==================== fsm_umbrales_param
==> fsm_umbrales_param/congestion_map.png <==
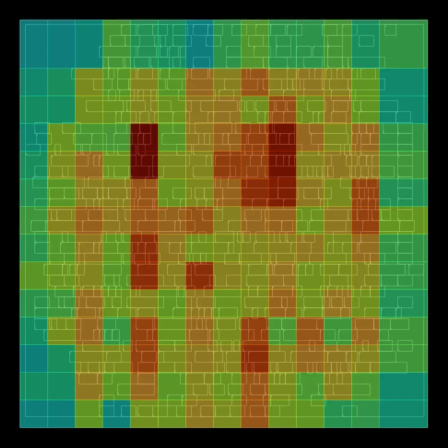

## config.mk

```make
export PLATFORM = sky130hd
export DESIGN_NAME = fsm_umbrales_param
export DESIGN_NICKNAME = d
export VERILOG_FILES = /design/src/rtl/fsm_umbrales_param.sv
export SDC_FILE = /design/constraint.sdc
export NUM_CORES = 1
export LEC_CHECK = 0
export CAP_MARGIN = 20
export CORE_UTILIZATION = 45
export CTS_CLUSTER_DIAMETER = 150
export CTS_CLUSTER_SIZE = 25
export DETAILED_ROUTE_END_ITERATION = 10
export GPL_TIMING_DRIVEN = 0
export MAX_ROUTING_LAYER = met4
export PLACE_DENSITY = 0.68
export REMOVE_ABC_BUFFERS = 1
export SYNTH_ARGS = -nofsm -noshare
export SYNTH_HDL_FRONTEND = slang
export SYNTH_SLANG_ARGS = --single-unit
```

## constraint.sdc

```tcl
create_clock -name clk -period 3.4 [get_ports clk]
set_clock_uncertainty 0.05 [all_clocks]
set_input_delay 0.68 -clock clk [delete_from_list [all_inputs] [get_ports clk]]
set_output_delay 0.68 -clock clk [all_outputs]
set_load 0.02 [all_outputs]
```

## src/rtl/fsm_umbrales_param.sv

```systemverilog
// Flow-control FSM for the QoS FIFO array: validates per-FIFO high/low thresholds,
// drives hysteretic per-FIFO pause and keeps a sticky record of overflows.
module fsm_umbrales_param #(
    parameter int NUM_FIFOS = 5,
    parameter int CNT_W     = 5
) (
    input  logic                       clk,
    input  logic                       reset_L,
    input  logic                       init,
    input  logic [NUM_FIFOS*CNT_W-1:0] umbral_high_in,
    input  logic [NUM_FIFOS*CNT_W-1:0] umbral_low_in,
    input  logic [NUM_FIFOS*CNT_W-1:0] fifo_count,
    input  logic [NUM_FIFOS-1:0]       fifo_ovf,
    output logic                       init_out,
    output logic                       idle_out,
    output logic                       active_out,
    output logic                       error_out,
    output logic [NUM_FIFOS-1:0]       error_full,
    output logic                       cfg_error,
    output logic [NUM_FIFOS-1:0]       pause
);

    typedef enum logic [2:0] {
        S_RESET  = 3'd0,
        S_INIT   = 3'd1,
        S_IDLE   = 3'd2,
        S_ACTIVE = 3'd3,
        S_ERROR  = 3'd4
    } stateT;

    stateT                      r_state;
    stateT                      w_stateNext;
    logic [NUM_FIFOS*CNT_W-1:0] r_high;
    logic [NUM_FIFOS*CNT_W-1:0] r_low;
    logic [NUM_FIFOS-1:0]       r_errorFull;
    logic [NUM_FIFOS-1:0]       w_errorFullNext;
    logic                       r_cfgError;
    logic                       w_cfgErrorNext;
    logic [NUM_FIFOS-1:0]       r_pause;
    logic [NUM_FIFOS-1:0]       w_pauseNext;
    logic [NUM_FIFOS-1:0]       w_hystPause;
    logic                       w_cfgBad;
    logic                       w_anyOvf;
    logic                       w_anyCount;
    logic [CNT_W-1:0]           w_hi;
    logic [CNT_W-1:0]           w_lo;
    logic [CNT_W-1:0]           w_cnt;

    // While in INIT the thresholds being latched this edge are the ones that take effect.
    always_comb begin
        w_cfgBad    = 1'b0;
        w_hystPause = r_pause;
        w_hi        = '0;
        w_lo        = '0;
        w_cnt       = '0;
        for (int i = 0; i < NUM_FIFOS; i++) begin
            if (umbral_low_in[i*CNT_W +: CNT_W] >= umbral_high_in[i*CNT_W +: CNT_W])
                w_cfgBad = 1'b1;
            w_hi  = (r_state == S_INIT) ? umbral_high_in[i*CNT_W +: CNT_W] : r_high[i*CNT_W +: CNT_W];
            w_lo  = (r_state == S_INIT) ? umbral_low_in[i*CNT_W +: CNT_W]  : r_low[i*CNT_W +: CNT_W];
            w_cnt = fifo_count[i*CNT_W +: CNT_W];
            if (w_cnt >= w_hi)
                w_hystPause[i] = 1'b1;
            else if (w_cnt <= w_lo)
                w_hystPause[i] = 1'b0;
        end
    end

    assign w_anyOvf   = |fifo_ovf;
    assign w_anyCount = |fifo_count;

    always_comb begin
        w_stateNext     = r_state;
        w_errorFullNext = r_errorFull;
        w_cfgErrorNext  = r_cfgError;
        w_pauseNext     = '0;
        case (r_state)
            S_RESET: w_stateNext = S_INIT;
            S_INIT: begin
                if (!init && w_cfgBad)
                    w_cfgErrorNext = 1'b1;
                if (w_anyOvf) begin
                    w_stateNext     = S_ERROR;
                    w_errorFullNext = fifo_ovf;
                end else if (!init) begin
                    w_stateNext = w_cfgBad ? S_ERROR : S_IDLE;
                end
            end
            S_IDLE, S_ACTIVE: begin
                if (w_anyOvf) begin
                    w_stateNext     = S_ERROR;
                    w_errorFullNext = fifo_ovf;
                end else if (init) begin
                    w_stateNext = S_INIT;
                end else begin
                    w_stateNext = w_anyCount ? S_ACTIVE : S_IDLE;
                end
            end
            S_ERROR: w_errorFullNext = r_errorFull | fifo_ovf;
            default: w_stateNext = S_RESET;
        endcase
        // Pause follows the state being entered so it lines up with the state flags.
        case (w_stateNext)
            S_ERROR:          w_pauseNext = '1;
            S_IDLE, S_ACTIVE: w_pauseNext = w_hystPause;
            default:          w_pauseNext = '0;
        endcase
    end

    always_ff @(posedge clk or negedge reset_L) begin
        if (!reset_L) begin
            r_state     <= S_RESET;
            r_high      <= '0;
            r_low       <= '0;
            r_errorFull <= '0;
            r_cfgError  <= 1'b0;
            r_pause     <= '0;
        end else begin
            r_state     <= w_stateNext;
            r_errorFull <= w_errorFullNext;
            r_cfgError  <= w_cfgErrorNext;
            r_pause     <= w_pauseNext;
            if (r_state == S_INIT) begin
                r_high <= umbral_high_in;
                r_low  <= umbral_low_in;
            end
        end
    end

    assign init_out   = (r_state == S_INIT);
    assign idle_out   = (r_state == S_IDLE);
    assign active_out = (r_state == S_ACTIVE);
    assign error_out  = (r_state == S_ERROR);
    assign error_full = r_errorFull;
    assign cfg_error  = r_cfgError;
    assign pause      = r_pause;

endmodule

```

==================== reset_sequencer
<file path="config.mk">
export PLATFORM = sky130hd
export DESIGN_NAME = reset_sequencer
export DESIGN_NICKNAME = d
export VERILOG_FILES = /design/src/rtl/reset_sequencer.sv
export SDC_FILE = /design/constraint.sdc
export NUM_CORES = 1
export LEC_CHECK = 0
export ABC_AREA = 1
export CAP_MARGIN = 25
export CORE_AREA = 2 2 92 94
export DETAILED_ROUTE_END_ITERATION = 7
export DIE_AREA = 0 0 94 96
export PLACE_DENSITY = 0.5
export SLEW_MARGIN = 10
export SYNTH_ARGS = -nofsm -noshare
export SYNTH_HDL_FRONTEND = slang
export SYNTH_SLANG_ARGS = --single-unit
</file>
<file path="constraint.sdc">
create_clock -name clk_in -period 1.8 [get_ports clk_in]
set_clock_uncertainty 0.15 [all_clocks]
set_input_delay 0.36 -clock clk_in [delete_from_list [all_inputs] [get_ports clk_in]]
set_output_delay 0.36 -clock clk_in [all_outputs]
set_load 0.02 [all_outputs]
</file>
<file path="src/rtl/reset_sequencer.sv">
// System reset controller: synchronised/debounced reset sources, hold timer,
// and ordered release of active-low reset domains with a sticky cause record.
//   state   | meaning
//   ASSERT  | all domains held in reset while any trigger is present
//   HOLD    | triggers clear, waiting HOLD_CYCLES before first release
//   RELEASE | releasing domains one by one, STAGE_GAP cycles apart
//   RUN     | all domains out of reset
module reset_sequencer #(
  parameter int NUM_SRC         = 2,
  parameter int NUM_OUTPUTS     = 3,
  parameter int SYNC_STAGES     = 2,
  parameter int DEBOUNCE_CYCLES = 10000,
  parameter int HOLD_CYCLES     = 16,
  parameter int STAGE_GAP       = 4
) (
  input  logic                   clk_in,
  input  logic                   reset_in,
  input  logic                   locked_in,
  input  logic [NUM_SRC-1:0]     req_in,
  output logic [NUM_OUTPUTS-1:0] reset_out,
  output logic                   active_out,
  output logic [NUM_SRC:0]       cause_out
);

  localparam int DB_W   = $clog2(DEBOUNCE_CYCLES + 1);
  localparam int HOLD_W = $clog2(HOLD_CYCLES + 1);
  localparam int GAP_W  = $clog2(STAGE_GAP + 1);
  localparam int STG_W  = $clog2(NUM_OUTPUTS + 1);

  typedef enum logic [1:0] {ST_ASSERT, ST_HOLD, ST_RELEASE, ST_RUN} state_t;

  // Bit 0 of each stage carries the PLL lock, bits NUM_SRC:1 the requests.
  logic [SYNC_STAGES-1:0][NUM_SRC:0] sync_q;
  logic                              lock_sync;
  logic [NUM_SRC-1:0]                req_sync;
  logic [NUM_SRC-1:0]                req_db;
  logic [DB_W-1:0]                   db_cnt [NUM_SRC];
  logic                              trigger;
  logic [NUM_SRC:0]                  cause_vec;

  state_t            state;
  logic [HOLD_W-1:0] hold_cnt;
  logic [GAP_W-1:0]  gap_cnt;
  logic [STG_W-1:0]  stage;

  always_ff @(posedge clk_in) begin
    if (!reset_in) begin
      sync_q <= '0;
    end else begin
      sync_q <= {sync_q[SYNC_STAGES-2:0], {req_in, locked_in}};
    end
  end

  assign lock_sync = sync_q[SYNC_STAGES-1][0];
  assign req_sync  = sync_q[SYNC_STAGES-1][NUM_SRC:1];

  always_ff @(posedge clk_in) begin
    if (!reset_in) begin
      req_db <= '0;
      for (int i = 0; i < NUM_SRC; i++) db_cnt[i] <= '0;
    end else begin
      for (int i = 0; i < NUM_SRC; i++) begin
        if (req_sync[i] == req_db[i]) begin
          db_cnt[i] <= '0;
        end else if (db_cnt[i] == DB_W'(DEBOUNCE_CYCLES - 1)) begin
          req_db[i] <= ~req_db[i];
          db_cnt[i] <= '0;
        end else begin
          db_cnt[i] <= db_cnt[i] + DB_W'(1);
        end
      end
    end
  end

  assign trigger   = ~lock_sync | (|req_db);
  assign cause_vec = {req_db, ~lock_sync};

  always_ff @(posedge clk_in) begin
    if (!reset_in) begin
      state      <= ST_ASSERT;
      hold_cnt   <= '0;
      gap_cnt    <= '0;
      stage      <= '0;
      reset_out  <= '0;
      active_out <= 1'b1;
      cause_out  <= '0;
    end else begin
      // Fresh record on entry to ASSERT, accumulate while staying there.
      if (state == ST_ASSERT) begin
        cause_out <= cause_out | cause_vec;
      end else if (trigger) begin
        cause_out <= cause_vec;
      end

      if (trigger) begin
        state      <= ST_ASSERT;
        reset_out  <= '0;
        active_out <= 1'b1;
        hold_cnt   <= '0;
        gap_cnt    <= '0;
        stage      <= '0;
      end else begin
        case (state)
          ST_ASSERT: begin
            state    <= ST_HOLD;
            hold_cnt <= '0;
          end
          ST_HOLD: begin
            if (hold_cnt == HOLD_W'(HOLD_CYCLES - 1)) begin
              hold_cnt  <= '0;
              reset_out <= NUM_OUTPUTS'(1);
              stage     <= '0;
              gap_cnt   <= '0;
              if (NUM_OUTPUTS == 1) begin
                state      <= ST_RUN;
                active_out <= 1'b0;
              end else begin
                state <= ST_RELEASE;
              end
            end else begin
              hold_cnt <= hold_cnt + HOLD_W'(1);
            end
          end
          ST_RELEASE: begin
            if (gap_cnt == GAP_W'(STAGE_GAP - 1)) begin
              gap_cnt   <= '0;
              stage     <= stage + STG_W'(1);
              reset_out <= (reset_out << 1) | NUM_OUTPUTS'(1);
              if (int'(stage) + 1 == NUM_OUTPUTS - 1) begin
                state      <= ST_RUN;
                active_out <= 1'b0;
              end
            end else begin
              gap_cnt <= gap_cnt + GAP_W'(1);
            end
          end
          ST_RUN: begin
            state <= ST_RUN;
          end
          default: begin
            state <= ST_ASSERT;
          end
        endcase
      end
    end
  end

endmodule

</file>
==================== run_length_histogram_flat
===== src/rtl/run_length_histogram_if.sv =====
// rtl/run_length_histogram_if.sv - serial sample input and histogram readout bundle
interface run_length_histogram_if #(
    parameter int MAX_RUN = 16,
    parameter int COUNT_W = 11
);
    localparam int AW = $clog2(MAX_RUN);

    logic               data_valid;
    logic               data_in;
    logic               hist_init;
    logic               hist_rd_sel;
    logic [AW-1:0]      hist_addr;
    logic [COUNT_W-1:0] hist_data;
    logic               frame_done;
    logic               sat_flag;

    modport master (
        output data_valid, data_in, hist_init, hist_rd_sel, hist_addr,
        input  hist_data, frame_done, sat_flag
    );

    modport slave (
        input  data_valid, data_in, hist_init, hist_rd_sel, hist_addr,
        output hist_data, frame_done, sat_flag
    );
endinterface


===== src/rtl/run_length_histogram.sv =====
// rtl/run_length_histogram.sv - framed run-length histogram of 0-runs and 1-runs
module run_length_histogram #(
    parameter int FRAME_BITS = 1024,
    parameter int MAX_RUN    = 16,
    parameter int COUNT_W    = 11
) (
    input  logic                  clk,
    input  logic                  rst,
    run_length_histogram_if.slave bus
);
    localparam int AW = $clog2(MAX_RUN);
    localparam int RW = AW + 1;
    localparam int CW = $clog2(FRAME_BITS);
    localparam logic [RW-1:0]      MAX_LEN  = RW'(MAX_RUN);
    localparam logic [CW-1:0]      LAST_BIT = CW'(FRAME_BITS - 1);
    localparam logic [COUNT_W-1:0] CNT_MAX  = '1;

    logic [COUNT_W-1:0] r_hist [2][MAX_RUN];
    logic [RW-1:0]      r_run_len;
    logic [CW-1:0]      r_bit_cnt;
    logic               r_prev;
    logic               r_frame_done;
    logic               r_sat;
    logic [COUNT_W-1:0] r_hist_data;

    logic               w_c0_en, w_c0_pol;
    logic [AW-1:0]      w_c0_bin;
    logic               w_c1_en, w_c1_pol;
    logic [AW-1:0]      w_c1_bin;
    logic [RW-1:0]      w_run_nxt;
    logic               w_prev_nxt;
    logic               w_last;
    logic               w_sat_hit;
    logic [COUNT_W-1:0] w_hist_nxt [2][MAX_RUN];
    logic [COUNT_W-1:0] w_rd;

    // Commit 0 closes the run by the normal rule; commit 1 flushes the open run at frame end.
    always_comb begin
        w_c0_en    = 1'b0;
        w_c0_pol   = r_prev;
        w_c0_bin   = AW'(r_run_len - RW'(1));
        w_run_nxt  = r_run_len;
        w_prev_nxt = r_prev;
        w_last     = bus.data_valid && (r_bit_cnt == LAST_BIT);
        if (bus.data_valid) begin
            if (r_bit_cnt == '0) begin
                w_run_nxt  = RW'(1);
                w_prev_nxt = bus.data_in;
            end else if (bus.data_in == r_prev) begin
                if (r_run_len == MAX_LEN) begin
                    w_c0_en   = 1'b1;
                    w_run_nxt = RW'(1);
                end else begin
                    w_run_nxt = r_run_len + RW'(1);
                end
            end else begin
                w_c0_en    = 1'b1;
                w_run_nxt  = RW'(1);
                w_prev_nxt = bus.data_in;
            end
        end
        w_c1_en  = w_last;
        w_c1_pol = w_prev_nxt;
        w_c1_bin = AW'(w_run_nxt - RW'(1));
    end

    // The two commits never target the same bin, so each bin sees at most +1 per edge.
    always_comb begin
        w_sat_hit = 1'b0;
        for (int p = 0; p < 2; p++) begin
            for (int k = 0; k < MAX_RUN; k++) begin
                w_hist_nxt[p][k] = r_hist[p][k];
                if ((w_c0_en && w_c0_pol == 1'(p) && w_c0_bin == AW'(k)) ||
                    (w_c1_en && w_c1_pol == 1'(p) && w_c1_bin == AW'(k))) begin
                    if (r_hist[p][k] != CNT_MAX) begin
                        w_hist_nxt[p][k] = r_hist[p][k] + COUNT_W'(1);
                    end
                    if (r_hist[p][k] >= CNT_MAX - COUNT_W'(1)) begin
                        w_sat_hit = 1'b1;
                    end
                end
            end
        end
        w_rd = '0;
        if ({1'b0, bus.hist_addr} < MAX_LEN) begin
            w_rd = w_hist_nxt[bus.hist_rd_sel][bus.hist_addr];
        end
    end

    always_ff @(posedge clk or posedge rst) begin
        if (rst) begin
            r_hist       <= '{default: '0};
            r_run_len    <= '0;
            r_bit_cnt    <= '0;
            r_prev       <= 1'b0;
            r_frame_done <= 1'b0;
            r_sat        <= 1'b0;
            r_hist_data  <= '0;
        end else if (bus.hist_init) begin
            r_hist       <= '{default: '0};
            r_run_len    <= '0;
            r_bit_cnt    <= '0;
            r_prev       <= 1'b0;
            r_frame_done <= 1'b0;
            r_sat        <= 1'b0;
            r_hist_data  <= '0;
        end else begin
            r_hist       <= w_hist_nxt;
            r_hist_data  <= w_rd;
            r_frame_done <= w_last;
            if (w_sat_hit) begin
                r_sat <= 1'b1;
            end
            if (bus.data_valid) begin
                r_prev    <= w_prev_nxt;
                r_run_len <= w_last ? '0 : w_run_nxt;
                r_bit_cnt <= w_last ? '0 : r_bit_cnt + CW'(1);
            end
        end
    end

    assign bus.hist_data  = r_hist_data;
    assign bus.frame_done = r_frame_done;
    assign bus.sat_flag   = r_sat;
endmodule


===== src/flat_wrapper.sv =====
// flat-port wrapper written by rule: the top's interface ports become plain ports
module run_length_histogram_flat 
#(
    parameter int FRAME_BITS = 1024,
    parameter int MAX_RUN    = 16,
    parameter int COUNT_W    = 11
)
  (clk, rst, bus_data_valid, bus_data_in, bus_hist_init, bus_hist_rd_sel, bus_hist_addr, bus_hist_data, bus_frame_done, bus_sat_flag);
  run_length_histogram_if #(.MAX_RUN(MAX_RUN), .COUNT_W(COUNT_W)) bus_i ();
  input  logic clk;
  input  logic rst;
  input wire logic [$bits(bus_i.data_valid)-1:0] bus_data_valid;
  input wire logic [$bits(bus_i.data_in)-1:0] bus_data_in;
  input wire logic [$bits(bus_i.hist_init)-1:0] bus_hist_init;
  input wire logic [$bits(bus_i.hist_rd_sel)-1:0] bus_hist_rd_sel;
  input wire logic [$bits(bus_i.hist_addr)-1:0] bus_hist_addr;
  output wire logic [$bits(bus_i.hist_data)-1:0] bus_hist_data;
  output wire logic [$bits(bus_i.frame_done)-1:0] bus_frame_done;
  output wire logic [$bits(bus_i.sat_flag)-1:0] bus_sat_flag;
  assign bus_i.data_valid = bus_data_valid;
  assign bus_i.data_in = bus_data_in;
  assign bus_i.hist_init = bus_hist_init;
  assign bus_i.hist_rd_sel = bus_hist_rd_sel;
  assign bus_i.hist_addr = bus_hist_addr;
  assign bus_hist_data = bus_i.hist_data;
  assign bus_frame_done = bus_i.frame_done;
  assign bus_sat_flag = bus_i.sat_flag;
  run_length_histogram #(.FRAME_BITS(FRAME_BITS), .MAX_RUN(MAX_RUN), .COUNT_W(COUNT_W)) u_core (.clk(clk), .rst(rst), .bus(bus_i));
endmodule

===== config.mk =====
export PLATFORM = sky130hd
export DESIGN_NAME = run_length_histogram_flat
export DESIGN_NICKNAME = d
export VERILOG_FILES = /design/src/rtl/run_length_histogram_if.sv /design/src/rtl/run_length_histogram.sv /design/src/flat_wrapper.sv
export SDC_FILE = /design/constraint.sdc
export NUM_CORES = 2
export LEC_CHECK = 0
export ABC_AREA = 1
export CAP_MARGIN = 15
export CORE_MARGIN = 2
export CORE_UTILIZATION = 23
export CTS_CLUSTER_DIAMETER = 120
export DETAILED_ROUTE_END_ITERATION = 10
export SYNTH_ARGS = -nofsm -noshare
export SYNTH_HDL_FRONTEND = slang
export SYNTH_SLANG_ARGS = --single-unit

===== constraint.sdc =====
create_clock -name clk -period 14.35 [get_ports clk]
set_clock_uncertainty 0.05 [all_clocks]
set_input_delay 1.435 -clock clk [delete_from_list [all_inputs] [get_ports clk]]
set_output_delay 1.435 -clock clk [all_outputs]
set_load 0.05 [all_outputs]

==> fsm_umbrales_param/class_map.png <==
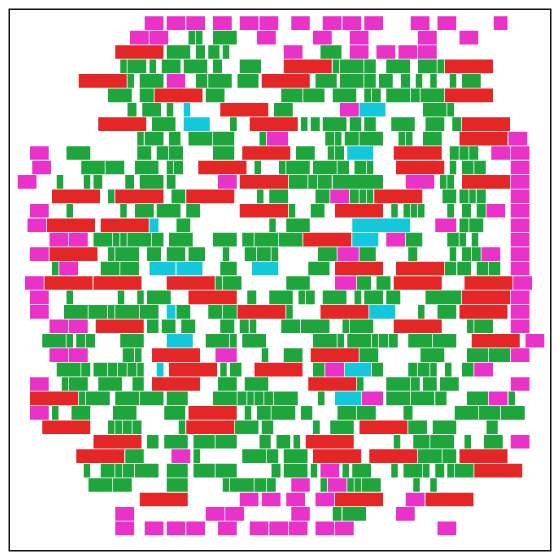
[red] registers | cells: 64 | share of their area: 28%
[cyan] clock drivers and dummy loads | cells: 16 | share of their area: 3.5%
[magenta] remaining buffers and delay cells | cells: 104 | share of their area: 19%
[green] remaining logic cells | cells: 370 | share of their area: 50%
core area: 9730 um^2
Final Util: 60.0%
post-route cell area: 5840 um^2
Seq area share: 27.4%
Cell Rows: 36

## Picture notes: fsm_umbrales_param/congestion_map.png
grt met2 use: 36.9%
met3 usage: 2.90%

==> reports/summary.txt, fsm_umbrales_param <==
Outcome - finished clean
Critical path launch point type - flop
Ant diodes - 0
CTS tree - done
Port buffer count - 97
Dpl ws - 120 ps
# DRC - 0
Worst Setup EP - pause[3]
Final ANT Viol Nets - 0
Slowest-stage cell, CP - nor3b_4
Power consumption - 0.00431 W
Crit share post-route - 93.0%
Post-Syn Instances - 443
CP max stage delay - 500 ps
Max Cap Violations - 0
## fsm_umbrales_param: critical path, delay by kind of cell (launching register included)
family                     cells  cell delay, ps
and+or+nand+nor                2             640
adders and majority gates      1             260
DFF                            1             470
buffers and inverters          2             410
muxes                          1             350
AOI/OAI and AO/OA              5             820
## fsm_umbrales_param: area by class of cell
class | count | area, um^2
clock inverters | 3 | 40.0
flip-flops and latches | 64 | 1600
well taps | 133 | 166
inverters | 73 | 274
multi-input cells | 297 | 2550
clock buffers | 13 | 159
repair buffers | 104 | 1050
fillers | 849 | 3890
## fsm_umbrales_param: report_power, final
group	total, W	switching [W]	internal, W
clock	0.000671	0.000294	0.000377
combinational	0.00234	0.00118	0.00116
sequential	0.00130	0.000152	0.00114
## fsm_umbrales_param: logic make-up after synthesis
logic type | synth area share, %
fa+ha+maj | 21.0
compound gates | 11.8
flops | 35.8
simple gates | 9.47
buf+inv | 7.54
mux | 14.4
## fsm_umbrales_param: metrics by stage
step,util (%),std cells
final,60.0,687
after global routing,60.0,687
after CTS,60.0,687
after detailed placement,57.9,671
after global placement,57.1,664
after floorplan,-,434
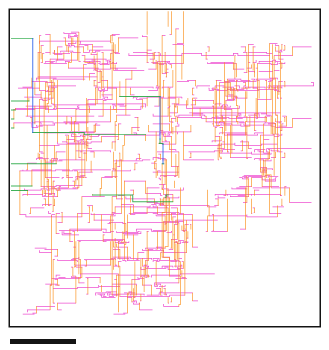
(reset_sequencer/layers.png)
The bar under the picture is 20 um long.
[magenta] M1 | wire length: 2570 um
[blue] M4 | wire length: 47.4 um
[green] M3 | wire length: 117 um
[orange] M2 | wire length: 2320 um
per-cell routed wire length: 10.1 um
Tot GR Track Use: 11.8%

==> reports/summary.txt, reset_sequencer <==
Outcome - finished clean
HP Class - reg2reg
Dpl ws - -116 ps
Clk latency of the worst-skew pair - 320 ps
Min cycle time layout - 1680 ps
Filler-free cell count of the finished design - 501
Average cell area after synthesis - 8.15 um^2
Via density per instance - 4.38
Sequential logic power - 0.00138 W
Setup bufs post-CTS - 0
Sequential power share - 57.3%
Quantity of gates resized following cts - 2
Power share of the clock group - 37.5%
IO Pins - 12
Final RePlAce weighted congestion - 0.756
Core area - 8050 um^2
Die ar. - 9020 um^2
Number of synthesized flops with an enable pin - 28
Reg area - 1380 um^2
Basic Gates by Area - 31.2%
Met3 usage - 2.74%
Mux cell area share after synthesis - 0%
Pwr dens - 720 nW/um^2
Ys async rst share - 0%
Top cells by count - nand2_1, nor2_1, inv_1, edfxtp_1
Final Util - 41.5%
Grt met2 use - 20.1%
-- reset_sequencer: sequential cells by signal, indices dropped and copies added, names as in the netlist --
register,cells
db_cnt,28
hold_cnt,5
cause_out,3
gap_cnt,3
reset_out,3
sync_q,3
req_db,2
req_sync,2
stage,2
state,2
active_out,1
lock_sync,1
-- reset_sequencer: cell type report --
type                            count  share of cell area, %
Sequential cell                    55                   41.4
Multi-Input combinational cell    266                   39.5
Timing Repair Buffer               24                   6.52
Inverter                           43                   4.83
Tap cell                          105                   3.93
Clock buffer                        7                   3.56
Clock inverter                      1                  0.337
-- reset_sequencer: path summary, 6_finish.rpt --
kind                        end  cells after the start  slack [ps]         start
setup reg to reg  db_cnt[0][10]                      7         120  db_cnt[0][0]
hold reg to reg     req_sync[0]                      2         270     sync_q[1]
setup / recovery  db_cnt[0][10]                      7         120  db_cnt[0][0]
hold / removal      req_sync[0]                      2         270     sync_q[1]
-- reset_sequencer: routing by layer --
metal | share of wire [%] | vias up
met2 | 46 | 15
li1 | - | 1183
met4 | 0.93 | 0
met1 | 51 | 988
met5 | 0 | -
met3 | 2.3 | 6
==> run_length_histogram_flat/ff_map.png <==
The bar under the picture is 100 um long. Other sequential cells in the stronger gray, the rest of the logic in the fainter gray.
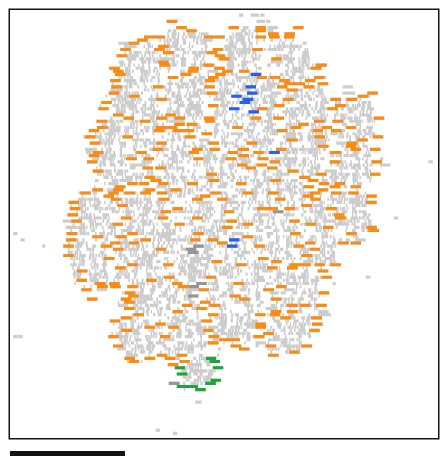
[orange] u_core.r_hist | sequential cells: 352
[blue] u_core.bus.hist_data | sequential cells: 11 | where: north
[green] u_core.r_bit_cnt | sequential cells: 10 | where: south
Reg area: 9530 um^2
Seq area share: 27.5%
Final Util: 25.6%
sequential logic power: 0.00109 W

==> reports/summary.txt, run_length_histogram_flat <==
Crit path from - bus_data_valid
Stages on worst setup path - 17
Via count - 33300
DPL Wire Length - 77300 um
Outcome - finished clean
Crit-path cells - clkdlybuf4s50_1 > inv_1 > nor2_1 > nand3_1 > nand2_2 > inv_2 > nand2_1 > nor2_2 > nand3_1 > nand2_1 > nand2_1 > nand3_1 > nand3_1 > nand3_1 > nand3_1 > a21oi_1 > nor2_1
Worst r2r src - u_core.r_run_len[0]
Fin Hold WS - 495 ps
Tot GR Track Use - 15.1%
CP bufs+invs - 3
RSZ-0062 raised after global routing - no
Peak supply drop - 0.0745 mV
Dominant kind of combinational cell - simple AND/OR/NAND/NOR gates
XOR/XNOR Area Share - 4.64%
Area of placed instances - 33000 um^2
Post-route cell area - 34700 um^2
Cells on worst reg2reg path - 22
Filler-free cell count of the finished design - 6775
CTS tree - done
Number of cells in Yosys stat - 5076
Worst Setup EP - u_core.bus.hist_data[4]
Grt ovf - 0
Area fraction in compound gates - 5.12%
[run_length_histogram_flat: per-layer routing]
layer / wire (um) / vias to the layer above / part of all wire, % / global-route usage, %
met4: 3940 / 2 / 3.6 / 5.90
met1: 49100 / 15800 / 45 / 20.5
met5: 8 / - / 0.0073 / 0
li1: - / 16100 / - / -
met2: 48700 / 1170 / 45 / 23.8
met3: 7340 / 186 / 6.7 / 2.25
[run_length_histogram_flat: power groups by stage]
stage                     combinational (W)  clock, W  sequential [W]
after floorplan                    0.000123         0         0.00112
after global placement             0.000207         0         0.00111
after detailed placement           0.000207         0         0.00111
after CTS                          0.000207   0.00138         0.00109
after global routing               0.000225   0.00142         0.00109
final                              0.000208   0.00135         0.00109
[run_length_histogram_flat: layout make-up]
cell class              count  area, um^2
inverters                 607        2290
fillers                 15100      101000
repair buffers             41         374
clock buffers              66        1410
flip-flops and latches    381        9530
well taps                1781        2230
clock inverters            25         319
multi-input cells        3874       18500
[run_length_histogram_flat: flip-flops by register name, summed over array words and instances (netlist names)]
register,flops
u_core.r_bit_cnt,10
u_core.bus.frame_done,1
u_core.bus.sat_flag,1
u_core.r_run_len,5
u_core.bus.hist_data,11
u_core.r_prev,1
u_core.r_hist,352

==================== pipeline_ctrl
==> pipeline_ctrl/layers.png <==
The bar under the picture is 20 um long.
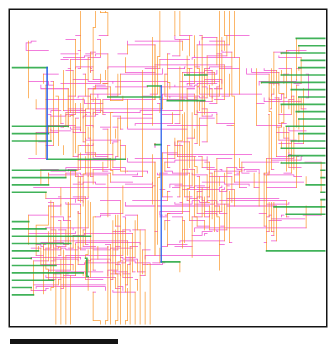

<file path="src/rtl/riscv_pkg.sv">
// Shared types for the pipeline hazard controller: forwarding selects and
// memory-wait FSM states.
package riscv_pkg;

    localparam int REG_W = 5;

    typedef enum logic [1:0] {
        FWD_NONE = 2'b00,
        FWD_WB   = 2'b01,
        FWD_MEM  = 2'b10
    } fwd_e;

    typedef enum logic [1:0] {
        RUN,
        MWAIT,
        TIMEOUT
    } pctl_state_e;

endpackage

</file>
<file path="src/rtl/fwd_unit.sv">
// Operand forwarding select for one Execute-stage source register.
// The younger result in Memory wins over the one in Writeback.
module fwd_unit
    import riscv_pkg::*;
(
    input  logic [REG_W-1:0] rs_e,
    input  logic [REG_W-1:0] rd_m,
    input  logic [REG_W-1:0] rd_w,
    input  logic             reg_write_m,
    input  logic             reg_write_w,
    output fwd_e             fwd
);

    always_comb begin
        // x0 is hardwired to zero, so a write to it never produces a value to forward.
        if (reg_write_m && (rd_m != '0) && (rd_m == rs_e)) begin
            fwd = FWD_MEM;
        end else if (reg_write_w && (rd_w != '0) && (rd_w == rs_e)) begin
            fwd = FWD_WB;
        end else begin
            fwd = FWD_NONE;
        end
    end

endmodule

</file>
<file path="src/rtl/pipeline_ctrl.sv">
// Hazard controller for a 5-stage pipeline: forwarding, load-use stall,
// branch flush and data-memory wait/timeout freeze with a stall counter.
module pipeline_ctrl
    import riscv_pkg::*;
#(
    parameter int WAIT_MAX = 16,
    parameter int CNT_W    = 16
) (
    input  logic             clk,
    input  logic             rst_n,
    input  logic [REG_W-1:0] Rs1D,
    input  logic [REG_W-1:0] Rs2D,
    input  logic [REG_W-1:0] Rs1E,
    input  logic [REG_W-1:0] Rs2E,
    input  logic [REG_W-1:0] RdE,
    input  logic [REG_W-1:0] RdM,
    input  logic [REG_W-1:0] RdW,
    input  logic             RegWriteM,
    input  logic             RegWriteW,
    input  logic             LoadE,
    input  logic             PCSrcE,
    input  logic             MemReqM,
    input  logic             MemReadyM,
    output logic [1:0]       ForwardAE,
    output logic [1:0]       ForwardBE,
    output logic             StallF,
    output logic             StallD,
    output logic             StallE,
    output logic             StallM,
    output logic             FlushD,
    output logic             FlushE,
    output logic             FlushW,
    output logic             MemErr,
    output logic [CNT_W-1:0] StallCnt
);

    localparam int                WCNT_W   = $clog2(WAIT_MAX + 1);
    localparam logic [WCNT_W-1:0] WCNT_ONE = WCNT_W'(1);
    localparam logic [WCNT_W-1:0] WAIT_LIM = WCNT_W'(WAIT_MAX);

    fwd_e              fwd_a;
    fwd_e              fwd_b;
    pctl_state_e       state;
    pctl_state_e       state_next;
    logic [WCNT_W-1:0] wcnt;
    logic [WCNT_W-1:0] wcnt_next;
    logic              lw_stall;
    logic              mem_wait;
    logic              any_stall;
    logic [CNT_W-1:0]  stall_cnt;

    fwd_unit u_fwd_a (
        .rs_e        (Rs1E),
        .rd_m        (RdM),
        .rd_w        (RdW),
        .reg_write_m (RegWriteM),
        .reg_write_w (RegWriteW),
        .fwd         (fwd_a)
    );

    fwd_unit u_fwd_b (
        .rs_e        (Rs2E),
        .rd_m        (RdM),
        .rd_w        (RdW),
        .reg_write_m (RegWriteM),
        .reg_write_w (RegWriteW),
        .fwd         (fwd_b)
    );

    assign lw_stall = LoadE && (RdE != '0) && ((RdE == Rs1D) || (RdE == Rs2D));
    assign mem_wait = (MemReqM && !MemReadyM) || (state == TIMEOUT);

    assign ForwardAE = rst_n ? fwd_a : FWD_NONE;
    assign ForwardBE = rst_n ? fwd_b : FWD_NONE;

    always_comb begin
        // NOTE: every output gets a default first so no path through the if-chain infers a latch.
        StallF = 1'b0;
        StallD = 1'b0;
        StallE = 1'b0;
        StallM = 1'b0;
        FlushD = 1'b0;
        FlushE = 1'b0;
        FlushW = 1'b0;
        if (!rst_n) begin
            // Held quiet while in reset.
        end else if (mem_wait) begin
            // Whole pipe frozen; a pending taken branch is serviced once memory completes.
            StallF = 1'b1;
            StallD = 1'b1;
            StallE = 1'b1;
            StallM = 1'b1;
            FlushW = 1'b1;
        end else if (PCSrcE) begin
            FlushD = 1'b1;
            FlushE = 1'b1;
        end else if (lw_stall) begin
            StallF = 1'b1;
            StallD = 1'b1;
            FlushE = 1'b1;
        end
    end

    always_comb begin
        state_next = state;
        wcnt_next  = wcnt;
        case (state)
            RUN: begin
                if (MemReqM && !MemReadyM) begin
                    wcnt_next  = WCNT_ONE;
                    state_next = (WAIT_MAX <= 1) ? TIMEOUT : MWAIT;
                end
            end
            MWAIT: begin
                // A ready arriving on the final allowed wait cycle still completes cleanly.
                if (MemReadyM || !MemReqM) begin
                    wcnt_next  = '0;
                    state_next = RUN;
                end else begin
                    wcnt_next = wcnt + WCNT_ONE;
                    if (wcnt_next == WAIT_LIM) begin
                        state_next = TIMEOUT;
                    end
                end
            end
            TIMEOUT: state_next = TIMEOUT;
            default: begin
                state_next = RUN;
                wcnt_next  = '0;
            end
        endcase
    end

    // NOTE: state registers use non-blocking assignments so every flop samples pre-edge values.
    always_ff @(posedge clk or negedge rst_n) begin
        if (!rst_n) begin
            state <= RUN;
            wcnt  <= '0;
        end else begin
            state <= state_next;
            wcnt  <= wcnt_next;
        end
    end

    assign any_stall = StallF || StallD || StallE || StallM;

    always_ff @(posedge clk or negedge rst_n) begin
        if (!rst_n) begin
            stall_cnt <= '0;
        end else if (any_stall && (stall_cnt != '1)) begin
            stall_cnt <= stall_cnt + 1'b1;
        end
    end

    assign MemErr   = (state == TIMEOUT);
    assign StallCnt = stall_cnt;

endmodule

</file>
<file path="config.mk">
export PLATFORM = sky130hd
export DESIGN_NAME = pipeline_ctrl
export DESIGN_NICKNAME = d
export VERILOG_FILES = /design/src/rtl/riscv_pkg.sv /design/src/rtl/fwd_unit.sv /design/src/rtl/pipeline_ctrl.sv
export SDC_FILE = /design/constraint.sdc
export NUM_CORES = 1
export LEC_CHECK = 0
export CAP_MARGIN = 15
export CORE_MARGIN = 3
export CORE_UTILIZATION = 60
export CTS_BUF_LIST = sky130_fd_sc_hd__clkbuf_16
export DETAILED_ROUTE_END_ITERATION = 12
export DONT_BUFFER_PORTS = 1
export GPL_ROUTABILITY_DRIVEN = 0
export GPL_TIMING_DRIVEN = 1
export PLACE_DENSITY = 0.79
export SLEW_MARGIN = 30
export SYNTH_ARGS = -nofsm -noshare
export SYNTH_HDL_FRONTEND = slang
export SYNTH_SLANG_ARGS = --single-unit
</file>
<file path="constraint.sdc">
create_clock -name clk -period 2.89 [get_ports clk]
set_input_delay 0.578 -clock clk [delete_from_list [all_inputs] [get_ports clk]]
set_output_delay 0.578 -clock clk [all_outputs]
set_load 0.02 [all_outputs]
</file>
==================== watchdog_reset_ctrl
`config.mk`:
```
export PLATFORM = sky130hd
export DESIGN_NAME = watchdog_reset_ctrl
export DESIGN_NICKNAME = d
export VERILOG_FILES = /design/src/rtl/watchdog_reset_ctrl.sv
export SDC_FILE = /design/constraint.sdc
export NUM_CORES = 1
export LEC_CHECK = 0
export ABC_AREA = 1
export CAP_MARGIN = 20
export CORE_MARGIN = 2
export CORE_UTILIZATION = 50
export DETAILED_ROUTE_END_ITERATION = 7
export GPL_TIMING_DRIVEN = 0
export PLACE_DENSITY_LB_ADDON = 0.15
export SYNTH_ARGS = -nofsm -noshare
export SYNTH_HDL_FRONTEND = slang
export SYNTH_SLANG_ARGS = --single-unit
```
`constraint.sdc`:
```
create_clock -name clk -period 2.8 [get_ports clk]
set_clock_uncertainty 0.1 [all_clocks]
set_input_delay 0.42 -clock clk [delete_from_list [all_inputs] [get_ports clk]]
set_output_delay 0.42 -clock clk [all_outputs]
set_load 0.005 [all_outputs]
```
`src/rtl/watchdog_reset_ctrl.sv`:
```
// Turns a watchdog bite into a timed system reset request followed by a holdoff
// window, with saturating event counters and a control/status register pair.
module watchdog_reset_ctrl #(
  parameter int unsigned               DATA_WIDTH     = 8,
  parameter logic [DATA_WIDTH-1:0]     REG_ADDR       = 8'hE0,
  parameter int unsigned               RESET_CYCLES   = 1024,
  parameter int unsigned               HOLDOFF_CYCLES = 256,
  parameter logic                      ARM_AT_RESET   = 1'b0
) (
  input  logic                  clk,
  input  logic                  reset,
  input  logic                  stb_i,
  input  logic                  we_i,
  input  logic [DATA_WIDTH-1:0] adr_wr_i,
  input  logic [DATA_WIDTH-1:0] adr_rd_i,
  input  logic [DATA_WIDTH-1:0] dat_i,
  output logic [DATA_WIDTH-1:0] dat_o,
  output logic                  ack_o,
  input  logic                  dog_bite,
  input  logic                  non_zero_pulse,
  output logic                  sys_reset_req,
  output logic                  busy
);

  localparam int unsigned           CNT_W        = 16;
  localparam logic [DATA_WIDTH-1:0] CNT_ADDR     = REG_ADDR + DATA_WIDTH'(1);
  localparam logic [CNT_W-1:0]      ASSERT_LOAD  = CNT_W'(RESET_CYCLES - 1);
  localparam logic [CNT_W-1:0]      HOLDOFF_LOAD = CNT_W'(HOLDOFF_CYCLES - 1);

  typedef enum logic [1:0] {
    ST_IDLE    = 2'd0,
    ST_ASSERT  = 2'd1,
    ST_HOLDOFF = 2'd2
  } state_e;

  state_e           state_q, state_d;
  logic [CNT_W-1:0] cyc_cnt_q, cyc_cnt_d;
  logic             armed_q, armed_d;
  logic [3:0]       bite_count_q, bite_count_d;
  logic [7:0]       nz_count_q, nz_count_d;
  logic             dog_bite_q;
  logic             sys_reset_req_q, sys_reset_req_d;
  logic             busy_q, busy_d;

  logic wr_c, clear_c, force_c, bite_edge_c, bite_trig_c;
  logic unused_dat_bits;

  assign wr_c        = stb_i & we_i & (adr_wr_i == REG_ADDR);
  assign clear_c     = wr_c & dat_i[1];
  assign force_c     = wr_c & dat_i[7];
  assign bite_edge_c = dog_bite & ~dog_bite_q;
  assign bite_trig_c = bite_edge_c & armed_q;
  assign unused_dat_bits = ^dat_i;

  assign ack_o         = stb_i;
  assign sys_reset_req = sys_reset_req_q;
  assign busy          = busy_q;

  // Register read mux
  always_comb begin
    dat_o = '0;
    if (adr_rd_i == REG_ADDR) begin
      dat_o = DATA_WIDTH'({armed_q, busy_q, 2'b00, bite_count_q});
    end else if (adr_rd_i == CNT_ADDR) begin
      dat_o = DATA_WIDTH'(nz_count_q);
    end
  end

  // State register and all bookkeeping registers
  always_ff @(posedge clk) begin
    if (reset) begin
      state_q         <= ST_IDLE;
      cyc_cnt_q       <= '0;
      armed_q         <= ARM_AT_RESET;
      bite_count_q    <= '0;
      nz_count_q      <= '0;
      dog_bite_q      <= 1'b1;
      sys_reset_req_q <= 1'b0;
      busy_q          <= 1'b0;
    end else begin
      state_q         <= state_d;
      cyc_cnt_q       <= cyc_cnt_d;
      armed_q         <= armed_d;
      bite_count_q    <= bite_count_d;
      nz_count_q      <= nz_count_d;
      dog_bite_q      <= dog_bite;
      sys_reset_req_q <= sys_reset_req_d;
      busy_q          <= busy_d;
    end
  end

  // Next-state: triggers are only honoured from IDLE; clear beats any increment
  always_comb begin
    state_d      = state_q;
    cyc_cnt_d    = cyc_cnt_q;
    armed_d      = armed_q;
    bite_count_d = bite_count_q;
    nz_count_d   = nz_count_q;

    unique case (state_q)
      ST_IDLE: begin
        if (bite_trig_c || force_c) begin
          state_d   = ST_ASSERT;
          cyc_cnt_d = ASSERT_LOAD;
          if (bite_trig_c && (bite_count_q != 4'hF)) begin
            bite_count_d = bite_count_q + 4'd1;
          end
        end
      end
      ST_ASSERT: begin
        if (cyc_cnt_q == '0) begin
          state_d   = ST_HOLDOFF;
          cyc_cnt_d = HOLDOFF_LOAD;
        end else begin
          cyc_cnt_d = cyc_cnt_q - CNT_W'(1);
        end
      end
      ST_HOLDOFF: begin
        if (cyc_cnt_q == '0) begin
          state_d = ST_IDLE;
        end else begin
          cyc_cnt_d = cyc_cnt_q - CNT_W'(1);
        end
      end
      default: begin
        state_d   = ST_IDLE;
        cyc_cnt_d = '0;
      end
    endcase

    if (non_zero_pulse && (nz_count_q != 8'hFF)) begin
      nz_count_d = nz_count_q + 8'd1;
    end
    if (clear_c) begin
      bite_count_d = '0;
      nz_count_d   = '0;
    end
    if (wr_c) begin
      armed_d = dat_i[0];
    end

    sys_reset_req_d = (state_d == ST_ASSERT);
    busy_d          = (state_d != ST_IDLE);
  end

endmodule

```
==> watchdog_reset_ctrl/congestion_map.png <==
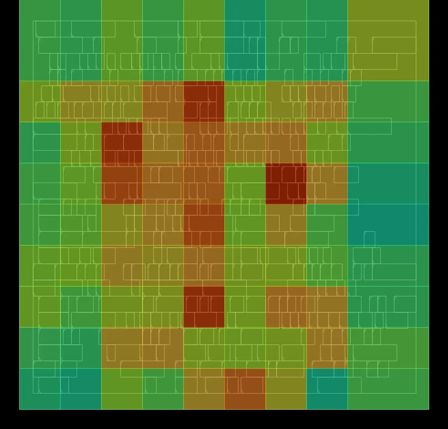
grt peak-use layer: met2
Final Util: 65.0%

==> watchdog_reset_ctrl/layers.png <==
The bar under the picture is 20 um long.
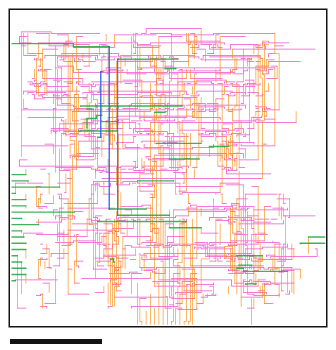
[green] M3 | wire length: 253 um
[blue] M4 | wire length: 83.6 um
[orange] M2 | wire length: 2280 um
[magenta] M1 | wire length: 2500 um
Tot GR Track Use: 24.9%
total wire length: 5110 um
via count: 2187

==> reports/summary.txt, watchdog_reset_ctrl <==
Outcome - finished clean
Adder-Cell Fraction of Synth Area - 2.38%
Dominant kind of combinational cell - simple AND/OR/NAND/NOR gates
Critical path class - in2out
Maximum clock rate - 369 MHz
Power consumption - 0.00185 W
Crit share post-route - 96.9%
Post-synthesis sequential area ratio - 32.4%
Synth top cell by count - nand2_1
Sum of negative setup slack - 0 ps
Max FFs per register - 16
Final non-clock buffer share - 14.7%
Tapcells - 50
Dpl ws - -5.01 ps
Chip Area, Yosys - 2100 um^2
Seq area share - 26.0%
watchdog_reset_ctrl: worst max-delay path: stages:
cell and delay [ps]:
clkdlybuf4s50_1 420, nor3_1 340, nand3_2 230, o22ai_1 250
clkdlybuf4s50_1 530
watchdog_reset_ctrl: repair_timing:
item	CTS	global route
gates resized	1	1
gates cloned	0	0
setup endpoints to repair	1	8
watchdog_reset_ctrl: placed cells by master (no fill, tap or decap), types with 3 or more instances in the layout:
cell type,netlist,routed
nand2_2,4,4
o22ai_1,6,6
inv_2,3,3
inv_1,41,41
xor2_1,6,6
nand3_1,18,17
nand3b_1,3,3
nor2_2,3,3
clkbuf_1,2,3
nor3_1,8,8
dfxtp_1,34,34
nor2_1,49,49
clkdlybuf4s50_1,0,35
nand4_1,9,9
clkbuf_8,0,6
a21oi_2,3,3
o21ai_0,15,15
ha_1,4,4
a21oi_1,19,19
nand2_1,79,79
watchdog_reset_ctrl: per-layer routing:
layer,GRT usage (%),vias to the layer above,part of all wire [%]
li1,-,1136,-
met1,32.7,979,49
met2,39.8,65,45
met3,5.68,7,4.9
met4,9.56,0,1.6
met5,0,-,0
==> pipeline_ctrl/ff_map.png <==
The bar under the picture is 20 um long. Other cells in gray.
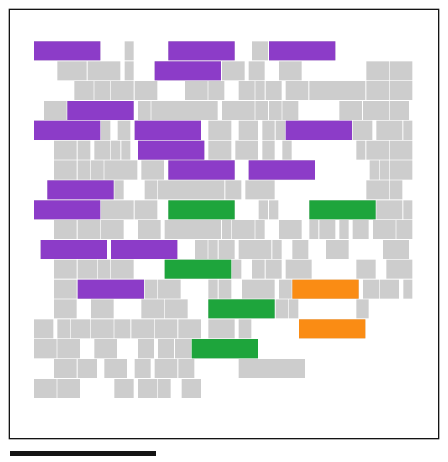
[orange] state | sequential cells: 2
[purple] StallCnt | sequential cells: 16
[green] wcnt | sequential cells: 5
Reg area: 576 um^2
Seq area share: 32.2%

==> pipeline_ctrl/route_heat.png <==
The bar under the picture is 20 um long. 12 x 12 tiles, from dark blue (low) to red (high), scaled to the fullest tile. Values are wire area over tile area, all layers added.
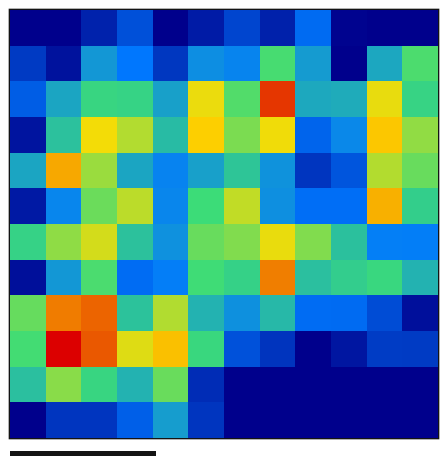
fullest tile: 0.49
densest ninth of the die: south-west
mean over tiles: 0.17
via count: 1320
per-cell routed wire length: 17.4 um
total wire length: 3600 um
Tot GR Track Use: 20.9%

About pipeline_ctrl/layers.png:
[blue] M4 | wire length: 49.6 um
[magenta] M1 | wire length: 1430 um
[orange] M2 | wire length: 1780 um
[green] M3 | wire length: 341 um

==> reports/summary.txt, pipeline_ctrl <==
Cell Rows - 18
Critical path class - in2out
XOR/XNOR Area Share - 24.8%
Skew final - 3.72 ps
Top cells by count - xor2_1, dfrtp_1, nand2_1, nand3_1
Critical path launch point type - input port
Worst Setup EP - StallD
Cell internal pwr - 0.000622 W
Worst EP required - 2310 ps
Quantity of gates resized following cts - 0
DPL Wire Length - 2710 um
Post-synthesis sequential area ratio - 34.6%
Cell taking the most area after synthesis - dfrtp_1
Peak supply drop - 0.560 mV
Crit path from - RdE[1]
Non-clock inverters - 6
Final Util - 70.3%
Max Cap Violations - 0
Initial antenna violation count - 0
CP max stage delay - 510 ps
Outcome - finished clean
Sum of negative setup slack - 0 ps
Basic Gates by Area - 25.5%
pipeline_ctrl: metrics by stage:
step,power [W],setup WS [ps],instances,area [um^2]
finish,0.000918,358,207,1790
global route,0.000965,218,207,1790
CTS,0.000917,351,205,1770
detailed placement,0.000615,356,201,1690
global placement,0.000606,439,201,1690
floorplan,0.000586,217,173,1660
pipeline_ctrl: sequential cells by signal, indices dropped and copies added, names as in the netlist:
| signal | count |
|---|---|
| StallCnt | 16 |
| wcnt | 5 |
| state | 2 |
pipeline_ctrl: per-layer routing:
metal | routed length, um | global-route usage [%] | up-vias
li1 | - | - | 619
met1 | 1430 | 23.8 | 639
met2 | 1780 | 36.8 | 57
met3 | 341 | 6.58 | 5
met4 | 49 | 7.44 | 0
met5 | 0 | 0 | -
pipeline_ctrl: power by group through the flow:
stage | logic [W] | clock network [W] | registers (W)
floorplan | 0.000122 | 0 | 0.000464
global placement | 0.000130 | 0 | 0.000476
detailed placement | 0.000136 | 0 | 0.000479
CTS | 0.000138 | 0.000306 | 0.000473
global route | 0.000163 | 0.000320 | 0.000482
finish | 0.000144 | 0.000302 | 0.000472

==================== cordic_top
[config.mk]
export PLATFORM = sky130hd
export DESIGN_NAME = cordic_top
export DESIGN_NICKNAME = d
export VERILOG_FILES = /design/src/rtl/cordic_top.sv
export SDC_FILE = /design/constraint.sdc
export NUM_CORES = 2
export LEC_CHECK = 0
export ABC_AREA = 1
export CORE_ASPECT_RATIO = 0.5
export CORE_MARGIN = 2
export CORE_UTILIZATION = 50
export CTS_CLUSTER_DIAMETER = 200
export DETAILED_ROUTE_END_ITERATION = 10
export PLACE_DENSITY = 0.72
export SETUP_SLACK_MARGIN = 0.5
export SLEW_MARGIN = 20
export SYNTH_ARGS = -nofsm -noshare
export SYNTH_HDL_FRONTEND = slang
export SYNTH_SLANG_ARGS = --single-unit
[constraint.sdc]
create_clock -name clk -period 9.9 [get_ports clk]
set_input_delay 1.485 -clock clk [delete_from_list [all_inputs] [get_ports clk]]
set_output_delay 1.485 -clock clk [all_outputs]
set_load 0.01 [all_outputs]
[src/rtl/cordic_top.sv]
`timescale 1ns/1ps
`default_nettype none
// ============================================================================
// Module  : cordic_top
// Brief   : IEEE-754 degrees in, Q1.15 sin/cos out via 16-step rotation CORDIC.
// Revision: 1.0
// ============================================================================
module cordic_top (
    input  logic               clk,
    input  logic               rst,
    input  logic               valid_in,
    input  logic [31:0]        angle_ieee754,
    output logic signed [15:0] sin_ieee754,
    output logic signed [15:0] cos_ieee754,
    output logic               valid,
    output logic signed [2:0]  flip_out
);

    localparam logic [2:0] S_IDLE   = 3'd0;
    localparam logic [2:0] S_CONV   = 3'd1;
    localparam logic [2:0] S_REDUCE = 3'd2;
    localparam logic [2:0] S_ITER   = 3'd3;
    localparam logic [2:0] S_DONE   = 3'd4;

    localparam logic [25:0]        C_720     = 26'd47185920;
    localparam logic [25:0]        C_360     = 26'd23592960;
    localparam logic [25:0]        C_270     = 26'd17694720;
    localparam logic [25:0]        C_180     = 26'd11796480;
    localparam logic [25:0]        C_90      = 26'd5898240;
    localparam logic [43:0]        C_DEG2RAD = 44'd585635;   // pi/90 * 2^24
    localparam logic [43:0]        C_RND24   = 44'd8388608;
    localparam logic signed [19:0] C_K       = 20'sd79594;

    logic [2:0]         state_q, state_d;
    logic               armed_q, armed_d;
    logic [31:0]        angle_q, angle_d;
    logic               neg_q, neg_d;
    logic [25:0]        fix_q, fix_d;
    logic [1:0]         quad_q, quad_d;
    logic signed [19:0] x_q, x_d;
    logic signed [19:0] y_q, y_d;
    logic signed [19:0] z_q, z_d;
    logic [3:0]         iter_q, iter_d;
    logic signed [15:0] sin_q, sin_d;
    logic signed [15:0] cos_q, cos_d;
    logic signed [2:0]  flip_q, flip_d;
    logic               valid_q, valid_d;

    logic [7:0]         w_exp;
    logic [25:0]        w_mant;
    logic               w_conv_ok;
    logic [25:0]        w_fix;
    logic               w_neg;

    logic [25:0]        w_a1, w_a2, w_base;
    logic [1:0]         w_quad;
    logic [22:0]        w_r;
    logic [43:0]        w_prod;
    logic signed [19:0] w_rad;

    logic signed [19:0] w_xs, w_ys, w_atan;
    logic               w_zpos;

    logic signed [20:0] w_sr, w_cr, w_s, w_c;

    function automatic logic signed [15:0] to_q15(input logic signed [20:0] v);
        logic signed [20:0] s;
        s = (v + 21'sd2) >>> 2;
        if (s > 21'sd32767)
            to_q15 = 16'sh7FFF;
        else if (s < -21'sd32768)
            to_q15 = 16'sh8000;
        else
            to_q15 = 16'(s);
    endfunction

    // Float to unsigned 10.16 fixed point; unsupported encodings collapse to 0 deg.
    always_comb begin
        w_exp     = angle_q[30:23];
        w_mant    = {3'b001, angle_q[22:0]};
        w_conv_ok = (w_exp != 8'd0) && (w_exp < 8'd137);
        if (!w_conv_ok)
            w_fix = '0;
        else if (w_exp >= 8'd134)
            w_fix = w_mant << (w_exp - 8'd134);
        else
            w_fix = w_mant >> (8'd134 - w_exp);
        w_neg = angle_q[31] & w_conv_ok;
    end

    always_comb begin
        w_a1 = (fix_q >= C_720) ? (fix_q - C_720) : fix_q;
        w_a2 = (w_a1 >= C_360) ? (w_a1 - C_360) : w_a1;
        if (w_a2 >= C_270) begin
            w_quad = 2'd3;
            w_base = C_270;
        end else if (w_a2 >= C_180) begin
            w_quad = 2'd2;
            w_base = C_180;
        end else if (w_a2 >= C_90) begin
            w_quad = 2'd1;
            w_base = C_90;
        end else begin
            w_quad = 2'd0;
            w_base = '0;
        end
        w_r    = 23'(w_a2 - w_base);
        w_prod = {21'd0, w_r} * C_DEG2RAD;
        w_rad  = 20'((w_prod + C_RND24) >> 24);
    end

    always_comb begin
        w_xs   = x_q >>> iter_q;
        w_ys   = y_q >>> iter_q;
        w_zpos = ~z_q[19];
        w_atan = 20'sd0;
        case (iter_q)
            4'd0:  w_atan = 20'sd102944;
            4'd1:  w_atan = 20'sd60771;
            4'd2:  w_atan = 20'sd32110;
            4'd3:  w_atan = 20'sd16299;
            4'd4:  w_atan = 20'sd8181;
            4'd5:  w_atan = 20'sd4095;
            4'd6:  w_atan = 20'sd2048;
            4'd7:  w_atan = 20'sd1024;
            4'd8:  w_atan = 20'sd512;
            4'd9:  w_atan = 20'sd256;
            4'd10: w_atan = 20'sd128;
            4'd11: w_atan = 20'sd64;
            4'd12: w_atan = 20'sd32;
            4'd13: w_atan = 20'sd16;
            4'd14: w_atan = 20'sd8;
            4'd15: w_atan = 20'sd4;
            default: w_atan = 20'sd0;
        endcase
    end

    // Unfold first-quadrant result back to the original quadrant and sign.
    always_comb begin
        w_sr = {y_q[19], y_q};
        w_cr = {x_q[19], x_q};
        case (quad_q)
            2'd0: begin w_s = w_sr;  w_c = w_cr;  end
            2'd1: begin w_s = w_cr;  w_c = -w_sr; end
            2'd2: begin w_s = -w_sr; w_c = -w_cr; end
            default: begin w_s = -w_cr; w_c = w_sr; end
        endcase
        if (neg_q)
            w_s = -w_s;
    end

    always_comb begin
        state_d = state_q;
        armed_d = 1'b1;
        angle_d = angle_q;
        neg_d   = neg_q;
        fix_d   = fix_q;
        quad_d  = quad_q;
        x_d     = x_q;
        y_d     = y_q;
        z_d     = z_q;
        iter_d  = iter_q;
        sin_d   = sin_q;
        cos_d   = cos_q;
        flip_d  = flip_q;
        valid_d = 1'b0;
        case (state_q)
            S_IDLE: begin
                // armed_q blocks a strobe on the first edge after reset release
                if (valid_in && armed_q) begin
                    angle_d = angle_ieee754;
                    state_d = S_CONV;
                end
            end
            S_CONV: begin
                fix_d   = w_fix;
                neg_d   = w_neg;
                state_d = S_REDUCE;
            end
            S_REDUCE: begin
                quad_d  = w_quad;
                x_d     = C_K;
                y_d     = 20'sd0;
                z_d     = w_rad;
                iter_d  = 4'd0;
                state_d = S_ITER;
            end
            S_ITER: begin
                if (w_zpos) begin
                    x_d = x_q - w_ys;
                    y_d = y_q + w_xs;
                    z_d = z_q - w_atan;
                end else begin
                    x_d = x_q + w_ys;
                    y_d = y_q - w_xs;
                    z_d = z_q + w_atan;
                end
                iter_d = iter_q + 4'd1;
                if (iter_q == 4'd15)
                    state_d = S_DONE;
            end
            S_DONE: begin
                sin_d   = to_q15(w_s);
                cos_d   = to_q15(w_c);
                flip_d  = {neg_q, quad_q};
                valid_d = 1'b1;
                state_d = S_IDLE;
            end
            default: state_d = S_IDLE;
        endcase
    end

    always_ff @(posedge clk or negedge rst) begin
        if (!rst) begin
            state_q <= S_IDLE;
            armed_q <= 1'b0;
            angle_q <= '0;
            neg_q   <= 1'b0;
            fix_q   <= '0;
            quad_q  <= '0;
            x_q     <= '0;
            y_q     <= '0;
            z_q     <= '0;
            iter_q  <= '0;
            sin_q   <= '0;
            cos_q   <= '0;
            flip_q  <= '0;
            valid_q <= 1'b0;
        end else begin
            state_q <= state_d;
            armed_q <= armed_d;
            angle_q <= angle_d;
            neg_q   <= neg_d;
            fix_q   <= fix_d;
            quad_q  <= quad_d;
            x_q     <= x_d;
            y_q     <= y_d;
            z_q     <= z_d;
            iter_q  <= iter_d;
            sin_q   <= sin_d;
            cos_q   <= cos_d;
            flip_q  <= flip_d;
            valid_q <= valid_d;
        end
    end

    assign sin_ieee754 = sin_q;
    assign cos_ieee754 = cos_q;
    assign flip_out    = flip_q;
    assign valid       = valid_q;

endmodule
`default_nettype wire

==================== dram_write_arbiter
File: src/rtl/dram_write_arbiter.sv
// Round-robin owner of the shared DRAM write path (af + wdf FIFOs) for two clients.
// Ownership changes only on whole-burst boundaries: one af command plus WDF_BEATS beats.
module dram_write_arbiter #(
  parameter int MAX_BURSTS = 4,
  parameter int WDF_BEATS  = 2
) (
  input  logic         clk,
  input  logic         rst,

  input  logic         c0_req,
  input  logic [2:0]   c0_af_cmd_din,
  input  logic [30:0]  c0_af_addr_din,
  input  logic         c0_af_wr_en,
  input  logic [127:0] c0_wdf_din,
  input  logic [15:0]  c0_wdf_mask_din,
  input  logic         c0_wdf_wr_en,
  output logic         c0_af_full,
  output logic         c0_wdf_full,
  output logic         c0_grant,

  input  logic         c1_req,
  input  logic [2:0]   c1_af_cmd_din,
  input  logic [30:0]  c1_af_addr_din,
  input  logic         c1_af_wr_en,
  input  logic [127:0] c1_wdf_din,
  input  logic [15:0]  c1_wdf_mask_din,
  input  logic         c1_wdf_wr_en,
  output logic         c1_af_full,
  output logic         c1_wdf_full,
  output logic         c1_grant,

  input  logic         af_full,
  input  logic         wdf_full,
  output logic [2:0]   af_cmd_din,
  output logic [30:0]  af_addr_din,
  output logic         af_wr_en,
  output logic [127:0] wdf_din,
  output logic [15:0]  wdf_mask_din,
  output logic         wdf_wr_en
);

  localparam logic [1:0] IDLE   = 2'd0;
  localparam logic [1:0] GRANT0 = 2'd1;
  localparam logic [1:0] GRANT1 = 2'd2;

  localparam logic [1:0] BEATS = 2'(WDF_BEATS);
  localparam logic [4:0] CAP   = 5'(MAX_BURSTS);

  logic [1:0]   state, state_next;
  logic         last, last_next;
  logic         af_done, af_done_next;
  logic [1:0]   beat_cnt, beat_next;
  logic [3:0]   burst_cnt, burst_next;

  logic         granted, sel;
  logic         own_req, other_req;
  logic         path_af_full, path_wdf_full;
  logic         sel_af_wr_en, sel_wdf_wr_en;
  logic         af_push, wdf_push;
  logic         burst_done, between_bursts;
  logic [4:0]   burst_inc;
  logic [1:0]   other_state;

  // Decode the owner and steer the owner's request onto the DRAM side; no grant means zeros.
  always_comb begin
    granted       = (state == GRANT0) || (state == GRANT1);
    sel           = (state == GRANT1);
    own_req       = sel ? c1_req : c0_req;
    other_req     = sel ? c0_req : c1_req;
    other_state   = sel ? GRANT0 : GRANT1;
    path_af_full  = af_full | af_done;
    path_wdf_full = wdf_full | (beat_cnt == BEATS);
    sel_af_wr_en  = sel ? c1_af_wr_en : c0_af_wr_en;
    sel_wdf_wr_en = sel ? c1_wdf_wr_en : c0_wdf_wr_en;
    af_push       = granted & sel_af_wr_en & ~path_af_full;
    wdf_push      = granted & sel_wdf_wr_en & ~path_wdf_full;

    c0_grant    = (state == GRANT0);
    c1_grant    = (state == GRANT1);
    c0_af_full  = c0_grant ? path_af_full  : 1'b1;
    c0_wdf_full = c0_grant ? path_wdf_full : 1'b1;
    c1_af_full  = c1_grant ? path_af_full  : 1'b1;
    c1_wdf_full = c1_grant ? path_wdf_full : 1'b1;

    af_wr_en     = af_push;
    wdf_wr_en    = wdf_push;
    af_cmd_din   = granted ? (sel ? c1_af_cmd_din   : c0_af_cmd_din)   : '0;
    af_addr_din  = granted ? (sel ? c1_af_addr_din  : c0_af_addr_din)  : '0;
    wdf_din      = granted ? (sel ? c1_wdf_din      : c0_wdf_din)      : '0;
    wdf_mask_din = granted ? (sel ? c1_wdf_mask_din : c0_wdf_mask_din) : '0;
  end

  // Burst tracking and hand-over; a client that goes quiet between bursts releases the path.
  always_comb begin
    state_next     = state;
    last_next      = last;
    af_done_next   = af_done | af_push;
    beat_next      = beat_cnt + {1'b0, wdf_push};
    burst_next     = burst_cnt;
    burst_inc      = {1'b0, burst_cnt} + 5'd1;
    burst_done     = af_done_next && (beat_next == BEATS) && (af_push || wdf_push);
    between_bursts = !af_done && (beat_cnt == 2'd0) && !af_push && !wdf_push;

    case (state)
      IDLE: begin
        if (c0_req && c1_req) state_next = last ? GRANT0 : GRANT1;
        else if (c0_req)      state_next = GRANT0;
        else if (c1_req)      state_next = GRANT1;
      end
      GRANT0, GRANT1: begin
        if (burst_done) begin
          af_done_next = 1'b0;
          beat_next    = 2'd0;
          last_next    = sel;
          if (other_req && ((burst_inc >= CAP) || !own_req)) begin
            state_next = other_state;
            burst_next = 4'd0;
          end else if (own_req) begin
            burst_next = (burst_inc > CAP) ? CAP[3:0] : burst_inc[3:0];
          end else begin
            state_next = IDLE;
            burst_next = 4'd0;
          end
        end else if (between_bursts && !own_req) begin
          last_next  = sel;
          burst_next = 4'd0;
          state_next = other_req ? other_state : IDLE;
        end
      end
      default: begin
        state_next   = IDLE;
        af_done_next = 1'b0;
        beat_next    = 2'd0;
        burst_next   = 4'd0;
      end
    endcase
  end

  always_ff @(posedge clk or negedge rst) begin
    if (!rst) begin
      state     <= IDLE;
      last      <= 1'b1;
      af_done   <= 1'b0;
      beat_cnt  <= 2'd0;
      burst_cnt <= 4'd0;
    end else begin
      state     <= state_next;
      last      <= last_next;
      af_done   <= af_done_next;
      beat_cnt  <= beat_next;
      burst_cnt <= burst_next;
    end
  end

endmodule
File: config.mk
export PLATFORM = sky130hd
export DESIGN_NAME = dram_write_arbiter
export DESIGN_NICKNAME = d
export VERILOG_FILES = /design/src/rtl/dram_write_arbiter.sv
export SDC_FILE = /design/constraint.sdc
export NUM_CORES = 1
export LEC_CHECK = 0
export CAP_MARGIN = 20
export CORE_AREA = 2 2 213 215
export DETAILED_ROUTE_END_ITERATION = 10
export DIE_AREA = 0 0 215 217
export GPL_TIMING_DRIVEN = 0
export PLACE_DENSITY_LB_ADDON = 0.15
export SLEW_MARGIN = 20
export SYNTH_ARGS = -nofsm -noshare
export SYNTH_HDL_FRONTEND = slang
export SYNTH_SLANG_ARGS = --single-unit
File: constraint.sdc
create_clock -name clk -period 3.8 [get_ports clk]
set_input_delay 0.38 -clock clk [delete_from_list [all_inputs] [get_ports clk]]
set_output_delay 0.38 -clock clk [all_outputs]
set_load 0.01 [all_outputs]
==================== hazard_scoreboard_unit
--- src/rtl/hazard_scoreboard_unit.sv ---
// hazard_scoreboard_unit: forwarding selects, load-use and scoreboard stalls,
// and redirect flushes for a DE/EX/MEM/WB pipeline with variable-latency units.
// The scoreboard tracks destinations of in-flight multi-cycle ops. Register 0
// is never tracked and never matches for forwarding or hazard detection.
module hazard_scoreboard_unit #(
    parameter int NUM_SRC         = 2,
    parameter int NUM_REGS        = 32,
    parameter int LOAD_STALL      = 1,
    parameter int FLUSH_CYCLES    = 1,
    parameter int MAX_OUTSTANDING = 4
) (
    input  logic                                   CLK,
    input  logic                                   RST,
    input  logic [5*NUM_SRC-1:0]                   de_adr,
    input  logic [NUM_SRC-1:0]                     de_used,
    input  logic [4:0]                             de_rd,
    input  logic                                   de_regWrite,
    input  logic                                   de_mc,
    input  logic [5*NUM_SRC-1:0]                   ex_adr,
    input  logic [NUM_SRC-1:0]                     ex_used,
    input  logic [4:0]                             ex_rd,
    input  logic                                   ex_is_load,
    input  logic [4:0]                             mem_rd,
    input  logic                                   mem_regWrite,
    input  logic [4:0]                             wb_rd,
    input  logic                                   wb_regWrite,
    input  logic [1:0]                             pc_source,
    input  logic                                   mc_issue,
    input  logic [4:0]                             mc_rd,
    input  logic                                   mc_done,
    input  logic [4:0]                             mc_done_rd,
    output logic [2*NUM_SRC-1:0]                   fsel,
    output logic                                   stall,
    output logic                                   bubble_ex,
    output logic                                   flush,
    output logic [$clog2(MAX_OUTSTANDING+1)-1:0]   pending_cnt,
    output logic                                   sb_full
);

    localparam int CW = $clog2(MAX_OUTSTANDING + 1);
    localparam logic [2:0]    LU_RELOAD = 3'(LOAD_STALL - 1);
    localparam logic [2:0]    FL_RELOAD = 3'(FLUSH_CYCLES - 1);
    localparam logic [CW-1:0] MAX_CNT   = CW'(MAX_OUTSTANDING);

    logic [NUM_REGS-1:0] sb_q, sb_d;
    logic [2:0]          lu_cnt_q, lu_cnt_d;
    logic [2:0]          fl_cnt_q, fl_cnt_d;
    logic [CW-1:0]       pend_q, pend_d;

    logic redirect;
    logic lu_det;
    logic sb_haz;
    logic hold;
    logic issue_ok;
    logic done_ok;

    // Scoreboard lookup; r0 and out-of-range addresses always read as free.
    function automatic logic sb_hit(input logic [NUM_REGS-1:0] sb, input logic [4:0] r);
        logic hit;
        hit = 1'b0;
        for (int unsigned k = 1; k < NUM_REGS; k++) begin
            if (r == 5'(k)) hit = sb[k];
        end
        return hit;
    endfunction

    // Forward select per EX operand: MEM result first, then WB, else regfile.
    always_comb begin
        logic [4:0] src;
        fsel = '0;
        src  = '0;
        for (int unsigned i = 0; i < NUM_SRC; i++) begin
            src = ex_adr[5*i +: 5];
            if (ex_used[i] && (src != 5'd0)) begin
                if (mem_regWrite && (mem_rd == src)) begin
                    fsel[2*i +: 2] = 2'b01;
                end else if (wb_regWrite && (wb_rd == src)) begin
                    fsel[2*i +: 2] = 2'b10;
                end
            end
        end
    end

    // Hazard detection: load-use against EX, RAW/WAW/capacity against the scoreboard.
    always_comb begin
        lu_det = 1'b0;
        sb_haz = 1'b0;
        for (int unsigned i = 0; i < NUM_SRC; i++) begin
            if (ex_is_load && (ex_rd != 5'd0) && de_used[i] && (de_adr[5*i +: 5] == ex_rd)) begin
                lu_det = 1'b1;
            end
            if (de_used[i] && sb_hit(sb_q, de_adr[5*i +: 5])) begin
                sb_haz = 1'b1;
            end
        end
        if (de_regWrite && sb_hit(sb_q, de_rd)) sb_haz = 1'b1;
        if (de_mc && sb_full) sb_haz = 1'b1;
    end

    // Pipeline control outputs; a flush masks every stall source.
    always_comb begin
        redirect    = (pc_source != 2'b00);
        flush       = redirect || (fl_cnt_q != 3'd0);
        hold        = lu_det || (lu_cnt_q != 3'd0) || sb_haz;
        stall       = hold && !flush;
        bubble_ex   = hold && !flush;
        pending_cnt = pend_q;
        sb_full     = (pend_q == MAX_CNT);
    end

    // Next state for the stall/flush countdowns.
    always_comb begin
        lu_cnt_d = lu_cnt_q;
        fl_cnt_d = fl_cnt_q;
        if (flush) begin
            lu_cnt_d = 3'd0;
        end else if (lu_det) begin
            lu_cnt_d = LU_RELOAD;
        end else if (lu_cnt_q != 3'd0) begin
            lu_cnt_d = lu_cnt_q - 3'd1;
        end
        if (redirect) begin
            fl_cnt_d = FL_RELOAD;
        end else if (fl_cnt_q != 3'd0) begin
            fl_cnt_d = fl_cnt_q - 3'd1;
        end
    end

    // Next state for the scoreboard; a same-register set is applied after the
    // clear so the newer issue wins over the completion of the older op.
    always_comb begin
        issue_ok = mc_issue && !sb_full;
        done_ok  = mc_done && (pend_q != '0);
        sb_d     = sb_q;
        for (int unsigned k = 1; k < NUM_REGS; k++) begin
            if (done_ok && (mc_done_rd == 5'(k))) sb_d[k] = 1'b0;
            if (issue_ok && (mc_rd == 5'(k)))     sb_d[k] = 1'b1;
        end
        sb_d[0] = 1'b0;
        case ({issue_ok, done_ok})
            2'b10:   pend_d = pend_q + CW'(1);
            2'b01:   pend_d = pend_q - CW'(1);
            default: pend_d = pend_q;
        endcase
    end

    // State registers with synchronous reset.
    always_ff @(posedge CLK) begin
        if (RST) begin
            sb_q     <= '0;
            lu_cnt_q <= '0;
            fl_cnt_q <= '0;
            pend_q   <= '0;
        end else begin
            sb_q     <= sb_d;
            lu_cnt_q <= lu_cnt_d;
            fl_cnt_q <= fl_cnt_d;
            pend_q   <= pend_d;
        end
    end

    a_no_issue_when_full: assert property (@(posedge CLK) disable iff (RST)
        !(mc_issue && sb_full));
    a_no_done_when_empty: assert property (@(posedge CLK) disable iff (RST)
        !(mc_done && (pend_q == '0)));

endmodule
--- config.mk ---
export PLATFORM = sky130hd
export DESIGN_NAME = hazard_scoreboard_unit
export DESIGN_NICKNAME = d
export VERILOG_FILES = /design/src/rtl/hazard_scoreboard_unit.sv
export SDC_FILE = /design/constraint.sdc
export NUM_CORES = 1
export LEC_CHECK = 0
export ABC_CLOCK_PERIOD_IN_PS = 7400
export CORE_MARGIN = 1.5
export CORE_UTILIZATION = 56
export DETAILED_ROUTE_END_ITERATION = 10
export GPL_TIMING_DRIVEN = 0
export PLACE_DENSITY = 0.94
export SYNTH_ARGS = -nofsm -noshare
export SYNTH_HDL_FRONTEND = slang
export SYNTH_SLANG_ARGS = --single-unit
export TNS_END_PERCENT = 30
--- constraint.sdc ---
create_clock -name CLK -period 7.4 [get_ports CLK]
set_clock_uncertainty 0.05 [all_clocks]
set_input_delay 2.22 -clock CLK [delete_from_list [all_inputs] [get_ports CLK]]
set_output_delay 2.22 -clock CLK [all_outputs]
set_load 0.02 [all_outputs]
==> dram_write_arbiter/class_map.png <==
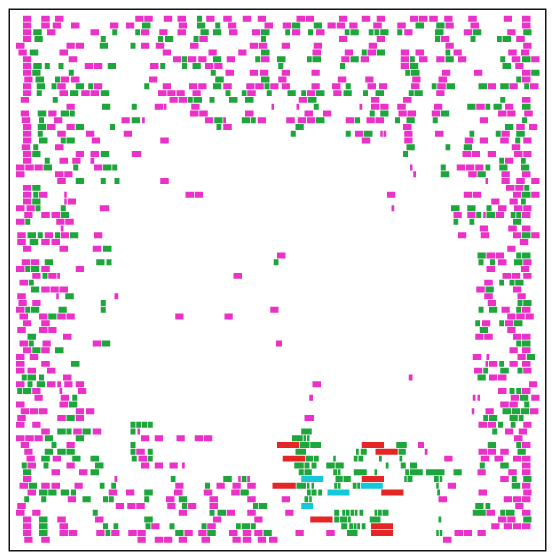
[green] remaining logic cells | cells: 435 | share of their area: 36%
[magenta] remaining buffers and delay cells | cells: 592 | share of their area: 60%
[cyan] clock drivers and dummy loads | cells: 4 | share of their area: 0.94%
[red] registers | cells: 10 | share of their area: 2.7%
Final Util: 22.9%
post-route cell area: 10200 um^2
Cell Rows: 78
Seq area share: 2.46%

==> reports/summary.txt, dram_write_arbiter <==
Synth top cell by count - mux2i_1
RR Endpoint - burst_cnt[0]
Crit-path cells - inv_1 > ha_1 > buf_6 > clkbuf_2 > buf_1 > mux2i_1 > nor2b_1 > clkdlybuf4s50_1
Skew final - 2.26 ps
Per-cell routed wire length - 17.7 um
Post-synthesis sequential area ratio - 6.53%
Largest net degree at the start of global routing - 11
Initial antenna violation count - 1
Die ar. - 46700 um^2
Core area - 44700 um^2
RSZ-0062 raised after global routing - no
Setup ws final - 263 ps
Nets at Floorplan - 859
Critical path launch point type - flop
Stages on worst setup path - 8
Critical path arrival - 3160 ps
Worst EP required - 3420 ps
Adder-Cell Fraction of Synth Area - 2.28%
Outcome - finished clean
## dram_write_arbiter: state kept, by name, indices dropped and copies added, names as in the netlist
register   flops
af_done        1
beat_cnt       2
burst_cnt      4
last           1
state          2
## dram_write_arbiter: layout by cell type, fill, tap and decap left out, drive strengths merged, types with 2 or more instances in the layout
cell type        n
clkbuf          29
or2              2
nor2            11
clkdlybuf4s15    3
dfrtp            9
nand2b           4
a21oi            4
nor3             3
inv              5
mux2i          180
nor2b          179
nand4b           2
o21ai            5
nand2           12
mux2             4
buf             13
ha               7
nand3            2
clkdlybuf4s50  551
## dram_write_arbiter: area by class of cell
type	instances	share of cell area (%)
Timing Repair Buffer	551	53.9
Multi-Input combinational cell	430	33.4
Tap cell	600	7.33
Sequential cell	10	2.46
Buffer	41	1.92
Clock buffer	4	0.868
Inverter	5	0.183
## dram_write_arbiter: per-layer routing
metal  track usage, %  vias to the layer above  wire (um)  part of all wire (%)
met4             1.20                        0        312                   1.1
met5                0                        -          0                     0
met3             3.56                       10       2690                   9.3
met2             22.7                      336      15300                    53
li1                 -                     2756          -                     -
met1             12.0                     2474      10700                    37
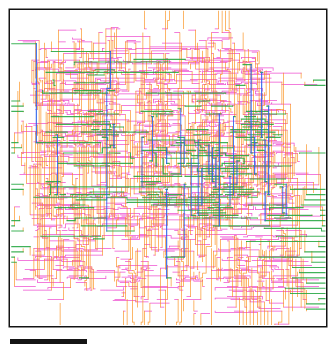
(hazard_scoreboard_unit/layers.png)
The bar under the picture is 20 um long.
[magenta] M1 | wire length: 4330 um
[orange] M2 | wire length: 5250 um
[blue] M4 | wire length: 427 um
[green] M3 | wire length: 1320 um
total wire length: 11300 um
via count: 4188
per-cell routed wire length: 18.1 um
Tot GR Track Use: 33.4%

==> hazard_scoreboard_unit/congestion_map.png <==
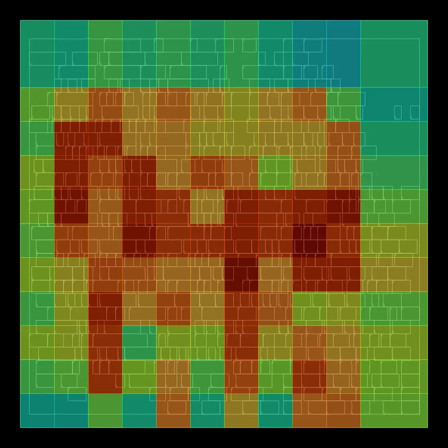
Final Util: 73.6%
grt peak-use layer: met2
grt met2 use: 57.3%
met3 usage: 5.93%

==> reports/summary.txt, hazard_scoreboard_unit <==
Cell Rows - 28
Setup ws final - -66.5 ps
Global routing usage on met1 - 41.3%
Failing checks - negative setup slack
Max-slew headroom - 39.2%
Core area - 6030 um^2
Outcome - finished with violations
Cells on worst reg2reg path - 9
Clk buf depth - 2
Clk sinks - 40
Endpoints failing setup - 1
Worst EP required - 5130 ps
Cell area after synthesis - 3550 um^2
-- hazard_scoreboard_unit: cells by family (layout without fill, tap and decap cells) --
kind of cell	Yosys count	count (layout)	synth area share [%]
compound gates	147	147	25.5
xor+xnor	35	35	8.64
fa+ha+maj	6	6	2.33
buf+inv	48	121	6.21
flops	40	40	22.6
mux	23	23	8.50
simple gates	179	179	26.2
-- hazard_scoreboard_unit: worst max-delay path by stage --
stage | endpoint | start | depth (start not counted) | slack, ps
after floorplan | stall | de_adr[5] | 8 | 1020
final | stall | de_adr[5] | 11 | -70
after global routing | stall | de_adr[5] | 11 | -110
after detailed placement | stall | de_adr[8] | 11 | -70
after CTS | stall | de_adr[5] | 11 | 10
after global placement | stall | de_adr[6] | 11 | 0.2
-- hazard_scoreboard_unit: flip-flops by register name, indices dropped and copies added, names as in the netlist --
register,flops
pending_cnt,3
lu_cnt_q,3
sb_q,31
fl_cnt_q,3
-- hazard_scoreboard_unit: critical path: stages --
cell and delay (ps):
clkdlybuf4s50_1 580, buf_4 220, buf_2 240, nor2_1 90
a22oi_1 320, o22ai_1 180, a211oi_2 280, a22oi_1 140
a31oi_2 200, buf_4 140, clkdlybuf4s50_1 590
==> cordic_top/layers.png <==
The bar under the picture is 100 um long.
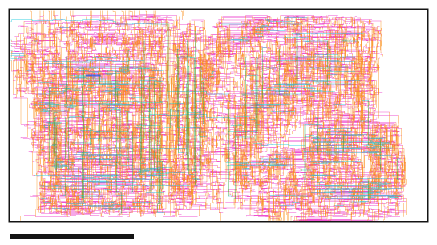
[cyan] M3 | wire length: 5490 um
[blue] M5 | wire length: 10.1 um
[green] M4 | wire length: 2770 um
[magenta] M1 | wire length: 38.9 mm
[orange] M2 | wire length: 37.9 mm
per-cell routed wire length: 17.8 um
Tot GR Track Use: 30.2%
total wire length: 85100 um
via count: 26700

==> reports/summary.txt, cordic_top <==
Clk pin slew, worst setup/hold paths - 80 ps
Placed cell count - 4726
Cell taking the most area after synthesis - dfrtp_1
IO Pins - 71
Hold Startpoint - cos_ieee754[15]
Post-Syn Instances - 3991
Hold Fails Final Rpt - 0
Clk sinks - 165
Final ANT Viol Nets - 0
Outcome - finished clean
Top layer in use - met5
Worst r2r src - fix_q[14]
Number of cells in Yosys stat - 3991
Commonest Layout Cell - nand2_1
DIE WIDTH - 336 um
[cordic_top: registers in the layout, summed over array words and instances (netlist names), 4 cells and up]
register	count
iter_q	4
fix_q	26
cos_ieee754	16
y_q	20
sin_ieee754	16
angle_q	32
x_q	20
z_q	20
[cordic_top: stage by stage]
step / hold slack (ps)
global placement: 472
finish: 488
CTS: 496
floorplan: 472
global route: 523
detailed placement: 477
[cordic_top: cells by family (layout without fill, tap and decap cells)]
| kind of cell | Yosys count | after routing | synth area share [%] |
|---|---|---|---|
| AOI/OAI and AO/OA | 811 | 811 | 16.5 |
| and+or+nand+nor | 1566 | 1566 | 24.3 |
| muxes | 25 | 25 | 0.975 |
| DFF | 165 | 165 | 15.0 |
| adders and majority gates | 499 | 499 | 28.0 |
| buffers and inverters | 798 | 846 | 11.2 |
| xor gates and xnor gates | 126 | 126 | 4.05 |
| other | 1 | 1 | 0.0136 |
[cordic_top: repair_timing]
item,in CTS,in global routing
setup endpoints to repair,15,19
setup buffers,0,25
resized,21,91
hold endpoints to repair,0,0
pin swaps,6,40

==================== tx_fct_credit_ctrl
==> tx_fct_credit_ctrl/class_map.png <==
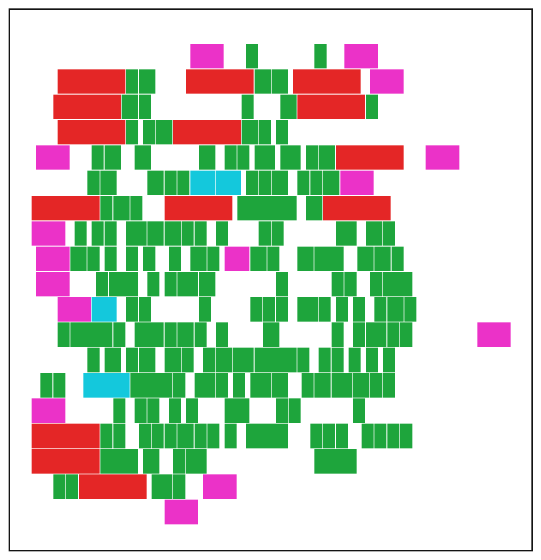

File: config.mk
export PLATFORM = sky130hd
export DESIGN_NAME = tx_fct_credit_ctrl
export DESIGN_NICKNAME = d
export VERILOG_FILES = /design/src/rtl/spw_tx_pkg.sv /design/src/rtl/spw_sync_edge.sv /design/src/rtl/tx_fct_credit_ctrl.sv
export SDC_FILE = /design/constraint.sdc
export NUM_CORES = 1
export LEC_CHECK = 0
export ABC_AREA = 1
export ABC_CLOCK_PERIOD_IN_PS = 3650
export CAP_MARGIN = 0
export CORE_AREA = 2 2 54 56
export DETAILED_ROUTE_END_ITERATION = 6
export DIE_AREA = 0 0 56 58
export HOLD_SLACK_MARGIN = 0.06
export PLACE_DENSITY = 0.76
export SETUP_SLACK_MARGIN = 0.5
export SKIP_LAST_GASP = 1
export SYNTH_ARGS = -nofsm -noshare
export SYNTH_HDL_FRONTEND = slang
export SYNTH_SLANG_ARGS = --single-unit
File: constraint.sdc
create_clock -name pclk_tx -period 3.65 [get_ports pclk_tx]
set_clock_uncertainty 0.05 [all_clocks]
set_input_delay 1.095 -clock pclk_tx [delete_from_list [all_inputs] [get_ports pclk_tx]]
set_output_delay 1.095 -clock pclk_tx [all_outputs]
set_load 0.02 [all_outputs]
File: src/rtl/spw_tx_pkg.sv
// spw_tx_pkg
//   Shared types and default constants for the transmit-side FCT credit
//   controller.
//   Contents:
//     tx_fct_state_e   credit FSM state encoding (IDLE / ACTIVE / ERR)
//     DEF_CREDIT_W     default credit counter width (bits)
//     DEF_FCT_WEIGHT   default N-Chars granted per received FCT
//     DEF_MAX_CREDIT   default maximum legal outstanding credit
package spw_tx_pkg;

  localparam int DEF_CREDIT_W   = 7;
  localparam int DEF_FCT_WEIGHT = 8;
  localparam int DEF_MAX_CREDIT = 56;

  typedef enum logic [1:0] {
    ST_IDLE   = 2'd0,
    ST_ACTIVE = 2'd1,
    ST_ERR    = 2'd2
  } tx_fct_state_e;

endpackage

File: src/rtl/spw_sync_edge.sv
// spw_sync_edge
//   Optional input conditioning (0, 1 or N flops) followed by a single-edge
//   detector. The pulse is one pclk cycle wide and is valid in the cycle
//   before the edge that should act on it.
//   Parameters:
//     SYNC_STAGES  0 = raw input feeds the detector, 1 = single register,
//                  >=2 = multi-flop synchroniser
//     EDGE_RISE    1 = pulse on rising edge, 0 = pulse on falling edge
//   Ports:
//     i_clk    clock
//     i_rst    synchronous active-high reset
//     i_clr    synchronous functional clear (flushes conditioning + history)
//     i_d      input level
//     o_pulse  selected edge pulse
module spw_sync_edge #(
  parameter int SYNC_STAGES = 2,
  parameter bit EDGE_RISE   = 1'b1
) (
  input  logic i_clk,
  input  logic i_rst,
  input  logic i_clr,
  input  logic i_d,
  output logic o_pulse
);

  logic w_cond;
  logic r_prev;

  generate
    if (SYNC_STAGES == 0) begin : g_direct
      assign w_cond = i_d;
    end else if (SYNC_STAGES == 1) begin : g_reg
      logic r_q;
      always_ff @(posedge i_clk) begin
        if (i_rst || i_clr) r_q <= 1'b0;
        else                r_q <= i_d;
      end
      assign w_cond = r_q;
    end else begin : g_sync
      logic [SYNC_STAGES-1:0] r_sync;
      always_ff @(posedge i_clk) begin
        if (i_rst || i_clr) r_sync <= '0;
        else                r_sync <= {r_sync[SYNC_STAGES-2:0], i_d};
      end
      assign w_cond = r_sync[SYNC_STAGES-1];
    end
  endgenerate

  // History is cleared to 0 so a level still high after a clear is seen
  // as a fresh rising edge, and a low level is never seen as a falling edge.
  always_ff @(posedge i_clk) begin
    if (i_rst || i_clr) r_prev <= 1'b0;
    else                r_prev <= w_cond;
  end

  assign o_pulse = EDGE_RISE ? (w_cond & ~r_prev) : (~w_cond & r_prev);

endmodule

File: src/rtl/tx_fct_credit_ctrl.sv
// tx_fct_credit_ctrl
//   Transmit flow-control credit counter. Each received FCT grants
//   FCT_WEIGHT N-Chars; each completed N-Char (falling edge of char_sent)
//   consumes one. Overflow is fatal until reset; underflow is flagged and the
//   credit is held at 0.
//   Build option:
//     TX_FCT_SYNC_EN  defined   -> gotfct_tx passes a 2-flop synchroniser
//                                  (FCT sampled at edge k counts at k+2)
//                     undefined -> single input register (counts at k+1)
//   Ports:
//     pclk_tx           transmit clock
//     reset_tx          synchronous active-high reset
//     enable_tx         link running; low clears credit, history, state
//     gotfct_tx         FCT received (level)
//     char_sent         high while an N-Char is sent
//     fct_counter_p     current credit
//     credit_available  credit is nonzero
//     credit_error      sticky overflow flag
//     underflow_error   sticky consume-at-zero flag
//
//   state  | meaning
//   IDLE   | no credit outstanding, waiting for FCT
//   ACTIVE | credit > 0, N-Chars may be sent
//   ERR    | credit overflow seen; frozen until reset_tx
module tx_fct_credit_ctrl
  import spw_tx_pkg::*;
#(
  parameter int CREDIT_W   = DEF_CREDIT_W,
  parameter int FCT_WEIGHT = DEF_FCT_WEIGHT,
  parameter int MAX_CREDIT = DEF_MAX_CREDIT
) (
  input  logic                pclk_tx,
  input  logic                reset_tx,
  input  logic                enable_tx,
  input  logic                gotfct_tx,
  input  logic                char_sent,
  output logic [CREDIT_W-1:0] fct_counter_p,
  output logic                credit_available,
  output logic                credit_error,
  output logic                underflow_error
);

  localparam int EXT_W = CREDIT_W + 1;
  localparam logic [EXT_W-1:0] WEIGHT_EXT = EXT_W'(FCT_WEIGHT);
  localparam logic [EXT_W-1:0] MAX_EXT    = EXT_W'(MAX_CREDIT);
  localparam logic [EXT_W-1:0] ONE_EXT    = EXT_W'(1);

`ifdef TX_FCT_SYNC_EN
  localparam int FCT_SYNC_STAGES = 2;
`else
  localparam int FCT_SYNC_STAGES = 1;
`endif

  tx_fct_state_e       r_state;
  tx_fct_state_e       w_state_nxt;
  logic [CREDIT_W-1:0] r_credit;
  logic [CREDIT_W-1:0] w_credit_nxt;
  logic                r_credit_err;
  logic                w_credit_err_nxt;
  logic                r_uflow_err;
  logic                w_uflow_err_nxt;

  logic                w_clr;
  logic                w_fct_evt;
  logic                w_con_evt;
  logic [EXT_W-1:0]    w_credit_ext;
  logic [EXT_W-1:0]    w_target;

  assign w_clr = ~enable_tx;

  spw_sync_edge #(
    .SYNC_STAGES (FCT_SYNC_STAGES),
    .EDGE_RISE   (1'b1)
  ) u_fct_edge (
    .i_clk   (pclk_tx),
    .i_rst   (reset_tx),
    .i_clr   (w_clr),
    .i_d     (gotfct_tx),
    .o_pulse (w_fct_evt)
  );

  // char_sent is already in the pclk_tx domain, so no conditioning flops.
  spw_sync_edge #(
    .SYNC_STAGES (0),
    .EDGE_RISE   (1'b0)
  ) u_char_edge (
    .i_clk   (pclk_tx),
    .i_rst   (reset_tx),
    .i_clr   (w_clr),
    .i_d     (char_sent),
    .o_pulse (w_con_evt)
  );

  // Candidate credit computed one bit wider so overflow is visible before
  // it could wrap the counter.
  always_comb begin
    w_credit_ext = {1'b0, r_credit};
    w_target     = w_credit_ext;
    if (w_fct_evt && w_con_evt)
      w_target = w_credit_ext + WEIGHT_EXT - ONE_EXT;
    else if (w_fct_evt)
      w_target = w_credit_ext + WEIGHT_EXT;
    else if (w_con_evt)
      w_target = w_credit_ext - ONE_EXT;
  end

  always_comb begin
    w_state_nxt      = r_state;
    w_credit_nxt     = r_credit;
    w_credit_err_nxt = r_credit_err;
    w_uflow_err_nxt  = r_uflow_err;

    case (r_state)
      // ERR is only left through reset_tx; a link disable does not thaw it.
      ST_ERR: begin
      end
      default: begin
        if (!enable_tx) begin
          w_credit_nxt = '0;
          w_state_nxt  = ST_IDLE;
        end else if (w_fct_evt && (w_target > MAX_EXT)) begin
          w_credit_err_nxt = 1'b1;
          w_state_nxt      = ST_ERR;
        end else if (w_con_evt && !w_fct_evt && (r_credit == '0)) begin
          w_uflow_err_nxt = 1'b1;
        end else if (w_fct_evt || w_con_evt) begin
          w_credit_nxt = w_target[CREDIT_W-1:0];
          w_state_nxt  = (w_target == '0) ? ST_IDLE : ST_ACTIVE;
        end
      end
    endcase
  end

  always_ff @(posedge pclk_tx) begin
    if (reset_tx) begin
      r_state      <= ST_IDLE;
      r_credit     <= '0;
      r_credit_err <= 1'b0;
      r_uflow_err  <= 1'b0;
    end else begin
      r_state      <= w_state_nxt;
      r_credit     <= w_credit_nxt;
      r_credit_err <= w_credit_err_nxt;
      r_uflow_err  <= w_uflow_err_nxt;
    end
  end

  assign fct_counter_p    = r_credit;
  assign credit_available = (r_credit != '0);
  assign credit_error     = r_credit_err;
  assign underflow_error  = r_uflow_err;

endmodule

==================== axi4lite_master_lsu
File: src/rtl/axi4lite_pkg.sv
// ============================================================================
// Module      : axi4lite_pkg
// Description : Shared AXI4-Lite response codes, access sizes and LSU states.
// Revision    : 1.0 - initial release
// ============================================================================
`default_nettype none

package axi4lite_pkg;

    localparam logic [1:0] RESP_OKAY   = 2'b00;
    localparam logic [1:0] RESP_SLVERR = 2'b10;

    typedef enum logic [1:0] {
        SZ_BYTE = 2'b00,
        SZ_HALF = 2'b01,
        SZ_WORD = 2'b10
    } size_e;

    typedef enum logic [2:0] {
        ST_IDLE  = 3'd0,
        ST_WRITE = 3'd1,
        ST_WRESP = 3'd2,
        ST_RADDR = 3'd3,
        ST_RDATA = 3'd4,
        ST_RESP  = 3'd5,
        ST_ERR   = 3'd6
    } state_e;

endpackage

`default_nettype wire

File: src/rtl/axi4lite_lane_align.sv
// ============================================================================
// Module      : axi4lite_lane_align
// Description : Byte-lane strobe/data steering, load extraction, alignment check.
// Revision    : 1.0 - initial release
// ============================================================================
`default_nettype none

module axi4lite_lane_align
    import axi4lite_pkg::*;
(
    input  logic [1:0]  off,
    input  logic [1:0]  size,
    input  logic [31:0] wdata_in,
    input  logic [31:0] rdata_in,
    input  logic        load_unsigned,
    output logic [3:0]  wstrb,
    output logic [31:0] wdata_out,
    output logic [31:0] rdata_out,
    output logic        misaligned
);

    logic [31:0] shifted;

    always_comb begin
        shifted    = rdata_in >> {off, 3'b000};
        wstrb      = 4'b0000;
        wdata_out  = wdata_in;
        rdata_out  = rdata_in;
        misaligned = 1'b0;
        case (size)
            SZ_BYTE: begin
                wstrb     = 4'b0001 << off;
                wdata_out = {4{wdata_in[7:0]}};
                rdata_out = load_unsigned ? {24'd0, shifted[7:0]}
                                          : {{24{shifted[7]}}, shifted[7:0]};
            end
            SZ_HALF: begin
                wstrb      = 4'b0011 << off;
                wdata_out  = {2{wdata_in[15:0]}};
                rdata_out  = load_unsigned ? {16'd0, shifted[15:0]}
                                           : {{16{shifted[15]}}, shifted[15:0]};
                misaligned = off[0];
            end
            SZ_WORD: begin
                wstrb      = 4'b1111;
                misaligned = (off != 2'b00);
            end
            default: misaligned = 1'b1;
        endcase
    end

endmodule

`default_nettype wire

File: src/rtl/axi4lite_master_lsu.sv
// ============================================================================
// Module      : axi4lite_master_lsu
// Description : CPU load/store port to single-beat AXI4-Lite master.
// Revision    : 1.0 - initial release
// ============================================================================
`default_nettype none

module axi4lite_master_lsu
    import axi4lite_pkg::*;
#(
    parameter int ADDRESS    = 32,
    parameter int DATA_WIDTH = 32
) (
    input  logic                  ACLK,
    input  logic                  ARESET,
    input  logic                  cpu_req_i,
    input  logic                  cpu_we_i,
    input  logic [ADDRESS-1:0]    cpu_addr_i,
    input  logic [DATA_WIDTH-1:0] cpu_wdata_i,
    input  logic [1:0]            cpu_size_i,
    input  logic                  cpu_unsigned_i,
    output logic                  cpu_ready_o,
    output logic                  cpu_rsp_valid_o,
    output logic [DATA_WIDTH-1:0] cpu_rdata_o,
    output logic                  cpu_err_o,
    output logic [ADDRESS-1:0]    M_AWADDR,
    output logic                  M_AWVALID,
    input  logic                  M_AWREADY,
    output logic [DATA_WIDTH-1:0] M_WDATA,
    output logic [3:0]            M_WSTRB,
    output logic                  M_WVALID,
    input  logic                  M_WREADY,
    input  logic [1:0]            M_BRESP,
    input  logic                  M_BVALID,
    output logic                  M_BREADY,
    output logic [ADDRESS-1:0]    M_ARADDR,
    output logic                  M_ARVALID,
    input  logic                  M_ARREADY,
    input  logic [DATA_WIDTH-1:0] M_RDATA,
    input  logic [1:0]            M_RRESP,
    input  logic                  M_RVALID,
    output logic                  M_RREADY
);

    state_e                state_q, state_d;
    logic [ADDRESS-1:0]    addr_q;
    logic [DATA_WIDTH-1:0] wdata_q;
    logic [3:0]            wstrb_q;
    logic [1:0]            size_q;
    logic                  unsigned_q;
    logic                  err_q;
    logic [DATA_WIDTH-1:0] rdata_q;
    logic                  aw_valid_q, w_valid_q, ar_valid_q;

    logic [1:0]            al_off, al_size;
    logic [3:0]            al_wstrb;
    logic [31:0]           al_wdata, al_rdata;
    logic                  al_misaligned;

    // Aligner sees the live CPU request in IDLE and the latched one afterwards
    assign al_off  = (state_q == ST_IDLE) ? cpu_addr_i[1:0] : addr_q[1:0];
    assign al_size = (state_q == ST_IDLE) ? cpu_size_i      : size_q;

    axi4lite_lane_align u_align (
        .off           (al_off),
        .size          (al_size),
        .wdata_in      (cpu_wdata_i),
        .rdata_in      (M_RDATA),
        .load_unsigned (unsigned_q),
        .wstrb         (al_wstrb),
        .wdata_out     (al_wdata),
        .rdata_out     (al_rdata),
        .misaligned    (al_misaligned)
    );

    always_ff @(posedge ACLK or posedge ARESET) begin
        if (ARESET) begin
            state_q <= ST_IDLE;
        end else begin
            state_q <= state_d;
        end
    end

    always_comb begin
        state_d         = state_q;
        cpu_ready_o     = 1'b0;
        cpu_rsp_valid_o = 1'b0;
        cpu_err_o       = 1'b0;
        M_BREADY        = 1'b0;
        M_RREADY        = 1'b0;
        case (state_q)
            ST_IDLE: begin
                cpu_ready_o = !ARESET;
                if (cpu_req_i) begin
                    if (al_misaligned) state_d = ST_ERR;
                    else if (cpu_we_i) state_d = ST_WRITE;
                    else               state_d = ST_RADDR;
                end
            end
            ST_WRITE: begin
                // AW and W may complete together or in either order
                if ((!aw_valid_q || M_AWREADY) && (!w_valid_q || M_WREADY))
                    state_d = ST_WRESP;
            end
            ST_WRESP: begin
                M_BREADY = 1'b1;
                if (M_BVALID) state_d = ST_RESP;
            end
            ST_RADDR: begin
                if (M_ARREADY) state_d = ST_RDATA;
            end
            ST_RDATA: begin
                M_RREADY = 1'b1;
                if (M_RVALID) state_d = ST_RESP;
            end
            ST_RESP: begin
                cpu_rsp_valid_o = 1'b1;
                cpu_err_o       = err_q;
                state_d         = ST_IDLE;
            end
            ST_ERR: begin
                cpu_rsp_valid_o = 1'b1;
                cpu_err_o       = 1'b1;
                state_d         = ST_IDLE;
            end
            default: state_d = ST_IDLE;
        endcase
    end

    always_ff @(posedge ACLK or posedge ARESET) begin
        if (ARESET) begin
            addr_q     <= '0;
            wdata_q    <= '0;
            wstrb_q    <= '0;
            size_q     <= '0;
            unsigned_q <= 1'b0;
            err_q      <= 1'b0;
            rdata_q    <= '0;
            aw_valid_q <= 1'b0;
            w_valid_q  <= 1'b0;
            ar_valid_q <= 1'b0;
        end else begin
            case (state_q)
                ST_IDLE: begin
                    if (cpu_req_i) begin
                        addr_q     <= cpu_addr_i;
                        wdata_q    <= al_wdata;
                        wstrb_q    <= al_wstrb;
                        size_q     <= cpu_size_i;
                        unsigned_q <= cpu_unsigned_i;
                        err_q      <= 1'b0;
                        if (al_misaligned) begin
                            rdata_q <= '0;
                        end else if (cpu_we_i) begin
                            aw_valid_q <= 1'b1;
                            w_valid_q  <= 1'b1;
                        end else begin
                            ar_valid_q <= 1'b1;
                        end
                    end
                end
                ST_WRITE: begin
                    if (aw_valid_q && M_AWREADY) aw_valid_q <= 1'b0;
                    if (w_valid_q && M_WREADY)   w_valid_q  <= 1'b0;
                end
                ST_WRESP: begin
                    if (M_BVALID) begin
                        err_q   <= (M_BRESP != RESP_OKAY);
                        rdata_q <= '0;
                    end
                end
                ST_RADDR: begin
                    if (M_ARREADY) ar_valid_q <= 1'b0;
                end
                ST_RDATA: begin
                    if (M_RVALID) begin
                        err_q   <= (M_RRESP != RESP_OKAY);
                        rdata_q <= al_rdata;
                    end
                end
                default: ;
            endcase
        end
    end

    assign cpu_rdata_o = rdata_q;
    assign M_AWADDR    = addr_q;
    assign M_ARADDR    = addr_q;
    assign M_WDATA     = wdata_q;
    assign M_WSTRB     = wstrb_q;
    assign M_AWVALID   = aw_valid_q;
    assign M_WVALID    = w_valid_q;
    assign M_ARVALID   = ar_valid_q;

endmodule

`default_nettype wire

File: config.mk
export PLATFORM = sky130hd
export DESIGN_NAME = axi4lite_master_lsu
export DESIGN_NICKNAME = d
export VERILOG_FILES = /design/src/rtl/axi4lite_pkg.sv /design/src/rtl/axi4lite_lane_align.sv /design/src/rtl/axi4lite_master_lsu.sv
export SDC_FILE = /design/constraint.sdc
export NUM_CORES = 1
export LEC_CHECK = 0
export ABC_CLOCK_PERIOD_IN_PS = 3300
export CORE_ASPECT_RATIO = 0.6
export CORE_MARGIN = 8
export CORE_UTILIZATION = 39
export CTS_BUF_LIST = sky130_fd_sc_hd__clkbuf_8
export CTS_CLUSTER_DIAMETER = 120
export DETAILED_ROUTE_END_ITERATION = 10
export PLACE_DENSITY = 0.74
export SLEW_MARGIN = 15
export SYNTH_ARGS = -nofsm -noshare
export SYNTH_HDL_FRONTEND = slang
export SYNTH_SLANG_ARGS = --single-unit
File: constraint.sdc
create_clock -name ACLK -period 3.3 [get_ports ACLK]
set_input_delay 0.33 -clock ACLK [delete_from_list [all_inputs] [get_ports ACLK]]
set_output_delay 0.33 -clock ACLK [all_outputs]
set_load 0.1 [all_outputs]
==> axi4lite_master_lsu/route_heat.png <==
The bar under the picture is 50 um long. 34 x 22 tiles, from dark blue (low) to red (high), scaled to the fullest tile. Values are wire area over tile area, all layers added.
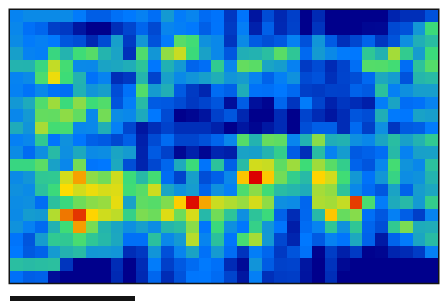
mean over tiles: 0.18
tiles over half the peak: 16%
fullest tile: 0.62
densest ninth of the die: west
nearly empty tiles: 7.4%
Tot GR Track Use: 21.2%
per-cell routed wire length: 20.0 um
via count: 5401
total wire length: 20400 um

==> reports/summary.txt, axi4lite_master_lsu <==
Outcome - finished clean
Most common logic cells in the final layout - clkdlybuf4s50_1, nand2_1, dfrtp_1
Adder-Cell Fraction of Synth Area - 0%
Placed cell count - 1004
Ys async rst share - 100%
First-pass DRT Iterations - 5
Dpl ws - 655 ps
Setup bufs post-CTS - 0
Vias in the first global route - 5490
Met3 usage - 9.25%
R2R Setup Slk - 630 ps
Post-synthesis sequential area ratio - 48.6%
Fin Hold WS - 437 ps
Top_reg_cell synth - dfrtp_1
Metal-1 WL - 8790 um
DRT iter0 DRCs - 407
Basic Gates by Area - 18.8%
Critical path class - reg2reg
[axi4lite_master_lsu: cell usage after synthesis (3+ instances only)]
| cell | instances |
|---|---|
| inv_1 | 6 |
| nand3b_1 | 3 |
| nor3_1 | 17 |
| a21oi_1 | 22 |
| buf_4 | 35 |
| o221ai_1 | 17 |
| nand2b_1 | 6 |
| nand3_1 | 3 |
| dfrtp_1 | 110 |
| o21ai_1 | 28 |
| mux2_2 | 9 |
| nand2_1 | 176 |
| a221o_1 | 17 |
| a22oi_1 | 8 |
| o21ai_0 | 6 |
| a21o_1 | 9 |
| clkbuf_1 | 27 |
| a31oi_1 | 9 |
| buf_2 | 6 |
| mux2i_1 | 31 |
| nor2_1 | 29 |
[axi4lite_master_lsu: final cells by class]
cell class	instances	area (um^2)
fillers	1251	5980
repair buffers	265	2620
clock buffers	10	138
inverters	7	28.8
flip-flops and latches	110	2750
multi-input cells	424	2490
clock inverters	6	75.1
well taps	198	248
[axi4lite_master_lsu: worst max-delay path, cell delays in order, from the launching register on]
cell and delay [ps]:
dfrtp_1 730, nor3_4 90, buf_4 230, mux2i_4 210, buf_4 220, nor3_2 830, a221o_1 290
==> tx_fct_credit_ctrl/ff_map.png <==
The bar under the picture is 20 um long. Other sequential cells in the stronger gray, the rest of the logic in the fainter gray.
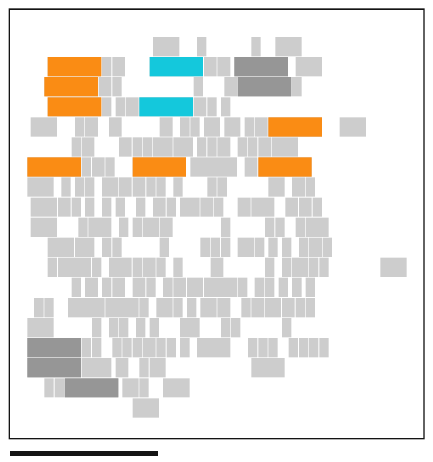
[cyan] r_state | sequential cells: 2
[orange] fct_counter_p | sequential cells: 7
Seq area share: 21.0%
Final Util: 50.1%

==> tx_fct_credit_ctrl/route_heat.png <==
The bar under the picture is 20 um long. 11 x 12 tiles, from dark blue (low) to red (high), scaled to the fullest tile. Values are wire area over tile area, all layers added.
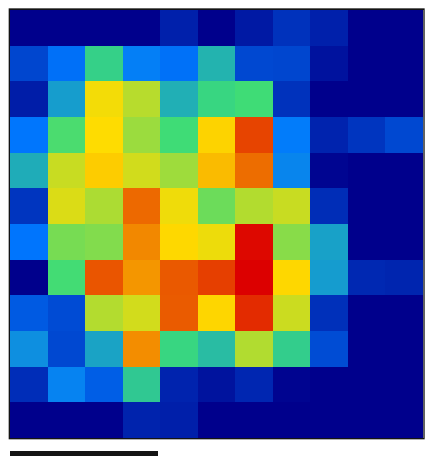
mean over tiles: 0.13
densest ninth of the die: center
nearly empty tiles: 28%
emptiest ninth of the die: north-east
tiles over half the peak: 33%
via count: 1185
Tot GR Track Use: 17.9%
total wire length: 2690 um
per-cell routed wire length: 11.2 um

About tx_fct_credit_ctrl/class_map.png:
[green] remaining logic cells | cells: 176 | share of their area: 64%
[red] registers | cells: 14 | share of their area: 22%
[cyan] clock drivers and dummy loads | cells: 4 | share of their area: 2.8%
[magenta] remaining buffers and delay cells | cells: 15 | share of their area: 11%
post-route cell area: 1330 um^2
core area: 2660 um^2
Cell Rows: 19

==> reports/summary.txt, tx_fct_credit_ctrl <==
Grt met2 use - 30.4%
Via density per instance - 4.94
Clk buf depth - 2
Sum of negative setup slack - 0 ps
Fin Hold WS - 408 ps
Root buf cell - clkbuf_4
Adder-Cell Fraction of Synth Area - 4.40%
Critical path launch point type - flop
HP Class - reg2reg
Die ar. - 3250 um^2
IO Pins - 15
Synth warnings - 0
Min cycle time layout - 2980 ps
# DRC - 0
Outcome - finished clean
FP Core Util - 42.7%
Post-Syn Instances - 194
Flops & latches, synth - 14
CP bufs+invs - 2
Post-synthesis sequential area ratio - 24.6%
tx_fct_credit_ctrl: layer usage:
layer	up-vias	wire (um)
li1	642	-
met1	519	1320
met2	20	1250
met3	4	99
met4	0	21
met5	-	0
tx_fct_credit_ctrl: final timing paths:
kind	slack (ps)	endpoint	depth (start not counted)
max	670	credit_available	5
min	410	credit_error	2
max reg2reg	1270	fct_counter_p[3]	12
min reg2reg	410	credit_error	2
tx_fct_credit_ctrl: synth_stat cells, drive strengths merged:
| cell type | instances | area share [%] |
|---|---|---|
| o21ai | 4 | 1.8 |
| inv | 28 | 9.2 |
| buf | 4 | 2.3 |
| ha | 4 | 4.4 |
| a21oi | 13 | 6.1 |
| nand4 | 6 | 3.3 |
| nand2 | 61 | 21 |
| clkinv | 1 | 0.33 |
| or2 | 2 | 1.1 |
| dfxtp | 14 | 25 |
| o31ai | 1 | 0.66 |
| nand3 | 24 | 12 |
| nor2 | 28 | 11 |
| xor2 | 3 | 2.3 |
| a31oi | 1 | 1.1 |
tx_fct_credit_ctrl: cell type report:
cell class,instances,area [um^2]
Tap cell,31,38.8
Timing Repair Buffer,15,148
Fill cell,275,1330
Inverter,29,109
Clock buffer,4,36.3
Sequential cell,14,280
Multi-Input combinational cell,147,722

## Gallery

Track usage over the die.
Plate I
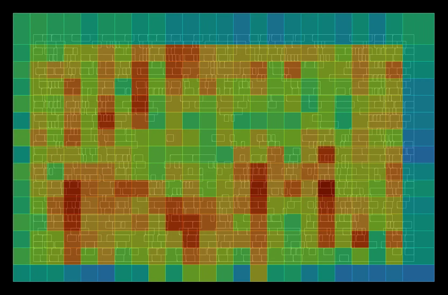
Plate II
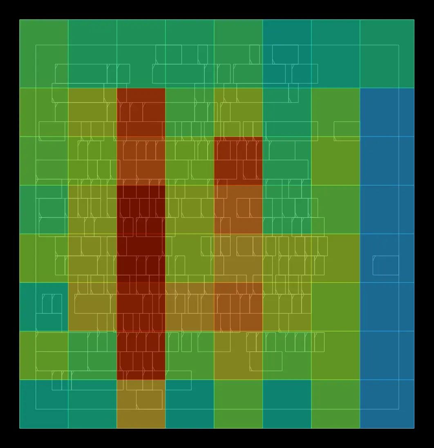
tx_fct_credit_ctrl is Plate II.
axi4lite_master_lsu is Plate I.
- highest track usage: Plate I
- highest utilization: Plate I


==================== store_slice_stage
==> store_slice_stage/layers.png <==
The bar under the picture is 20 um long.
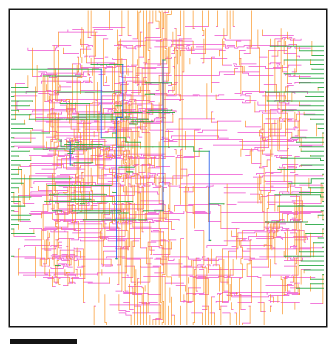

## config.mk

```make
export PLATFORM = sky130hd
export DESIGN_NAME = store_slice_stage
export DESIGN_NICKNAME = d
export VERILOG_FILES = /design/src/rtl/store_slice_stage.sv
export SDC_FILE = /design/constraint.sdc
export NUM_CORES = 1
export LEC_CHECK = 0
export CORE_MARGIN = 2
export CORE_UTILIZATION = 40
export DETAILED_ROUTE_END_ITERATION = 8
export GPL_ROUTABILITY_DRIVEN = 0
export GPL_TIMING_DRIVEN = 1
export PLACE_DENSITY_LB_ADDON = 0.3
export SYNTH_ARGS = -nofsm -noshare
export SYNTH_HDL_FRONTEND = slang
export SYNTH_SLANG_ARGS = --single-unit
```

## constraint.sdc

```tcl
create_clock -name clk_i -period 2.4 [get_ports clk_i]
set_input_delay 0.6 -clock clk_i [delete_from_list [all_inputs] [get_ports clk_i]]
set_output_delay 0.6 -clock clk_i [all_outputs]
set_load 0.01 [all_outputs]
```

## src/rtl/store_slice_stage.sv

```systemverilog
// Store slice stage: aligns execute-stage store data onto the 32-bit dmem bus and runs the write handshake.
// Define STORE_MISALIGN_SPLIT_EN to split word-crossing stores into two writes; otherwise they raise store_err_o.
module store_slice_stage #(
    parameter int ADDR_W = 32
) (
    input  logic              clk_i,
    input  logic              rst_ni,
    input  logic              valid_i,
    input  logic [ADDR_W-1:0] addr_i,
    input  logic [31:0]       wdata_i,
    input  logic [1:0]        size_i,
    input  logic              flush_i,
    output logic              ready_o,
    output logic              stall_o,
    output logic              dmem_req_o,
    output logic              dmem_we_o,
    output logic [ADDR_W-1:0] dmem_addr_o,
    output logic [3:0]        dmem_be_o,
    output logic [31:0]       dmem_wdata_o,
    input  logic              dmem_gnt_i,
    output logic              done_o,
    output logic              store_err_o,
    output logic [1:0]        state_o
);

    // Handshake: a store is taken when valid_i & ready_o & ~flush_i; a dmem beat completes when dmem_req_o & dmem_gnt_i.
    typedef enum logic [1:0] {
        IDLE   = 2'd0,
        FIRST  = 2'd1,
        SECOND = 2'd2
    } state_t;

    state_t            state_q, state_d;
    logic              illegal, split, bad, accept, take, gnt_first;
    logic [4:0]        sh;
    logic [7:0]        be_wide;
    logic [31:0]       data_j, b1_data;
    logic [ADDR_W-1:0] b1_addr;

`ifdef STORE_MISALIGN_SPLIT_EN
    logic [63:0]       data_wide;
    logic              split_q;
    logic [ADDR_W-1:0] b2_addr_q;
    logic [3:0]        b2_be_q;
    logic [31:0]       b2_data_q;
`endif

    // Lane mask and data shifted across an 8-byte window; the upper half is the second beat.
    always_comb begin
        sh      = {addr_i[1:0], 3'b000};
        illegal = (size_i == 2'b11);
        be_wide = 8'b0000_1111 << addr_i[1:0];
        data_j  = wdata_i;
        case (size_i)
            2'b00: begin
                be_wide = 8'b0000_0001 << addr_i[1:0];
                data_j  = {24'b0, wdata_i[7:0]};
            end
            2'b01: begin
                be_wide = 8'b0000_0011 << addr_i[1:0];
                data_j  = {16'b0, wdata_i[15:0]};
            end
            default: ;
        endcase
        split   = (|be_wide[7:4]) & ~illegal;
        b1_addr = {addr_i[ADDR_W-1:2], 2'b00};
`ifdef STORE_MISALIGN_SPLIT_EN
        data_wide = {32'b0, data_j} << sh;
        b1_data   = (size_i == 2'b00) ? {4{wdata_i[7:0]}} : data_wide[31:0];
        bad       = illegal;
`else
        b1_data   = (size_i == 2'b00) ? {4{wdata_i[7:0]}} : (data_j << sh);
        bad       = illegal | split;
`endif
    end

    assign accept    = (state_q == IDLE) & valid_i & ~flush_i;
    assign take      = accept & ~bad;
    assign gnt_first = (state_q == FIRST) & dmem_gnt_i;

    always_ff @(posedge clk_i or negedge rst_ni) begin
        if (!rst_ni) state_q <= IDLE;
        else         state_q <= state_d;
    end

    // A grant in FIRST wins over a same-cycle flush; SECOND ignores flush.
    always_comb begin
        state_d = state_q;
        case (state_q)
            IDLE:   if (take) state_d = FIRST;
            FIRST: begin
                if (dmem_gnt_i) begin
`ifdef STORE_MISALIGN_SPLIT_EN
                    state_d = split_q ? SECOND : IDLE;
`else
                    state_d = IDLE;
`endif
                end else if (flush_i) begin
                    state_d = IDLE;
                end
            end
            SECOND: if (dmem_gnt_i) state_d = IDLE;
            default: state_d = IDLE;
        endcase
    end

    always_comb begin
        ready_o    = (state_q == IDLE);
        stall_o    = ~ready_o;
        dmem_req_o = (state_q == FIRST) || (state_q == SECOND);
        dmem_we_o  = dmem_req_o;
        state_o    = state_q;
    end

    always_ff @(posedge clk_i or negedge rst_ni) begin
        if (!rst_ni) begin
            dmem_addr_o  <= '0;
            dmem_be_o    <= '0;
            dmem_wdata_o <= '0;
            done_o       <= 1'b0;
            store_err_o  <= 1'b0;
`ifdef STORE_MISALIGN_SPLIT_EN
            split_q      <= 1'b0;
            b2_addr_q    <= '0;
            b2_be_q      <= '0;
            b2_data_q    <= '0;
`endif
        end else begin
            store_err_o <= accept & bad;
`ifdef STORE_MISALIGN_SPLIT_EN
            done_o <= (gnt_first & ~split_q) | ((state_q == SECOND) & dmem_gnt_i);
`else
            done_o <= gnt_first;
`endif
            if (take) begin
                dmem_addr_o  <= b1_addr;
                dmem_be_o    <= be_wide[3:0];
                dmem_wdata_o <= b1_data;
`ifdef STORE_MISALIGN_SPLIT_EN
                split_q      <= split;
                b2_addr_q    <= b1_addr + ADDR_W'(4);
                b2_be_q      <= be_wide[7:4];
                b2_data_q    <= data_wide[63:32];
            end else if (gnt_first && split_q) begin
                dmem_addr_o  <= b2_addr_q;
                dmem_be_o    <= b2_be_q;
                dmem_wdata_o <= b2_data_q;
`endif
            end
        end
    end

endmodule

```

==================== uart_word_codec
File: config.mk
export PLATFORM = sky130hd
export DESIGN_NAME = uart_word_codec
export DESIGN_NICKNAME = d
export VERILOG_FILES = /design/src/rtl/uart_codec_pkg.sv /design/src/rtl/uart_word_codec_rx.sv /design/src/rtl/uart_word_codec.sv
export SDC_FILE = /design/constraint.sdc
export NUM_CORES = 1
export LEC_CHECK = 0
export CAP_MARGIN = 10
export CORE_AREA = 5 5 101 103
export DETAILED_ROUTE_END_ITERATION = 12
export DIE_AREA = 0 0 106 108
export GPL_ROUTABILITY_DRIVEN = 0
export PLACE_DENSITY = 0.69
export RECOVER_POWER = 100
export SLEW_MARGIN = 20
export SYNTH_ARGS = -nofsm -noshare
export SYNTH_HDL_FRONTEND = slang
export SYNTH_SLANG_ARGS = --single-unit
File: constraint.sdc
create_clock -name clk -period 3.2 [get_ports clk]
set_clock_uncertainty 0.15 [all_clocks]
set_input_delay 0.48 -clock clk [delete_from_list [all_inputs] [get_ports clk]]
set_output_delay 0.48 -clock clk [all_outputs]
set_load 0.05 [all_outputs]
File: src/rtl/uart_codec_pkg.sv
// Shared types and helpers for the word<->UART-byte codec.
// Holds the TX state encoding and the bytes-per-word calculation.
package uart_codec_pkg;

   typedef enum logic [1:0] {
      TX_IDLE,
      TX_SEND,
      TX_WAIT_BUSY,
      TX_WAIT_DONE
   } tx_state_t;

   function automatic int bytes_per_word(input int word_size,
                                         input int uart_width);
      return (word_size + uart_width - 1) / uart_width;
   endfunction

endpackage

File: src/rtl/uart_word_codec_rx.sv
// word_rx_assembler: collects UART bytes into a word, drops stale partials.
// Ports: clk, rstN, byteValid/byteIn in; dataOut, done, timeout out.
module word_rx_assembler
   import uart_codec_pkg::*;
#(
   parameter int WORD_SIZE      = 24,
   parameter int UART_WIDTH     = 8,
   parameter int MSB_FIRST      = 1,
   parameter int TIMEOUT_CYCLES = 50000
) (
   input  logic                  clk,
   input  logic                  rstN,
   input  logic                  byteValid,
   input  logic [UART_WIDTH-1:0] byteIn,
   output logic [WORD_SIZE-1:0]  dataOut,
   output logic                  done,
   output logic                  timeout
);

   localparam int BYTE_COUNT = bytes_per_word(WORD_SIZE, UART_WIDTH);
   localparam int PAD_W = BYTE_COUNT * UART_WIDTH;
   localparam int IDX_W = (BYTE_COUNT > 1) ? $clog2(BYTE_COUNT) : 1;
   localparam logic [IDX_W-1:0] LAST_IDX = IDX_W'(BYTE_COUNT - 1);
   localparam int TMR_W = (TIMEOUT_CYCLES > 1) ? $clog2(TIMEOUT_CYCLES) : 1;
   localparam logic [TMR_W-1:0] TMR_LAST =
      TMR_W'((TIMEOUT_CYCLES > 0) ? TIMEOUT_CYCLES - 1 : 0);

   logic [PAD_W-1:0] asmWord;
   logic [PAD_W-1:0] merged;
   logic [IDX_W-1:0] cnt;
   logic [IDX_W-1:0] slot;
   logic [TMR_W-1:0] tmr;

   // The n-th received byte lands in the slot matching the byte order.
   always_comb begin
      slot   = (MSB_FIRST != 0) ? LAST_IDX - cnt : cnt;
      merged = asmWord
             & ~(PAD_W'({UART_WIDTH{1'b1}}) << (int'(slot) * UART_WIDTH))
             | (PAD_W'(byteIn) << (int'(slot) * UART_WIDTH));
   end

   always_ff @(posedge clk or negedge rstN) begin
      if (!rstN) begin
         asmWord <= '0;
         cnt     <= '0;
         tmr     <= '0;
         dataOut <= '0;
         done    <= 1'b0;
         timeout <= 1'b0;
      end else begin
         done    <= 1'b0;
         timeout <= 1'b0;
         if (byteValid) begin
            // A byte always beats an expiring timer.
            tmr <= '0;
            if (cnt == LAST_IDX) begin
               cnt     <= '0;
               dataOut <= merged[WORD_SIZE-1:0];
               done    <= 1'b1;
            end else begin
               cnt     <= cnt + 1'b1;
               asmWord <= merged;
            end
         end else if (TIMEOUT_CYCLES != 0 && cnt != '0) begin
            if (tmr == TMR_LAST) begin
               cnt     <= '0;
               tmr     <= '0;
               timeout <= 1'b1;
            end else begin
               tmr <= tmr + 1'b1;
            end
         end
      end
   end

endmodule

File: src/rtl/uart_word_codec.sv
// uart_word_codec: splits memory words into UART bytes and reassembles RX.
// Ports: txStart/dataFromMem/txReady, txByte* handshake, RX byte in, word out.
module uart_word_codec
   import uart_codec_pkg::*;
#(
   parameter int WORD_SIZE      = 24,
   parameter int UART_WIDTH     = 8,
   parameter int MSB_FIRST      = 1,
   parameter int TIMEOUT_CYCLES = 50000
) (
   input  logic                  clk,
   input  logic                  rstN,
   input  logic                  txStart,
   input  logic [WORD_SIZE-1:0]  dataFromMem,
   output logic                  txReady,
   input  logic                  txByteReady,
   output logic                  txByteStart,
   output logic [UART_WIDTH-1:0] byteForTx,
   input  logic                  rx_new_byte_indicate,
   input  logic [UART_WIDTH-1:0] byteFromRx,
   output logic [WORD_SIZE-1:0]  dataToMem,
   output logic                  rxDone,
   output logic                  rxTimeout
);

   localparam int BYTE_COUNT = bytes_per_word(WORD_SIZE, UART_WIDTH);
   localparam int PAD_W = BYTE_COUNT * UART_WIDTH;
   localparam int IDX_W = (BYTE_COUNT > 1) ? $clog2(BYTE_COUNT) : 1;
   localparam logic [IDX_W-1:0] LAST_IDX = IDX_W'(BYTE_COUNT - 1);

   tx_state_t        txState;
   tx_state_t        txNext;
   logic [PAD_W-1:0] txWord;
   logic [IDX_W-1:0] txIdx;
   logic [IDX_W-1:0] txSlot;

   always_ff @(posedge clk or negedge rstN) begin
      if (!rstN) begin
         txState <= TX_IDLE;
         txWord  <= '0;
         txIdx   <= '0;
      end else begin
         txState <= txNext;
         if (txState == TX_IDLE && txStart) begin
            // Zero extension puts the pad bits at the top of the MS byte.
            txWord <= PAD_W'(dataFromMem);
            txIdx  <= '0;
         end else if (txState == TX_WAIT_DONE && txByteReady
                      && txIdx != LAST_IDX) begin
            txIdx <= txIdx + 1'b1;
         end
      end
   end

   always_comb begin
      txNext      = txState;
      txReady     = 1'b0;
      txByteStart = 1'b0;
      unique case (txState)
         TX_IDLE: begin
            txReady = 1'b1;
            if (txStart) txNext = TX_SEND;
         end
         TX_SEND: begin
            if (txByteReady) begin
               txByteStart = 1'b1;
               txNext      = TX_WAIT_BUSY;
            end
         end
         TX_WAIT_BUSY: begin
            if (!txByteReady) txNext = TX_WAIT_DONE;
         end
         TX_WAIT_DONE: begin
            if (txByteReady)
               txNext = (txIdx == LAST_IDX) ? TX_IDLE : TX_SEND;
         end
         default: txNext = TX_IDLE;
      endcase
   end

   always_comb begin
      txSlot    = (MSB_FIRST != 0) ? LAST_IDX - txIdx : txIdx;
      byteForTx = UART_WIDTH'(txWord >> (int'(txSlot) * UART_WIDTH));
   end

   word_rx_assembler #(
      .WORD_SIZE      (WORD_SIZE),
      .UART_WIDTH     (UART_WIDTH),
      .MSB_FIRST      (MSB_FIRST),
      .TIMEOUT_CYCLES (TIMEOUT_CYCLES)
   ) uRx (
      .clk       (clk),
      .rstN      (rstN),
      .byteValid (rx_new_byte_indicate),
      .byteIn    (byteFromRx),
      .dataOut   (dataToMem),
      .done      (rxDone),
      .timeout   (rxTimeout)
   );

endmodule

==================== clk_gen_multi_flat
$ cat src/rtl/clk_gen_multi_pkg.sv
// rtl/clk_gen_multi_pkg.sv - shared types and configuration legality check for clk_gen_multi
//
// Package clk_gen_pkg. It is imported by clk_gen_multi_if, clk_gen_chan and clk_gen_multi.
//   cnt_t        : default-width counter word (CNT_W_DEF bits)
//   chan_state_e : per-channel FSM states IDLE / PHASE / RUN
//   cfg_s        : {period, high, phase} at the default counter width
//   cfg_legal()  : returns 1 when a configuration may be accepted
// The optional macro CLK_GEN_GLITCHLESS_STOP_EN is not used in this file.

package clk_gen_pkg;

  localparam int CNT_W_DEF = 16;

  typedef logic [CNT_W_DEF-1:0] cnt_t;

  typedef enum logic [1:0] {
    IDLE  = 2'd0,
    PHASE = 2'd1,
    RUN   = 2'd2
  } chan_state_e;

  typedef struct packed {
    cnt_t period;
    cnt_t high;
    cnt_t phase;
  } cfg_s;

  // The arguments are zero-extended to 32 bits so that one function serves
  // every counter width up to 32 bits.
  function automatic logic cfg_legal(input int unsigned period,
                                     input int unsigned high,
                                     input int unsigned phase,
                                     input int unsigned ch,
                                     input int unsigned num_ch);
    return (period >= 32'd2) && (high != 32'd0) && (high < period) &&
           (phase < period) && (ch < num_ch);
  endfunction

endpackage

$ cat src/rtl/clk_gen_multi_if.sv
// rtl/clk_gen_multi_if.sv - configuration handshake interface for clk_gen_multi
//
// Signals:
//   cfg_valid  : configuration write request       (master -> slave)
//   cfg_ready  : the addressed channel can accept   (slave -> master)
//   cfg_ch     : target channel, width at least 1   (master -> slave)
//   cfg_period : period in system-clock cycles      (master -> slave)
//   cfg_high   : high time in system-clock cycles   (master -> slave)
//   cfg_phase  : delay from enable to first rise    (master -> slave)
//   cfg_err    : one-cycle illegal-config pulse     (slave -> master)
// The optional macro CLK_GEN_GLITCHLESS_STOP_EN is not used in this file.

interface clk_gen_multi_if
  import clk_gen_pkg::*;
#(
  parameter int NUM_CH = 4,
  parameter int CNT_W  = CNT_W_DEF
);
  localparam int CH_W = (NUM_CH > 1) ? $clog2(NUM_CH) : 1;

  logic             cfg_valid;
  logic             cfg_ready;
  logic [CH_W-1:0]  cfg_ch;
  logic [CNT_W-1:0] cfg_period;
  logic [CNT_W-1:0] cfg_high;
  logic [CNT_W-1:0] cfg_phase;
  logic             cfg_err;

  modport master (
    output cfg_valid, cfg_ch, cfg_period, cfg_high, cfg_phase,
    input  cfg_ready, cfg_err
  );

  modport slave (
    input  cfg_valid, cfg_ch, cfg_period, cfg_high, cfg_phase,
    output cfg_ready, cfg_err
  );

endinterface

$ cat src/rtl/clk_gen_multi_chan.sv
// rtl/clk_gen_multi_chan.sv - one divided-clock channel: FSM, counter, active/shadow config
//
// Module clk_gen_chan.
// Ports:
//   clk, rst_n       : system clock, synchronous active-low reset
//   enable           : level-sensitive run request
//   wr_en            : accepted legal configuration addressed to this channel
//   wr_period/high/phase : the configuration being written
//   pending          : a shadow configuration is waiting for a period boundary
//   clk_out          : generated clock, registered
//   rise_pulse       : high in the cycle clk_out goes 0->1
// Macro CLK_GEN_GLITCHLESS_STOP_EN: when defined, dropping enable during a
// high time lets that high time finish before the channel goes idle.

module clk_gen_chan
  import clk_gen_pkg::*;
#(
  parameter int CNT_W      = CNT_W_DEF,
  parameter int DEF_PERIOD = 10,
  parameter int DEF_HIGH   = 5
) (
  input  logic             clk,
  input  logic             rst_n,
  input  logic             enable,
  input  logic             wr_en,
  input  logic [CNT_W-1:0] wr_period,
  input  logic [CNT_W-1:0] wr_high,
  input  logic [CNT_W-1:0] wr_phase,
  output logic             pending,
  output logic             clk_out,
  output logic             rise_pulse
);

  typedef struct packed {
    logic [CNT_W-1:0] period;
    logic [CNT_W-1:0] high;
    logic [CNT_W-1:0] phase;
  } chan_cfg_t;

  localparam chan_cfg_t CFG_RST = {CNT_W'(DEF_PERIOD), CNT_W'(DEF_HIGH), {CNT_W{1'b0}}};

  chan_state_e      state_q, state_d;
  logic [CNT_W-1:0] cnt_q, cnt_d;
  chan_cfg_t        act_q, act_d;
  chan_cfg_t        shd_q, shd_d;
  logic             pend_q, pend_d;
  logic             clk_out_q, clk_out_d;
  logic             rise_q, rise_d;

  chan_cfg_t        wr_cfg;
  logic [CNT_W-1:0] idle_period;
  logic [CNT_W-1:0] idle_phase;
  logic [CNT_W-1:0] cnt_inc;
  logic             boundary;
  logic             keep_high;
  logic             commit;

  always_comb begin
    state_d   = state_q;
    cnt_d     = cnt_q;
    act_d     = act_q;
    shd_d     = shd_q;
    pend_d    = pend_q;
    commit    = 1'b0;
    wr_cfg    = {wr_period, wr_high, wr_phase};
    // A write that lands while idle is already the active config, so a
    // simultaneous enable starts from the new values.
    idle_period = wr_en ? wr_period : act_q.period;
    idle_phase  = wr_en ? wr_phase  : act_q.phase;
    cnt_inc   = cnt_q + 1'b1;
    boundary  = (state_q == RUN) && (cnt_q == act_q.period - 1'b1);
`ifdef CLK_GEN_GLITCHLESS_STOP_EN
    // Still inside a high time that has not reached its end.
    keep_high = !boundary && (cnt_inc < act_q.high);
`else
    keep_high = 1'b0;
`endif

    case (state_q)
      IDLE: begin
        cnt_d = '0;
        if (enable) begin
          // RUN is entered at the last count of a virtual period, so the
          // first rise always comes one edge after the counter is set up.
          if (idle_phase == '0) begin
            state_d = RUN;
            cnt_d   = idle_period - 1'b1;
          end else begin
            state_d = PHASE;
            cnt_d   = idle_phase - 1'b1;
          end
        end
      end

      PHASE: begin
        if (!enable) begin
          state_d = IDLE;
          cnt_d   = '0;
          commit  = 1'b1;
        end else if (cnt_q == '0) begin
          state_d = RUN;
          cnt_d   = act_q.period - 1'b1;
        end else begin
          cnt_d = cnt_q - 1'b1;
        end
      end

      RUN: begin
        if (enable || keep_high) begin
          if (boundary) begin
            cnt_d  = '0;
            commit = 1'b1;
          end else begin
            cnt_d = cnt_inc;
          end
        end else begin
          state_d = IDLE;
          cnt_d   = '0;
          commit  = 1'b1;
        end
      end

      default: begin
        state_d = IDLE;
        cnt_d   = '0;
      end
    endcase

    // The old shadow commits before a same-cycle write is considered.
    if (commit && pend_q) begin
      act_d  = shd_q;
      pend_d = 1'b0;
    end

    if (wr_en) begin
      if ((state_q == IDLE) || (state_d == IDLE)) begin
        act_d = wr_cfg;
      end else begin
        shd_d  = wr_cfg;
        pend_d = 1'b1;
      end
    end

    // The output is high only while counting inside RUN. The RUN entry cycle
    // always gives 0.
    clk_out_d = (state_q == RUN) && (state_d == RUN) && (cnt_d < act_d.high);
    rise_d    = clk_out_d && !clk_out_q;
  end

  always_ff @(posedge clk) begin
    if (!rst_n) begin
      state_q   <= IDLE;
      cnt_q     <= '0;
      act_q     <= CFG_RST;
      shd_q     <= CFG_RST;
      pend_q    <= 1'b0;
      clk_out_q <= 1'b0;
      rise_q    <= 1'b0;
    end else begin
      state_q   <= state_d;
      cnt_q     <= cnt_d;
      act_q     <= act_d;
      shd_q     <= shd_d;
      pend_q    <= pend_d;
      clk_out_q <= clk_out_d;
      rise_q    <= rise_d;
    end
  end

  assign pending    = pend_q;
  assign clk_out    = clk_out_q;
  assign rise_pulse = rise_q;

endmodule

$ cat src/rtl/clk_gen_multi.sv
// rtl/clk_gen_multi.sv - NUM_CH independent programmable divided clocks from the system clock
//
// Module clk_gen_multi (top).
// Ports:
//   clk, rst_n  : system clock, synchronous active-low reset
//   cfg         : clk_gen_multi_if.slave configuration handshake
//                 (valid/ready/ch/period/high/phase/err)
//   enable      : per-channel level-sensitive run request
//   clk_out     : per-channel generated clocks, registered
//   rise_pulse  : per-channel one-cycle strobe on each 0->1 of clk_out
// Macro CLK_GEN_GLITCHLESS_STOP_EN: when defined, each channel finishes its
// current high time after enable drops, then goes idle.

module clk_gen_multi
  import clk_gen_pkg::*;
#(
  parameter int NUM_CH     = 4,
  parameter int CNT_W      = CNT_W_DEF,
  parameter int DEF_PERIOD = 10,
  parameter int DEF_HIGH   = 5
) (
  input  logic              clk,
  input  logic              rst_n,
  clk_gen_multi_if.slave    cfg,
  input  logic [NUM_CH-1:0] enable,
  output logic [NUM_CH-1:0] clk_out,
  output logic [NUM_CH-1:0] rise_pulse
);

  localparam int CH_W = (NUM_CH > 1) ? $clog2(NUM_CH) : 1;

  logic [NUM_CH-1:0]      pending;
  logic [NUM_CH-1:0]      wr_en;
  logic [(1<<CH_W)-1:0]   pending_pad;
  logic                   fire;
  logic                   legal;
  logic                   cfg_err_d, cfg_err_q;

  // Channel numbers beyond NUM_CH read as not pending. They always handshake,
  // so the illegal channel number is reported through cfg_err.
  always_comb begin
    pending_pad             = '0;
    pending_pad[NUM_CH-1:0] = pending;
  end

  assign cfg.cfg_ready = ~pending_pad[cfg.cfg_ch];
  assign fire          = cfg.cfg_valid & cfg.cfg_ready;
  assign legal         = cfg_legal(32'(cfg.cfg_period), 32'(cfg.cfg_high),
                                   32'(cfg.cfg_phase), 32'(cfg.cfg_ch), 32'(NUM_CH));
  assign cfg_err_d     = fire & ~legal;

  always_ff @(posedge clk) begin
    if (!rst_n) begin
      cfg_err_q <= 1'b0;
    end else begin
      cfg_err_q <= cfg_err_d;
    end
  end

  assign cfg.cfg_err = cfg_err_q;

  for (genvar i = 0; i < NUM_CH; i++) begin : g_ch
    assign wr_en[i] = fire & legal & (cfg.cfg_ch == CH_W'(i));

    clk_gen_chan #(
      .CNT_W      (CNT_W),
      .DEF_PERIOD (DEF_PERIOD),
      .DEF_HIGH   (DEF_HIGH)
    ) u_chan (
      .clk        (clk),
      .rst_n      (rst_n),
      .enable     (enable[i]),
      .wr_en      (wr_en[i]),
      .wr_period  (cfg.cfg_period),
      .wr_high    (cfg.cfg_high),
      .wr_phase   (cfg.cfg_phase),
      .pending    (pending[i]),
      .clk_out    (clk_out[i]),
      .rise_pulse (rise_pulse[i])
    );
  end

endmodule

$ cat src/flat_wrapper.sv
// flat-port wrapper written by rule: the top's interface ports become plain ports
module clk_gen_multi_flat import clk_gen_pkg::*;
#(
  parameter int NUM_CH     = 4,
  parameter int CNT_W      = CNT_W_DEF,
  parameter int DEF_PERIOD = 10,
  parameter int DEF_HIGH   = 5
)
  (clk, rst_n, enable, clk_out, rise_pulse, cfg_cfg_valid, cfg_cfg_ch, cfg_cfg_period, cfg_cfg_high, cfg_cfg_phase, cfg_cfg_ready, cfg_cfg_err);
  clk_gen_multi_if #(.NUM_CH(NUM_CH), .CNT_W(CNT_W)) cfg_i ();
  input  logic clk;
  input  logic rst_n;
  input  logic [NUM_CH-1:0] enable;
  output logic [NUM_CH-1:0] clk_out;
  output logic [NUM_CH-1:0] rise_pulse;
  input wire logic [$bits(cfg_i.cfg_valid)-1:0] cfg_cfg_valid;
  input wire logic [$bits(cfg_i.cfg_ch)-1:0] cfg_cfg_ch;
  input wire logic [$bits(cfg_i.cfg_period)-1:0] cfg_cfg_period;
  input wire logic [$bits(cfg_i.cfg_high)-1:0] cfg_cfg_high;
  input wire logic [$bits(cfg_i.cfg_phase)-1:0] cfg_cfg_phase;
  output wire logic [$bits(cfg_i.cfg_ready)-1:0] cfg_cfg_ready;
  output wire logic [$bits(cfg_i.cfg_err)-1:0] cfg_cfg_err;
  assign cfg_i.cfg_valid = cfg_cfg_valid;
  assign cfg_i.cfg_ch = cfg_cfg_ch;
  assign cfg_i.cfg_period = cfg_cfg_period;
  assign cfg_i.cfg_high = cfg_cfg_high;
  assign cfg_i.cfg_phase = cfg_cfg_phase;
  assign cfg_cfg_ready = cfg_i.cfg_ready;
  assign cfg_cfg_err = cfg_i.cfg_err;
  clk_gen_multi #(.NUM_CH(NUM_CH), .CNT_W(CNT_W), .DEF_PERIOD(DEF_PERIOD), .DEF_HIGH(DEF_HIGH)) u_core (.clk(clk), .rst_n(rst_n), .cfg(cfg_i), .enable(enable), .clk_out(clk_out), .rise_pulse(rise_pulse));
endmodule
$ cat config.mk
export PLATFORM = sky130hd
export DESIGN_NAME = clk_gen_multi_flat
export DESIGN_NICKNAME = d
export VERILOG_FILES = /design/src/rtl/clk_gen_multi_pkg.sv /design/src/rtl/clk_gen_multi_if.sv /design/src/rtl/clk_gen_multi_chan.sv /design/src/rtl/clk_gen_multi.sv /design/src/flat_wrapper.sv
export SDC_FILE = /design/constraint.sdc
export NUM_CORES = 2
export LEC_CHECK = 0
export CORE_UTILIZATION = 50
export DETAILED_ROUTE_END_ITERATION = 16
export PLACE_DENSITY = 0.78
export SYNTH_ARGS = -nofsm -noshare
export SYNTH_HDL_FRONTEND = slang
export SYNTH_SLANG_ARGS = --single-unit
$ cat constraint.sdc
create_clock -name clk -period 7.8 [get_ports clk]
set_clock_uncertainty 0.1 [all_clocks]
set_input_delay 1.56 -clock clk [delete_from_list [all_inputs] [get_ports clk]]
set_output_delay 1.56 -clock clk [all_outputs]
set_load 0.005 [all_outputs]
==================== rf_wb_arbiter
`config.mk`:
```
export PLATFORM = sky130hd
export DESIGN_NAME = rf_wb_arbiter
export DESIGN_NICKNAME = d
export VERILOG_FILES = /design/src/rtl/rf_arb_pkg.sv /design/src/rtl/rf_wb_arbiter_register.sv /design/src/rtl/rf_wb_arbiter.sv
export SDC_FILE = /design/constraint.sdc
export NUM_CORES = 1
export LEC_CHECK = 0
export CAP_MARGIN = 20
export CORE_MARGIN = 5
export CORE_UTILIZATION = 47
export DETAILED_ROUTE_END_ITERATION = 16
export GPL_ROUTABILITY_DRIVEN = 0
export MAX_ROUTING_LAYER = met4
export PLACE_DENSITY = 0.95
export SLEW_MARGIN = 25
export SYNTH_ARGS = -nofsm -noshare
export SYNTH_HDL_FRONTEND = slang
export SYNTH_HIERARCHICAL = 1
export SYNTH_SLANG_ARGS = --single-unit
```
`constraint.sdc`:
```
create_clock -name clk -period 7.26 [get_ports clk]
set_input_delay 1.452 -clock clk [delete_from_list [all_inputs] [get_ports clk]]
set_output_delay 1.452 -clock clk [all_outputs]
set_load 0.05 [all_outputs]
```
`src/rtl/rf_arb_pkg.sv`:
```
// Shared types and default widths for the register-file write-port arbiter.
package rf_arb_pkg;

  localparam int unsigned DEF_WIDTH      = 32;
  localparam int unsigned DEF_ADDR_WIDTH = 5;
  localparam int unsigned CNT_WIDTH      = 4;

  typedef enum logic {
    PIPE_PRI = 1'b0,
    FORCE_B  = 1'b1
  } arb_state_e;

  typedef enum logic [1:0] {
    GNT_NONE = 2'd0,
    GNT_A    = 2'd1,
    GNT_B    = 2'd2
  } grant_e;

endpackage

```
`src/rtl/rf_wb_arbiter_register.sv`:
```
// Generic enable-gated register with synchronous active-high clear.
module register #(
  parameter int unsigned width = 8
) (
  input  logic             clk,
  input  logic             rst,
  input  logic             i_en,
  input  logic [width-1:0] i_d,
  output logic [width-1:0] o_q
);

  logic [width-1:0] r_q;

  // NOTE: sequential state uses non-blocking assignments so every flop samples pre-edge values.
  always_ff @(posedge clk) begin
    if (rst)       r_q <= '0;
    else if (i_en) r_q <= i_d;
  end

  assign o_q = r_q;

endmodule

```
`src/rtl/rf_wb_arbiter.sv`:
```
// Arbitrates the single regfile write port between pipeline WB (A) and mul/div (B),
// with starvation forcing for B and a registered write port.
module rf_wb_arbiter
  import rf_arb_pkg::*;
#(
  parameter int unsigned width        = DEF_WIDTH,
  parameter int unsigned addr_width   = DEF_ADDR_WIDTH,
  parameter int unsigned starve_limit = 4
) (
  input  logic                  clk,
  input  logic                  rst,
  input  logic                  a_valid,
  input  logic [addr_width-1:0] a_addr,
  input  logic [width-1:0]      a_data,
  output logic                  a_ready,
  input  logic                  b_valid,
  input  logic [addr_width-1:0] b_addr,
  input  logic [width-1:0]      b_data,
  output logic                  b_ready,
  output logic                  rf_we,
  output logic [addr_width-1:0] rf_addr,
  output logic [width-1:0]      rf_data,
  output logic                  b_starving
);

  localparam int unsigned          OUT_W = 1 + addr_width + width;
  localparam logic [CNT_WIDTH-1:0] LIMIT = CNT_WIDTH'(starve_limit);

  arb_state_e            r_state, w_state_next;
  grant_e                w_grant;
  logic                  w_collide;
  logic [CNT_WIDTH-1:0]  r_wait_cnt, w_wait_cnt_next;
  logic                  r_starving;
  logic                  r_fresh;
  logic [addr_width-1:0] w_sel_addr;
  logic [width-1:0]      w_sel_data;
  logic                  w_sel_we;
  logic [OUT_W-1:0]      w_stage_d, w_stage_q;

  // Same nonzero destination: B is the older instruction, so it writes first and A lands last.
  assign w_collide = a_valid && b_valid && (a_addr == b_addr) && (a_addr != '0);

  // NOTE: every combinational output gets a default first so no path can infer a latch.
  always_comb begin
    w_grant = GNT_NONE;
    if (!rst) begin
      if (w_collide)                           w_grant = GNT_B;
      else if (r_state == FORCE_B && b_valid)  w_grant = GNT_B;
      else if (a_valid)                        w_grant = GNT_A;
      else if (b_valid)                        w_grant = GNT_B;
    end
  end

  assign a_ready = (w_grant == GNT_A);
  assign b_ready = (w_grant == GNT_B);

  always_comb begin
    w_wait_cnt_next = r_wait_cnt;
    w_state_next    = r_state;
    if (!b_valid || b_ready)   w_wait_cnt_next = '0;
    else if (r_wait_cnt < LIMIT) w_wait_cnt_next = r_wait_cnt + 1'b1;

    case (r_state)
      PIPE_PRI: if (w_wait_cnt_next == LIMIT) w_state_next = FORCE_B;
      FORCE_B:  if (b_ready || !b_valid)      w_state_next = PIPE_PRI;
      default:  w_state_next = PIPE_PRI;
    endcase
  end

  // NOTE: only control state is reset here; the datapath register gets its own clear.
  always_ff @(posedge clk) begin
    if (rst) begin
      r_state    <= PIPE_PRI;
      r_wait_cnt <= '0;
      r_starving <= 1'b0;
      r_fresh    <= 1'b0;
    end else begin
      r_state    <= w_state_next;
      r_wait_cnt <= w_wait_cnt_next;
      r_starving <= (w_wait_cnt_next == LIMIT);
      r_fresh    <= (w_grant != GNT_NONE);
    end
  end

  assign w_sel_addr = (w_grant == GNT_B) ? b_addr : a_addr;
  assign w_sel_data = (w_grant == GNT_B) ? b_data : a_data;
  assign w_sel_we   = (w_grant != GNT_NONE) && (w_sel_addr != '0);

  // A $0 grant completes the handshake but reloads the held address/data with we=0.
  assign w_stage_d = w_sel_we ? {1'b1, w_sel_addr, w_sel_data}
                              : {1'b0, rf_addr, rf_data};

  register #(.width(OUT_W)) u_out_stage (
    .clk  (clk),
    .rst  (rst),
    .i_en (w_grant != GNT_NONE),
    .i_d  (w_stage_d),
    .o_q  (w_stage_q)
  );

  assign rf_we      = r_fresh & w_stage_q[OUT_W-1];
  assign rf_addr    = w_stage_q[width +: addr_width];
  assign rf_data    = w_stage_q[width-1:0];
  assign b_starving = r_starving;

endmodule

```
==> uart_word_codec/layers.png <==
The bar under the picture is 20 um long.
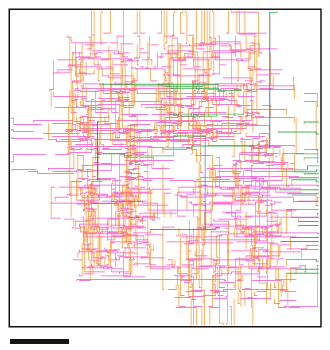
[magenta] M1 | wire length: 4320 um
[blue] M4 | wire length: 97.9 um
[orange] M2 | wire length: 3920 um
[green] M3 | wire length: 458 um
per-cell routed wire length: 15.8 um
total wire length: 8800 um
via count: 2983
Tot GR Track Use: 15.8%

==> reports/summary.txt, uart_word_codec <==
Port buffer count - 72
RSZ-0062 raised after global routing - no
Hold endpoint - uRx.dataOut[15]
Root buf cell - clkbuf_8
Top pwr grp - combinational cells
Metal-1 WL - 4320 um
DR WL met3 - 458 um
Endpoints failing setup - 0
Number of cells in Yosys stat - 364
Post-Syn Instances - 364
DPL Wire Length - 6290 um
Clk buf depth - 2
Power consumption - 0.00508 W
Clock H-tree levels - 3
Number of synthesized flops with an enable pin - 0
Slowest-stage cell, CP - ha_1
Worst Setup End Kind - primary output
Outcome - finished clean
Cell internal pwr - 0.00292 W
Max-slew headroom - 17.5%
FP Core Util - 44.0%
Worst Setup EP - byteForTx[6]
Largest net degree at the start of global routing - 48
Synth top area share - 54.9%
Critical path arrival - 2290 ps
Cells on worst reg2reg path - 5
# nets final - 491
## uart_word_codec: synthesized netlist by cell type (2+ instances only)
cell and n:
a21oi_1 26, nand2_1 40, or4_1 3, inv_1 9, nor3_1 4, ha_1 12
o21ai_0 28, mux2_2 25, nand3_1 6, nand2b_1 2, and4bb_2 2, xnor2_1 5
nor2_1 17, xor2_1 5, and4_1 3, a22o_1 24, mux2i_1 8, clkbuf_1 10
nor2b_1 21, dfrtp_1 88, o31ai_1 3, nand4_1 7, and2_1 2
## uart_word_codec: layout make-up
type / instances / area [um^2]
Tap cell: 111 / 139
Clock inverter: 6 / 50.0
Sequential cell: 88 / 2200
Timing Repair Buffer: 80 / 841
Clock buffer: 10 / 138
Inverter: 9 / 33.8
Fill cell: 786 / 3980
Multi-Input combinational cell: 254 / 1720
## uart_word_codec: cells by family (layout without fill, tap and decap cells)
kind of cell	Yosys count	after routing	share of synthesized area (%)
fa+ha+maj	12	12	3.74
simple gates	113	113	14.5
mux	33	33	9.02
flops	88	88	54.9
xor+xnor	10	10	2.18
compound gates	86	86	13.5
buf+inv	22	105	2.18
==> rf_wb_arbiter/route_heat.png <==
The bar under the picture is 20 um long. 18 x 18 tiles, from dark blue (low) to red (high), scaled to the fullest tile. Values are wire area over tile area, all layers added.
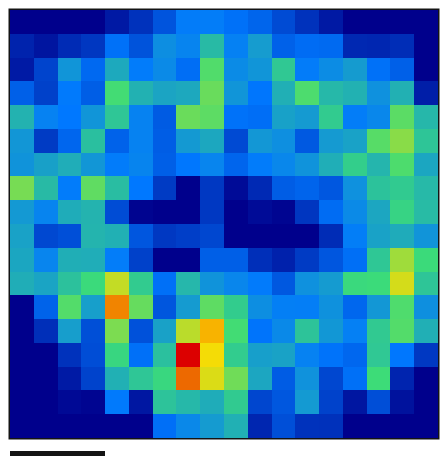
fullest tile: 0.52
densest ninth of the die: south
emptiest ninth of the die: center
mean over tiles: 0.14
Tot GR Track Use: 16.5%
via count: 2289
per-cell routed wire length: 15.0 um
total wire length: 6760 um

==> reports/summary.txt, rf_wb_arbiter <==
Outcome - finished clean
Number of non-clock buffers - 121
Sw frac - 28.1%
Final ANT Viol Nets - 0
Critical path launch point type - input port
Synth warnings - 6
Cell mode on critical path - clkdlybuf4s50_1
Setup bufs post-CTS - 0
# nets final - 452
Log Warnings - 26
Maximum clock rate - 188 MHz
Worst Setup End Kind - primary output
Final non-clock buffer share - 28.6%
Hold endpoint - r_wait_cnt[3]
Lkg Pwr - 1.73 nW
Grt ovf - 0
Final Util - 66.7%
Slew Viols, Final - 0
Sequential logic power - 0.000266 W
Clock network area share - 2.06%
Post-Syn Instances - 262
Number of cells in Yosys stat - 262
Power share of the clock group - 23.6%
Clk buf depth - 2
Dpl ws - 1940 ps
Cell Rows - 29
Critical path fanouts, max - 4
[rf_wb_arbiter: state kept, by name, indices dropped and copies added (netlist names)]
| register | flops |
|---|---|
| r_state | 1 |
| r_wait_cnt | 4 |
| b_starving | 1 |
| u_out_stage/o_q | 38 |
| r_fresh | 1 |
[rf_wb_arbiter: synth_stat cells (3+ instances only)]
| master | count |
|---|---|
| buf_12 | 5 |
| buf_4 | 5 |
| nor3_1 | 6 |
| mux2_4 | 62 |
| nor2b_1 | 3 |
| inv_1 | 4 |
| mux2i_1 | 39 |
| mux2_2 | 8 |
| buf_6 | 3 |
| nand2_1 | 3 |
| dfxtp_1 | 45 |
| nor2_1 | 44 |
| xor2_1 | 4 |
[rf_wb_arbiter: worst max-delay path, delay by kind of cell]
kind / cells / cell delay (ps)
buffers and inverters: 2 / 1260
and+or+nand+nor: 3 / 970
AOI/OAI and AO/OA: 1 / 180
[rf_wb_arbiter: routing by layer]
layer | routed length, um | global-route usage, % | up-vias
li1 | - | - | 1147
met1 | 2630 | 17.3 | 1047
met2 | 3390 | 29.5 | 81
met3 | 622 | 5.02 | 14
met4 | 117 | 5.01 | 0
met5 | 0 | - | -
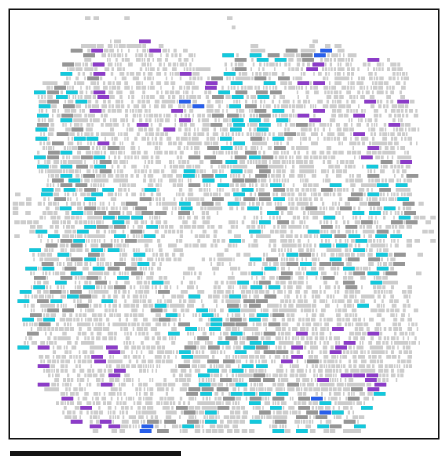
(clk_gen_multi_flat/ff_map.png)
The bar under the picture is 100 um long. Other sequential cells in the stronger gray, the rest of the logic in the fainter gray.
[cyan] u_core.g_ch.u_chan.shd_q | sequential cells: 192 | where: widely spread
[purple] u_core.g_ch.u_chan.cnt_q | sequential cells: 64 | where: widely spread
[blue] u_core.g_ch.u_chan.state_q | sequential cells: 8
not colored: 205
Final Util: 55.9%
sequential logic power: 0.00271 W
Reg area: 9390 um^2
Seq area share: 27.6%

==> reports/summary.txt, clk_gen_multi_flat <==
Cells on worst reg2reg path - 21
DRT iter0 DRCs - 3962
Clk sinks - 469
DPL Wire Length - 78100 um
Number of cells in Yosys stat - 3996
RR Endpoint - u_core.g_ch[2].u_chan.rise_pulse
Basic Gates by Area - 21.7%
Power share of the clock group - 31.9%
Crit path from - cfg_cfg_period[12]
Post-route cell area - 34000 um^2
Grt met2 use - 50.0%
Clk buf depth - 3
Clock H-tree levels - 2
Most common logic cells in the final layout - nand2_1, dfxtp_1, nor2_1
Seq cells - 469
Dpl ws - 21.1 ps
Fin Hold WS - 343 ps
Clk_buf instances - 72
Worst slew pin tran - 1370 ps
Peak supply drop - 0.198 mV
Non-clock inverters - 69
Critical path class - in2reg
Cell Rows - 90
Top cells, area - dfxtp_1, mux2i_1, a21oi_1
Setup bufs post-CTS - 0
Hold Fails Final Rpt - 0
Outcome - finished clean
Tot GR Track Use - 33.9%
Port buffer count - 66
[clk_gen_multi_flat: worst register-to-register path: cells and delay by family, from the launching register on]
| kind | cells | cell delay (ps) |
|---|---|---|
| mux | 2 | 590 |
| simple gates | 7 | 2550 |
| flops | 1 | 410 |
| buf+inv | 1 | 120 |
| compound gates | 8 | 1940 |
| fa+ha+maj | 2 | 500 |
| xor+xnor | 1 | 180 |
[clk_gen_multi_flat: Yosys cell counts, types with 63 or more instances]
cell type and n:
a211oi_1 112, a21oi_1 392, clkbuf_1 278, dfxtp_1 469, ha_1 126, inv_1 68, mux2i_1 268, nand2_1 512
nand3_1 79, nor2_1 394, nor3_1 77, nor4_1 63, o21ai_0 208, xnor2_1 133, xor2_1 100
[clk_gen_multi_flat: flip-flops by register name (all words and copies together) (netlist names)]
register,cells
u_core.cfg.cfg_err,1
u_core.g_ch.u_chan.act_q,192
u_core.g_ch.u_chan.clk_out,4
u_core.g_ch.u_chan.cnt_q,64
u_core.g_ch.u_chan.pending,4
u_core.g_ch.u_chan.rise_pulse,4
u_core.g_ch.u_chan.shd_q,192
u_core.g_ch.u_chan.state_q,8
==> store_slice_stage/congestion_map.png <==
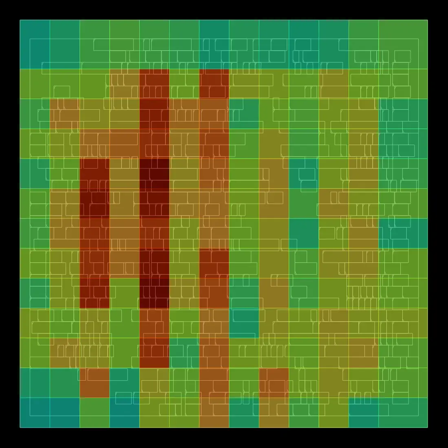
grt met2 use: 35.1%
met3 usage: 4.09%
Final Util: 64.6%
grt peak-use layer: met2

## Picture notes: store_slice_stage/layers.png
[green] M3 | wire length: 913 um
[blue] M4 | wire length: 158 um
[magenta] M1 | wire length: 4020 um
[orange] M2 | wire length: 4320 um
via count: 3178
Tot GR Track Use: 22.5%
total wire length: 9410 um
per-cell routed wire length: 15.6 um

==> reports/summary.txt, store_slice_stage <==
Non-clock inverters - 2
Most common logic cells in the final layout - clkdlybuf4s50_1, nand2_1, dfrtp_1
Clock H-tree levels - 3
Number of non-clock buffers - 161
Post-Syn Instances - 355
Outcome - finished clean
Largest net degree at the start of global routing - 70
Slowest-stage cell, CP - nor2b_1
Critical path class - in2reg
DIE WIDTH - 94.1 um
Final non-clock buffer share - 32.0%
Pwr dens - 767 nW/um^2
Worst slew pin tran - 849 ps
Power share of the clock group - 27.3%
Area of placed instances - 4820 um^2
Cell area after synthesis - 3250 um^2
Comb group - 0.00125 W
Top cells, area - dfrtp_1, nand2_1, a221oi_1
Die height - 94.1 um
==> store_slice_stage: state kept, by name, indices dropped and copies added, names as in the netlist <==
name          flops
dmem_wdata_o     32
dmem_be_o         4
store_err_o       1
state_o           1
dmem_addr_o      30
done_o            1
==> store_slice_stage: layer usage <==
layer	vias up	routed length (um)	GRT usage [%]
met3	14	912	4.09
met4	0	158	9.42
met1	1487	4020	30.9
met2	179	4320	35.1
met5	-	0	0
li1	1498	-	-
==> store_slice_stage: cells in the mapped netlist (all sizes together), types with 2 or more instances <==
master,count
nand2,120
dfrtp,69
nor2,36
buf,25
a221oi,16
o21ai,13
clkbuf,9
a222oi,8
a22o,8
a32o,8
mux2,8
nand3,8
a21oi,4
o31ai,3
nor2b,2
nor4,2
==> store_slice_stage: stage by stage <==
stage          setup slack [ps]  hold WS (ps)  utilization (%)  cells  power, W
3_3_place_gp              -3.07           452             61.7    586   0.00281
3_5_place_dp               -117           461             61.7    586   0.00284
4_1_cts                     240           393             64.6    602   0.00390
6_report                    284           364             64.6    602   0.00387
2_1_floorplan               449           304                -    357   0.00204
5_1_grt                     143           441             64.6    602   0.00410

==================== pc_epc_unit
==> pc_epc_unit/class_map.png <==
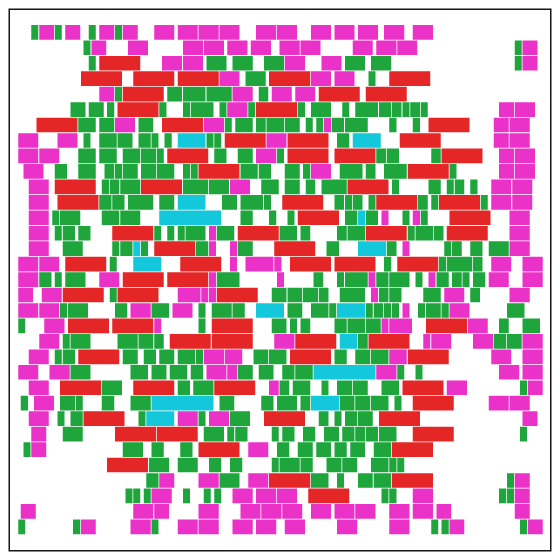

$ cat src/rtl/pc_epc_unit.sv
// pc_epc_unit: program counter and exception PC register stage.
// Commits the selected next-PC each cycle, or runs the exception sequence:
// save PC-4 into EPC, fetch the handler byte from the vector table, load it into PC.
module pc_epc_unit #(
    parameter logic [31:0] RESET_PC = 32'h0000_0000,
    parameter logic [31:0] VEC_BASE = 32'd253,
    parameter int unsigned MEM_LAT  = 1
) (
    input  logic        clk,
    input  logic        reset,
    input  logic [31:0] pc_src_in,
    input  logic        pc_write,
    input  logic        pc_write_cond,
    input  logic [1:0]  branch_type,
    input  logic        alu_zero,
    input  logic        alu_gt,
    input  logic [2:0]  exc_req,
    input  logic [7:0]  exc_mem_data,
    output logic        exc_mem_rd,
    output logic [31:0] exc_mem_addr,
    output logic [31:0] pc_out,
    output logic [31:0] epc_out,
    output logic        busy,
    output logic        exc_done
);

    typedef enum logic [1:0] {
        IDLE  = 2'd0,
        FETCH = 2'd1,
        LOAD  = 2'd2
    } state_t;

    localparam logic [2:0] LAT_INIT = 3'(MEM_LAT - 1);

    state_t      r_state;
    logic [31:0] r_pc;
    logic [31:0] r_epc;
    logic        r_mem_rd;
    logic [31:0] r_mem_addr;
    logic        r_busy;
    logic        r_done;
    logic [2:0]  r_cnt;

    state_t      w_state_nxt;
    logic [31:0] w_pc_nxt;
    logic [31:0] w_epc_nxt;
    logic        w_mem_rd_nxt;
    logic [31:0] w_mem_addr_nxt;
    logic        w_busy_nxt;
    logic        w_done_nxt;
    logic [2:0]  w_cnt_nxt;

    logic        w_cond;
    logic [1:0]  w_code;

    // Branch condition selected by branch_type from the ALU flags
    always_comb begin
        w_cond = 1'b0;
        case (branch_type)
            2'b00:   w_cond = alu_zero;
            2'b01:   w_cond = ~alu_zero;
            2'b10:   w_cond = alu_zero | ~alu_gt;
            default: w_cond = alu_gt;
        endcase
    end

    // Exception code: lowest set request bit wins
    always_comb begin
        w_code = 2'd0;
        if (exc_req[0])      w_code = 2'd0;
        else if (exc_req[1]) w_code = 2'd1;
        else                 w_code = 2'd2;
    end

    // Next-state and next-register values for the sequencer
    always_comb begin
        w_state_nxt    = r_state;
        w_pc_nxt       = r_pc;
        w_epc_nxt      = r_epc;
        w_mem_rd_nxt   = r_mem_rd;
        w_mem_addr_nxt = r_mem_addr;
        w_busy_nxt     = r_busy;
        w_done_nxt     = r_done;
        w_cnt_nxt      = r_cnt;
        case (r_state)
            IDLE: begin
                if (exc_req != 3'b000) begin
                    w_epc_nxt      = r_pc - 32'd4;
                    w_mem_addr_nxt = VEC_BASE + {30'b0, w_code};
                    w_mem_rd_nxt   = 1'b1;
                    w_busy_nxt     = 1'b1;
                    w_cnt_nxt      = LAT_INIT;
                    w_state_nxt    = FETCH;
                end else if (pc_write | (pc_write_cond & w_cond)) begin
                    w_pc_nxt = pc_src_in;
                end
            end
            FETCH: begin
                if (r_cnt != '0) begin
                    w_cnt_nxt = r_cnt - 3'd1;
                end else begin
                    w_pc_nxt     = {24'b0, exc_mem_data};
                    w_mem_rd_nxt = 1'b0;
                    w_done_nxt   = 1'b1;
                    w_state_nxt  = LOAD;
                end
            end
            LOAD: begin
                w_done_nxt  = 1'b0;
                w_busy_nxt  = 1'b0;
                w_state_nxt = IDLE;
            end
            default: begin
                w_state_nxt = IDLE;
            end
        endcase
    end

    // Register all state and outputs; synchronous reset aborts any sequence
    always_ff @(posedge clk) begin
        if (reset) begin
            r_state    <= IDLE;
            r_pc       <= RESET_PC;
            r_epc      <= '0;
            r_mem_rd   <= 1'b0;
            r_mem_addr <= '0;
            r_busy     <= 1'b0;
            r_done     <= 1'b0;
            r_cnt      <= '0;
        end else begin
            r_state    <= w_state_nxt;
            r_pc       <= w_pc_nxt;
            r_epc      <= w_epc_nxt;
            r_mem_rd   <= w_mem_rd_nxt;
            r_mem_addr <= w_mem_addr_nxt;
            r_busy     <= w_busy_nxt;
            r_done     <= w_done_nxt;
            r_cnt      <= w_cnt_nxt;
        end
    end

    assign exc_mem_rd   = r_mem_rd;
    assign exc_mem_addr = r_mem_addr;
    assign pc_out       = r_pc;
    assign epc_out      = r_epc;
    assign busy         = r_busy;
    assign exc_done     = r_done;

endmodule
$ cat config.mk
export PLATFORM = sky130hd
export DESIGN_NAME = pc_epc_unit
export DESIGN_NICKNAME = d
export VERILOG_FILES = /design/src/rtl/pc_epc_unit.sv
export SDC_FILE = /design/constraint.sdc
export NUM_CORES = 1
export LEC_CHECK = 0
export CAP_MARGIN = 30
export CORE_UTILIZATION = 45
export DETAILED_ROUTE_END_ITERATION = 8
export GPL_ROUTABILITY_DRIVEN = 1
export GPL_TIMING_DRIVEN = 0
export PLACE_DENSITY = 0.84
export SLEW_MARGIN = 20
export SYNTH_ARGS = -nofsm -noshare
export SYNTH_HDL_FRONTEND = slang
export SYNTH_SLANG_ARGS = --single-unit
$ cat constraint.sdc
create_clock -name clk -period 5.98 [get_ports clk]
set_input_delay 1.495 -clock clk [delete_from_list [all_inputs] [get_ports clk]]
set_output_delay 1.495 -clock clk [all_outputs]
set_load 0.05 [all_outputs]
==================== game_controller
File: src/rtl/game_controller.sv
// Game-flow sequencer: start screen, round intro, play and game over, with
// life/alien bookkeeping and single-cycle respawn pulses for the play field.
module game_controller #(
  parameter int NUM_ROWS     = 5,
  parameter int NUM_COLS     = 11,
  parameter int NUM_ROUNDS   = 4,
  parameter int START_LIVES  = 3,
  parameter int INTRO_FRAMES = 120,
  parameter int OVER_FRAMES  = 180,
  localparam int TOTAL       = NUM_ROWS * NUM_COLS,
  localparam int W           = $clog2(TOTAL + 1)
) (
  input  logic         pixel_clk,
  input  logic         rst,
  input  logic         fsync,
  input  logic         start_btn,
  input  logic         alien_hit,
  input  logic         player_hit,
  output logic [1:0]   game_state,
  output logic [1:0]   current_round,
  output logic [1:0]   lives_remaining,
  output logic [W-1:0] aliens_remaining,
  output logic         game_won,
  output logic         round_start,
  output logic         player_respawn
);

  localparam int MAXF = (INTRO_FRAMES > OVER_FRAMES) ? INTRO_FRAMES : OVER_FRAMES;
  localparam int FW   = $clog2(MAXF + 1);

  localparam logic [FW-1:0] INTRO_LAST = FW'(INTRO_FRAMES - 1);
  localparam logic [FW-1:0] OVER_LAST  = FW'(OVER_FRAMES - 1);
  localparam logic [1:0]    LAST_ROUND = 2'(NUM_ROUNDS - 1);
  localparam logic [1:0]    LIVES0     = 2'(START_LIVES);
  localparam logic [W-1:0]  ALIENS0    = W'(TOTAL);

  typedef enum logic [1:0] {
    ST_START = 2'b00,
    ST_INTRO = 2'b01,
    ST_PLAY  = 2'b10,
    ST_OVER  = 2'b11
  } state_t;

  state_t        r_state, w_state_nx;
  logic [1:0]    r_round, w_round_nx;
  logic [1:0]    r_lives, w_lives_nx;
  logic [W-1:0]  r_aliens, w_aliens_nx;
  logic          r_won, w_won_nx;
  logic          r_rs, w_rs_nx;
  logic          r_pr, w_pr_nx;
  logic [FW-1:0] r_cnt, w_cnt_nx;
  logic          r_btn;
  logic          w_press;
  logic          w_loss;
  logic          w_cleared;

  assign w_press   = start_btn & ~r_btn;
  assign w_loss    = player_hit & (r_lives == 2'd1);
  assign w_cleared = alien_hit & (r_aliens == W'(1));

  always_comb begin
    w_state_nx  = r_state;
    w_round_nx  = r_round;
    w_lives_nx  = r_lives;
    w_aliens_nx = r_aliens;
    w_won_nx    = r_won;
    w_rs_nx     = 1'b0;
    w_pr_nx     = 1'b0;
    w_cnt_nx    = r_cnt;
    case (r_state)
      ST_START: begin
        if (w_press) begin
          w_state_nx  = ST_INTRO;
          w_round_nx  = '0;
          w_lives_nx  = LIVES0;
          w_aliens_nx = ALIENS0;
          w_won_nx    = 1'b0;
          w_cnt_nx    = '0;
        end
      end
      ST_INTRO: begin
        if (fsync) begin
          if (r_cnt == INTRO_LAST) begin
            w_state_nx = ST_PLAY;
            w_rs_nx    = 1'b1;
            w_pr_nx    = 1'b1;
            w_cnt_nx   = '0;
          end else begin
            w_cnt_nx = r_cnt + 1'b1;
          end
        end
      end
      ST_PLAY: begin
        if (alien_hit && r_aliens != '0)
          w_aliens_nx = r_aliens - 1'b1;
        if (player_hit && r_lives != '0)
          w_lives_nx = r_lives - 1'b1;
        // Losing the last life outranks clearing the round in the same cycle.
        if (w_loss) begin
          w_state_nx = ST_OVER;
          w_won_nx   = 1'b0;
          w_cnt_nx   = '0;
        end else begin
          if (player_hit)
            w_pr_nx = 1'b1;
          if (w_cleared) begin
            w_cnt_nx = '0;
            if (r_round == LAST_ROUND) begin
              w_state_nx = ST_OVER;
              w_won_nx   = 1'b1;
            end else begin
              w_state_nx  = ST_INTRO;
              w_round_nx  = r_round + 1'b1;
              w_aliens_nx = ALIENS0;
            end
          end
        end
      end
      ST_OVER: begin
        if (fsync) begin
          if (r_cnt == OVER_LAST) begin
            w_state_nx = ST_START;
            w_cnt_nx   = '0;
          end else begin
            w_cnt_nx = r_cnt + 1'b1;
          end
        end
      end
      default: w_state_nx = ST_START;
    endcase
  end

  always_ff @(posedge pixel_clk) begin
    if (rst) begin
      r_state  <= ST_START;
      r_round  <= '0;
      r_lives  <= LIVES0;
      r_aliens <= ALIENS0;
      r_won    <= 1'b0;
      r_rs     <= 1'b0;
      r_pr     <= 1'b0;
      r_cnt    <= '0;
      r_btn    <= 1'b0;
    end else begin
      r_state  <= w_state_nx;
      r_round  <= w_round_nx;
      r_lives  <= w_lives_nx;
      r_aliens <= w_aliens_nx;
      r_won    <= w_won_nx;
      r_rs     <= w_rs_nx;
      r_pr     <= w_pr_nx;
      r_cnt    <= w_cnt_nx;
      r_btn    <= start_btn;
    end
  end

  assign game_state       = r_state;
  assign current_round    = r_round;
  assign lives_remaining  = r_lives;
  assign aliens_remaining = r_aliens;
  assign game_won         = r_won;
  assign round_start      = r_rs;
  assign player_respawn   = r_pr;

endmodule

File: config.mk
export PLATFORM = sky130hd
export DESIGN_NAME = game_controller
export DESIGN_NICKNAME = d
export VERILOG_FILES = /design/src/rtl/game_controller.sv
export SDC_FILE = /design/constraint.sdc
export NUM_CORES = 1
export LEC_CHECK = 0
export ABC_AREA = 0
export CORE_MARGIN = 1.5
export CORE_UTILIZATION = 46
export DETAILED_ROUTE_END_ITERATION = 8
export PLACE_DENSITY = 0.73
export SLEW_MARGIN = 10
export SYNTH_ARGS = -nofsm -noshare
export SYNTH_HDL_FRONTEND = slang
export SYNTH_SLANG_ARGS = --single-unit
File: constraint.sdc
create_clock -name pixel_clk -period 2.6 [get_ports pixel_clk]
set_input_delay 0.65 -clock pixel_clk [delete_from_list [all_inputs] [get_ports pixel_clk]]
set_output_delay 0.65 -clock pixel_clk [all_outputs]
set_load 0.05 [all_outputs]
==================== uart_rx
[src/rtl/uart_pkg.sv]
// Shared UART definitions: receiver state encoding, default line settings and
// the oversample-tick divider calculation used by both receive and transmit paths.
package uart_pkg;

   typedef enum logic [2:0] {
      IDLE  = 3'd0,
      START = 3'd1,
      DATA  = 3'd2,
      STOP  = 3'd3,
      BREAK = 3'd4
   } rx_state_t;

   localparam int unsigned DEF_CLK_FREQ  = 32'd50_000_000;
   localparam int unsigned DEF_BAUD      = 32'd115_200;
   localparam int unsigned DEF_OVERSAMPLE = 32'd16;

   // Clocks per oversample tick, rounded down.
   function automatic int unsigned calc_div(input int unsigned clk_freq,
                                            input int unsigned baud,
                                            input int unsigned oversample);
      return clk_freq / (baud * oversample);
   endfunction

endpackage

[src/rtl/uart_baud_tick.sv]
// Oversample tick generator: one-cycle tick every DIV clocks while enabled,
// counter held cleared while disabled.
module uart_baud_tick
   import uart_pkg::*;
#(
   parameter int unsigned CLK_FREQ   = DEF_CLK_FREQ,
   parameter int unsigned BAUD       = DEF_BAUD,
   parameter int unsigned OVERSAMPLE = DEF_OVERSAMPLE
) (
   input  logic clk,
   input  logic reset,
   input  logic en,
   output logic tick
);

   localparam int unsigned DIV = calc_div(CLK_FREQ, BAUD, OVERSAMPLE);
   localparam int unsigned CW  = (DIV > 1) ? $clog2(DIV) : 1;
   localparam logic [CW-1:0] LAST = CW'(DIV - 1);

   logic [CW-1:0] cnt_r;

   // Divider counter, wraps at DIV-1.
   always_ff @(posedge clk) begin
      if (reset || !en) begin
         cnt_r <= '0;
      end else if (cnt_r == LAST) begin
         cnt_r <= '0;
      end else begin
         cnt_r <= cnt_r + CW'(1);
      end
   end

   assign tick = en & (cnt_r == LAST);

endmodule

[src/rtl/uart_rx.sv]
// 8N1 UART receiver with 16x oversampling, mid-bit sampling, start-glitch
// rejection and break handling after a framing error.
module uart_rx
   import uart_pkg::*;
#(
   parameter int unsigned CLK_FREQ   = DEF_CLK_FREQ,
   parameter int unsigned BAUD       = DEF_BAUD,
   parameter int unsigned OVERSAMPLE = DEF_OVERSAMPLE,
   parameter int unsigned DATA_BITS  = 8
) (
   input  logic                 CLK,
   input  logic                 Reset,
   input  logic                 EN,
   input  logic                 RxD,
   output logic [DATA_BITS-1:0] DataOUT,
   output logic                 Valid,
   output logic                 FrameErr,
   output logic                 Busy
);

   localparam int unsigned SW = $clog2(OVERSAMPLE);
   localparam int unsigned IW = (DATA_BITS > 1) ? $clog2(DATA_BITS) : 1;
   localparam logic [SW-1:0] MID_START = SW'(OVERSAMPLE / 2 - 1);
   localparam logic [SW-1:0] LAST_SMP  = SW'(OVERSAMPLE - 1);
   localparam logic [IW-1:0] LAST_BIT  = IW'(DATA_BITS - 1);

   logic                 sync1_r;
   logic                 sync2_r;
   logic                 rx_s;
   logic                 tick_s;
   rx_state_t            state_r;
   logic [SW-1:0]        smp_r;
   logic [IW-1:0]        idx_r;
   logic [DATA_BITS-1:0] shreg_r;
   logic [DATA_BITS-1:0] data_r;
   logic                 valid_r;
   logic                 ferr_r;
   logic                 busy_r;

   uart_baud_tick #(
      .CLK_FREQ   (CLK_FREQ),
      .BAUD       (BAUD),
      .OVERSAMPLE (OVERSAMPLE)
   ) u_tick (
      .clk   (CLK),
      .reset (Reset),
      .en    (EN),
      .tick  (tick_s)
   );

   // Two-flop synchroniser for the asynchronous line; resets to idle-high.
   always_ff @(posedge CLK) begin
      if (Reset) begin
         sync1_r <= 1'b1;
         sync2_r <= 1'b1;
      end else begin
         sync1_r <= RxD;
         sync2_r <= sync1_r;
      end
   end

   assign rx_s = sync2_r;

   // Frame FSM; counting restarts at the start edge so every sample lands mid-bit.
   always_ff @(posedge CLK) begin
      if (Reset) begin
         state_r <= IDLE;
         smp_r   <= '0;
         idx_r   <= '0;
         shreg_r <= '0;
         data_r  <= '0;
         valid_r <= 1'b0;
         ferr_r  <= 1'b0;
         busy_r  <= 1'b0;
      end else begin
         valid_r <= 1'b0;
         ferr_r  <= 1'b0;
         if (!EN) begin
            state_r <= IDLE;
            smp_r   <= '0;
            idx_r   <= '0;
            busy_r  <= 1'b0;
         end else begin
            case (state_r)
               IDLE: begin
                  if (!rx_s) begin
                     state_r <= START;
                     smp_r   <= '0;
                     busy_r  <= 1'b1;
                  end
               end
               START: begin
                  if (tick_s) begin
                     if (smp_r == MID_START) begin
                        smp_r <= '0;
                        if (!rx_s) begin
                           state_r <= DATA;
                           idx_r   <= '0;
                        end else begin
                           state_r <= IDLE;
                           busy_r  <= 1'b0;
                        end
                     end else begin
                        smp_r <= smp_r + SW'(1);
                     end
                  end
               end
               DATA: begin
                  if (tick_s) begin
                     if (smp_r == LAST_SMP) begin
                        smp_r          <= '0;
                        shreg_r[idx_r] <= rx_s;
                        if (idx_r == LAST_BIT) begin
                           state_r <= STOP;
                        end else begin
                           idx_r <= idx_r + IW'(1);
                        end
                     end else begin
                        smp_r <= smp_r + SW'(1);
                     end
                  end
               end
               STOP: begin
                  if (tick_s) begin
                     if (smp_r == LAST_SMP) begin
                        smp_r <= '0;
                        if (rx_s) begin
                           data_r  <= shreg_r;
                           valid_r <= 1'b1;
                           state_r <= IDLE;
                           busy_r  <= 1'b0;
                        end else begin
                           ferr_r  <= 1'b1;
                           state_r <= BREAK;
                        end
                     end else begin
                        smp_r <= smp_r + SW'(1);
                     end
                  end
               end
               BREAK: begin
                  if (rx_s) begin
                     state_r <= IDLE;
                     busy_r  <= 1'b0;
                  end
               end
               default: begin
                  state_r <= IDLE;
                  smp_r   <= '0;
                  busy_r  <= 1'b0;
               end
            endcase
         end
      end
   end

   assign DataOUT  = data_r;
   assign Valid    = valid_r;
   assign FrameErr = ferr_r;
   assign Busy     = busy_r;

endmodule

[config.mk]
export PLATFORM = sky130hd
export DESIGN_NAME = uart_rx
export DESIGN_NICKNAME = d
export VERILOG_FILES = /design/src/rtl/uart_pkg.sv /design/src/rtl/uart_baud_tick.sv /design/src/rtl/uart_rx.sv
export SDC_FILE = /design/constraint.sdc
export NUM_CORES = 1
export LEC_CHECK = 0
export CORE_ASPECT_RATIO = 1.4
export CORE_MARGIN = 2
export CORE_UTILIZATION = 40
export CTS_BUF_LIST = sky130_fd_sc_hd__clkbuf_16
export DETAILED_ROUTE_END_ITERATION = 10
export GPL_TIMING_DRIVEN = 0
export PLACE_DENSITY = 0.62
export SLEW_MARGIN = 20
export SYNTH_ARGS = -nofsm -noshare
export SYNTH_HDL_FRONTEND = slang
export SYNTH_SLANG_ARGS = --single-unit
[constraint.sdc]
create_clock -name CLK -period 3.85 [get_ports CLK]
set_input_delay 0.5775 -clock CLK [delete_from_list [all_inputs] [get_ports CLK]]
set_output_delay 0.5775 -clock CLK [all_outputs]
set_load 0.01 [all_outputs]

==> layout pictures side by side <==
Signal metal coverage by tile.
(a)
The bar under the picture is 20 um long. 19 x 19 tiles, from dark blue (low) to red (high), scaled to the fullest tile. Values are wire area over tile area, all layers added.
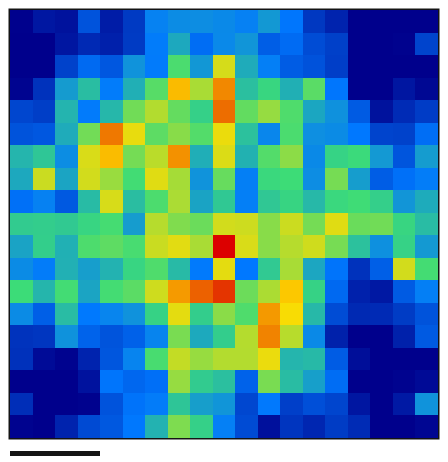
(b)
The bar under the picture is 20 um long. 12 x 17 tiles, from dark blue (low) to red (high), scaled to the fullest tile. Values are wire area over tile area, all layers added.
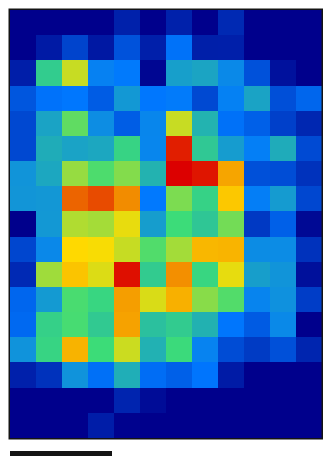
(c)
The bar under the picture is 20 um long. 12 x 12 tiles, from dark blue (low) to red (high), scaled to the fullest tile. Values are wire area over tile area, all layers added.
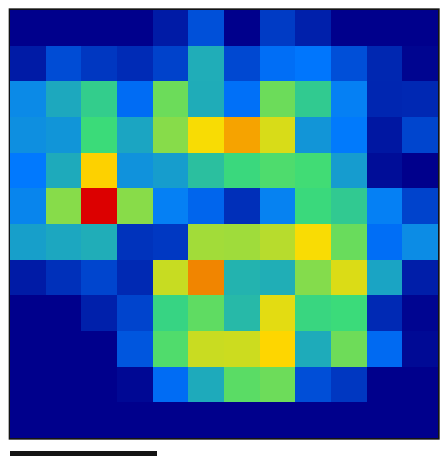
- largest die: (a)
- (c) = game_controller
- (b) = uart_rx
- (a) = pc_epc_unit

==> uart_rx/ff_map.png <==
The bar under the picture is 20 um long. Other sequential cells in the stronger gray, the rest of the logic in the fainter gray.
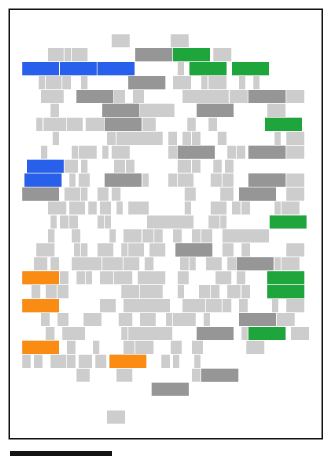
[blue] u_tick.cnt_r | sequential cells: 5 | where: north-west
[green] DataOUT | sequential cells: 8
[orange] smp_r | sequential cells: 4 | where: south-west
not colored: 19
Reg area: 721 um^2
sequential logic power: 0.000379 W
Final Util: 50.7%

==> uart_rx/congestion_map.png <==
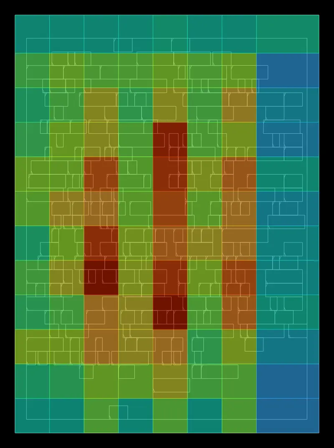
global routing usage on met1: 19.2%
met3 usage: 3.26%
Tot GR Track Use: 16.6%
grt peak-use layer: met2
grt met2 use: 28.4%

==> reports/summary.txt, uart_rx <==
Outcome - finished clean
Hold Fails Final Rpt - 0
Slowest-stage cell, CP - clkdlybuf4s50_1
Comb area - 1000 um^2
Hold Startpoint - sync1_r
Peak supply drop - 0.166 mV
Core area - 4270 um^2
Clk sinks - 36
Max-slew headroom - 59.1%
Critical path fanouts, max - 9
Crit-path cells - clkdlybuf4s50_1 > nand2b_1 > clkdlybuf4s25_2 > or3_2 > o22ai_1
Sum of negative setup slack - 0 ps
Maximum clock rate - 493 MHz
Metal-1 WL - 1660 um
Skew final - 4.91 ps
Min cycle time layout - 2030 ps
Die ar. - 5080 um^2
Placed cell count - 275
[uart_rx: kinds of logic (layout without fill, tap and decap cells)]
group | count (synthesis) | after routing | share of synthesized area [%]
buffers and inverters | 17 | 39 | 4.78
DFF | 36 | 36 | 39.9
AOI/OAI and AO/OA | 42 | 42 | 14.5
adders and majority gates | 5 | 5 | 3.46
muxes | 10 | 10 | 5.54
and+or+nand+nor | 86 | 86 | 28.9
xor gates and xnor gates | 5 | 5 | 2.84
[uart_rx: registers in the layout (all words and copies together), names as in the netlist]
name,cells
rx_s,1
idx_r,3
Valid,1
shreg_r,8
sync1_r,1
DataOUT,8
u_tick.cnt_r,5
Busy,1
state_r,3
FrameErr,1
smp_r,4
[uart_rx: final timing paths]
check	endpoint	slack, ps	cells after the start
max	smp_r[3]	1820	5
max reg2reg	state_r[0]	1910	6
min reg2reg	rx_s	410	1
min	rx_s	410	1
[uart_rx: power breakdown]
part	leakage (nW)	switching (W)	internal (W)	total (W)
Sequential	0.291	0.00000320	0.000375	0.000379
Clock	0.0736	0.000150	0.000238	0.000388
Combinational	0.436	0.0000194	0.0000121	0.0000315
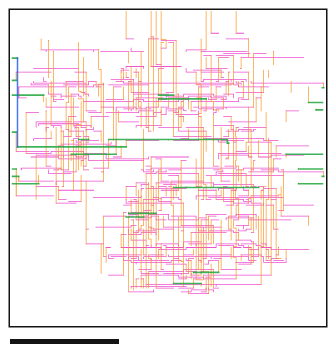
(game_controller/layers.png)
The bar under the picture is 20 um long.
[green] M3 | wire length: 132 um
[blue] M4 | wire length: 16.3 um
[magenta] M1 | wire length: 1450 um
[orange] M2 | wire length: 1350 um
via count: 1234
Tot GR Track Use: 18.6%
total wire length: 2950 um
per-cell routed wire length: 13.7 um

==> game_controller/congestion_map.png <==
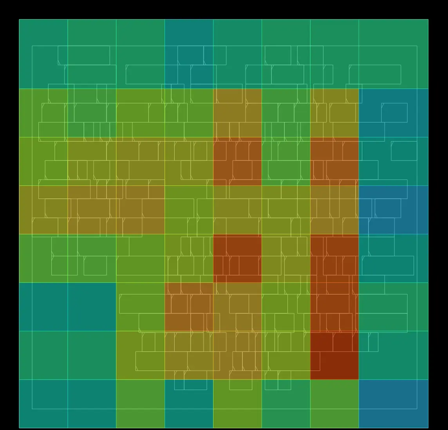
grt peak-use layer: met2
met3 usage: 4.24%
Final Util: 58.8%

==> reports/summary.txt, game_controller <==
Crit share post-route - 88.2%
Largest cell class by area - combinational gates
Port buffer count - 20
Synth warnings - 0
Largest net degree at the start of global routing - 15
XOR/XNOR Area Share - 3.13%
Max Cap Violations - 0
Setup ws final - 308 ps
Outcome - finished clean
Worst EP required - 1950 ps
Synth top cell by count - dfxtp_1
Clk pin slew, worst setup/hold paths - 130 ps
Setup bufs post-CTS - 0
Crit path from - game_state[1]
Commonest Layout Cell - dfxtp_1
Maximum clock rate - 436 MHz
Mux cell area share after synthesis - 0.804%
Final non-clock buffer share - 13.4%
Grt ovf - 0
Clock network area share - 2.18%
Worst Setup EP - game_state[1]
Dominant kind of combinational cell - simple AND/OR/NAND/NOR gates
Seq area share - 28.9%
## game_controller: cells by family (layout without fill, tap and decap cells)
logic type,after synthesis,in the layout
simple gates,72,72
compound gates,34,34
buf+inv,16,37
mux,1,1
flops,24,24
fa+ha+maj,12,12
xor+xnor,5,5
## game_controller: where the power goes
group	switching [W]	leakage [nW]	internal (W)
registers	0.0000330	0.194	0.000393
logic	0.000350	0.405	0.000200
clock network	0.000113	0.0210	0.0000856
total	0.000495	0.620	0.000678
## game_controller: per-layer routing
layer  track usage [%]  vias to the layer above  share of wire [%]
met5                 0                        -                  0
met2              31.3                       37                 46
met3              4.24                        2                4.5
li1                  -                      632                  -
met1              24.6                      563                 49
met4              2.99                        0               0.54
## game_controller: worst min-delay path by stage
| stage | start | end |
|---|---|---|
| floorplan | r_cnt[1] | r_cnt[1] |
| finish | current_round[1] | current_round[1] |
| detailed placement | current_round[1] | current_round[1] |
| global placement | current_round[1] | current_round[1] |
| global route | current_round[1] | current_round[1] |
| CTS | current_round[1] | current_round[1] |
## game_controller: state kept, by name (all words and copies together) (netlist names)
signal,flops
r_cnt,8
aliens_remaining,6
current_round,2
game_state,2
lives_remaining,2
game_won,1
player_respawn,1
r_btn,1
round_start,1
==> pc_epc_unit/ff_map.png <==
The bar under the picture is 20 um long. Other sequential cells in the stronger gray, the rest of the logic in the fainter gray.
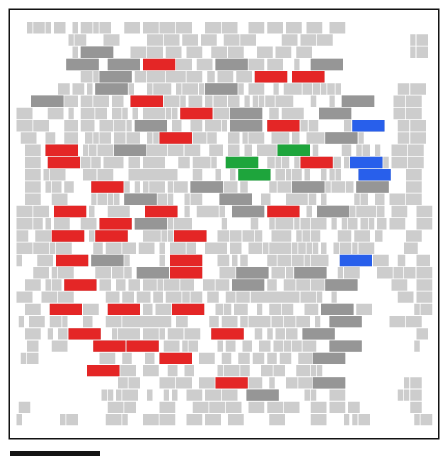
[green] r_cnt | sequential cells: 3
[blue] exc_mem_addr | sequential cells: 4
[red] pc_out | sequential cells: 32
not colored: 37
Seq area share: 27.2%
Reg area: 1520 um^2

==> pc_epc_unit/layers.png <==
The bar under the picture is 20 um long.
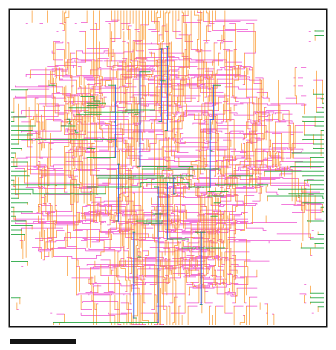
[orange] M2 | wire length: 5710 um
[blue] M4 | wire length: 256 um
[magenta] M1 | wire length: 4590 um
[green] M3 | wire length: 696 um
total wire length: 11200 um
per-cell routed wire length: 15.8 um
Tot GR Track Use: 25.3%
via count: 3817

Notes on pc_epc_unit/class_map.png above:
[magenta] remaining buffers and delay cells | cells: 182 | share of their area: 30%
[green] remaining logic cells | cells: 332 | share of their area: 38%
[red] registers | cells: 76 | share of their area: 28%
[cyan] clock drivers and dummy loads | cells: 15 | share of their area: 4.2%
post-route cell area: 5600 um^2
Final Util: 67.5%
core area: 8300 um^2
Cell Rows: 33

==> reports/summary.txt, pc_epc_unit <==
Outcome - finished clean
Post-synthesis sequential area ratio - 39.0%
Pwr dens - 339 nW/um^2
Layout Area Growth over Synthesis - 43.8%
Clk power - 0.000462 W
Endpoints failing setup - 0
Cell area after synthesis - 3900 um^2
Global-route wire length before repair - 17400 um
Skew final - 12.8 ps
Cts bufs inserted - 9
Port buffer count - 126
Cell taking the most area after synthesis - dfxtp_1
Worst EP required - 6220 ps
Die height - 95.1 um
Tapcells - 105
Post-Syn Instances - 442
Clk sinks - 76
Dpl ws - 2020 ps
Largest net degree at the start of global routing - 13
Sequential logic power - 0.000629 W
Worst slew pin tran - 825 ps
Critical path arrival - 3860 ps
Hold Startpoint - exc_mem_addr[8]
DRT iter0 DRCs - 222
RSZ-0062 raised after global routing - no
Sum of negative setup slack - 0 ps
## pc_epc_unit: logic make-up after synthesis
group	Yosys count	share of synthesized area [%]
buffers and inverters	61	9.70
adder cells (fa/ha/maj)	4	1.28
AND/OR/NAND/NOR	183	24.5
multiplexers	40	10.6
AND-OR/OR-AND	64	11.8
XOR/XNOR	13	2.92
flip-flops	76	39.0
other	1	0.0962
## pc_epc_unit: path summary, 6_finish.rpt
path | end | slack [ps]
setup / recovery | pc_out[6] | 2360
hold / removal | exc_mem_addr[8] | 460
setup reg to reg | epc_out[16] | 3200
hold reg to reg | exc_mem_addr[8] | 460
## pc_epc_unit: per-layer routing
metal	vias up	GRT usage, %
met5	-	0
met4	0	10.9
met3	24	4.55
met2	165	45.4
met1	1804	29.2
li1	1824	-
## pc_epc_unit: metrics by stage
stage	hold WS, ps	area, um^2
floorplan	444	3980
global placement	444	5370
detailed placement	449	5370
CTS	459	5600
global route	493	5600
finish	458	5600
## pc_epc_unit: sequential cells by signal, indices dropped and copies added (netlist names)
signal and flops:
r_cnt 3, pc_out 32, r_state 2, epc_out 32, busy 1, exc_mem_addr 4
exc_mem_rd 1, exc_done 1

==================== fifo_frame_writer
[config.mk]
export PLATFORM = sky130hd
export DESIGN_NAME = fifo_frame_writer
export DESIGN_NICKNAME = d
export VERILOG_FILES = /design/src/rtl/fifo_frame_pkg.sv /design/src/rtl/fifo_write_stage.sv /design/src/rtl/fifo_frame_writer.sv
export SDC_FILE = /design/constraint.sdc
export NUM_CORES = 1
export LEC_CHECK = 0
export ABC_AREA = 1
export CELL_PAD_IN_SITES_DETAIL_PLACEMENT = 1
export CELL_PAD_IN_SITES_GLOBAL_PLACEMENT = 2
export CORE_UTILIZATION = 29
export DETAILED_ROUTE_END_ITERATION = 16
export PLACE_DENSITY = 0.9
export SYNTH_ARGS = -nofsm -noshare
export SYNTH_HDL_FRONTEND = slang
export SYNTH_SLANG_ARGS = --single-unit
[constraint.sdc]
create_clock -name Write_Clock -period 1.62 [get_ports Write_Clock]
set_input_delay 0.486 -clock Write_Clock [delete_from_list [all_inputs] [get_ports Write_Clock]]
set_output_delay 0.486 -clock Write_Clock [all_outputs]
set_load 0.03 [all_outputs]
[src/rtl/fifo_frame_pkg.sv]
// Shared definitions for the FIFO frame writer: state encoding, word-format
// bit positions, trailer packing and parameter range checking.
package fifo_frame_pkg;

   localparam int FF_DATA_WIDTH = 8;
   localparam int FF_MAX_LEN    = 63;
   localparam int FF_CNT_WIDTH  = 16;

   localparam int TAG_BIT  = FF_DATA_WIDTH - 1;
   localparam int CONT_BIT = FF_DATA_WIDTH - 2;

   typedef enum logic [1:0] {
      IDLE    = 2'd0,
      PAYLOAD = 2'd1,
      TRAILER = 2'd2
   } frame_state_t;

   // Trailer word {1, cont, len} for a FIFO word of dw bits; the caller
   // truncates the result to its own width.
   function automatic logic [31:0] pack_trailer(input int          dw,
                                                input logic        cont,
                                                input logic [31:0] len);
      logic [31:0] w_word;
      w_word         = len & ((32'd1 << (dw - 2)) - 32'd1);
      w_word[dw - 1] = 1'b1;
      w_word[dw - 2] = cont;
      return w_word;
   endfunction

   // The length field is dw-2 bits wide, so MAX_LEN must fit in it.
   function automatic bit max_len_legal(input int dw, input int max_len);
      return (max_len >= 1) && (max_len <= (1 << (dw - 2)) - 1);
   endfunction

endpackage

[src/rtl/fifo_write_stage.sv]
// Single-entry output register feeding the FIFO write port. A held word
// stays put until the FIFO takes it; the stage is free when empty or draining.
import fifo_frame_pkg::*;

module fifo_write_stage #(
   parameter int DATA_WIDTH = FF_DATA_WIDTH
) (
   input  logic                  Write_Clock,
   input  logic                  Write_Reset_Enable,
   input  logic                  i_load,
   input  logic [DATA_WIDTH-1:0] i_data,
   input  logic                  i_full,
   output logic                  o_valid,
   output logic [DATA_WIDTH-1:0] o_data,
   output logic                  o_free,
   output logic                  o_taken
);

   logic                  r_valid;
   logic [DATA_WIDTH-1:0] r_data;

   assign o_valid = r_valid;
   assign o_data  = r_data;
   assign o_taken = r_valid && !i_full;
   assign o_free  = !r_valid || !i_full;

   // The top only raises i_load while o_free is high, so a load never
   // overwrites a word the FIFO has not taken.
   always_ff @(posedge Write_Clock or negedge Write_Reset_Enable) begin
      if (!Write_Reset_Enable) begin
         r_valid <= 1'b0;
         r_data  <= '0;
      end else if (i_load) begin
         r_valid <= 1'b1;
         r_data  <= i_data;
      end else if (o_taken) begin
         r_valid <= 1'b0;
      end
   end

endmodule

[src/rtl/fifo_frame_writer.sv]
// Write-domain producer for the async FIFO: forwards payload words and
// appends one tagged length trailer per frame, splitting frames at MAX_LEN.
//
//   state   | meaning
//   --------+---------------------------------------------------------
//   IDLE    | no frame open; next accepted word starts a frame
//   PAYLOAD | frame open, len words accepted so far
//   TRAILER | frame closed; waiting for the stage to load the trailer
import fifo_frame_pkg::*;

module fifo_frame_writer #(
   parameter int DATA_WIDTH = FF_DATA_WIDTH,
   parameter int MAX_LEN    = FF_MAX_LEN,
   parameter int CNT_WIDTH  = FF_CNT_WIDTH
) (
   input  logic                  Write_Clock,
   input  logic                  Write_Reset_Enable,
   input  logic                  s_valid,
   output logic                  s_ready,
   input  logic [DATA_WIDTH-2:0] s_data,
   input  logic                  s_last,
   output logic                  Write_Enable,
   output logic [DATA_WIDTH-1:0] Data_In,
   input  logic                  Full,
   output logic [CNT_WIDTH-1:0]  frame_count,
   output logic                  busy
);

   localparam int              LW     = DATA_WIDTH - 2;
   localparam logic [LW-1:0]   L_MAX  = LW'(MAX_LEN);
   localparam bit              L_ONE  = (MAX_LEN == 1);

   if (!max_len_legal(DATA_WIDTH, MAX_LEN)) begin : g_bad_max_len
      $error("fifo_frame_writer: MAX_LEN outside 1..2^(DATA_WIDTH-2)-1");
   end

   frame_state_t          r_state;
   logic [LW-1:0]         r_len;
   logic                  r_cont;
   logic [CNT_WIDTH-1:0]  r_frame_count;

   logic                  w_free;
   logic                  w_taken;
   logic                  w_accept;
   logic                  w_load_trl;
   logic                  w_load;
   logic [DATA_WIDTH-1:0] w_trailer;
   logic [DATA_WIDTH-1:0] w_load_data;
   logic [LW-1:0]         w_len_inc;

   assign s_ready     = Write_Reset_Enable && (r_state != TRAILER) && w_free;
   assign w_accept    = s_valid && s_ready;
   assign w_load_trl  = (r_state == TRAILER) && w_free;
   assign w_load      = w_accept || w_load_trl;
   assign w_len_inc   = r_len + LW'(1);
   assign w_trailer   = DATA_WIDTH'(pack_trailer(DATA_WIDTH, r_cont, 32'(r_len)));
   assign w_load_data = w_accept ? {1'b0, s_data} : w_trailer;

   fifo_write_stage #(
      .DATA_WIDTH (DATA_WIDTH)
   ) u_stage (
      .Write_Clock        (Write_Clock),
      .Write_Reset_Enable (Write_Reset_Enable),
      .i_load             (w_load),
      .i_data             (w_load_data),
      .i_full             (Full),
      .o_valid            (Write_Enable),
      .o_data             (Data_In),
      .o_free             (w_free),
      .o_taken            (w_taken)
   );

   // The trailer is built from r_len/r_cont as they stand at the loading
   // edge, so clearing them on that same edge is safe.
   always_ff @(posedge Write_Clock or negedge Write_Reset_Enable) begin
      if (!Write_Reset_Enable) begin
         r_state <= IDLE;
         r_len   <= '0;
         r_cont  <= 1'b0;
      end else begin
         case (r_state)
            IDLE: begin
               if (w_accept) begin
                  r_len <= LW'(1);
                  if (s_last || L_ONE) begin
                     r_state <= TRAILER;
                     r_cont  <= !s_last;
                  end else begin
                     r_state <= PAYLOAD;
                  end
               end
            end
            PAYLOAD: begin
               if (w_accept) begin
                  r_len <= w_len_inc;
                  if (s_last) begin
                     r_state <= TRAILER;
                     r_cont  <= 1'b0;
                  end else if (w_len_inc == L_MAX) begin
                     r_state <= TRAILER;
                     r_cont  <= 1'b1;
                  end
               end
            end
            TRAILER: begin
               if (w_free) begin
                  r_state <= IDLE;
                  r_len   <= '0;
                  r_cont  <= 1'b0;
               end
            end
            default: begin
               r_state <= IDLE;
               r_len   <= '0;
               r_cont  <= 1'b0;
            end
         endcase
      end
   end

   always_ff @(posedge Write_Clock or negedge Write_Reset_Enable) begin
      if (!Write_Reset_Enable) begin
         r_frame_count <= '0;
      end else if (w_taken && Data_In[DATA_WIDTH-1]) begin
         r_frame_count <= r_frame_count + CNT_WIDTH'(1);
      end
   end

   assign frame_count = r_frame_count;
   assign busy        = (r_state != IDLE) || Write_Enable;

endmodule

==================== byte_packet_assembler_flat
File: src/rtl/byte_packet_assembler_if.sv
// ----------------------------------------------------------------------------
// byte_packet_assembler_if
// Purpose : groups the byte-input handshake, the packet-output handshake and
//           the status signals of byte_packet_assembler into one bundle.
// Signals :
//   in_data      [7:0]          byte payload from the upstream source
//   in_valid                    in_data is valid this cycle
//   in_ready                    assembler can accept a byte this cycle
//   packet_out   [PACKET_SIZE]  assembled packet, first byte in the top bits
//   packet_valid                packet_out holds an unacknowledged packet
//   packet_ack                  consumer has taken packet_out
//   drop_pulse                  one-cycle pulse when a partial packet times out
//   byte_count   [CW]           bytes held in the assembly register
// Modports:
//   slave  - the assembler side
//   master - the source/consumer side (testbench or surrounding logic)
// ----------------------------------------------------------------------------
interface byte_packet_assembler_if #(
  parameter int PACKET_SIZE = 184
);
  localparam int N_BYTES = PACKET_SIZE / 8;
  localparam int CW      = $clog2(N_BYTES + 1);

  logic [7:0]             in_data;
  logic                   in_valid;
  logic                   in_ready;
  logic [PACKET_SIZE-1:0] packet_out;
  logic                   packet_valid;
  logic                   packet_ack;
  logic                   drop_pulse;
  logic [CW-1:0]          byte_count;

  modport slave (
    input  in_data,
    input  in_valid,
    output in_ready,
    output packet_out,
    output packet_valid,
    input  packet_ack,
    output drop_pulse,
    output byte_count
  );

  modport master (
    output in_data,
    output in_valid,
    input  in_ready,
    input  packet_out,
    input  packet_valid,
    output packet_ack,
    input  drop_pulse,
    input  byte_count
  );
endinterface

File: src/rtl/byte_packet_assembler.sv
// ----------------------------------------------------------------------------
// byte_packet_assembler
// Purpose : collects a stream of bytes (MSB-first) into a PACKET_SIZE-bit
//           packet and presents it on a valid/ack output slot. The next packet
//           assembles while the previous one waits for ack (double buffer).
//           A partial packet is discarded after TIMEOUT_CYCLES idle cycles.
// Ports   :
//   clk    - system clock, rising edge
//   rst_n  - asynchronous active-low reset
//   bus    - byte_packet_assembler_if.slave (byte input, packet output,
//            drop_pulse and byte_count status)
// ----------------------------------------------------------------------------
module byte_packet_assembler #(
  parameter int PACKET_SIZE    = 184,
  parameter int TIMEOUT_CYCLES = 100000
) (
  input  logic                    clk,
  input  logic                    rst_n,
  byte_packet_assembler_if.slave  bus
);

  localparam int N_BYTES = PACKET_SIZE / 8;
  localparam int CW      = $clog2(N_BYTES + 1);
  // One extra bit keeps the width non-zero when TIMEOUT_CYCLES is 1.
  localparam int TW      = $clog2(TIMEOUT_CYCLES + 1);

  localparam logic [CW-1:0] LAST_IDX = CW'(N_BYTES - 1);
  localparam logic [CW-1:0] FULL_CNT = CW'(N_BYTES);
  localparam logic [TW-1:0] TO_LAST  = TW'(TIMEOUT_CYCLES - 1);

  typedef enum logic [0:0] {
    FILL = 1'b0,
    FULL = 1'b1
  } state_e;

  state_e                 state_q, state_d;
  logic [PACKET_SIZE-1:0] shift_q, shift_d;
  logic [PACKET_SIZE-1:0] pout_q, pout_d;
  logic                   pvalid_q, pvalid_d;
  logic                   drop_q, drop_d;
  logic [CW-1:0]          bcount_q, bcount_d;
  logic [TW-1:0]          tcnt_q, tcnt_d;

  logic                   accept_s;
  logic                   slot_free_s;
  logic [PACKET_SIZE-1:0] shifted_s;

  // Byte acceptance and output-slot availability.
  always_comb begin
    accept_s    = bus.in_valid & (state_q == FILL);
    slot_free_s = ~pvalid_q | bus.packet_ack;
    shifted_s   = {shift_q[PACKET_SIZE-9:0], bus.in_data};
  end

  // Next-state logic: assembly, completion hand-off, ack and timeout.
  always_comb begin
    state_d  = state_q;
    shift_d  = shift_q;
    pout_d   = pout_q;
    pvalid_d = pvalid_q;
    bcount_d = bcount_q;
    drop_d   = 1'b0;
    tcnt_d   = {TW{1'b0}};

    // A plain ack empties the slot; a same-edge completion below refills it.
    if (pvalid_q && bus.packet_ack) begin
      pvalid_d = 1'b0;
    end else begin
      pvalid_d = pvalid_q;
    end

    case (state_q)
      FILL: begin
        if (accept_s) begin
          shift_d = shifted_s;
          if (bcount_q == LAST_IDX) begin
            if (slot_free_s) begin
              pout_d   = shifted_s;
              pvalid_d = 1'b1;
              bcount_d = {CW{1'b0}};
            end else begin
              // Slot still occupied: hold the complete packet in the shifter.
              bcount_d = FULL_CNT;
              state_d  = FULL;
            end
          end else begin
            bcount_d = bcount_q + CW'(1);
          end
        end else if (bcount_q != {CW{1'b0}}) begin
          if (tcnt_q == TO_LAST) begin
            shift_d  = {PACKET_SIZE{1'b0}};
            bcount_d = {CW{1'b0}};
            drop_d   = 1'b1;
          end else begin
            tcnt_d = tcnt_q + TW'(1);
          end
        end else begin
          tcnt_d = {TW{1'b0}};
        end
      end
      FULL: begin
        // Held packet moves into the slot as the consumer takes the old one.
        if (pvalid_q && bus.packet_ack) begin
          pout_d   = shift_q;
          pvalid_d = 1'b1;
          bcount_d = {CW{1'b0}};
          state_d  = FILL;
        end else begin
          state_d = FULL;
        end
      end
      default: begin
        state_d = FILL;
      end
    endcase
  end

  // State and datapath registers.
  always_ff @(posedge clk or negedge rst_n) begin
    if (!rst_n) begin
      state_q  <= FILL;
      shift_q  <= {PACKET_SIZE{1'b0}};
      pout_q   <= {PACKET_SIZE{1'b0}};
      pvalid_q <= 1'b0;
      drop_q   <= 1'b0;
      bcount_q <= {CW{1'b0}};
      tcnt_q   <= {TW{1'b0}};
    end else begin
      state_q  <= state_d;
      shift_q  <= shift_d;
      pout_q   <= pout_d;
      pvalid_q <= pvalid_d;
      drop_q   <= drop_d;
      bcount_q <= bcount_d;
      tcnt_q   <= tcnt_d;
    end
  end

  // Output drive; in_ready is combinational from the state so it reads 1 in reset.
  always_comb begin
    bus.in_ready     = (state_q == FILL);
    bus.packet_out   = pout_q;
    bus.packet_valid = pvalid_q;
    bus.drop_pulse   = drop_q;
    bus.byte_count   = bcount_q;
  end

endmodule

File: src/flat_wrapper.sv
// flat-port wrapper written by rule: the top's interface ports become plain ports
module byte_packet_assembler_flat 
#(
  parameter int PACKET_SIZE    = 184,
  parameter int TIMEOUT_CYCLES = 100000
)
  (clk, rst_n, bus_in_data, bus_in_valid, bus_in_ready, bus_packet_out, bus_packet_valid, bus_packet_ack, bus_drop_pulse, bus_byte_count);
  byte_packet_assembler_if #(.PACKET_SIZE(PACKET_SIZE)) bus_i ();
  input  logic clk;
  input  logic rst_n;
  input wire logic [$bits(bus_i.in_data)-1:0] bus_in_data;
  input wire logic [$bits(bus_i.in_valid)-1:0] bus_in_valid;
  output wire logic [$bits(bus_i.in_ready)-1:0] bus_in_ready;
  output wire logic [$bits(bus_i.packet_out)-1:0] bus_packet_out;
  output wire logic [$bits(bus_i.packet_valid)-1:0] bus_packet_valid;
  input wire logic [$bits(bus_i.packet_ack)-1:0] bus_packet_ack;
  output wire logic [$bits(bus_i.drop_pulse)-1:0] bus_drop_pulse;
  output wire logic [$bits(bus_i.byte_count)-1:0] bus_byte_count;
  assign bus_i.in_data = bus_in_data;
  assign bus_i.in_valid = bus_in_valid;
  assign bus_in_ready = bus_i.in_ready;
  assign bus_packet_out = bus_i.packet_out;
  assign bus_packet_valid = bus_i.packet_valid;
  assign bus_i.packet_ack = bus_packet_ack;
  assign bus_drop_pulse = bus_i.drop_pulse;
  assign bus_byte_count = bus_i.byte_count;
  byte_packet_assembler #(.PACKET_SIZE(PACKET_SIZE), .TIMEOUT_CYCLES(TIMEOUT_CYCLES)) u_core (.clk(clk), .rst_n(rst_n), .bus(bus_i));
endmodule
File: config.mk
export PLATFORM = sky130hd
export DESIGN_NAME = byte_packet_assembler_flat
export DESIGN_NICKNAME = d
export VERILOG_FILES = /design/src/rtl/byte_packet_assembler_if.sv /design/src/rtl/byte_packet_assembler.sv /design/src/flat_wrapper.sv
export SDC_FILE = /design/constraint.sdc
export NUM_CORES = 1
export LEC_CHECK = 0
export ABC_AREA = 0
export CAP_MARGIN = 5
export CORE_ASPECT_RATIO = 0.5
export CORE_MARGIN = 3
export CORE_UTILIZATION = 45
export DETAILED_ROUTE_END_ITERATION = 6
export PLACE_DENSITY = 0.66
export SLEW_MARGIN = 20
export SYNTH_ARGS = -nofsm -noshare
export SYNTH_HDL_FRONTEND = slang
export SYNTH_SLANG_ARGS = --single-unit
File: constraint.sdc
create_clock -name clk -period 2.3 [get_ports clk]
set_input_delay 0.46 -clock clk [delete_from_list [all_inputs] [get_ports clk]]
set_output_delay 0.46 -clock clk [all_outputs]
set_load 0.02 [all_outputs]
==================== spi_rx_axi_slave
**src/rtl/spi_rx_axi_slave.sv**
```systemverilog
// 3-wire SPI receiver (CEB/SCLK/DATA, MSB first) feeding a receive FIFO, exposed
// to the bus as an AXI4-lite slave with RXDATA, STATUS and CTRL word registers.
module spi_rx_axi_slave #(
  parameter int sword      = 32,
  parameter int DEPTH_LOG2 = 3
) (
  input  logic             CLK,
  input  logic             RST,
  input  logic             CEB,
  input  logic             SCLK,
  input  logic             DATA,
  input  logic             axi_awvalid,
  output logic             axi_awready,
  input  logic [sword-1:0] axi_awaddr,
  input  logic [2:0]       axi_awprot,
  input  logic             axi_wvalid,
  output logic             axi_wready,
  input  logic [sword-1:0] axi_wdata,
  input  logic [3:0]       axi_wstrb,
  output logic             axi_bvalid,
  input  logic             axi_bready,
  input  logic             axi_arvalid,
  output logic             axi_arready,
  input  logic [sword-1:0] axi_araddr,
  input  logic [2:0]       axi_arprot,
  output logic             axi_rvalid,
  input  logic             axi_rready,
  output logic [sword-1:0] axi_rdata,
  output logic             irq
);

  localparam int DEPTH = 1 << DEPTH_LOG2;
  localparam int LW    = DEPTH_LOG2 + 1;
  localparam int PW    = DEPTH_LOG2;

  typedef enum logic [1:0] {
    REG_RXDATA = 2'd0,
    REG_STATUS = 2'd1,
    REG_CTRL   = 2'd2,
    REG_NONE   = 2'd3
  } reg_addr_t;

  logic             r_ceb_s1, r_ceb_s2, r_ceb_prev;
  logic             r_sclk_s1, r_sclk_s2, r_sclk_prev;
  logic             r_data_s1, r_data_s2;
  logic [sword-1:0] r_shift;
  logic [4:0]       r_bit_cnt;
  logic [sword-1:0] r_mem [DEPTH];
  logic [PW-1:0]    r_wr_ptr, r_rd_ptr;
  logic [LW-1:0]    r_level;
  logic             r_ovf, r_ferr, r_en, r_ie;
  logic             r_bvalid, r_rvalid;
  logic [sword-1:0] r_rdata;

  logic             w_sclk_rise, w_ceb_rise;
  logic             w_push_req, w_push, w_pop, w_flush;
  logic             w_empty, w_full;
  logic             w_ovf_set, w_ferr_set, w_clr_ovf, w_clr_ferr;
  logic             w_wr_en, w_rd_en;
  reg_addr_t        w_wr_addr, w_rd_addr;
  logic [sword-1:0] w_push_word, w_status, w_rd_data;
  logic             w_unused_inputs;

  assign w_unused_inputs = ^{axi_awprot, axi_arprot, axi_wstrb,
                             axi_awaddr[sword-1:2], axi_araddr[sword-1:2],
                             axi_wdata[sword-1:4]};

  assign w_sclk_rise = r_sclk_s2 & ~r_sclk_prev;
  assign w_ceb_rise  = r_ceb_s2 & ~r_ceb_prev;
  assign w_push_word = {r_shift[sword-2:0], r_data_s2};
  assign w_push_req  = r_en & ~r_ceb_s2 & w_sclk_rise & (r_bit_cnt == 5'd31);

  // Ready is combinational so a write/read is accepted in the very cycle it is offered.
  assign w_wr_en   = axi_awvalid & axi_wvalid & ~r_bvalid & ~RST;
  assign w_rd_en   = axi_arvalid & ~r_rvalid & ~RST;
  assign w_wr_addr = reg_addr_t'(axi_awaddr[1:0]);
  assign w_rd_addr = reg_addr_t'(axi_araddr[1:0]);

  assign w_empty    = (r_level == '0);
  assign w_full     = (r_level == LW'(DEPTH));
  assign w_pop      = w_rd_en & (w_rd_addr == REG_RXDATA) & ~w_empty;
  assign w_flush    = w_wr_en & (w_wr_addr == REG_CTRL) & axi_wdata[2];
  // A pop in the same cycle frees the slot, so a full FIFO still takes the word.
  assign w_push     = w_push_req & (~w_full | w_pop) & ~w_flush;
  assign w_ovf_set  = w_push_req & w_full & ~w_pop & ~w_flush;
  assign w_ferr_set = r_en & w_ceb_rise & (r_bit_cnt != 5'd0);
  assign w_clr_ovf  = w_wr_en & (w_wr_addr == REG_STATUS) & axi_wdata[2];
  assign w_clr_ferr = w_wr_en & (w_wr_addr == REG_STATUS) & axi_wdata[3];

  // NOTE: every combinational output gets a default first so no latch is inferred.
  always_comb begin
    w_status      = '0;
    w_status[0]   = w_empty;
    w_status[1]   = w_full;
    w_status[2]   = r_ovf;
    w_status[3]   = r_ferr;
    w_status[7:4] = 4'(r_level);
  end

  always_comb begin
    w_rd_data = '0;
    case (w_rd_addr)
      REG_RXDATA: w_rd_data = w_empty ? '0 : r_mem[r_rd_ptr];
      REG_STATUS: w_rd_data = w_status;
      REG_CTRL:   w_rd_data = sword'({r_ie, r_en});
      default:    w_rd_data = '0;
    endcase
  end

  // NOTE: sequential state uses non-blocking assignments so every flop samples pre-edge values.
  always_ff @(posedge CLK) begin
    if (RST) begin
      r_ceb_s1    <= 1'b1;
      r_ceb_s2    <= 1'b1;
      r_ceb_prev  <= 1'b1;
      r_sclk_s1   <= 1'b0;
      r_sclk_s2   <= 1'b0;
      r_sclk_prev <= 1'b0;
      r_data_s1   <= 1'b0;
      r_data_s2   <= 1'b0;
      r_shift     <= '0;
      r_bit_cnt   <= '0;
    end else begin
      r_ceb_s1    <= CEB;
      r_ceb_s2    <= r_ceb_s1;
      r_ceb_prev  <= r_ceb_s2;
      r_sclk_s1   <= SCLK;
      r_sclk_s2   <= r_sclk_s1;
      r_sclk_prev <= r_sclk_s2;
      r_data_s1   <= DATA;
      r_data_s2   <= r_data_s1;
      if (!r_en) begin
        r_bit_cnt <= '0;
      end else if (w_ceb_rise) begin
        r_bit_cnt <= '0;
      end else if (!r_ceb_s2 && w_sclk_rise) begin
        r_shift   <= w_push_word;
        r_bit_cnt <= r_bit_cnt + 5'd1;
      end
    end
  end

  // NOTE: FIFO storage has no reset; the level and pointers alone define what is valid.
  always_ff @(posedge CLK) begin
    if (w_push) r_mem[r_wr_ptr] <= w_push_word;
  end

  always_ff @(posedge CLK) begin
    if (RST) begin
      r_wr_ptr <= '0;
      r_rd_ptr <= '0;
      r_level  <= '0;
      r_ovf    <= 1'b0;
      r_ferr   <= 1'b0;
      r_en     <= 1'b1;
      r_ie     <= 1'b0;
      r_bvalid <= 1'b0;
      r_rvalid <= 1'b0;
      r_rdata  <= '0;
    end else begin
      if (w_flush) begin
        r_wr_ptr <= '0;
        r_rd_ptr <= '0;
        r_level  <= '0;
      end else begin
        if (w_push) r_wr_ptr <= r_wr_ptr + PW'(1);
        if (w_pop)  r_rd_ptr <= r_rd_ptr + PW'(1);
        r_level <= r_level + LW'(w_push) - LW'(w_pop);
      end
      // A new event in the same cycle as a W1C keeps the flag set.
      r_ovf  <= (r_ovf & ~w_clr_ovf) | w_ovf_set;
      r_ferr <= (r_ferr & ~w_clr_ferr) | w_ferr_set;
      if (w_wr_en && w_wr_addr == REG_CTRL) begin
        r_en <= axi_wdata[0];
        r_ie <= axi_wdata[1];
      end
      if (w_wr_en)         r_bvalid <= 1'b1;
      else if (axi_bready) r_bvalid <= 1'b0;
      if (w_rd_en) begin
        r_rvalid <= 1'b1;
        r_rdata  <= w_rd_data;
      end else if (axi_rready) begin
        r_rvalid <= 1'b0;
      end
    end
  end

  assign axi_awready = w_wr_en;
  assign axi_wready  = w_wr_en;
  assign axi_arready = w_rd_en;
  assign axi_bvalid  = r_bvalid;
  assign axi_rvalid  = r_rvalid;
  assign axi_rdata   = r_rdata;
  assign irq         = (~w_empty & r_ie) | r_ovf | r_ferr;

endmodule

```
**config.mk**
```make
export PLATFORM = sky130hd
export DESIGN_NAME = spi_rx_axi_slave
export DESIGN_NICKNAME = d
export VERILOG_FILES = /design/src/rtl/spi_rx_axi_slave.sv
export SDC_FILE = /design/constraint.sdc
export NUM_CORES = 1
export LEC_CHECK = 0
export ABC_AREA = 0
export CAP_MARGIN = 25
export CORE_MARGIN = 2
export CORE_UTILIZATION = 40
export CTS_CLUSTER_DIAMETER = 200
export CTS_CLUSTER_SIZE = 10
export DETAILED_ROUTE_END_ITERATION = 7
export MAX_ROUTING_LAYER = met4
export SKIP_LAST_GASP = 1
export SYNTH_ARGS = -nofsm -noshare
export SYNTH_HDL_FRONTEND = slang
export SYNTH_SLANG_ARGS = --single-unit
```
**constraint.sdc**
```tcl
create_clock -name CLK -period 5.5 [get_ports CLK]
set_input_delay 1.1 -clock CLK [delete_from_list [all_inputs] [get_ports CLK]]
set_output_delay 1.1 -clock CLK [all_outputs]
set_load 0.02 [all_outputs]
```
==================== cnn_host_ctrl
$ cat config.mk
export PLATFORM = sky130hd
export DESIGN_NAME = cnn_host_ctrl
export DESIGN_NICKNAME = d
export VERILOG_FILES = /design/src/rtl/cnn_host_ctrl.sv
export SDC_FILE = /design/constraint.sdc
export NUM_CORES = 1
export LEC_CHECK = 0
export CAP_MARGIN = 20
export CORE_ASPECT_RATIO = 0.5
export CORE_MARGIN = 8
export CORE_UTILIZATION = 48
export DETAILED_ROUTE_END_ITERATION = 8
export MAX_ROUTING_LAYER = met4
export PLACE_DENSITY = 0.86
export SLEW_MARGIN = 0
export SYNTH_ARGS = -nofsm -noshare
export SYNTH_HDL_FRONTEND = slang
export SYNTH_SLANG_ARGS = --single-unit
$ cat constraint.sdc
create_clock -name clk -period 6.9 [get_ports clk]
set_clock_uncertainty 0.1 [all_clocks]
set_input_delay 1.38 -clock clk [delete_from_list [all_inputs] [get_ports clk]]
set_output_delay 1.38 -clock clk [all_outputs]
set_load 0.005 [all_outputs]
$ cat src/rtl/cnn_host_ctrl.sv
// cnn_host_ctrl: host-side sequencer for the cnn accelerator.
// Streams LOAD_WORDS input words into the IF1 BRAM, pulses cnn_start, waits for
// cnn_done (bounded by DONE_TIMEOUT) and streams RESULT_WORDS words back out of
// the result BRAM. All outputs are registered; outputs are decoded from the next state.
//
// state   | meaning
// IDLE    | no run in progress, waiting for go
// LOAD    | accepting input words, one IF1 write per handshake
// START   | one-cycle cnn_start pulse after the final IF1 write
// WAIT    | waiting for cnn_done, timer running
// RD_REQ  | result BRAM read issued for word r
// RD_DATA | BRAM read data captured into out_data
// OUT     | out_valid held until the sink takes word r
// ERR     | cnn_done timed out, error held until next go
module cnn_host_ctrl #(
    parameter int          LOAD_WORDS   = 256,
    parameter int          RESULT_WORDS = 21,
    parameter logic [31:0] LOAD_BASE    = 32'h0,
    parameter logic [31:0] RES_BASE     = 32'h0,
    parameter int          DONE_TIMEOUT = 1048576
) (
    input  logic        clk,
    input  logic        rst,
    input  logic        go,
    input  logic        in_valid,
    output logic        in_ready,
    input  logic [31:0] in_data,
    output logic        out_valid,
    input  logic        out_ready,
    output logic [31:0] out_data,
    output logic        out_last,
    output logic        busy,
    output logic        error,
    output logic        cnn_start,
    input  logic        cnn_done,
    output logic [31:0] BRAM_L_ADDR,
    output logic        BRAM_L_EN,
    output logic [3:0]  BRAM_L_WE,
    output logic [31:0] BRAM_L_DIN,
    output logic [31:0] BRAM_R_ADDR,
    output logic        BRAM_R_EN,
    output logic [3:0]  BRAM_R_WE,
    input  logic [31:0] BRAM_R_DOUT
);

    localparam int MAXW = (LOAD_WORDS > RESULT_WORDS) ? LOAD_WORDS : RESULT_WORDS;
    localparam int CW   = $clog2(MAXW + 1);
    localparam int TW   = $clog2(DONE_TIMEOUT + 1);
    localparam logic [CW-1:0] K_LAST = CW'(LOAD_WORDS - 1);
    localparam logic [CW-1:0] R_LAST = CW'(RESULT_WORDS - 1);
    localparam logic [TW-1:0] T_LAST = TW'(DONE_TIMEOUT - 1);

    typedef enum logic [2:0] {
        IDLE, LOAD, START, WAIT, RD_REQ, RD_DATA, OUT, ERR
    } state_t;

    state_t        state_q, state_d;
    logic [CW-1:0] cnt_q, cnt_d;
    logic [TW-1:0] timer_q, timer_d;
    logic          in_ready_q, in_ready_d;
    logic          out_valid_q, out_valid_d;
    logic          out_last_q, out_last_d;
    logic [31:0]   out_data_q, out_data_d;
    logic          busy_q, busy_d;
    logic          error_q, error_d;
    logic          cnn_start_q, cnn_start_d;
    logic          bram_l_en_q, bram_l_en_d;
    logic [3:0]    bram_l_we_q, bram_l_we_d;
    logic [31:0]   bram_l_addr_q, bram_l_addr_d;
    logic [31:0]   bram_l_din_q, bram_l_din_d;
    logic          bram_r_en_q, bram_r_en_d;
    logic [31:0]   bram_r_addr_q, bram_r_addr_d;

    // Next-state, counters and next values of every registered output.
    always_comb begin
        state_d       = state_q;
        cnt_d         = cnt_q;
        timer_d       = timer_q;
        error_d       = error_q;
        out_data_d    = out_data_q;
        bram_l_en_d   = 1'b0;
        bram_l_we_d   = 4'h0;
        bram_l_addr_d = bram_l_addr_q;
        bram_l_din_d  = bram_l_din_q;
        bram_r_en_d   = 1'b0;
        bram_r_addr_d = bram_r_addr_q;

        unique case (state_q)
            IDLE, ERR: begin
                if (go) begin
                    state_d = LOAD;
                    cnt_d   = '0;
                    error_d = 1'b0;
                end
            end
            LOAD: begin
                if (in_valid && in_ready_q) begin
                    bram_l_en_d   = 1'b1;
                    bram_l_we_d   = 4'hF;
                    bram_l_addr_d = LOAD_BASE + (32'(cnt_q) << 2);
                    bram_l_din_d  = in_data;
                    if (cnt_q == K_LAST) begin
                        state_d = START;
                    end else begin
                        cnt_d = cnt_q + 1'b1;
                    end
                end
            end
            START: begin
                state_d = WAIT;
                timer_d = '0;
            end
            WAIT: begin
                if (cnn_done) begin
                    state_d = RD_REQ;
                    cnt_d   = '0;
                end else if (timer_q == T_LAST) begin
                    state_d = ERR;
                    error_d = 1'b1;
                end else begin
                    timer_d = timer_q + 1'b1;
                end
            end
            RD_REQ: begin
                state_d = RD_DATA;
            end
            RD_DATA: begin
                out_data_d = BRAM_R_DOUT;
                state_d    = OUT;
            end
            OUT: begin
                if (out_ready) begin
                    if (cnt_q == R_LAST) begin
                        state_d = IDLE;
                    end else begin
                        cnt_d   = cnt_q + 1'b1;
                        state_d = RD_REQ;
                    end
                end
            end
            default: state_d = IDLE;
        endcase

        // Read request is registered so it is on the port during the RD_REQ cycle.
        if (state_d == RD_REQ) begin
            bram_r_en_d   = 1'b1;
            bram_r_addr_d = RES_BASE + (32'(cnt_d) << 2);
        end

        in_ready_d  = (state_d == LOAD);
        cnn_start_d = (state_d == START);
        out_valid_d = (state_d == OUT);
        out_last_d  = (state_d == OUT) && (cnt_d == R_LAST);
        busy_d      = (state_d != IDLE) && (state_d != ERR);
    end

    // State and output registers with synchronous active-low reset.
    always_ff @(posedge clk) begin
        if (!rst) begin
            state_q       <= IDLE;
            cnt_q         <= '0;
            timer_q       <= '0;
            in_ready_q    <= 1'b0;
            out_valid_q   <= 1'b0;
            out_last_q    <= 1'b0;
            out_data_q    <= '0;
            busy_q        <= 1'b0;
            error_q       <= 1'b0;
            cnn_start_q   <= 1'b0;
            bram_l_en_q   <= 1'b0;
            bram_l_we_q   <= 4'h0;
            bram_l_addr_q <= '0;
            bram_l_din_q  <= '0;
            bram_r_en_q   <= 1'b0;
            bram_r_addr_q <= '0;
        end else begin
            state_q       <= state_d;
            cnt_q         <= cnt_d;
            timer_q       <= timer_d;
            in_ready_q    <= in_ready_d;
            out_valid_q   <= out_valid_d;
            out_last_q    <= out_last_d;
            out_data_q    <= out_data_d;
            busy_q        <= busy_d;
            error_q       <= error_d;
            cnn_start_q   <= cnn_start_d;
            bram_l_en_q   <= bram_l_en_d;
            bram_l_we_q   <= bram_l_we_d;
            bram_l_addr_q <= bram_l_addr_d;
            bram_l_din_q  <= bram_l_din_d;
            bram_r_en_q   <= bram_r_en_d;
            bram_r_addr_q <= bram_r_addr_d;
        end
    end

    assign in_ready    = in_ready_q;
    assign out_valid   = out_valid_q;
    assign out_last    = out_last_q;
    assign out_data    = out_data_q;
    assign busy        = busy_q;
    assign error       = error_q;
    assign cnn_start   = cnn_start_q;
    assign BRAM_L_EN   = bram_l_en_q;
    assign BRAM_L_WE   = bram_l_we_q;
    assign BRAM_L_ADDR = bram_l_addr_q;
    assign BRAM_L_DIN  = bram_l_din_q;
    assign BRAM_R_EN   = bram_r_en_q;
    assign BRAM_R_ADDR = bram_r_addr_q;
    assign BRAM_R_WE   = 4'h0;

endmodule

==> fifo_frame_writer/class_map.png <==
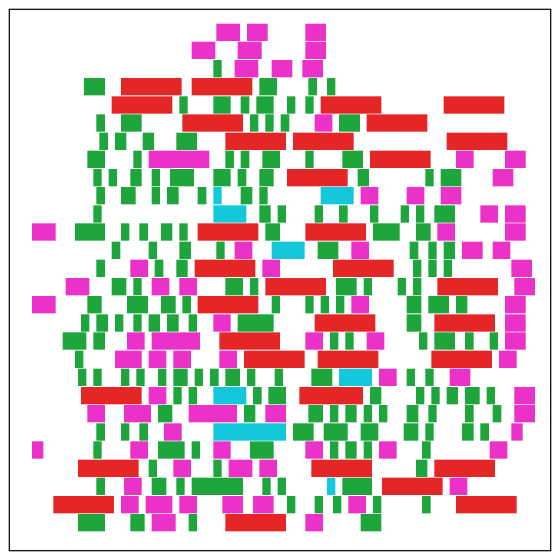
[magenta] remaining buffers and delay cells | cells: 78 | share of their area: 26%
[red] registers | cells: 34 | share of their area: 33%
[cyan] clock drivers and dummy loads | cells: 8 | share of their area: 4.1%
[green] remaining logic cells | cells: 186 | share of their area: 37%
Seq area share: 31.4%
post-route cell area: 2710 um^2

==> fifo_frame_writer/route_heat.png <==
The bar under the picture is 20 um long. 16 x 16 tiles, from dark blue (low) to red (high), scaled to the fullest tile. Values are wire area over tile area, all layers added.
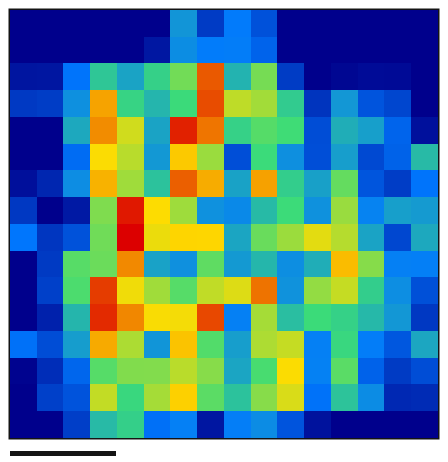
mean over tiles: 0.12
tiles over half the peak: 31%
emptiest ninth of the die: north-east
fullest tile: 0.34
nearly empty tiles: 17%
total wire length: 5190 um
per-cell routed wire length: 13.6 um
Tot GR Track Use: 16.6%
via count: 1728

==> reports/summary.txt, fifo_frame_writer <==
Unique masters post-synth - 25
Area fraction in compound gates - 7.77%
Cell taking the most area after synthesis - dfrtp_1
Ant diodes - 0
Sw Pwr - 0.00175 W
Vias in the first global route - 1790
Final Util - 45.5%
Setup ws final - -71.8 ps
Cts bufs inserted - 5
Critical path launch point type - flop
Outcome - finished with violations
Failing checks - negative setup slack
Sum of negative setup slack - -71.8 ps
Clk latency of the worst-skew pair - 280 ps
Endpoints failing setup - 1
Layout cells sized above 1 - 26.5%
==> fifo_frame_writer: per-stage QoR <==
step / setup slack [ps] / power (W)
floorplan: 50.6 / 0.00232
global placement: -232 / 0.00323
detailed placement: -261 / 0.00328
CTS: -90.6 / 0.00405
global route: -133 / 0.00453
finish: -71.8 / 0.00425
==> fifo_frame_writer: final cells by class <==
cell class                      count  area [um^2]  area share, %
Clock buffer                        7         76.3           2.82
Clock inverter                      1         30.0           1.11
Tap cell                           75         93.8           3.46
Inverter                           32          123           4.52
Timing Repair Buffer               78          684           25.3
Multi-Input combinational cell    154          851           31.4
Sequential cell                    34          852           31.4
==> fifo_frame_writer: worst paths after layout <==
path	startpoint	slack (ps)	cells past startpoint	endpoint
min in group Write_Clock	u_stage.o_data[5]	490	2	u_stage.o_data[5]
worst min register to register	u_stage.o_data[5]	490	2	u_stage.o_data[5]
worst max register to register	u_stage.o_valid	10	10	r_len[1]
worst min-delay path	Write_Reset_Enable	50	1	u_stage.o_valid
worst max-delay path	u_stage.o_valid	-70	5	s_ready
max in group asynchronous	Write_Reset_Enable	910	2	frame_count[0]
==> byte_packet_assembler_flat/class_map.png <==
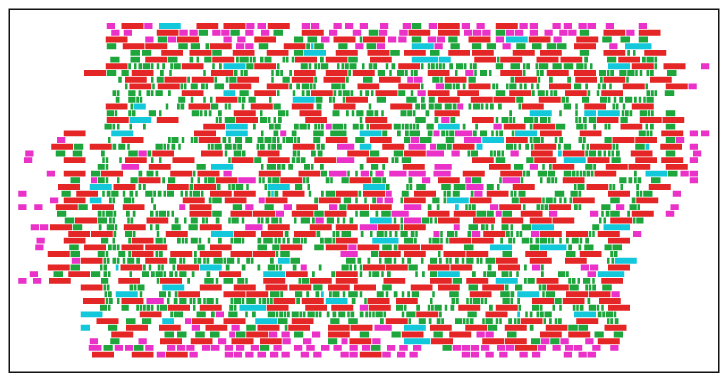
[red] registers | cells: 393 | share of their area: 46%
[green] remaining logic cells | cells: 1230 | share of their area: 35%
[cyan] clock drivers and dummy loads | cells: 67 | share of their area: 6.7%
[magenta] remaining buffers and delay cells | cells: 245 | share of their area: 12%
post-route cell area: 22000 um^2
Seq area share: 44.7%

==> reports/summary.txt, byte_packet_assembler_flat <==
Outcome - finished with violations
Failing checks - design-rule violations
Met3 usage - 3.39%
Sw frac - 28.0%
Top cells by count - dfrtp_1, nand2_1, inv_1, o21ai_0, mux2_2
Flops & latches, synth - 393
Cell internal pwr - 0.0142 W
Chip Area, Yosys - 17800 um^2
Critical path arrival - 1750 ps
Endpoints failing setup - 0
Worst r2r src - u_core.bus.byte_count[0]
Setup ws final - 87.9 ps
First-pass DRT Iterations - 7
Skew final - 12.8 ps
Worst Setup EP - bus_in_ready
DRT iter0 DRCs - 1217
Dpl ws - 129 ps
Worst path top cell family by delay - buffers and inverters
Lkg Pwr - 9.74 nW
Crit path from - u_core.state_q
Final RePlAce weighted congestion - 0.792
Cell area after synthesis - 17800 um^2
Grt ovf - 0
Filler-free cell count of the finished design - 2455
Min cycle time layout - 2210 ps
Die height - 147 um
# DRC - 9
Via count - 13500
Sw Pwr - 0.00552 W
CP bufs+invs - 2
## byte_packet_assembler_flat: area by class of cell
cell class / count / area [um^2] / area share, %
Clock buffer: 54 / 1150 / 5.25
Timing Repair Buffer: 245 / 2640 / 12.0
Multi-Input combinational cell: 1033 / 6710 / 30.5
Clock inverter: 13 / 274 / 1.24
Tap cell: 520 / 651 / 2.96
Sequential cell: 393 / 9840 / 44.7
Inverter: 197 / 739 / 3.36
## byte_packet_assembler_flat: routing by layer
layer	vias to the layer above	routed length (um)	part of all wire, %
li1	6403	-	-
met1	6682	21100	47
met2	311	20700	46
met3	54	2070	4.6
met4	0	935	2.1
met5	-	0	0
## byte_packet_assembler_flat: registers in the layout, indices dropped and copies added, names as in the netlist
name,flops
u_core.bus.packet_valid,1
u_core.shift_q,184
u_core.tcnt_q,17
u_core.state_q,1
u_core.bus.drop_pulse,1
u_core.bus.byte_count,5
u_core.bus.packet_out,184
## byte_packet_assembler_flat: logic make-up after synthesis
kind of cell | synth area share [%]
AND/OR/NAND/NOR | 9.94
AND-OR/OR-AND | 15.1
flip-flops | 55.3
buffers and inverters | 7.11
multiplexers | 11.6
XOR/XNOR | 0.591
adder cells (fa/ha/maj) | 0.281
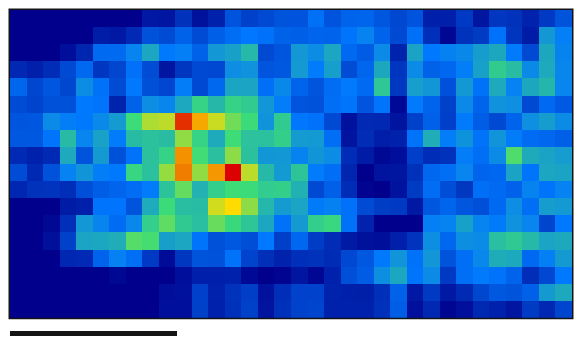
(cnn_host_ctrl/route_heat.png)
The bar under the picture is 50 um long. 34 x 18 tiles, from dark blue (low) to red (high), scaled to the fullest tile. Values are wire area over tile area, all layers added.
fullest tile: 0.79
emptiest ninth of the die: south-west
nearly empty tiles: 11%
total wire length: 16200 um
Tot GR Track Use: 20.7%
via count: 5084
per-cell routed wire length: 16.0 um

==> reports/summary.txt, cnn_host_ctrl <==
Ant diodes - 0
CP bufs+invs - 1
Slowest-stage cell, CP - or3b_2
Clk buf depth - 2
Fin Hold WS - 351 ps
R2R Setup Slk - 3590 ps
HP Class - reg2reg
Area of placed instances - 7100 um^2
Critical path launch point type - input port
IO Pins - 214
Cell Rows - 28
Adder-Cell Fraction of Synth Area - 1.12%
Crit share post-route - 49.5%
Die height - 92.4 um
FP Core Util - 48.3%
Clock H-tree levels - 4
Average cell area after synthesis - 8.08 um^2
Max Cap Violations - 0
Root buf cell - clkbuf_16
Outcome - finished clean
Core area - 11600 um^2
Vias in the first global route - 4672
Dominant kind of combinational cell - simple AND/OR/NAND/NOR gates
-- cnn_host_ctrl: tightest hold or removal path: stages, from the launching register on --
cell	delay (ps)
dfxtp_1	300
nand2_1	50
a21oi_1	50
-- cnn_host_ctrl: sequential cells by signal (all words and copies together), names as in the netlist --
register and count:
BRAM_R_EN 1, in_ready 1, BRAM_R_ADDR 9, BRAM_L_DIN 32, BRAM_L_ADDR 9, cnt_q 9, BRAM_L_WE 1, out_last 1
out_data 32, state_q 3, timer_q 21, busy 1, cnn_start 1, out_valid 1, error 1
-- cnn_host_ctrl: layer usage --
| layer | track usage [%] | up-vias | part of all wire [%] |
|---|---|---|---|
| li1 | - | 2535 | - |
| met1 | 26.9 | 2316 | 46 |
| met2 | 30.7 | 222 | 43 |
| met3 | 7.51 | 11 | 10 |
| met4 | 3.54 | 0 | 0.60 |
| met5 | - | - | 0 |
-- cnn_host_ctrl: cell type report --
cell class | instances | area [um^2] | area share, %
Clock buffer | 18 | 439 | 5.71
Clock inverter | 14 | 146 | 1.90
Inverter | 17 | 63.8 | 0.830
Multi-Input combinational cell | 509 | 2690 | 34.9
Sequential cell | 123 | 2460 | 32.0
Tap cell | 165 | 206 | 2.68
Timing Repair Buffer | 170 | 1680 | 21.9
==> spi_rx_axi_slave/class_map.png <==
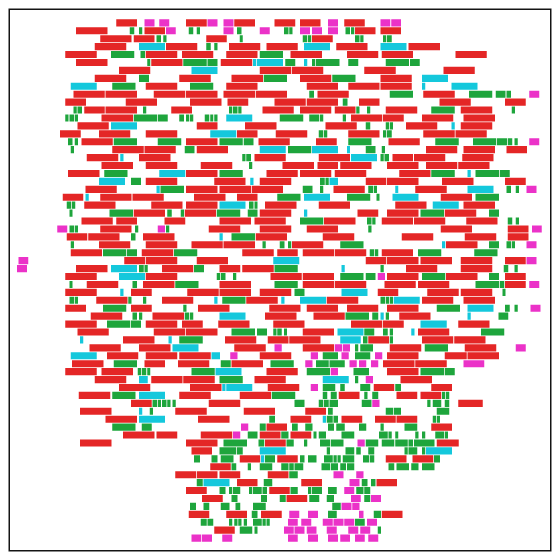
[magenta] remaining buffers and delay cells | cells: 78 | share of their area: 4.9%
[cyan] clock drivers and dummy loads | cells: 72 | share of their area: 7.9%
[red] registers | cells: 351 | share of their area: 64%
[green] remaining logic cells | cells: 381 | share of their area: 23%
core area: 32500 um^2
post-route cell area: 15500 um^2
Cell Rows: 66
Seq area share: 62.0%

==> reports/summary.txt, spi_rx_axi_slave <==
Ys async rst share - 0%
Unique masters post-synth - 50
Basic Gates by Area - 5.70%
Post-synthesis sequential area ratio - 72.9%
First-pass DRT Iterations - 5
Sw frac - 19.6%
Met2 wire length - 13100 um
Maximum clock rate - 244 MHz
Top_reg_cell synth - edfxtp_1
Outcome - finished clean
IO Pins - 154
HP Class - reg2reg
Grt ovf - 0
Grt met2 use - 26.6%
# nets final - 981
Final Util - 47.7%
==> spi_rx_axi_slave: flip-flops by register name, indices dropped and copies added (netlist names), named ones only <==
register,cells
r_shift,31
r_mem,256
r_level,4
r_sclk_prev,1
r_ceb_prev,1
r_sclk_s2,1
axi_bvalid,1
r_ovf,1
axi_rvalid,1
r_ferr,1
r_data_s2,1
r_rd_ptr,3
r_ceb_s2,1
r_data_s1,1
r_ie,1
axi_rdata,32
r_bit_cnt,5
r_wr_ptr,3
r_en,1
r_ceb_s1,1
r_sclk_s1,1
==> spi_rx_axi_slave: worst paths after layout <==
path | cells past startpoint | from | to
setup / recovery | 3 | axi_wvalid | axi_awready
hold / removal | 1 | r_ceb_s1 | r_ceb_s2
setup reg to reg | 12 | r_level[2] | r_level[2]
hold reg to reg | 1 | r_ceb_s1 | r_ceb_s2
==> spi_rx_axi_slave: cell type report <==
class	count	area [um^2]	area share, %
multi-input combinational	370	3380	21.8
tap	442	553	3.57
sequential	351	9600	62.0
clock inverter	4	46.3	0.299
clock buffer	68	1130	7.29
inverter	11	41.3	0.267
timing repair buffer	78	731	4.72

==> layout pictures side by side <==
Track usage over the die.
panel A
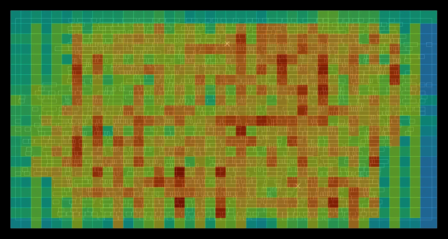
panel B
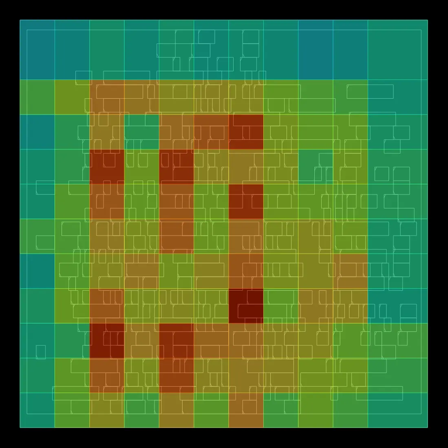
panel C
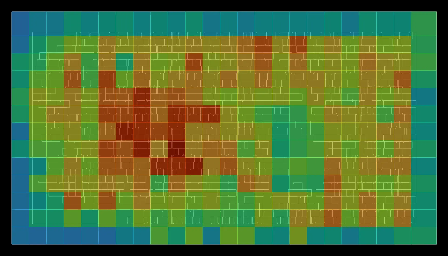
panel D
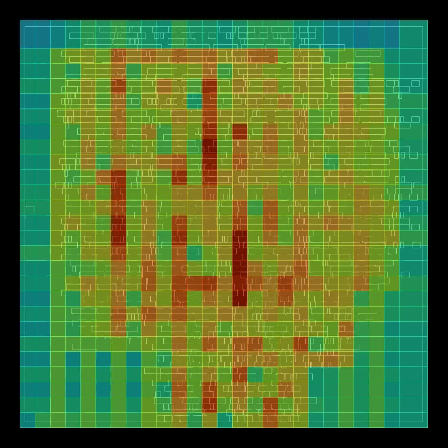
- panel C = cnn_host_ctrl
- panel D = spi_rx_axi_slave
- panel A = byte_packet_assembler_flat
- panel B = fifo_frame_writer
- least wire per cell: panel B


==================== mux_scan_n_flat
==> mux_scan_n_flat/layers.png <==
The bar under the picture is 10 um long.
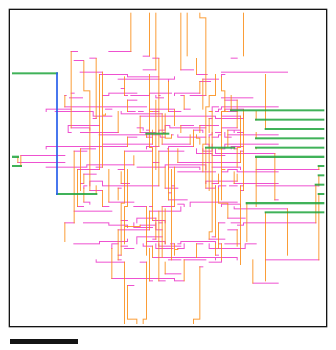

===== config.mk =====
export PLATFORM = sky130hd
export DESIGN_NAME = mux_scan_n_flat
export DESIGN_NICKNAME = d
export VERILOG_FILES = /design/src/rtl/mux_scan_n_if.sv /design/src/rtl/mux_scan_n.sv /design/src/flat_wrapper.sv
export SDC_FILE = /design/constraint.sdc
export NUM_CORES = 1
export LEC_CHECK = 0
export ABC_AREA = 1
export CAP_MARGIN = 20
export CORE_MARGIN = 5
export CORE_UTILIZATION = 37
export CTS_CLUSTER_SIZE = 24
export DETAILED_ROUTE_END_ITERATION = 10
export GPL_TIMING_DRIVEN = 0
export PLACE_DENSITY = 0.73
export SLEW_MARGIN = 30
export SYNTH_ARGS = -nofsm -noshare
export SYNTH_HDL_FRONTEND = slang
export SYNTH_SLANG_ARGS = --single-unit

===== constraint.sdc =====
create_clock -name clk -period 1.1 [get_ports clk]
set_input_delay 0.22 -clock clk [delete_from_list [all_inputs] [get_ports clk]]
set_output_delay 0.22 -clock clk [all_outputs]
set_load 0.005 [all_outputs]

===== src/rtl/mux_scan_n_if.sv =====
// Bundles the select controls, packed channel data and output handshake of mux_scan_n.
// Optional MUX_SCAN_MASK_EN adds the per-channel scan mask.
interface mux_scan_n_if #(
    parameter int NUM_CH = 8,
    parameter int WIDTH  = 1,
    parameter int SEL_W  = $clog2(NUM_CH)
);
    logic                    strobe;
    logic                    mode;
    logic [SEL_W-1:0]        sel;
    logic [NUM_CH*WIDTH-1:0] data_input;
    logic                    out_ready;
    logic                    out_valid;
    logic [WIDTH-1:0]        data_output;
    logic [SEL_W-1:0]        out_chan;
    logic                    sel_err;
    logic                    state_dbg;
    logic [SEL_W-1:0]        cnt_dbg;
`ifdef MUX_SCAN_MASK_EN
    logic [NUM_CH-1:0]       ch_mask;

    modport master (
        output strobe, mode, sel, data_input, out_ready, ch_mask,
        input  out_valid, data_output, out_chan, sel_err, state_dbg, cnt_dbg
    );
    modport slave (
        input  strobe, mode, sel, data_input, out_ready, ch_mask,
        output out_valid, data_output, out_chan, sel_err, state_dbg, cnt_dbg
    );
`else
    modport master (
        output strobe, mode, sel, data_input, out_ready,
        input  out_valid, data_output, out_chan, sel_err, state_dbg, cnt_dbg
    );
    modport slave (
        input  strobe, mode, sel, data_input, out_ready,
        output out_valid, data_output, out_chan, sel_err, state_dbg, cnt_dbg
    );
`endif
endinterface


===== src/rtl/mux_scan_n.sv =====
// Registered N-channel selector with valid/ready output and auto-scan counter.
// Optional MUX_SCAN_MASK_EN: scan skips channels whose ch_mask bit is 0.
module mux_scan_n #(
    parameter int NUM_CH = 8,
    parameter int WIDTH  = 1,
    parameter int SEL_W  = $clog2(NUM_CH)
) (
    input logic         clk,
    input logic         rst,
    mux_scan_n_if.slave bus
);
    // Handshake: a sample moves downstream on any edge where out_valid && out_ready;
    // a new sample may be captured on that same edge, and out_valid never drops
    // without a transfer unless strobe flushes the stage.

    typedef enum logic {EMPTY = 1'b0, FULL = 1'b1} state_t;

    localparam logic [SEL_W:0]   NUM_CH_W = (SEL_W+1)'(NUM_CH);
    localparam logic [SEL_W-1:0] LAST_CH  = SEL_W'(NUM_CH - 1);

    state_t           state_q, state_d;
    logic [WIDTH-1:0] data_q, data_d;
    logic [SEL_W-1:0] chan_q, chan_d;
    logic [SEL_W-1:0] cnt_q, cnt_d;
    logic             err_q, err_d;

    logic [SEL_W-1:0] idx;
    logic             idx_ok;
    logic [WIDTH-1:0] idx_data;
    logic [SEL_W-1:0] cnt_adv;
    logic             src_ok;
    logic             cap;

`ifdef MUX_SCAN_MASK_EN
    // First enabled channel at or above start (mod NUM_CH); returns start if none.
    function automatic logic [SEL_W-1:0] first_en(input int start, input logic [NUM_CH-1:0] m);
        logic [SEL_W-1:0] r;
        logic             found;
        int               p;
        r     = SEL_W'(start % NUM_CH);
        found = 1'b0;
        for (int o = 0; o < NUM_CH; o++) begin
            p = (start + o) % NUM_CH;
            if (!found && m[SEL_W'(p)]) begin
                r     = SEL_W'(p);
                found = 1'b1;
            end
        end
        return r;
    endfunction

    logic [SEL_W-1:0] scan_idx;

    always_comb begin
        scan_idx = first_en(int'(cnt_q), bus.ch_mask);
        idx      = bus.mode ? scan_idx : bus.sel;
        cnt_adv  = first_en(int'(scan_idx) + 1, bus.ch_mask);
        src_ok   = !bus.mode || (|bus.ch_mask);
    end
`else
    always_comb begin
        idx     = bus.mode ? cnt_q : bus.sel;
        cnt_adv = (cnt_q == LAST_CH) ? '0 : cnt_q + SEL_W'(1);
        src_ok  = 1'b1;
    end
`endif

    // Out-of-range indices match no channel and therefore select zero.
    always_comb begin
        idx_data = '0;
        for (int k = 0; k < NUM_CH; k++) begin
            if (idx == SEL_W'(k)) idx_data = bus.data_input[k*WIDTH +: WIDTH];
        end
        idx_ok = ({1'b0, idx} < NUM_CH_W);
    end

    assign cap = !bus.strobe && (state_q == EMPTY || bus.out_ready);

    always_comb begin
        state_d = state_q;
        data_d  = data_q;
        chan_d  = chan_q;
        cnt_d   = cnt_q;
        err_d   = err_q;
        if (bus.strobe) begin
            state_d = EMPTY;
            data_d  = '0;
            chan_d  = '0;
        end else if (cap && src_ok) begin
            state_d = FULL;
            data_d  = idx_ok ? idx_data : '0;
            chan_d  = idx;
            if (bus.mode) cnt_d = cnt_adv;
            if (!idx_ok)  err_d = 1'b1;
        end else if (state_q == FULL && bus.out_ready) begin
            // Only reachable when the scan mask is empty: deliver and go idle.
            state_d = EMPTY;
        end
    end

    always_ff @(posedge clk) begin
        if (rst) begin
            state_q <= EMPTY;
            data_q  <= '0;
            chan_q  <= '0;
            cnt_q   <= '0;
            err_q   <= 1'b0;
        end else begin
            state_q <= state_d;
            data_q  <= data_d;
            chan_q  <= chan_d;
            cnt_q   <= cnt_d;
            err_q   <= err_d;
        end
    end

    assign bus.out_valid   = (state_q == FULL);
    assign bus.data_output = data_q;
    assign bus.out_chan    = chan_q;
    assign bus.sel_err     = err_q;
    assign bus.state_dbg   = state_q;
    assign bus.cnt_dbg     = cnt_q;
endmodule


===== src/flat_wrapper.sv =====
// flat-port wrapper written by rule: the top's interface ports become plain ports
module mux_scan_n_flat 
#(
    parameter int NUM_CH = 8,
    parameter int WIDTH  = 1,
    parameter int SEL_W  = $clog2(NUM_CH)
)
  (clk, rst, bus_strobe, bus_mode, bus_sel, bus_data_input, bus_out_ready, bus_out_valid, bus_data_output, bus_out_chan, bus_sel_err, bus_state_dbg, bus_cnt_dbg);
  mux_scan_n_if #(.NUM_CH(NUM_CH), .WIDTH(WIDTH), .SEL_W(SEL_W)) bus_i ();
  input logic clk;
  input logic rst;
  input wire logic [$bits(bus_i.strobe)-1:0] bus_strobe;
  input wire logic [$bits(bus_i.mode)-1:0] bus_mode;
  input wire logic [$bits(bus_i.sel)-1:0] bus_sel;
  input wire logic [$bits(bus_i.data_input)-1:0] bus_data_input;
  input wire logic [$bits(bus_i.out_ready)-1:0] bus_out_ready;
  output wire logic [$bits(bus_i.out_valid)-1:0] bus_out_valid;
  output wire logic [$bits(bus_i.data_output)-1:0] bus_data_output;
  output wire logic [$bits(bus_i.out_chan)-1:0] bus_out_chan;
  output wire logic [$bits(bus_i.sel_err)-1:0] bus_sel_err;
  output wire logic [$bits(bus_i.state_dbg)-1:0] bus_state_dbg;
  output wire logic [$bits(bus_i.cnt_dbg)-1:0] bus_cnt_dbg;
  assign bus_i.strobe = bus_strobe;
  assign bus_i.mode = bus_mode;
  assign bus_i.sel = bus_sel;
  assign bus_i.data_input = bus_data_input;
  assign bus_i.out_ready = bus_out_ready;
  assign bus_out_valid = bus_i.out_valid;
  assign bus_data_output = bus_i.data_output;
  assign bus_out_chan = bus_i.out_chan;
  assign bus_sel_err = bus_i.sel_err;
  assign bus_state_dbg = bus_i.state_dbg;
  assign bus_cnt_dbg = bus_i.cnt_dbg;
  mux_scan_n #(.NUM_CH(NUM_CH), .WIDTH(WIDTH), .SEL_W(SEL_W)) u_core (.clk(clk), .rst(rst), .bus(bus_i));
endmodule

==================== en_strobe_gen
===== config.mk =====
export PLATFORM = sky130hd
export DESIGN_NAME = en_strobe_gen
export DESIGN_NICKNAME = d
export VERILOG_FILES = /design/src/rtl/en_strobe_pkg.sv /design/src/rtl/mod_counter.sv /design/src/rtl/en_strobe_gen.sv
export SDC_FILE = /design/constraint.sdc
export NUM_CORES = 1
export LEC_CHECK = 0
export CORE_MARGIN = 5
export CORE_UTILIZATION = 42
export CTS_CLUSTER_DIAMETER = 120
export CTS_CLUSTER_SIZE = 14
export DETAILED_ROUTE_END_ITERATION = 6
export GPL_TIMING_DRIVEN = 0
export PLACE_DENSITY = 0.65
export SLEW_MARGIN = 5
export SYNTH_ARGS = -nofsm -noshare
export SYNTH_HDL_FRONTEND = slang
export SYNTH_SLANG_ARGS = --single-unit

===== constraint.sdc =====
create_clock -name clk -period 2.4 [get_ports clk]
set_input_delay 0.72 -clock clk [delete_from_list [all_inputs] [get_ports clk]]
set_output_delay 0.72 -clock clk [all_outputs]
set_load 0.01 [all_outputs]

===== src/rtl/en_strobe_pkg.sv =====
// Shared types for the enable-strobe generator: FSM state encoding and mode constants.
package en_strobe_pkg;

  typedef enum logic [1:0] {
    ST_IDLE = 2'd0,
    ST_RUN  = 2'd1,
    ST_DONE = 2'd2
  } state_t;

  localparam logic MODE_CONT  = 1'b0;
  localparam logic MODE_BURST = 1'b1;

endpackage


===== src/rtl/mod_counter.sv =====
// Up-counter that wraps to zero after reaching a terminal value; tc flags the terminal count.
module mod_counter #(
  parameter int W = 8
) (
  input  logic         clk,
  input  logic         rst,
  input  logic         clr,
  input  logic         inc,
  input  logic [W-1:0] term,
  output logic         tc
);

  logic [W-1:0] count;

  assign tc = (count == term);

  always_ff @(posedge clk or posedge rst) begin
    if (rst) begin
      count <= '0;
    end else if (clr) begin
      count <= '0;
    end else if (inc) begin
      count <= tc ? '0 : count + W'(1);
    end
  end

endmodule


===== src/rtl/en_strobe_gen.sv =====
// Periodic one-cycle enable strobe generator with continuous and burst (one-shot) modes.
//   state   | meaning
//   IDLE    | waiting for start; settings captured on start
//   RUN     | period counter running, en pulses every div+1 cycles
//   DONE    | one-cycle burst-complete indication, then IDLE
module en_strobe_gen
  import en_strobe_pkg::*;
#(
  parameter int DIV_W = 8,
  parameter int CNT_W = 8
) (
  input  logic             clk,
  input  logic             rst,
  input  logic             start,
  input  logic             stop,
  input  logic             mode,
  input  logic [DIV_W-1:0] div,
  input  logic [CNT_W-1:0] burst_len,
  output logic             en,
  output logic             busy,
  output logic             done
);

  state_t           state;
  logic [DIV_W-1:0] div_q;
  logic [CNT_W-1:0] len_q;
  logic [CNT_W-1:0] len_eff;
  logic [CNT_W-1:0] pulse_cnt;
  logic             mode_q;
  logic             per_tc;

  // A zero burst length still produces one strobe.
  assign len_eff = (len_q == '0) ? CNT_W'(1) : len_q;

  mod_counter #(.W(DIV_W)) u_period (
    .clk  (clk),
    .rst  (rst),
    .clr  (state != ST_RUN),
    .inc  (state == ST_RUN),
    .term (div_q),
    .tc   (per_tc)
  );

  always_ff @(posedge clk or posedge rst) begin
    if (rst) begin
      state     <= ST_IDLE;
      en        <= 1'b0;
      busy      <= 1'b0;
      done      <= 1'b0;
      div_q     <= '0;
      len_q     <= '0;
      mode_q    <= MODE_CONT;
      pulse_cnt <= '0;
    end else begin
      en   <= 1'b0;
      done <= 1'b0;
      case (state)
        ST_IDLE: begin
          if (start && !stop) begin
            state     <= ST_RUN;
            busy      <= 1'b1;
            div_q     <= div;
            len_q     <= burst_len;
            mode_q    <= mode;
            pulse_cnt <= '0;
          end
        end
        ST_RUN: begin
          // The last burst strobe has already been issued when the count matches,
          // so DONE starts the cycle after that strobe and en never overlaps it.
          if (stop) begin
            state <= ST_IDLE;
            busy  <= 1'b0;
          end else if (mode_q == MODE_BURST && pulse_cnt == len_eff) begin
            state <= ST_DONE;
            busy  <= 1'b0;
            done  <= 1'b1;
          end else if (per_tc) begin
            en <= 1'b1;
            if (mode_q == MODE_BURST) pulse_cnt <= pulse_cnt + CNT_W'(1);
          end
        end
        ST_DONE: begin
          state <= ST_IDLE;
        end
        default: begin
          state <= ST_IDLE;
          busy  <= 1'b0;
        end
      endcase
    end
  end

endmodule


==================== rs_encoder_stream
### config.mk
export PLATFORM = sky130hd
export DESIGN_NAME = rs_encoder_stream
export DESIGN_NICKNAME = d
export VERILOG_FILES = /design/src/rtl/rs_encoder_stream.sv
export SDC_FILE = /design/constraint.sdc
export NUM_CORES = 1
export LEC_CHECK = 0
export CORE_MARGIN = 1
export CORE_UTILIZATION = 55
export DETAILED_ROUTE_END_ITERATION = 16
export HOLD_SLACK_MARGIN = 0.08
export PLACE_DENSITY = 0.86
export SYNTH_ARGS = -nofsm -noshare
export SYNTH_HDL_FRONTEND = slang
export SYNTH_SLANG_ARGS = --single-unit
### constraint.sdc
create_clock -name clk -period 2.9 [get_ports clk]
set_input_delay 0.58 -clock clk [delete_from_list [all_inputs] [get_ports clk]]
set_output_delay 0.58 -clock clk [all_outputs]
set_load 0.01 [all_outputs]
### src/rtl/rs_encoder_stream.sv
// Streaming systematic Reed-Solomon encoder over GF(2^8), poly 0x11D.
// Message symbols pass through unchanged; N_PARITY parity symbols follow, highest degree first.
//
//   state    | meaning
//   S_MSG    | accepting message symbols, updating the division LFSR
//   S_PARITY | draining the LFSR remainder as parity symbols
module rs_encoder_stream #(
  parameter int N_PARITY = 4,
  parameter int K_MAX    = 64,
  parameter int FCR      = 0
) (
  input  logic       clk,
  input  logic       rst,
  input  logic [7:0] s_data,
  input  logic       s_valid,
  input  logic       s_last,
  output logic       s_ready,
  output logic [7:0] m_data,
  output logic       m_valid,
  output logic       m_last,
  output logic       m_parity,
  input  logic       m_ready,
  output logic       err_len
);

  localparam int MW = $clog2(K_MAX + 1);
  localparam int PW = (N_PARITY > 1) ? $clog2(N_PARITY) : 1;

  function automatic logic [7:0] gf_mul(input logic [7:0] a, input logic [7:0] b);
    logic [7:0] p;
    logic [7:0] x;
    p = 8'h00;
    x = a;
    for (int i = 0; i < 8; i++) begin
      if (b[i]) p = p ^ x;
      x = x[7] ? ({x[6:0], 1'b0} ^ 8'h1D) : {x[6:0], 1'b0};
    end
    return p;
  endfunction

  // Ascending coefficients g[0..N_PARITY-1]; the monic x^N_PARITY term is implicit.
  function automatic logic [N_PARITY*8-1:0] gen_poly();
    logic [7:0]            c [N_PARITY+1];
    logic [7:0]            r;
    logic [N_PARITY*8-1:0] g;
    for (int k = 0; k <= N_PARITY; k++) c[k] = 8'h00;
    c[0] = 8'h01;
    r    = 8'h01;
    for (int k = 0; k < FCR; k++) r = gf_mul(r, 8'h02);
    for (int i = 0; i < N_PARITY; i++) begin
      for (int k = N_PARITY; k >= 1; k--) begin
        if (k <= i + 1) c[k] = c[k-1] ^ gf_mul(c[k], r);
      end
      c[0] = gf_mul(c[0], r);
      r    = gf_mul(r, 8'h02);
    end
    g = '0;
    for (int k = 0; k < N_PARITY; k++) g[k*8 +: 8] = c[k];
    return g;
  endfunction

  localparam logic [N_PARITY*8-1:0] G = gen_poly();

  typedef enum logic {S_MSG, S_PARITY} state_t;

  state_t          state_q, state_d;
  logic [7:0]      lfsr_q [N_PARITY];
  logic [7:0]      lfsr_d [N_PARITY];
  logic [MW-1:0]   msg_cnt_q, msg_cnt_d;
  logic [PW-1:0]   par_cnt_q, par_cnt_d;
  logic [7:0]      m_data_q, m_data_d;
  logic            m_valid_q, m_valid_d;
  logic            m_last_q, m_last_d;
  logic            m_parity_q, m_parity_d;
  logic            err_len_q, err_len_d;
  logic            adv;
  logic            s_ready_c;
  logic [7:0]      fb;

  always_comb begin
    state_d    = state_q;
    lfsr_d     = lfsr_q;
    msg_cnt_d  = msg_cnt_q;
    par_cnt_d  = par_cnt_q;
    m_data_d   = m_data_q;
    m_valid_d  = m_valid_q;
    m_last_d   = m_last_q;
    m_parity_d = m_parity_q;
    err_len_d  = 1'b0;
    adv        = !m_valid_q || m_ready;
    s_ready_c  = !rst && (state_q == S_MSG) && adv;
    fb         = s_data ^ lfsr_q[N_PARITY-1];

    case (state_q)
      S_MSG: begin
        if (s_valid && s_ready_c) begin
          m_data_d   = s_data;
          m_valid_d  = 1'b1;
          m_parity_d = 1'b0;
          m_last_d   = 1'b0;
          lfsr_d[0]  = gf_mul(fb, G[7:0]);
          for (int i = 1; i < N_PARITY; i++) begin
            lfsr_d[i] = lfsr_q[i-1] ^ gf_mul(fb, G[i*8 +: 8]);
          end
          msg_cnt_d = msg_cnt_q + MW'(1);
          if (s_last || (msg_cnt_q == MW'(K_MAX - 1))) begin
            state_d   = S_PARITY;
            par_cnt_d = '0;
            err_len_d = !s_last;
          end
        end else if (adv) begin
          m_valid_d = 1'b0;
        end
      end
      S_PARITY: begin
        if (adv) begin
          m_data_d   = lfsr_q[N_PARITY-1];
          m_parity_d = 1'b1;
          m_valid_d  = 1'b1;
          m_last_d   = (par_cnt_q == PW'(N_PARITY - 1));
          lfsr_d[0]  = 8'h00;
          for (int i = 1; i < N_PARITY; i++) lfsr_d[i] = lfsr_q[i-1];
          par_cnt_d = par_cnt_q + PW'(1);
          if (par_cnt_q == PW'(N_PARITY - 1)) begin
            par_cnt_d = '0;
            msg_cnt_d = '0;
            state_d   = S_MSG;
          end
        end
      end
      default: state_d = S_MSG;
    endcase
  end

  always_ff @(posedge clk) begin
    if (rst) begin
      state_q    <= S_MSG;
      for (int i = 0; i < N_PARITY; i++) lfsr_q[i] <= 8'h00;
      msg_cnt_q  <= '0;
      par_cnt_q  <= '0;
      m_data_q   <= 8'h00;
      m_valid_q  <= 1'b0;
      m_last_q   <= 1'b0;
      m_parity_q <= 1'b0;
      err_len_q  <= 1'b0;
    end else begin
      state_q    <= state_d;
      lfsr_q     <= lfsr_d;
      msg_cnt_q  <= msg_cnt_d;
      par_cnt_q  <= par_cnt_d;
      m_data_q   <= m_data_d;
      m_valid_q  <= m_valid_d;
      m_last_q   <= m_last_d;
      m_parity_q <= m_parity_d;
      err_len_q  <= err_len_d;
    end
  end

  assign s_ready  = s_ready_c;
  assign m_data   = m_data_q;
  assign m_valid  = m_valid_q;
  assign m_last   = m_last_q;
  assign m_parity = m_parity_q;
  assign err_len  = err_len_q;

endmodule
==> mux_scan_n_flat/class_map.png <==
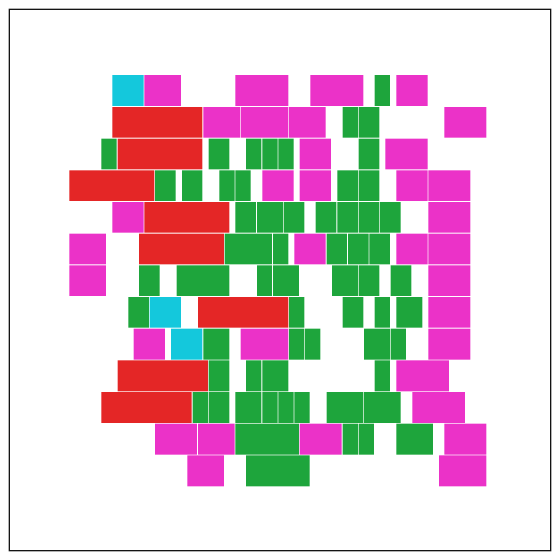
[cyan] clock-net drivers | cells: 3 | share of their area: 2.7%
[red] registers | cells: 8 | share of their area: 20%
[green] remaining logic cells | cells: 61 | share of their area: 39%
[magenta] remaining buffers and delay cells | cells: 34 | share of their area: 38%
Cell Rows: 13
Seq area share: 19.2%
Final Util: 67.9%
post-route cell area: 861 um^2
core area: 1270 um^2

==> mux_scan_n_flat/route_heat.png <==
The bar under the picture is 10 um long. 9 x 9 tiles, from dark blue (low) to red (high), scaled to the fullest tile. Values are wire area over tile area, all layers added.
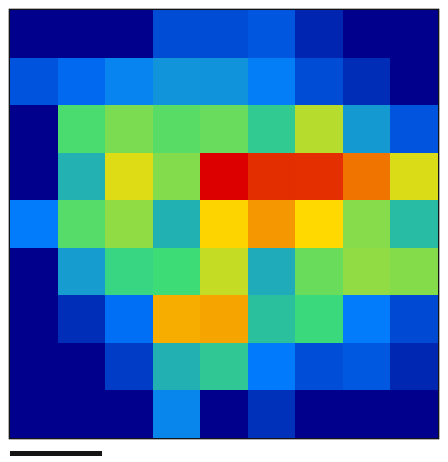
mean over tiles: 0.11
emptiest ninth of the die: south-west
tiles over half the peak: 31%
fullest tile: 0.32
nearly empty tiles: 24%
total wire length: 1390 um
per-cell routed wire length: 11.5 um
via count: 568
Tot GR Track Use: 14.0%

About mux_scan_n_flat/layers.png:
[orange] M2 | wire length: 632 um
[magenta] M1 | wire length: 634 um
[green] M3 | wire length: 106 um
[blue] M4 | wire length: 17.7 um

==> reports/summary.txt, mux_scan_n_flat <==
Outcome - finished clean
Average cell area after synthesis - 6.79 um^2
Final RePlAce weighted congestion - 0.838
Comb area share - 33.1%
Number of synthesized flops with an enable pin - 0
CTS tree - done
Die ar. - 2150 um^2
Nets at Floorplan - 90
Comb area - 285 um^2
Sw frac - 26.0%
Comb group - 0.000233 W
Unique masters post-synth - 19
Hold Startpoint - bus_strobe
Dpl ws - -269 ps
Adder-Cell Fraction of Synth Area - 5.12%
Peak supply drop - 0.736 mV
Synth warnings - 0
Critical path launch point type - flop
Most common logic cells in the final layout - nand3_1, nand2_1, clkdlybuf4s50_1
Chip Area, Yosys - 489 um^2
XOR/XNOR Area Share - 0%
Worst Setup End Kind - flop
Maximum clock rate - 938 MHz
Fin Hold WS - 251 ps
DPL Wire Length - 1000 um
Dominant kind of combinational cell - simple AND/OR/NAND/NOR gates
Tapcells - 15
[mux_scan_n_flat: worst min path at each step]
stage	endpoint	slack (ps)	cells after the start
finish	u_core.bus.out_valid	250	2
global route	u_core.bus.out_valid	260	2
CTS	u_core.bus.cnt_dbg[1]	280	3
detailed placement	u_core.bus.cnt_dbg[0]	510	2
global placement	u_core.bus.cnt_dbg[0]	500	2
floorplan	u_core.bus.cnt_dbg[0]	290	1
[mux_scan_n_flat: routing by layer]
metal / vias to the layer above / GRT usage [%] / routed length [um]
met5: - / 0 / 0
li1: 304 / - / -
met4: 0 / 10.2 / 17
met1: 243 / 17.9 / 633
met2: 19 / 20.6 / 631
met3: 2 / 2.73 / 105
[mux_scan_n_flat: worst max-delay path: stages, from the launching register on]
cell and delay [ps]:
dfxtp_2 330, ha_2 180, ha_2 320, nor2_2 40, a211oi_2 120
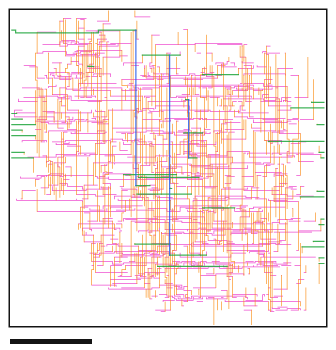
(rs_encoder_stream/layers.png)
The bar under the picture is 20 um long.
[magenta] M1 | wire length: 2690 um
[blue] M4 | wire length: 101 um
[green] M3 | wire length: 219 um
[orange] M2 | wire length: 3060 um
per-cell routed wire length: 14.0 um
via count: 2426
total wire length: 6070 um
Tot GR Track Use: 22.9%

==> reports/summary.txt, rs_encoder_stream <==
Cells on worst reg2reg path - 5
Maximum clock rate - 385 MHz
# DRC - 0
Root buf cell - clkbuf_8
Sw frac - 35.9%
Core area - 5470 um^2
Clk pin slew, worst setup/hold paths - 100 ps
Dpl ws - 18.9 ps
Average cell area after synthesis - 9.44 um^2
Max-slew headroom - 63.0%
Flops & latches, synth - 54
Outcome - finished clean
Sequential power share - 32.2%
Cell internal pwr - 0.00184 W
HP Class - reg2reg
Top_reg_cell synth - dfxtp_1
R2R Setup Slk - 690 ps
Cell taking the most area after synthesis - dfxtp_1
Placed cell count - 425
Post-synthesis sequential area ratio - 34.6%
Fin Hold WS - 486 ps
Layout Area Growth over Synthesis - 13.4%
Sw Pwr - 0.00103 W
Top cells by count - dfxtp_1, nor2_1, xnor2_1, o21ai_0, or3_1
Min cycle time layout - 2600 ps
Via density per instance - 5.60
Sum of negative setup slack - 0 ps
Grt ovf - 0
Clock H-tree levels - 2
Filler-free cell count of the finished design - 433
-- rs_encoder_stream: per-layer routing --
layer / wire [um] / global-route usage [%] / vias to the layer above
li1: - / - / 1234
met1: 2690 / 27.7 / 1138
met2: 3060 / 40.7 / 46
met3: 218 / 3.53 / 8
met4: 101 / 8.30 / 0
met5: 0 / 0 / -
-- rs_encoder_stream: through the flow --
step                util (%)  cell area, um^2  power (W)
floorplan                  -             3120    0.00211
global placement        63.0             3450    0.00240
detailed placement      63.0             3450    0.00244
CTS                     64.7             3540    0.00288
global route            64.7             3540    0.00309
finish                  64.7             3540    0.00287
-- rs_encoder_stream: cell type report --
class | count | area (um^2)
Sequential cell | 54 | 1080
Clock buffer | 6 | 82.6
Fill cell | 467 | 1930
Multi-Input combinational cell | 257 | 1890
Timing Repair Buffer | 42 | 385
Clock inverter | 2 | 12.5
Tap cell | 72 | 90.1
-- rs_encoder_stream: cell families (layout without fill, tap and decap cells) --
family / after synthesis / after routing
AOI/OAI and AO/OA: 68 / 68
xor gates and xnor gates: 64 / 64
adders and majority gates: 2 / 2
buffers and inverters: 20 / 50
DFF: 54 / 54
muxes: 9 / 9
and+or+nand+nor: 114 / 114
==> en_strobe_gen/route_heat.png <==
The bar under the picture is 20 um long. 15 x 15 tiles, from dark blue (low) to red (high), scaled to the fullest tile. Values are wire area over tile area, all layers added.
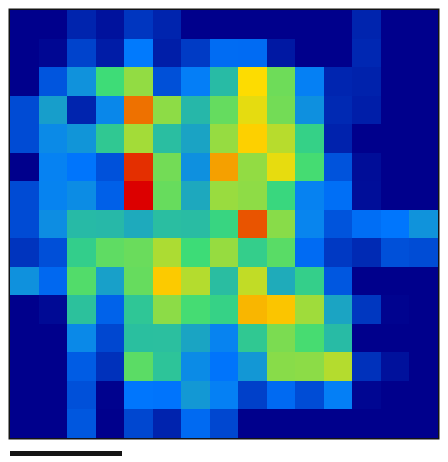
mean over tiles: 0.093
emptiest ninth of the die: north-east
fullest tile: 0.35
tiles over half the peak: 21%
densest ninth of the die: center
total wire length: 3550 um
per-cell routed wire length: 12.5 um
Tot GR Track Use: 12.8%
via count: 1424

==> en_strobe_gen/layers.png <==
The bar under the picture is 20 um long.
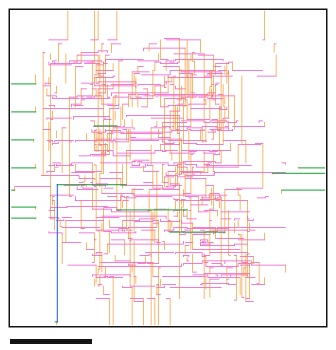
[magenta] M1 | wire length: 1830 um
[blue] M4 | wire length: 33.3 um
[green] M3 | wire length: 117 um
[orange] M2 | wire length: 1570 um

==> reports/summary.txt, en_strobe_gen <==
Outcome - finished clean
Clk buf depth - 2
Filler-free cell count of the finished design - 284
HP Class - reg2reg
Clock H-tree levels - 2
Clk pin slew, worst setup/hold paths - 70 ps
Cell taking the most area after synthesis - dfrtp_1
Met3 usage - 3.40%
Most common logic cells in the final layout - nand2_1, dfrtp_1, clkdlybuf4s50_1
Cell internal pwr - 0.00119 W
Largest net degree at the start of global routing - 39
Hold endpoint - div_q[7]
Die ar. - 5890 um^2
Log Warnings - 26
R2R Setup Slk - 420 ps
Post-synthesis sequential area ratio - 50.8%
# nets final - 254
## en_strobe_gen: power groups by stage
| stage | sequential [W] | combinational (W) | clock [W] |
|---|---|---|---|
| global placement | 0.000903 | 0.000385 | 0 |
| finish | 0.000894 | 0.000391 | 0.000437 |
| global route | 0.000911 | 0.000451 | 0.000479 |
| detailed placement | 0.000905 | 0.000396 | 0 |
| CTS | 0.000893 | 0.000397 | 0.000454 |
| floorplan | 0.000870 | 0.000303 | 0 |
## en_strobe_gen: state kept, by name, summed over array words and instances (netlist names)
register / flops
div_q: 8
len_q: 8
pulse_cnt: 8
u_period.count: 8
state: 2
busy: 1
done: 1
en: 1
mode_q: 1
## en_strobe_gen: worst reg2reg max path, stage by stage, from the launching register on
cell       delay, ps
dfrtp_1          440
xor2_1           200
nor4_2           280
o2111ai_2        260
o211ai_2         380
o21ai_0          150
a21o_1           160
## en_strobe_gen: cell families (layout without fill, tap and decap cells)
group / after synthesis / in the layout / synth area share [%]
and+or+nand+nor: 107 / 107 / 26.2
DFF: 38 / 38 / 50.8
AOI/OAI and AO/OA: 23 / 23 / 9.83
xor gates and xnor gates: 20 / 20 / 9.36
buffers and inverters: 11 / 42 / 2.47
adders and majority gates: 2 / 2 / 1.34

==> screenshots <==
Track usage over the die.
picture 1
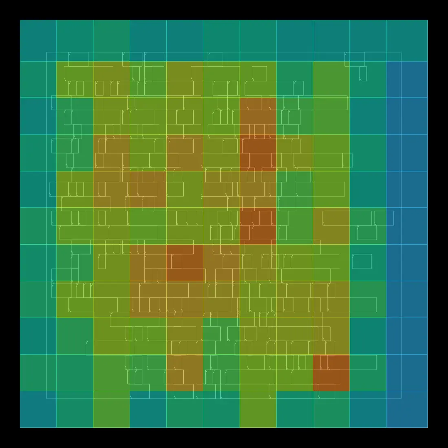
picture 2
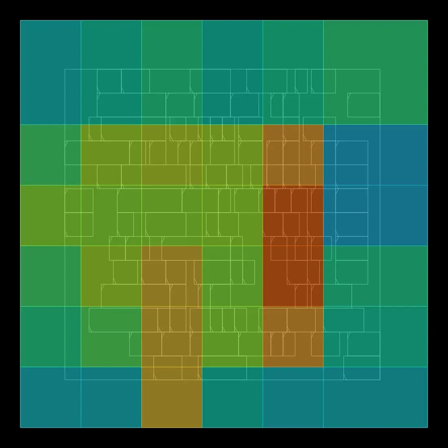
picture 3
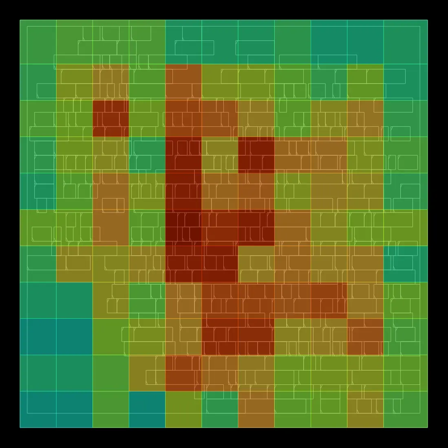
For mux_scan_n_flat, see picture 2.
For en_strobe_gen, see picture 1.
For rs_encoder_stream, see picture 3.
- highest track usage: picture 3
- lowest utilization: picture 1



==> screenshots <==
Signal metal coverage by tile.
image #1
The bar under the picture is 100 um long. 34 x 17 tiles, from dark blue (low) to red (high), scaled to the fullest tile. Values are wire area over tile area, all layers added.
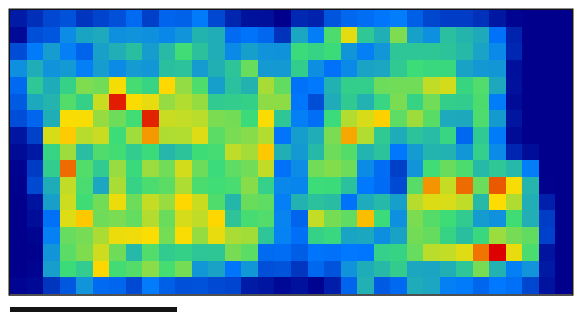
image #2
The bar under the picture is 50 um long. 37 x 37 tiles, from dark blue (low) to red (high), scaled to the fullest tile. Values are wire area over tile area, all layers added.
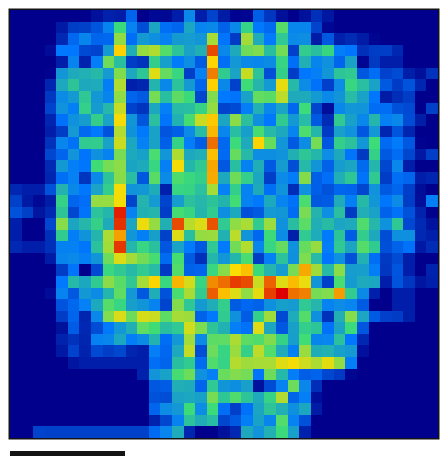
image #3
The bar under the picture is 20 um long. 15 x 15 tiles, from dark blue (low) to red (high), scaled to the fullest tile. Values are wire area over tile area, all layers added.
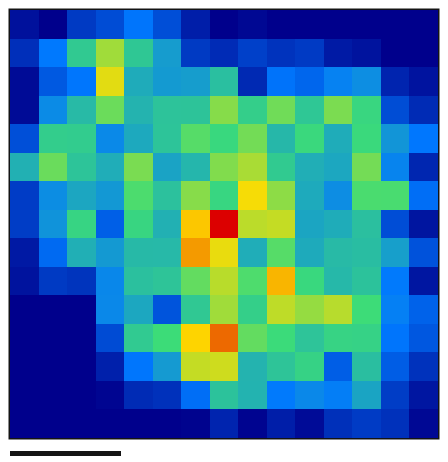
image #4
The bar under the picture is 20 um long. 14 x 14 tiles, from dark blue (low) to red (high), scaled to the fullest tile. Values are wire area over tile area, all layers added.
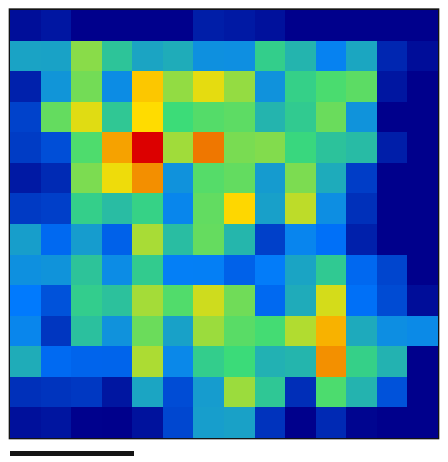
image #5
The bar under the picture is 20 um long. 17 x 17 tiles, from dark blue (low) to red (high), scaled to the fullest tile. Values are wire area over tile area, all layers added.
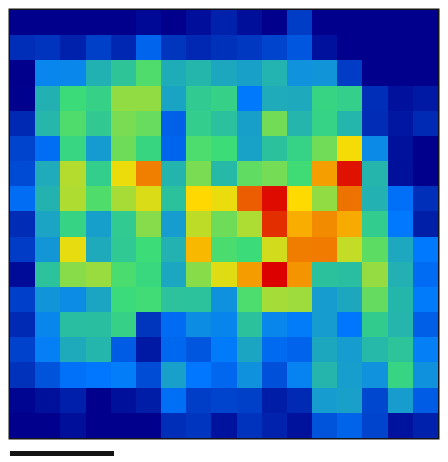
image #6
The bar under the picture is 100 um long. 29 x 15 tiles, from dark blue (low) to red (high), scaled to the fullest tile. Values are wire area over tile area, all layers added.
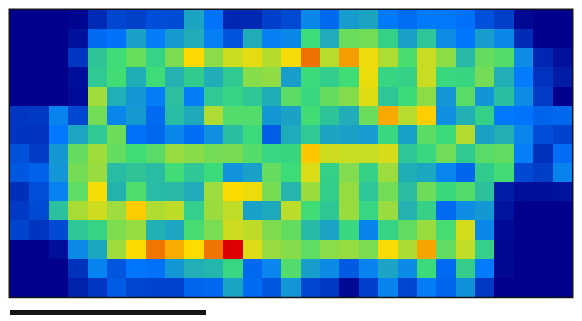
Of these, smallest die: image #4
For hazard_scoreboard_unit, see image #5.
For watchdog_reset_ctrl, see image #4.
For byte_packet_assembler_flat, see image #6.
For cordic_top, see image #1.
For spi_rx_axi_slave, see image #2.
For rs_encoder_stream, see image #3.

Key to image #4:
nearly empty tiles: 14%
mean over tiles: 0.17
fullest tile: 0.54
tiles over half the peak: 25%


==> gallery <==
Signal metal coverage by tile.
shot_01.png
The bar under the picture is 50 um long. 22 x 22 tiles, from dark blue (low) to red (high), scaled to the fullest tile. Values are wire area over tile area, all layers added.
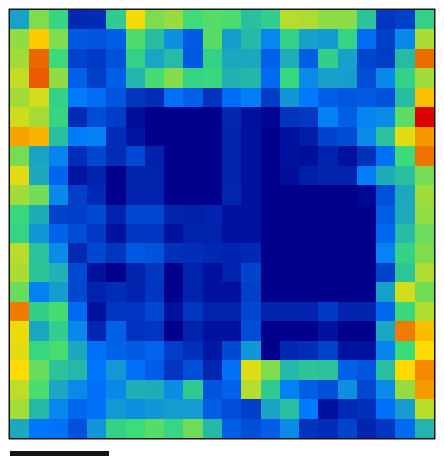
shot_02.png
The bar under the picture is 20 um long. 19 x 19 tiles, from dark blue (low) to red (high), scaled to the fullest tile. Values are wire area over tile area, all layers added.
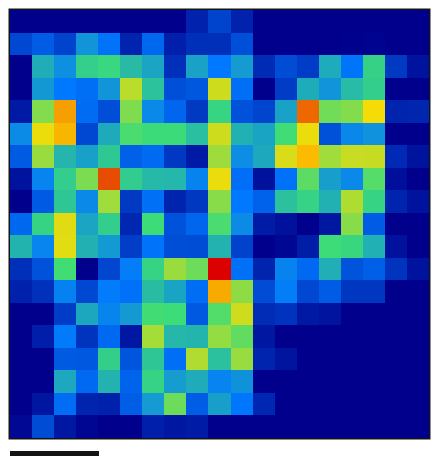
shot_03.png
The bar under the picture is 100 um long. 37 x 37 tiles, from dark blue (low) to red (high), scaled to the fullest tile. Values are wire area over tile area, all layers added.
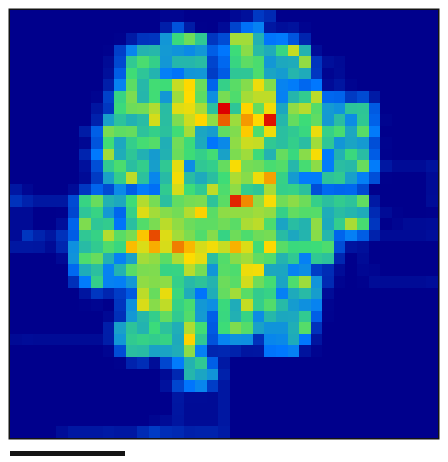
shot_04.png
The bar under the picture is 20 um long. 20 x 20 tiles, from dark blue (low) to red (high), scaled to the fullest tile. Values are wire area over tile area, all layers added.
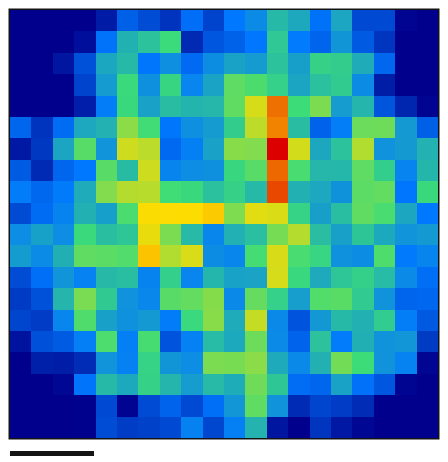
shot_05.png
The bar under the picture is 20 um long. 19 x 19 tiles, from dark blue (low) to red (high), scaled to the fullest tile. Values are wire area over tile area, all layers added.
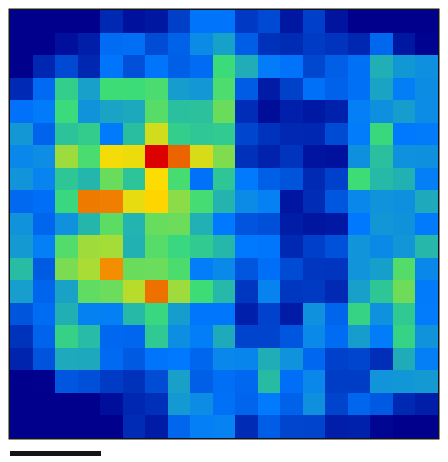
shot_06.png
The bar under the picture is 20 um long. 21 x 22 tiles, from dark blue (low) to red (high), scaled to the fullest tile. Values are wire area over tile area, all layers added.
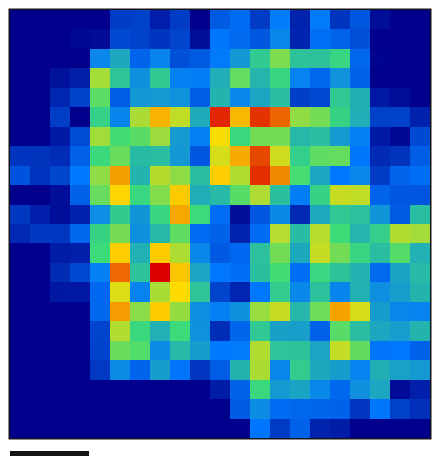
| picture | from |
|---|---|
| shot_01.png | dram_write_arbiter |
| shot_05.png | store_slice_stage |
| shot_06.png | uart_word_codec |
| shot_03.png | run_length_histogram_flat |
| shot_04.png | fsm_umbrales_param |
| shot_02.png | reset_sequencer |
- largest die: shot_03.png

Power figures rest on the tool's default switching activity, not on a simulated workload.
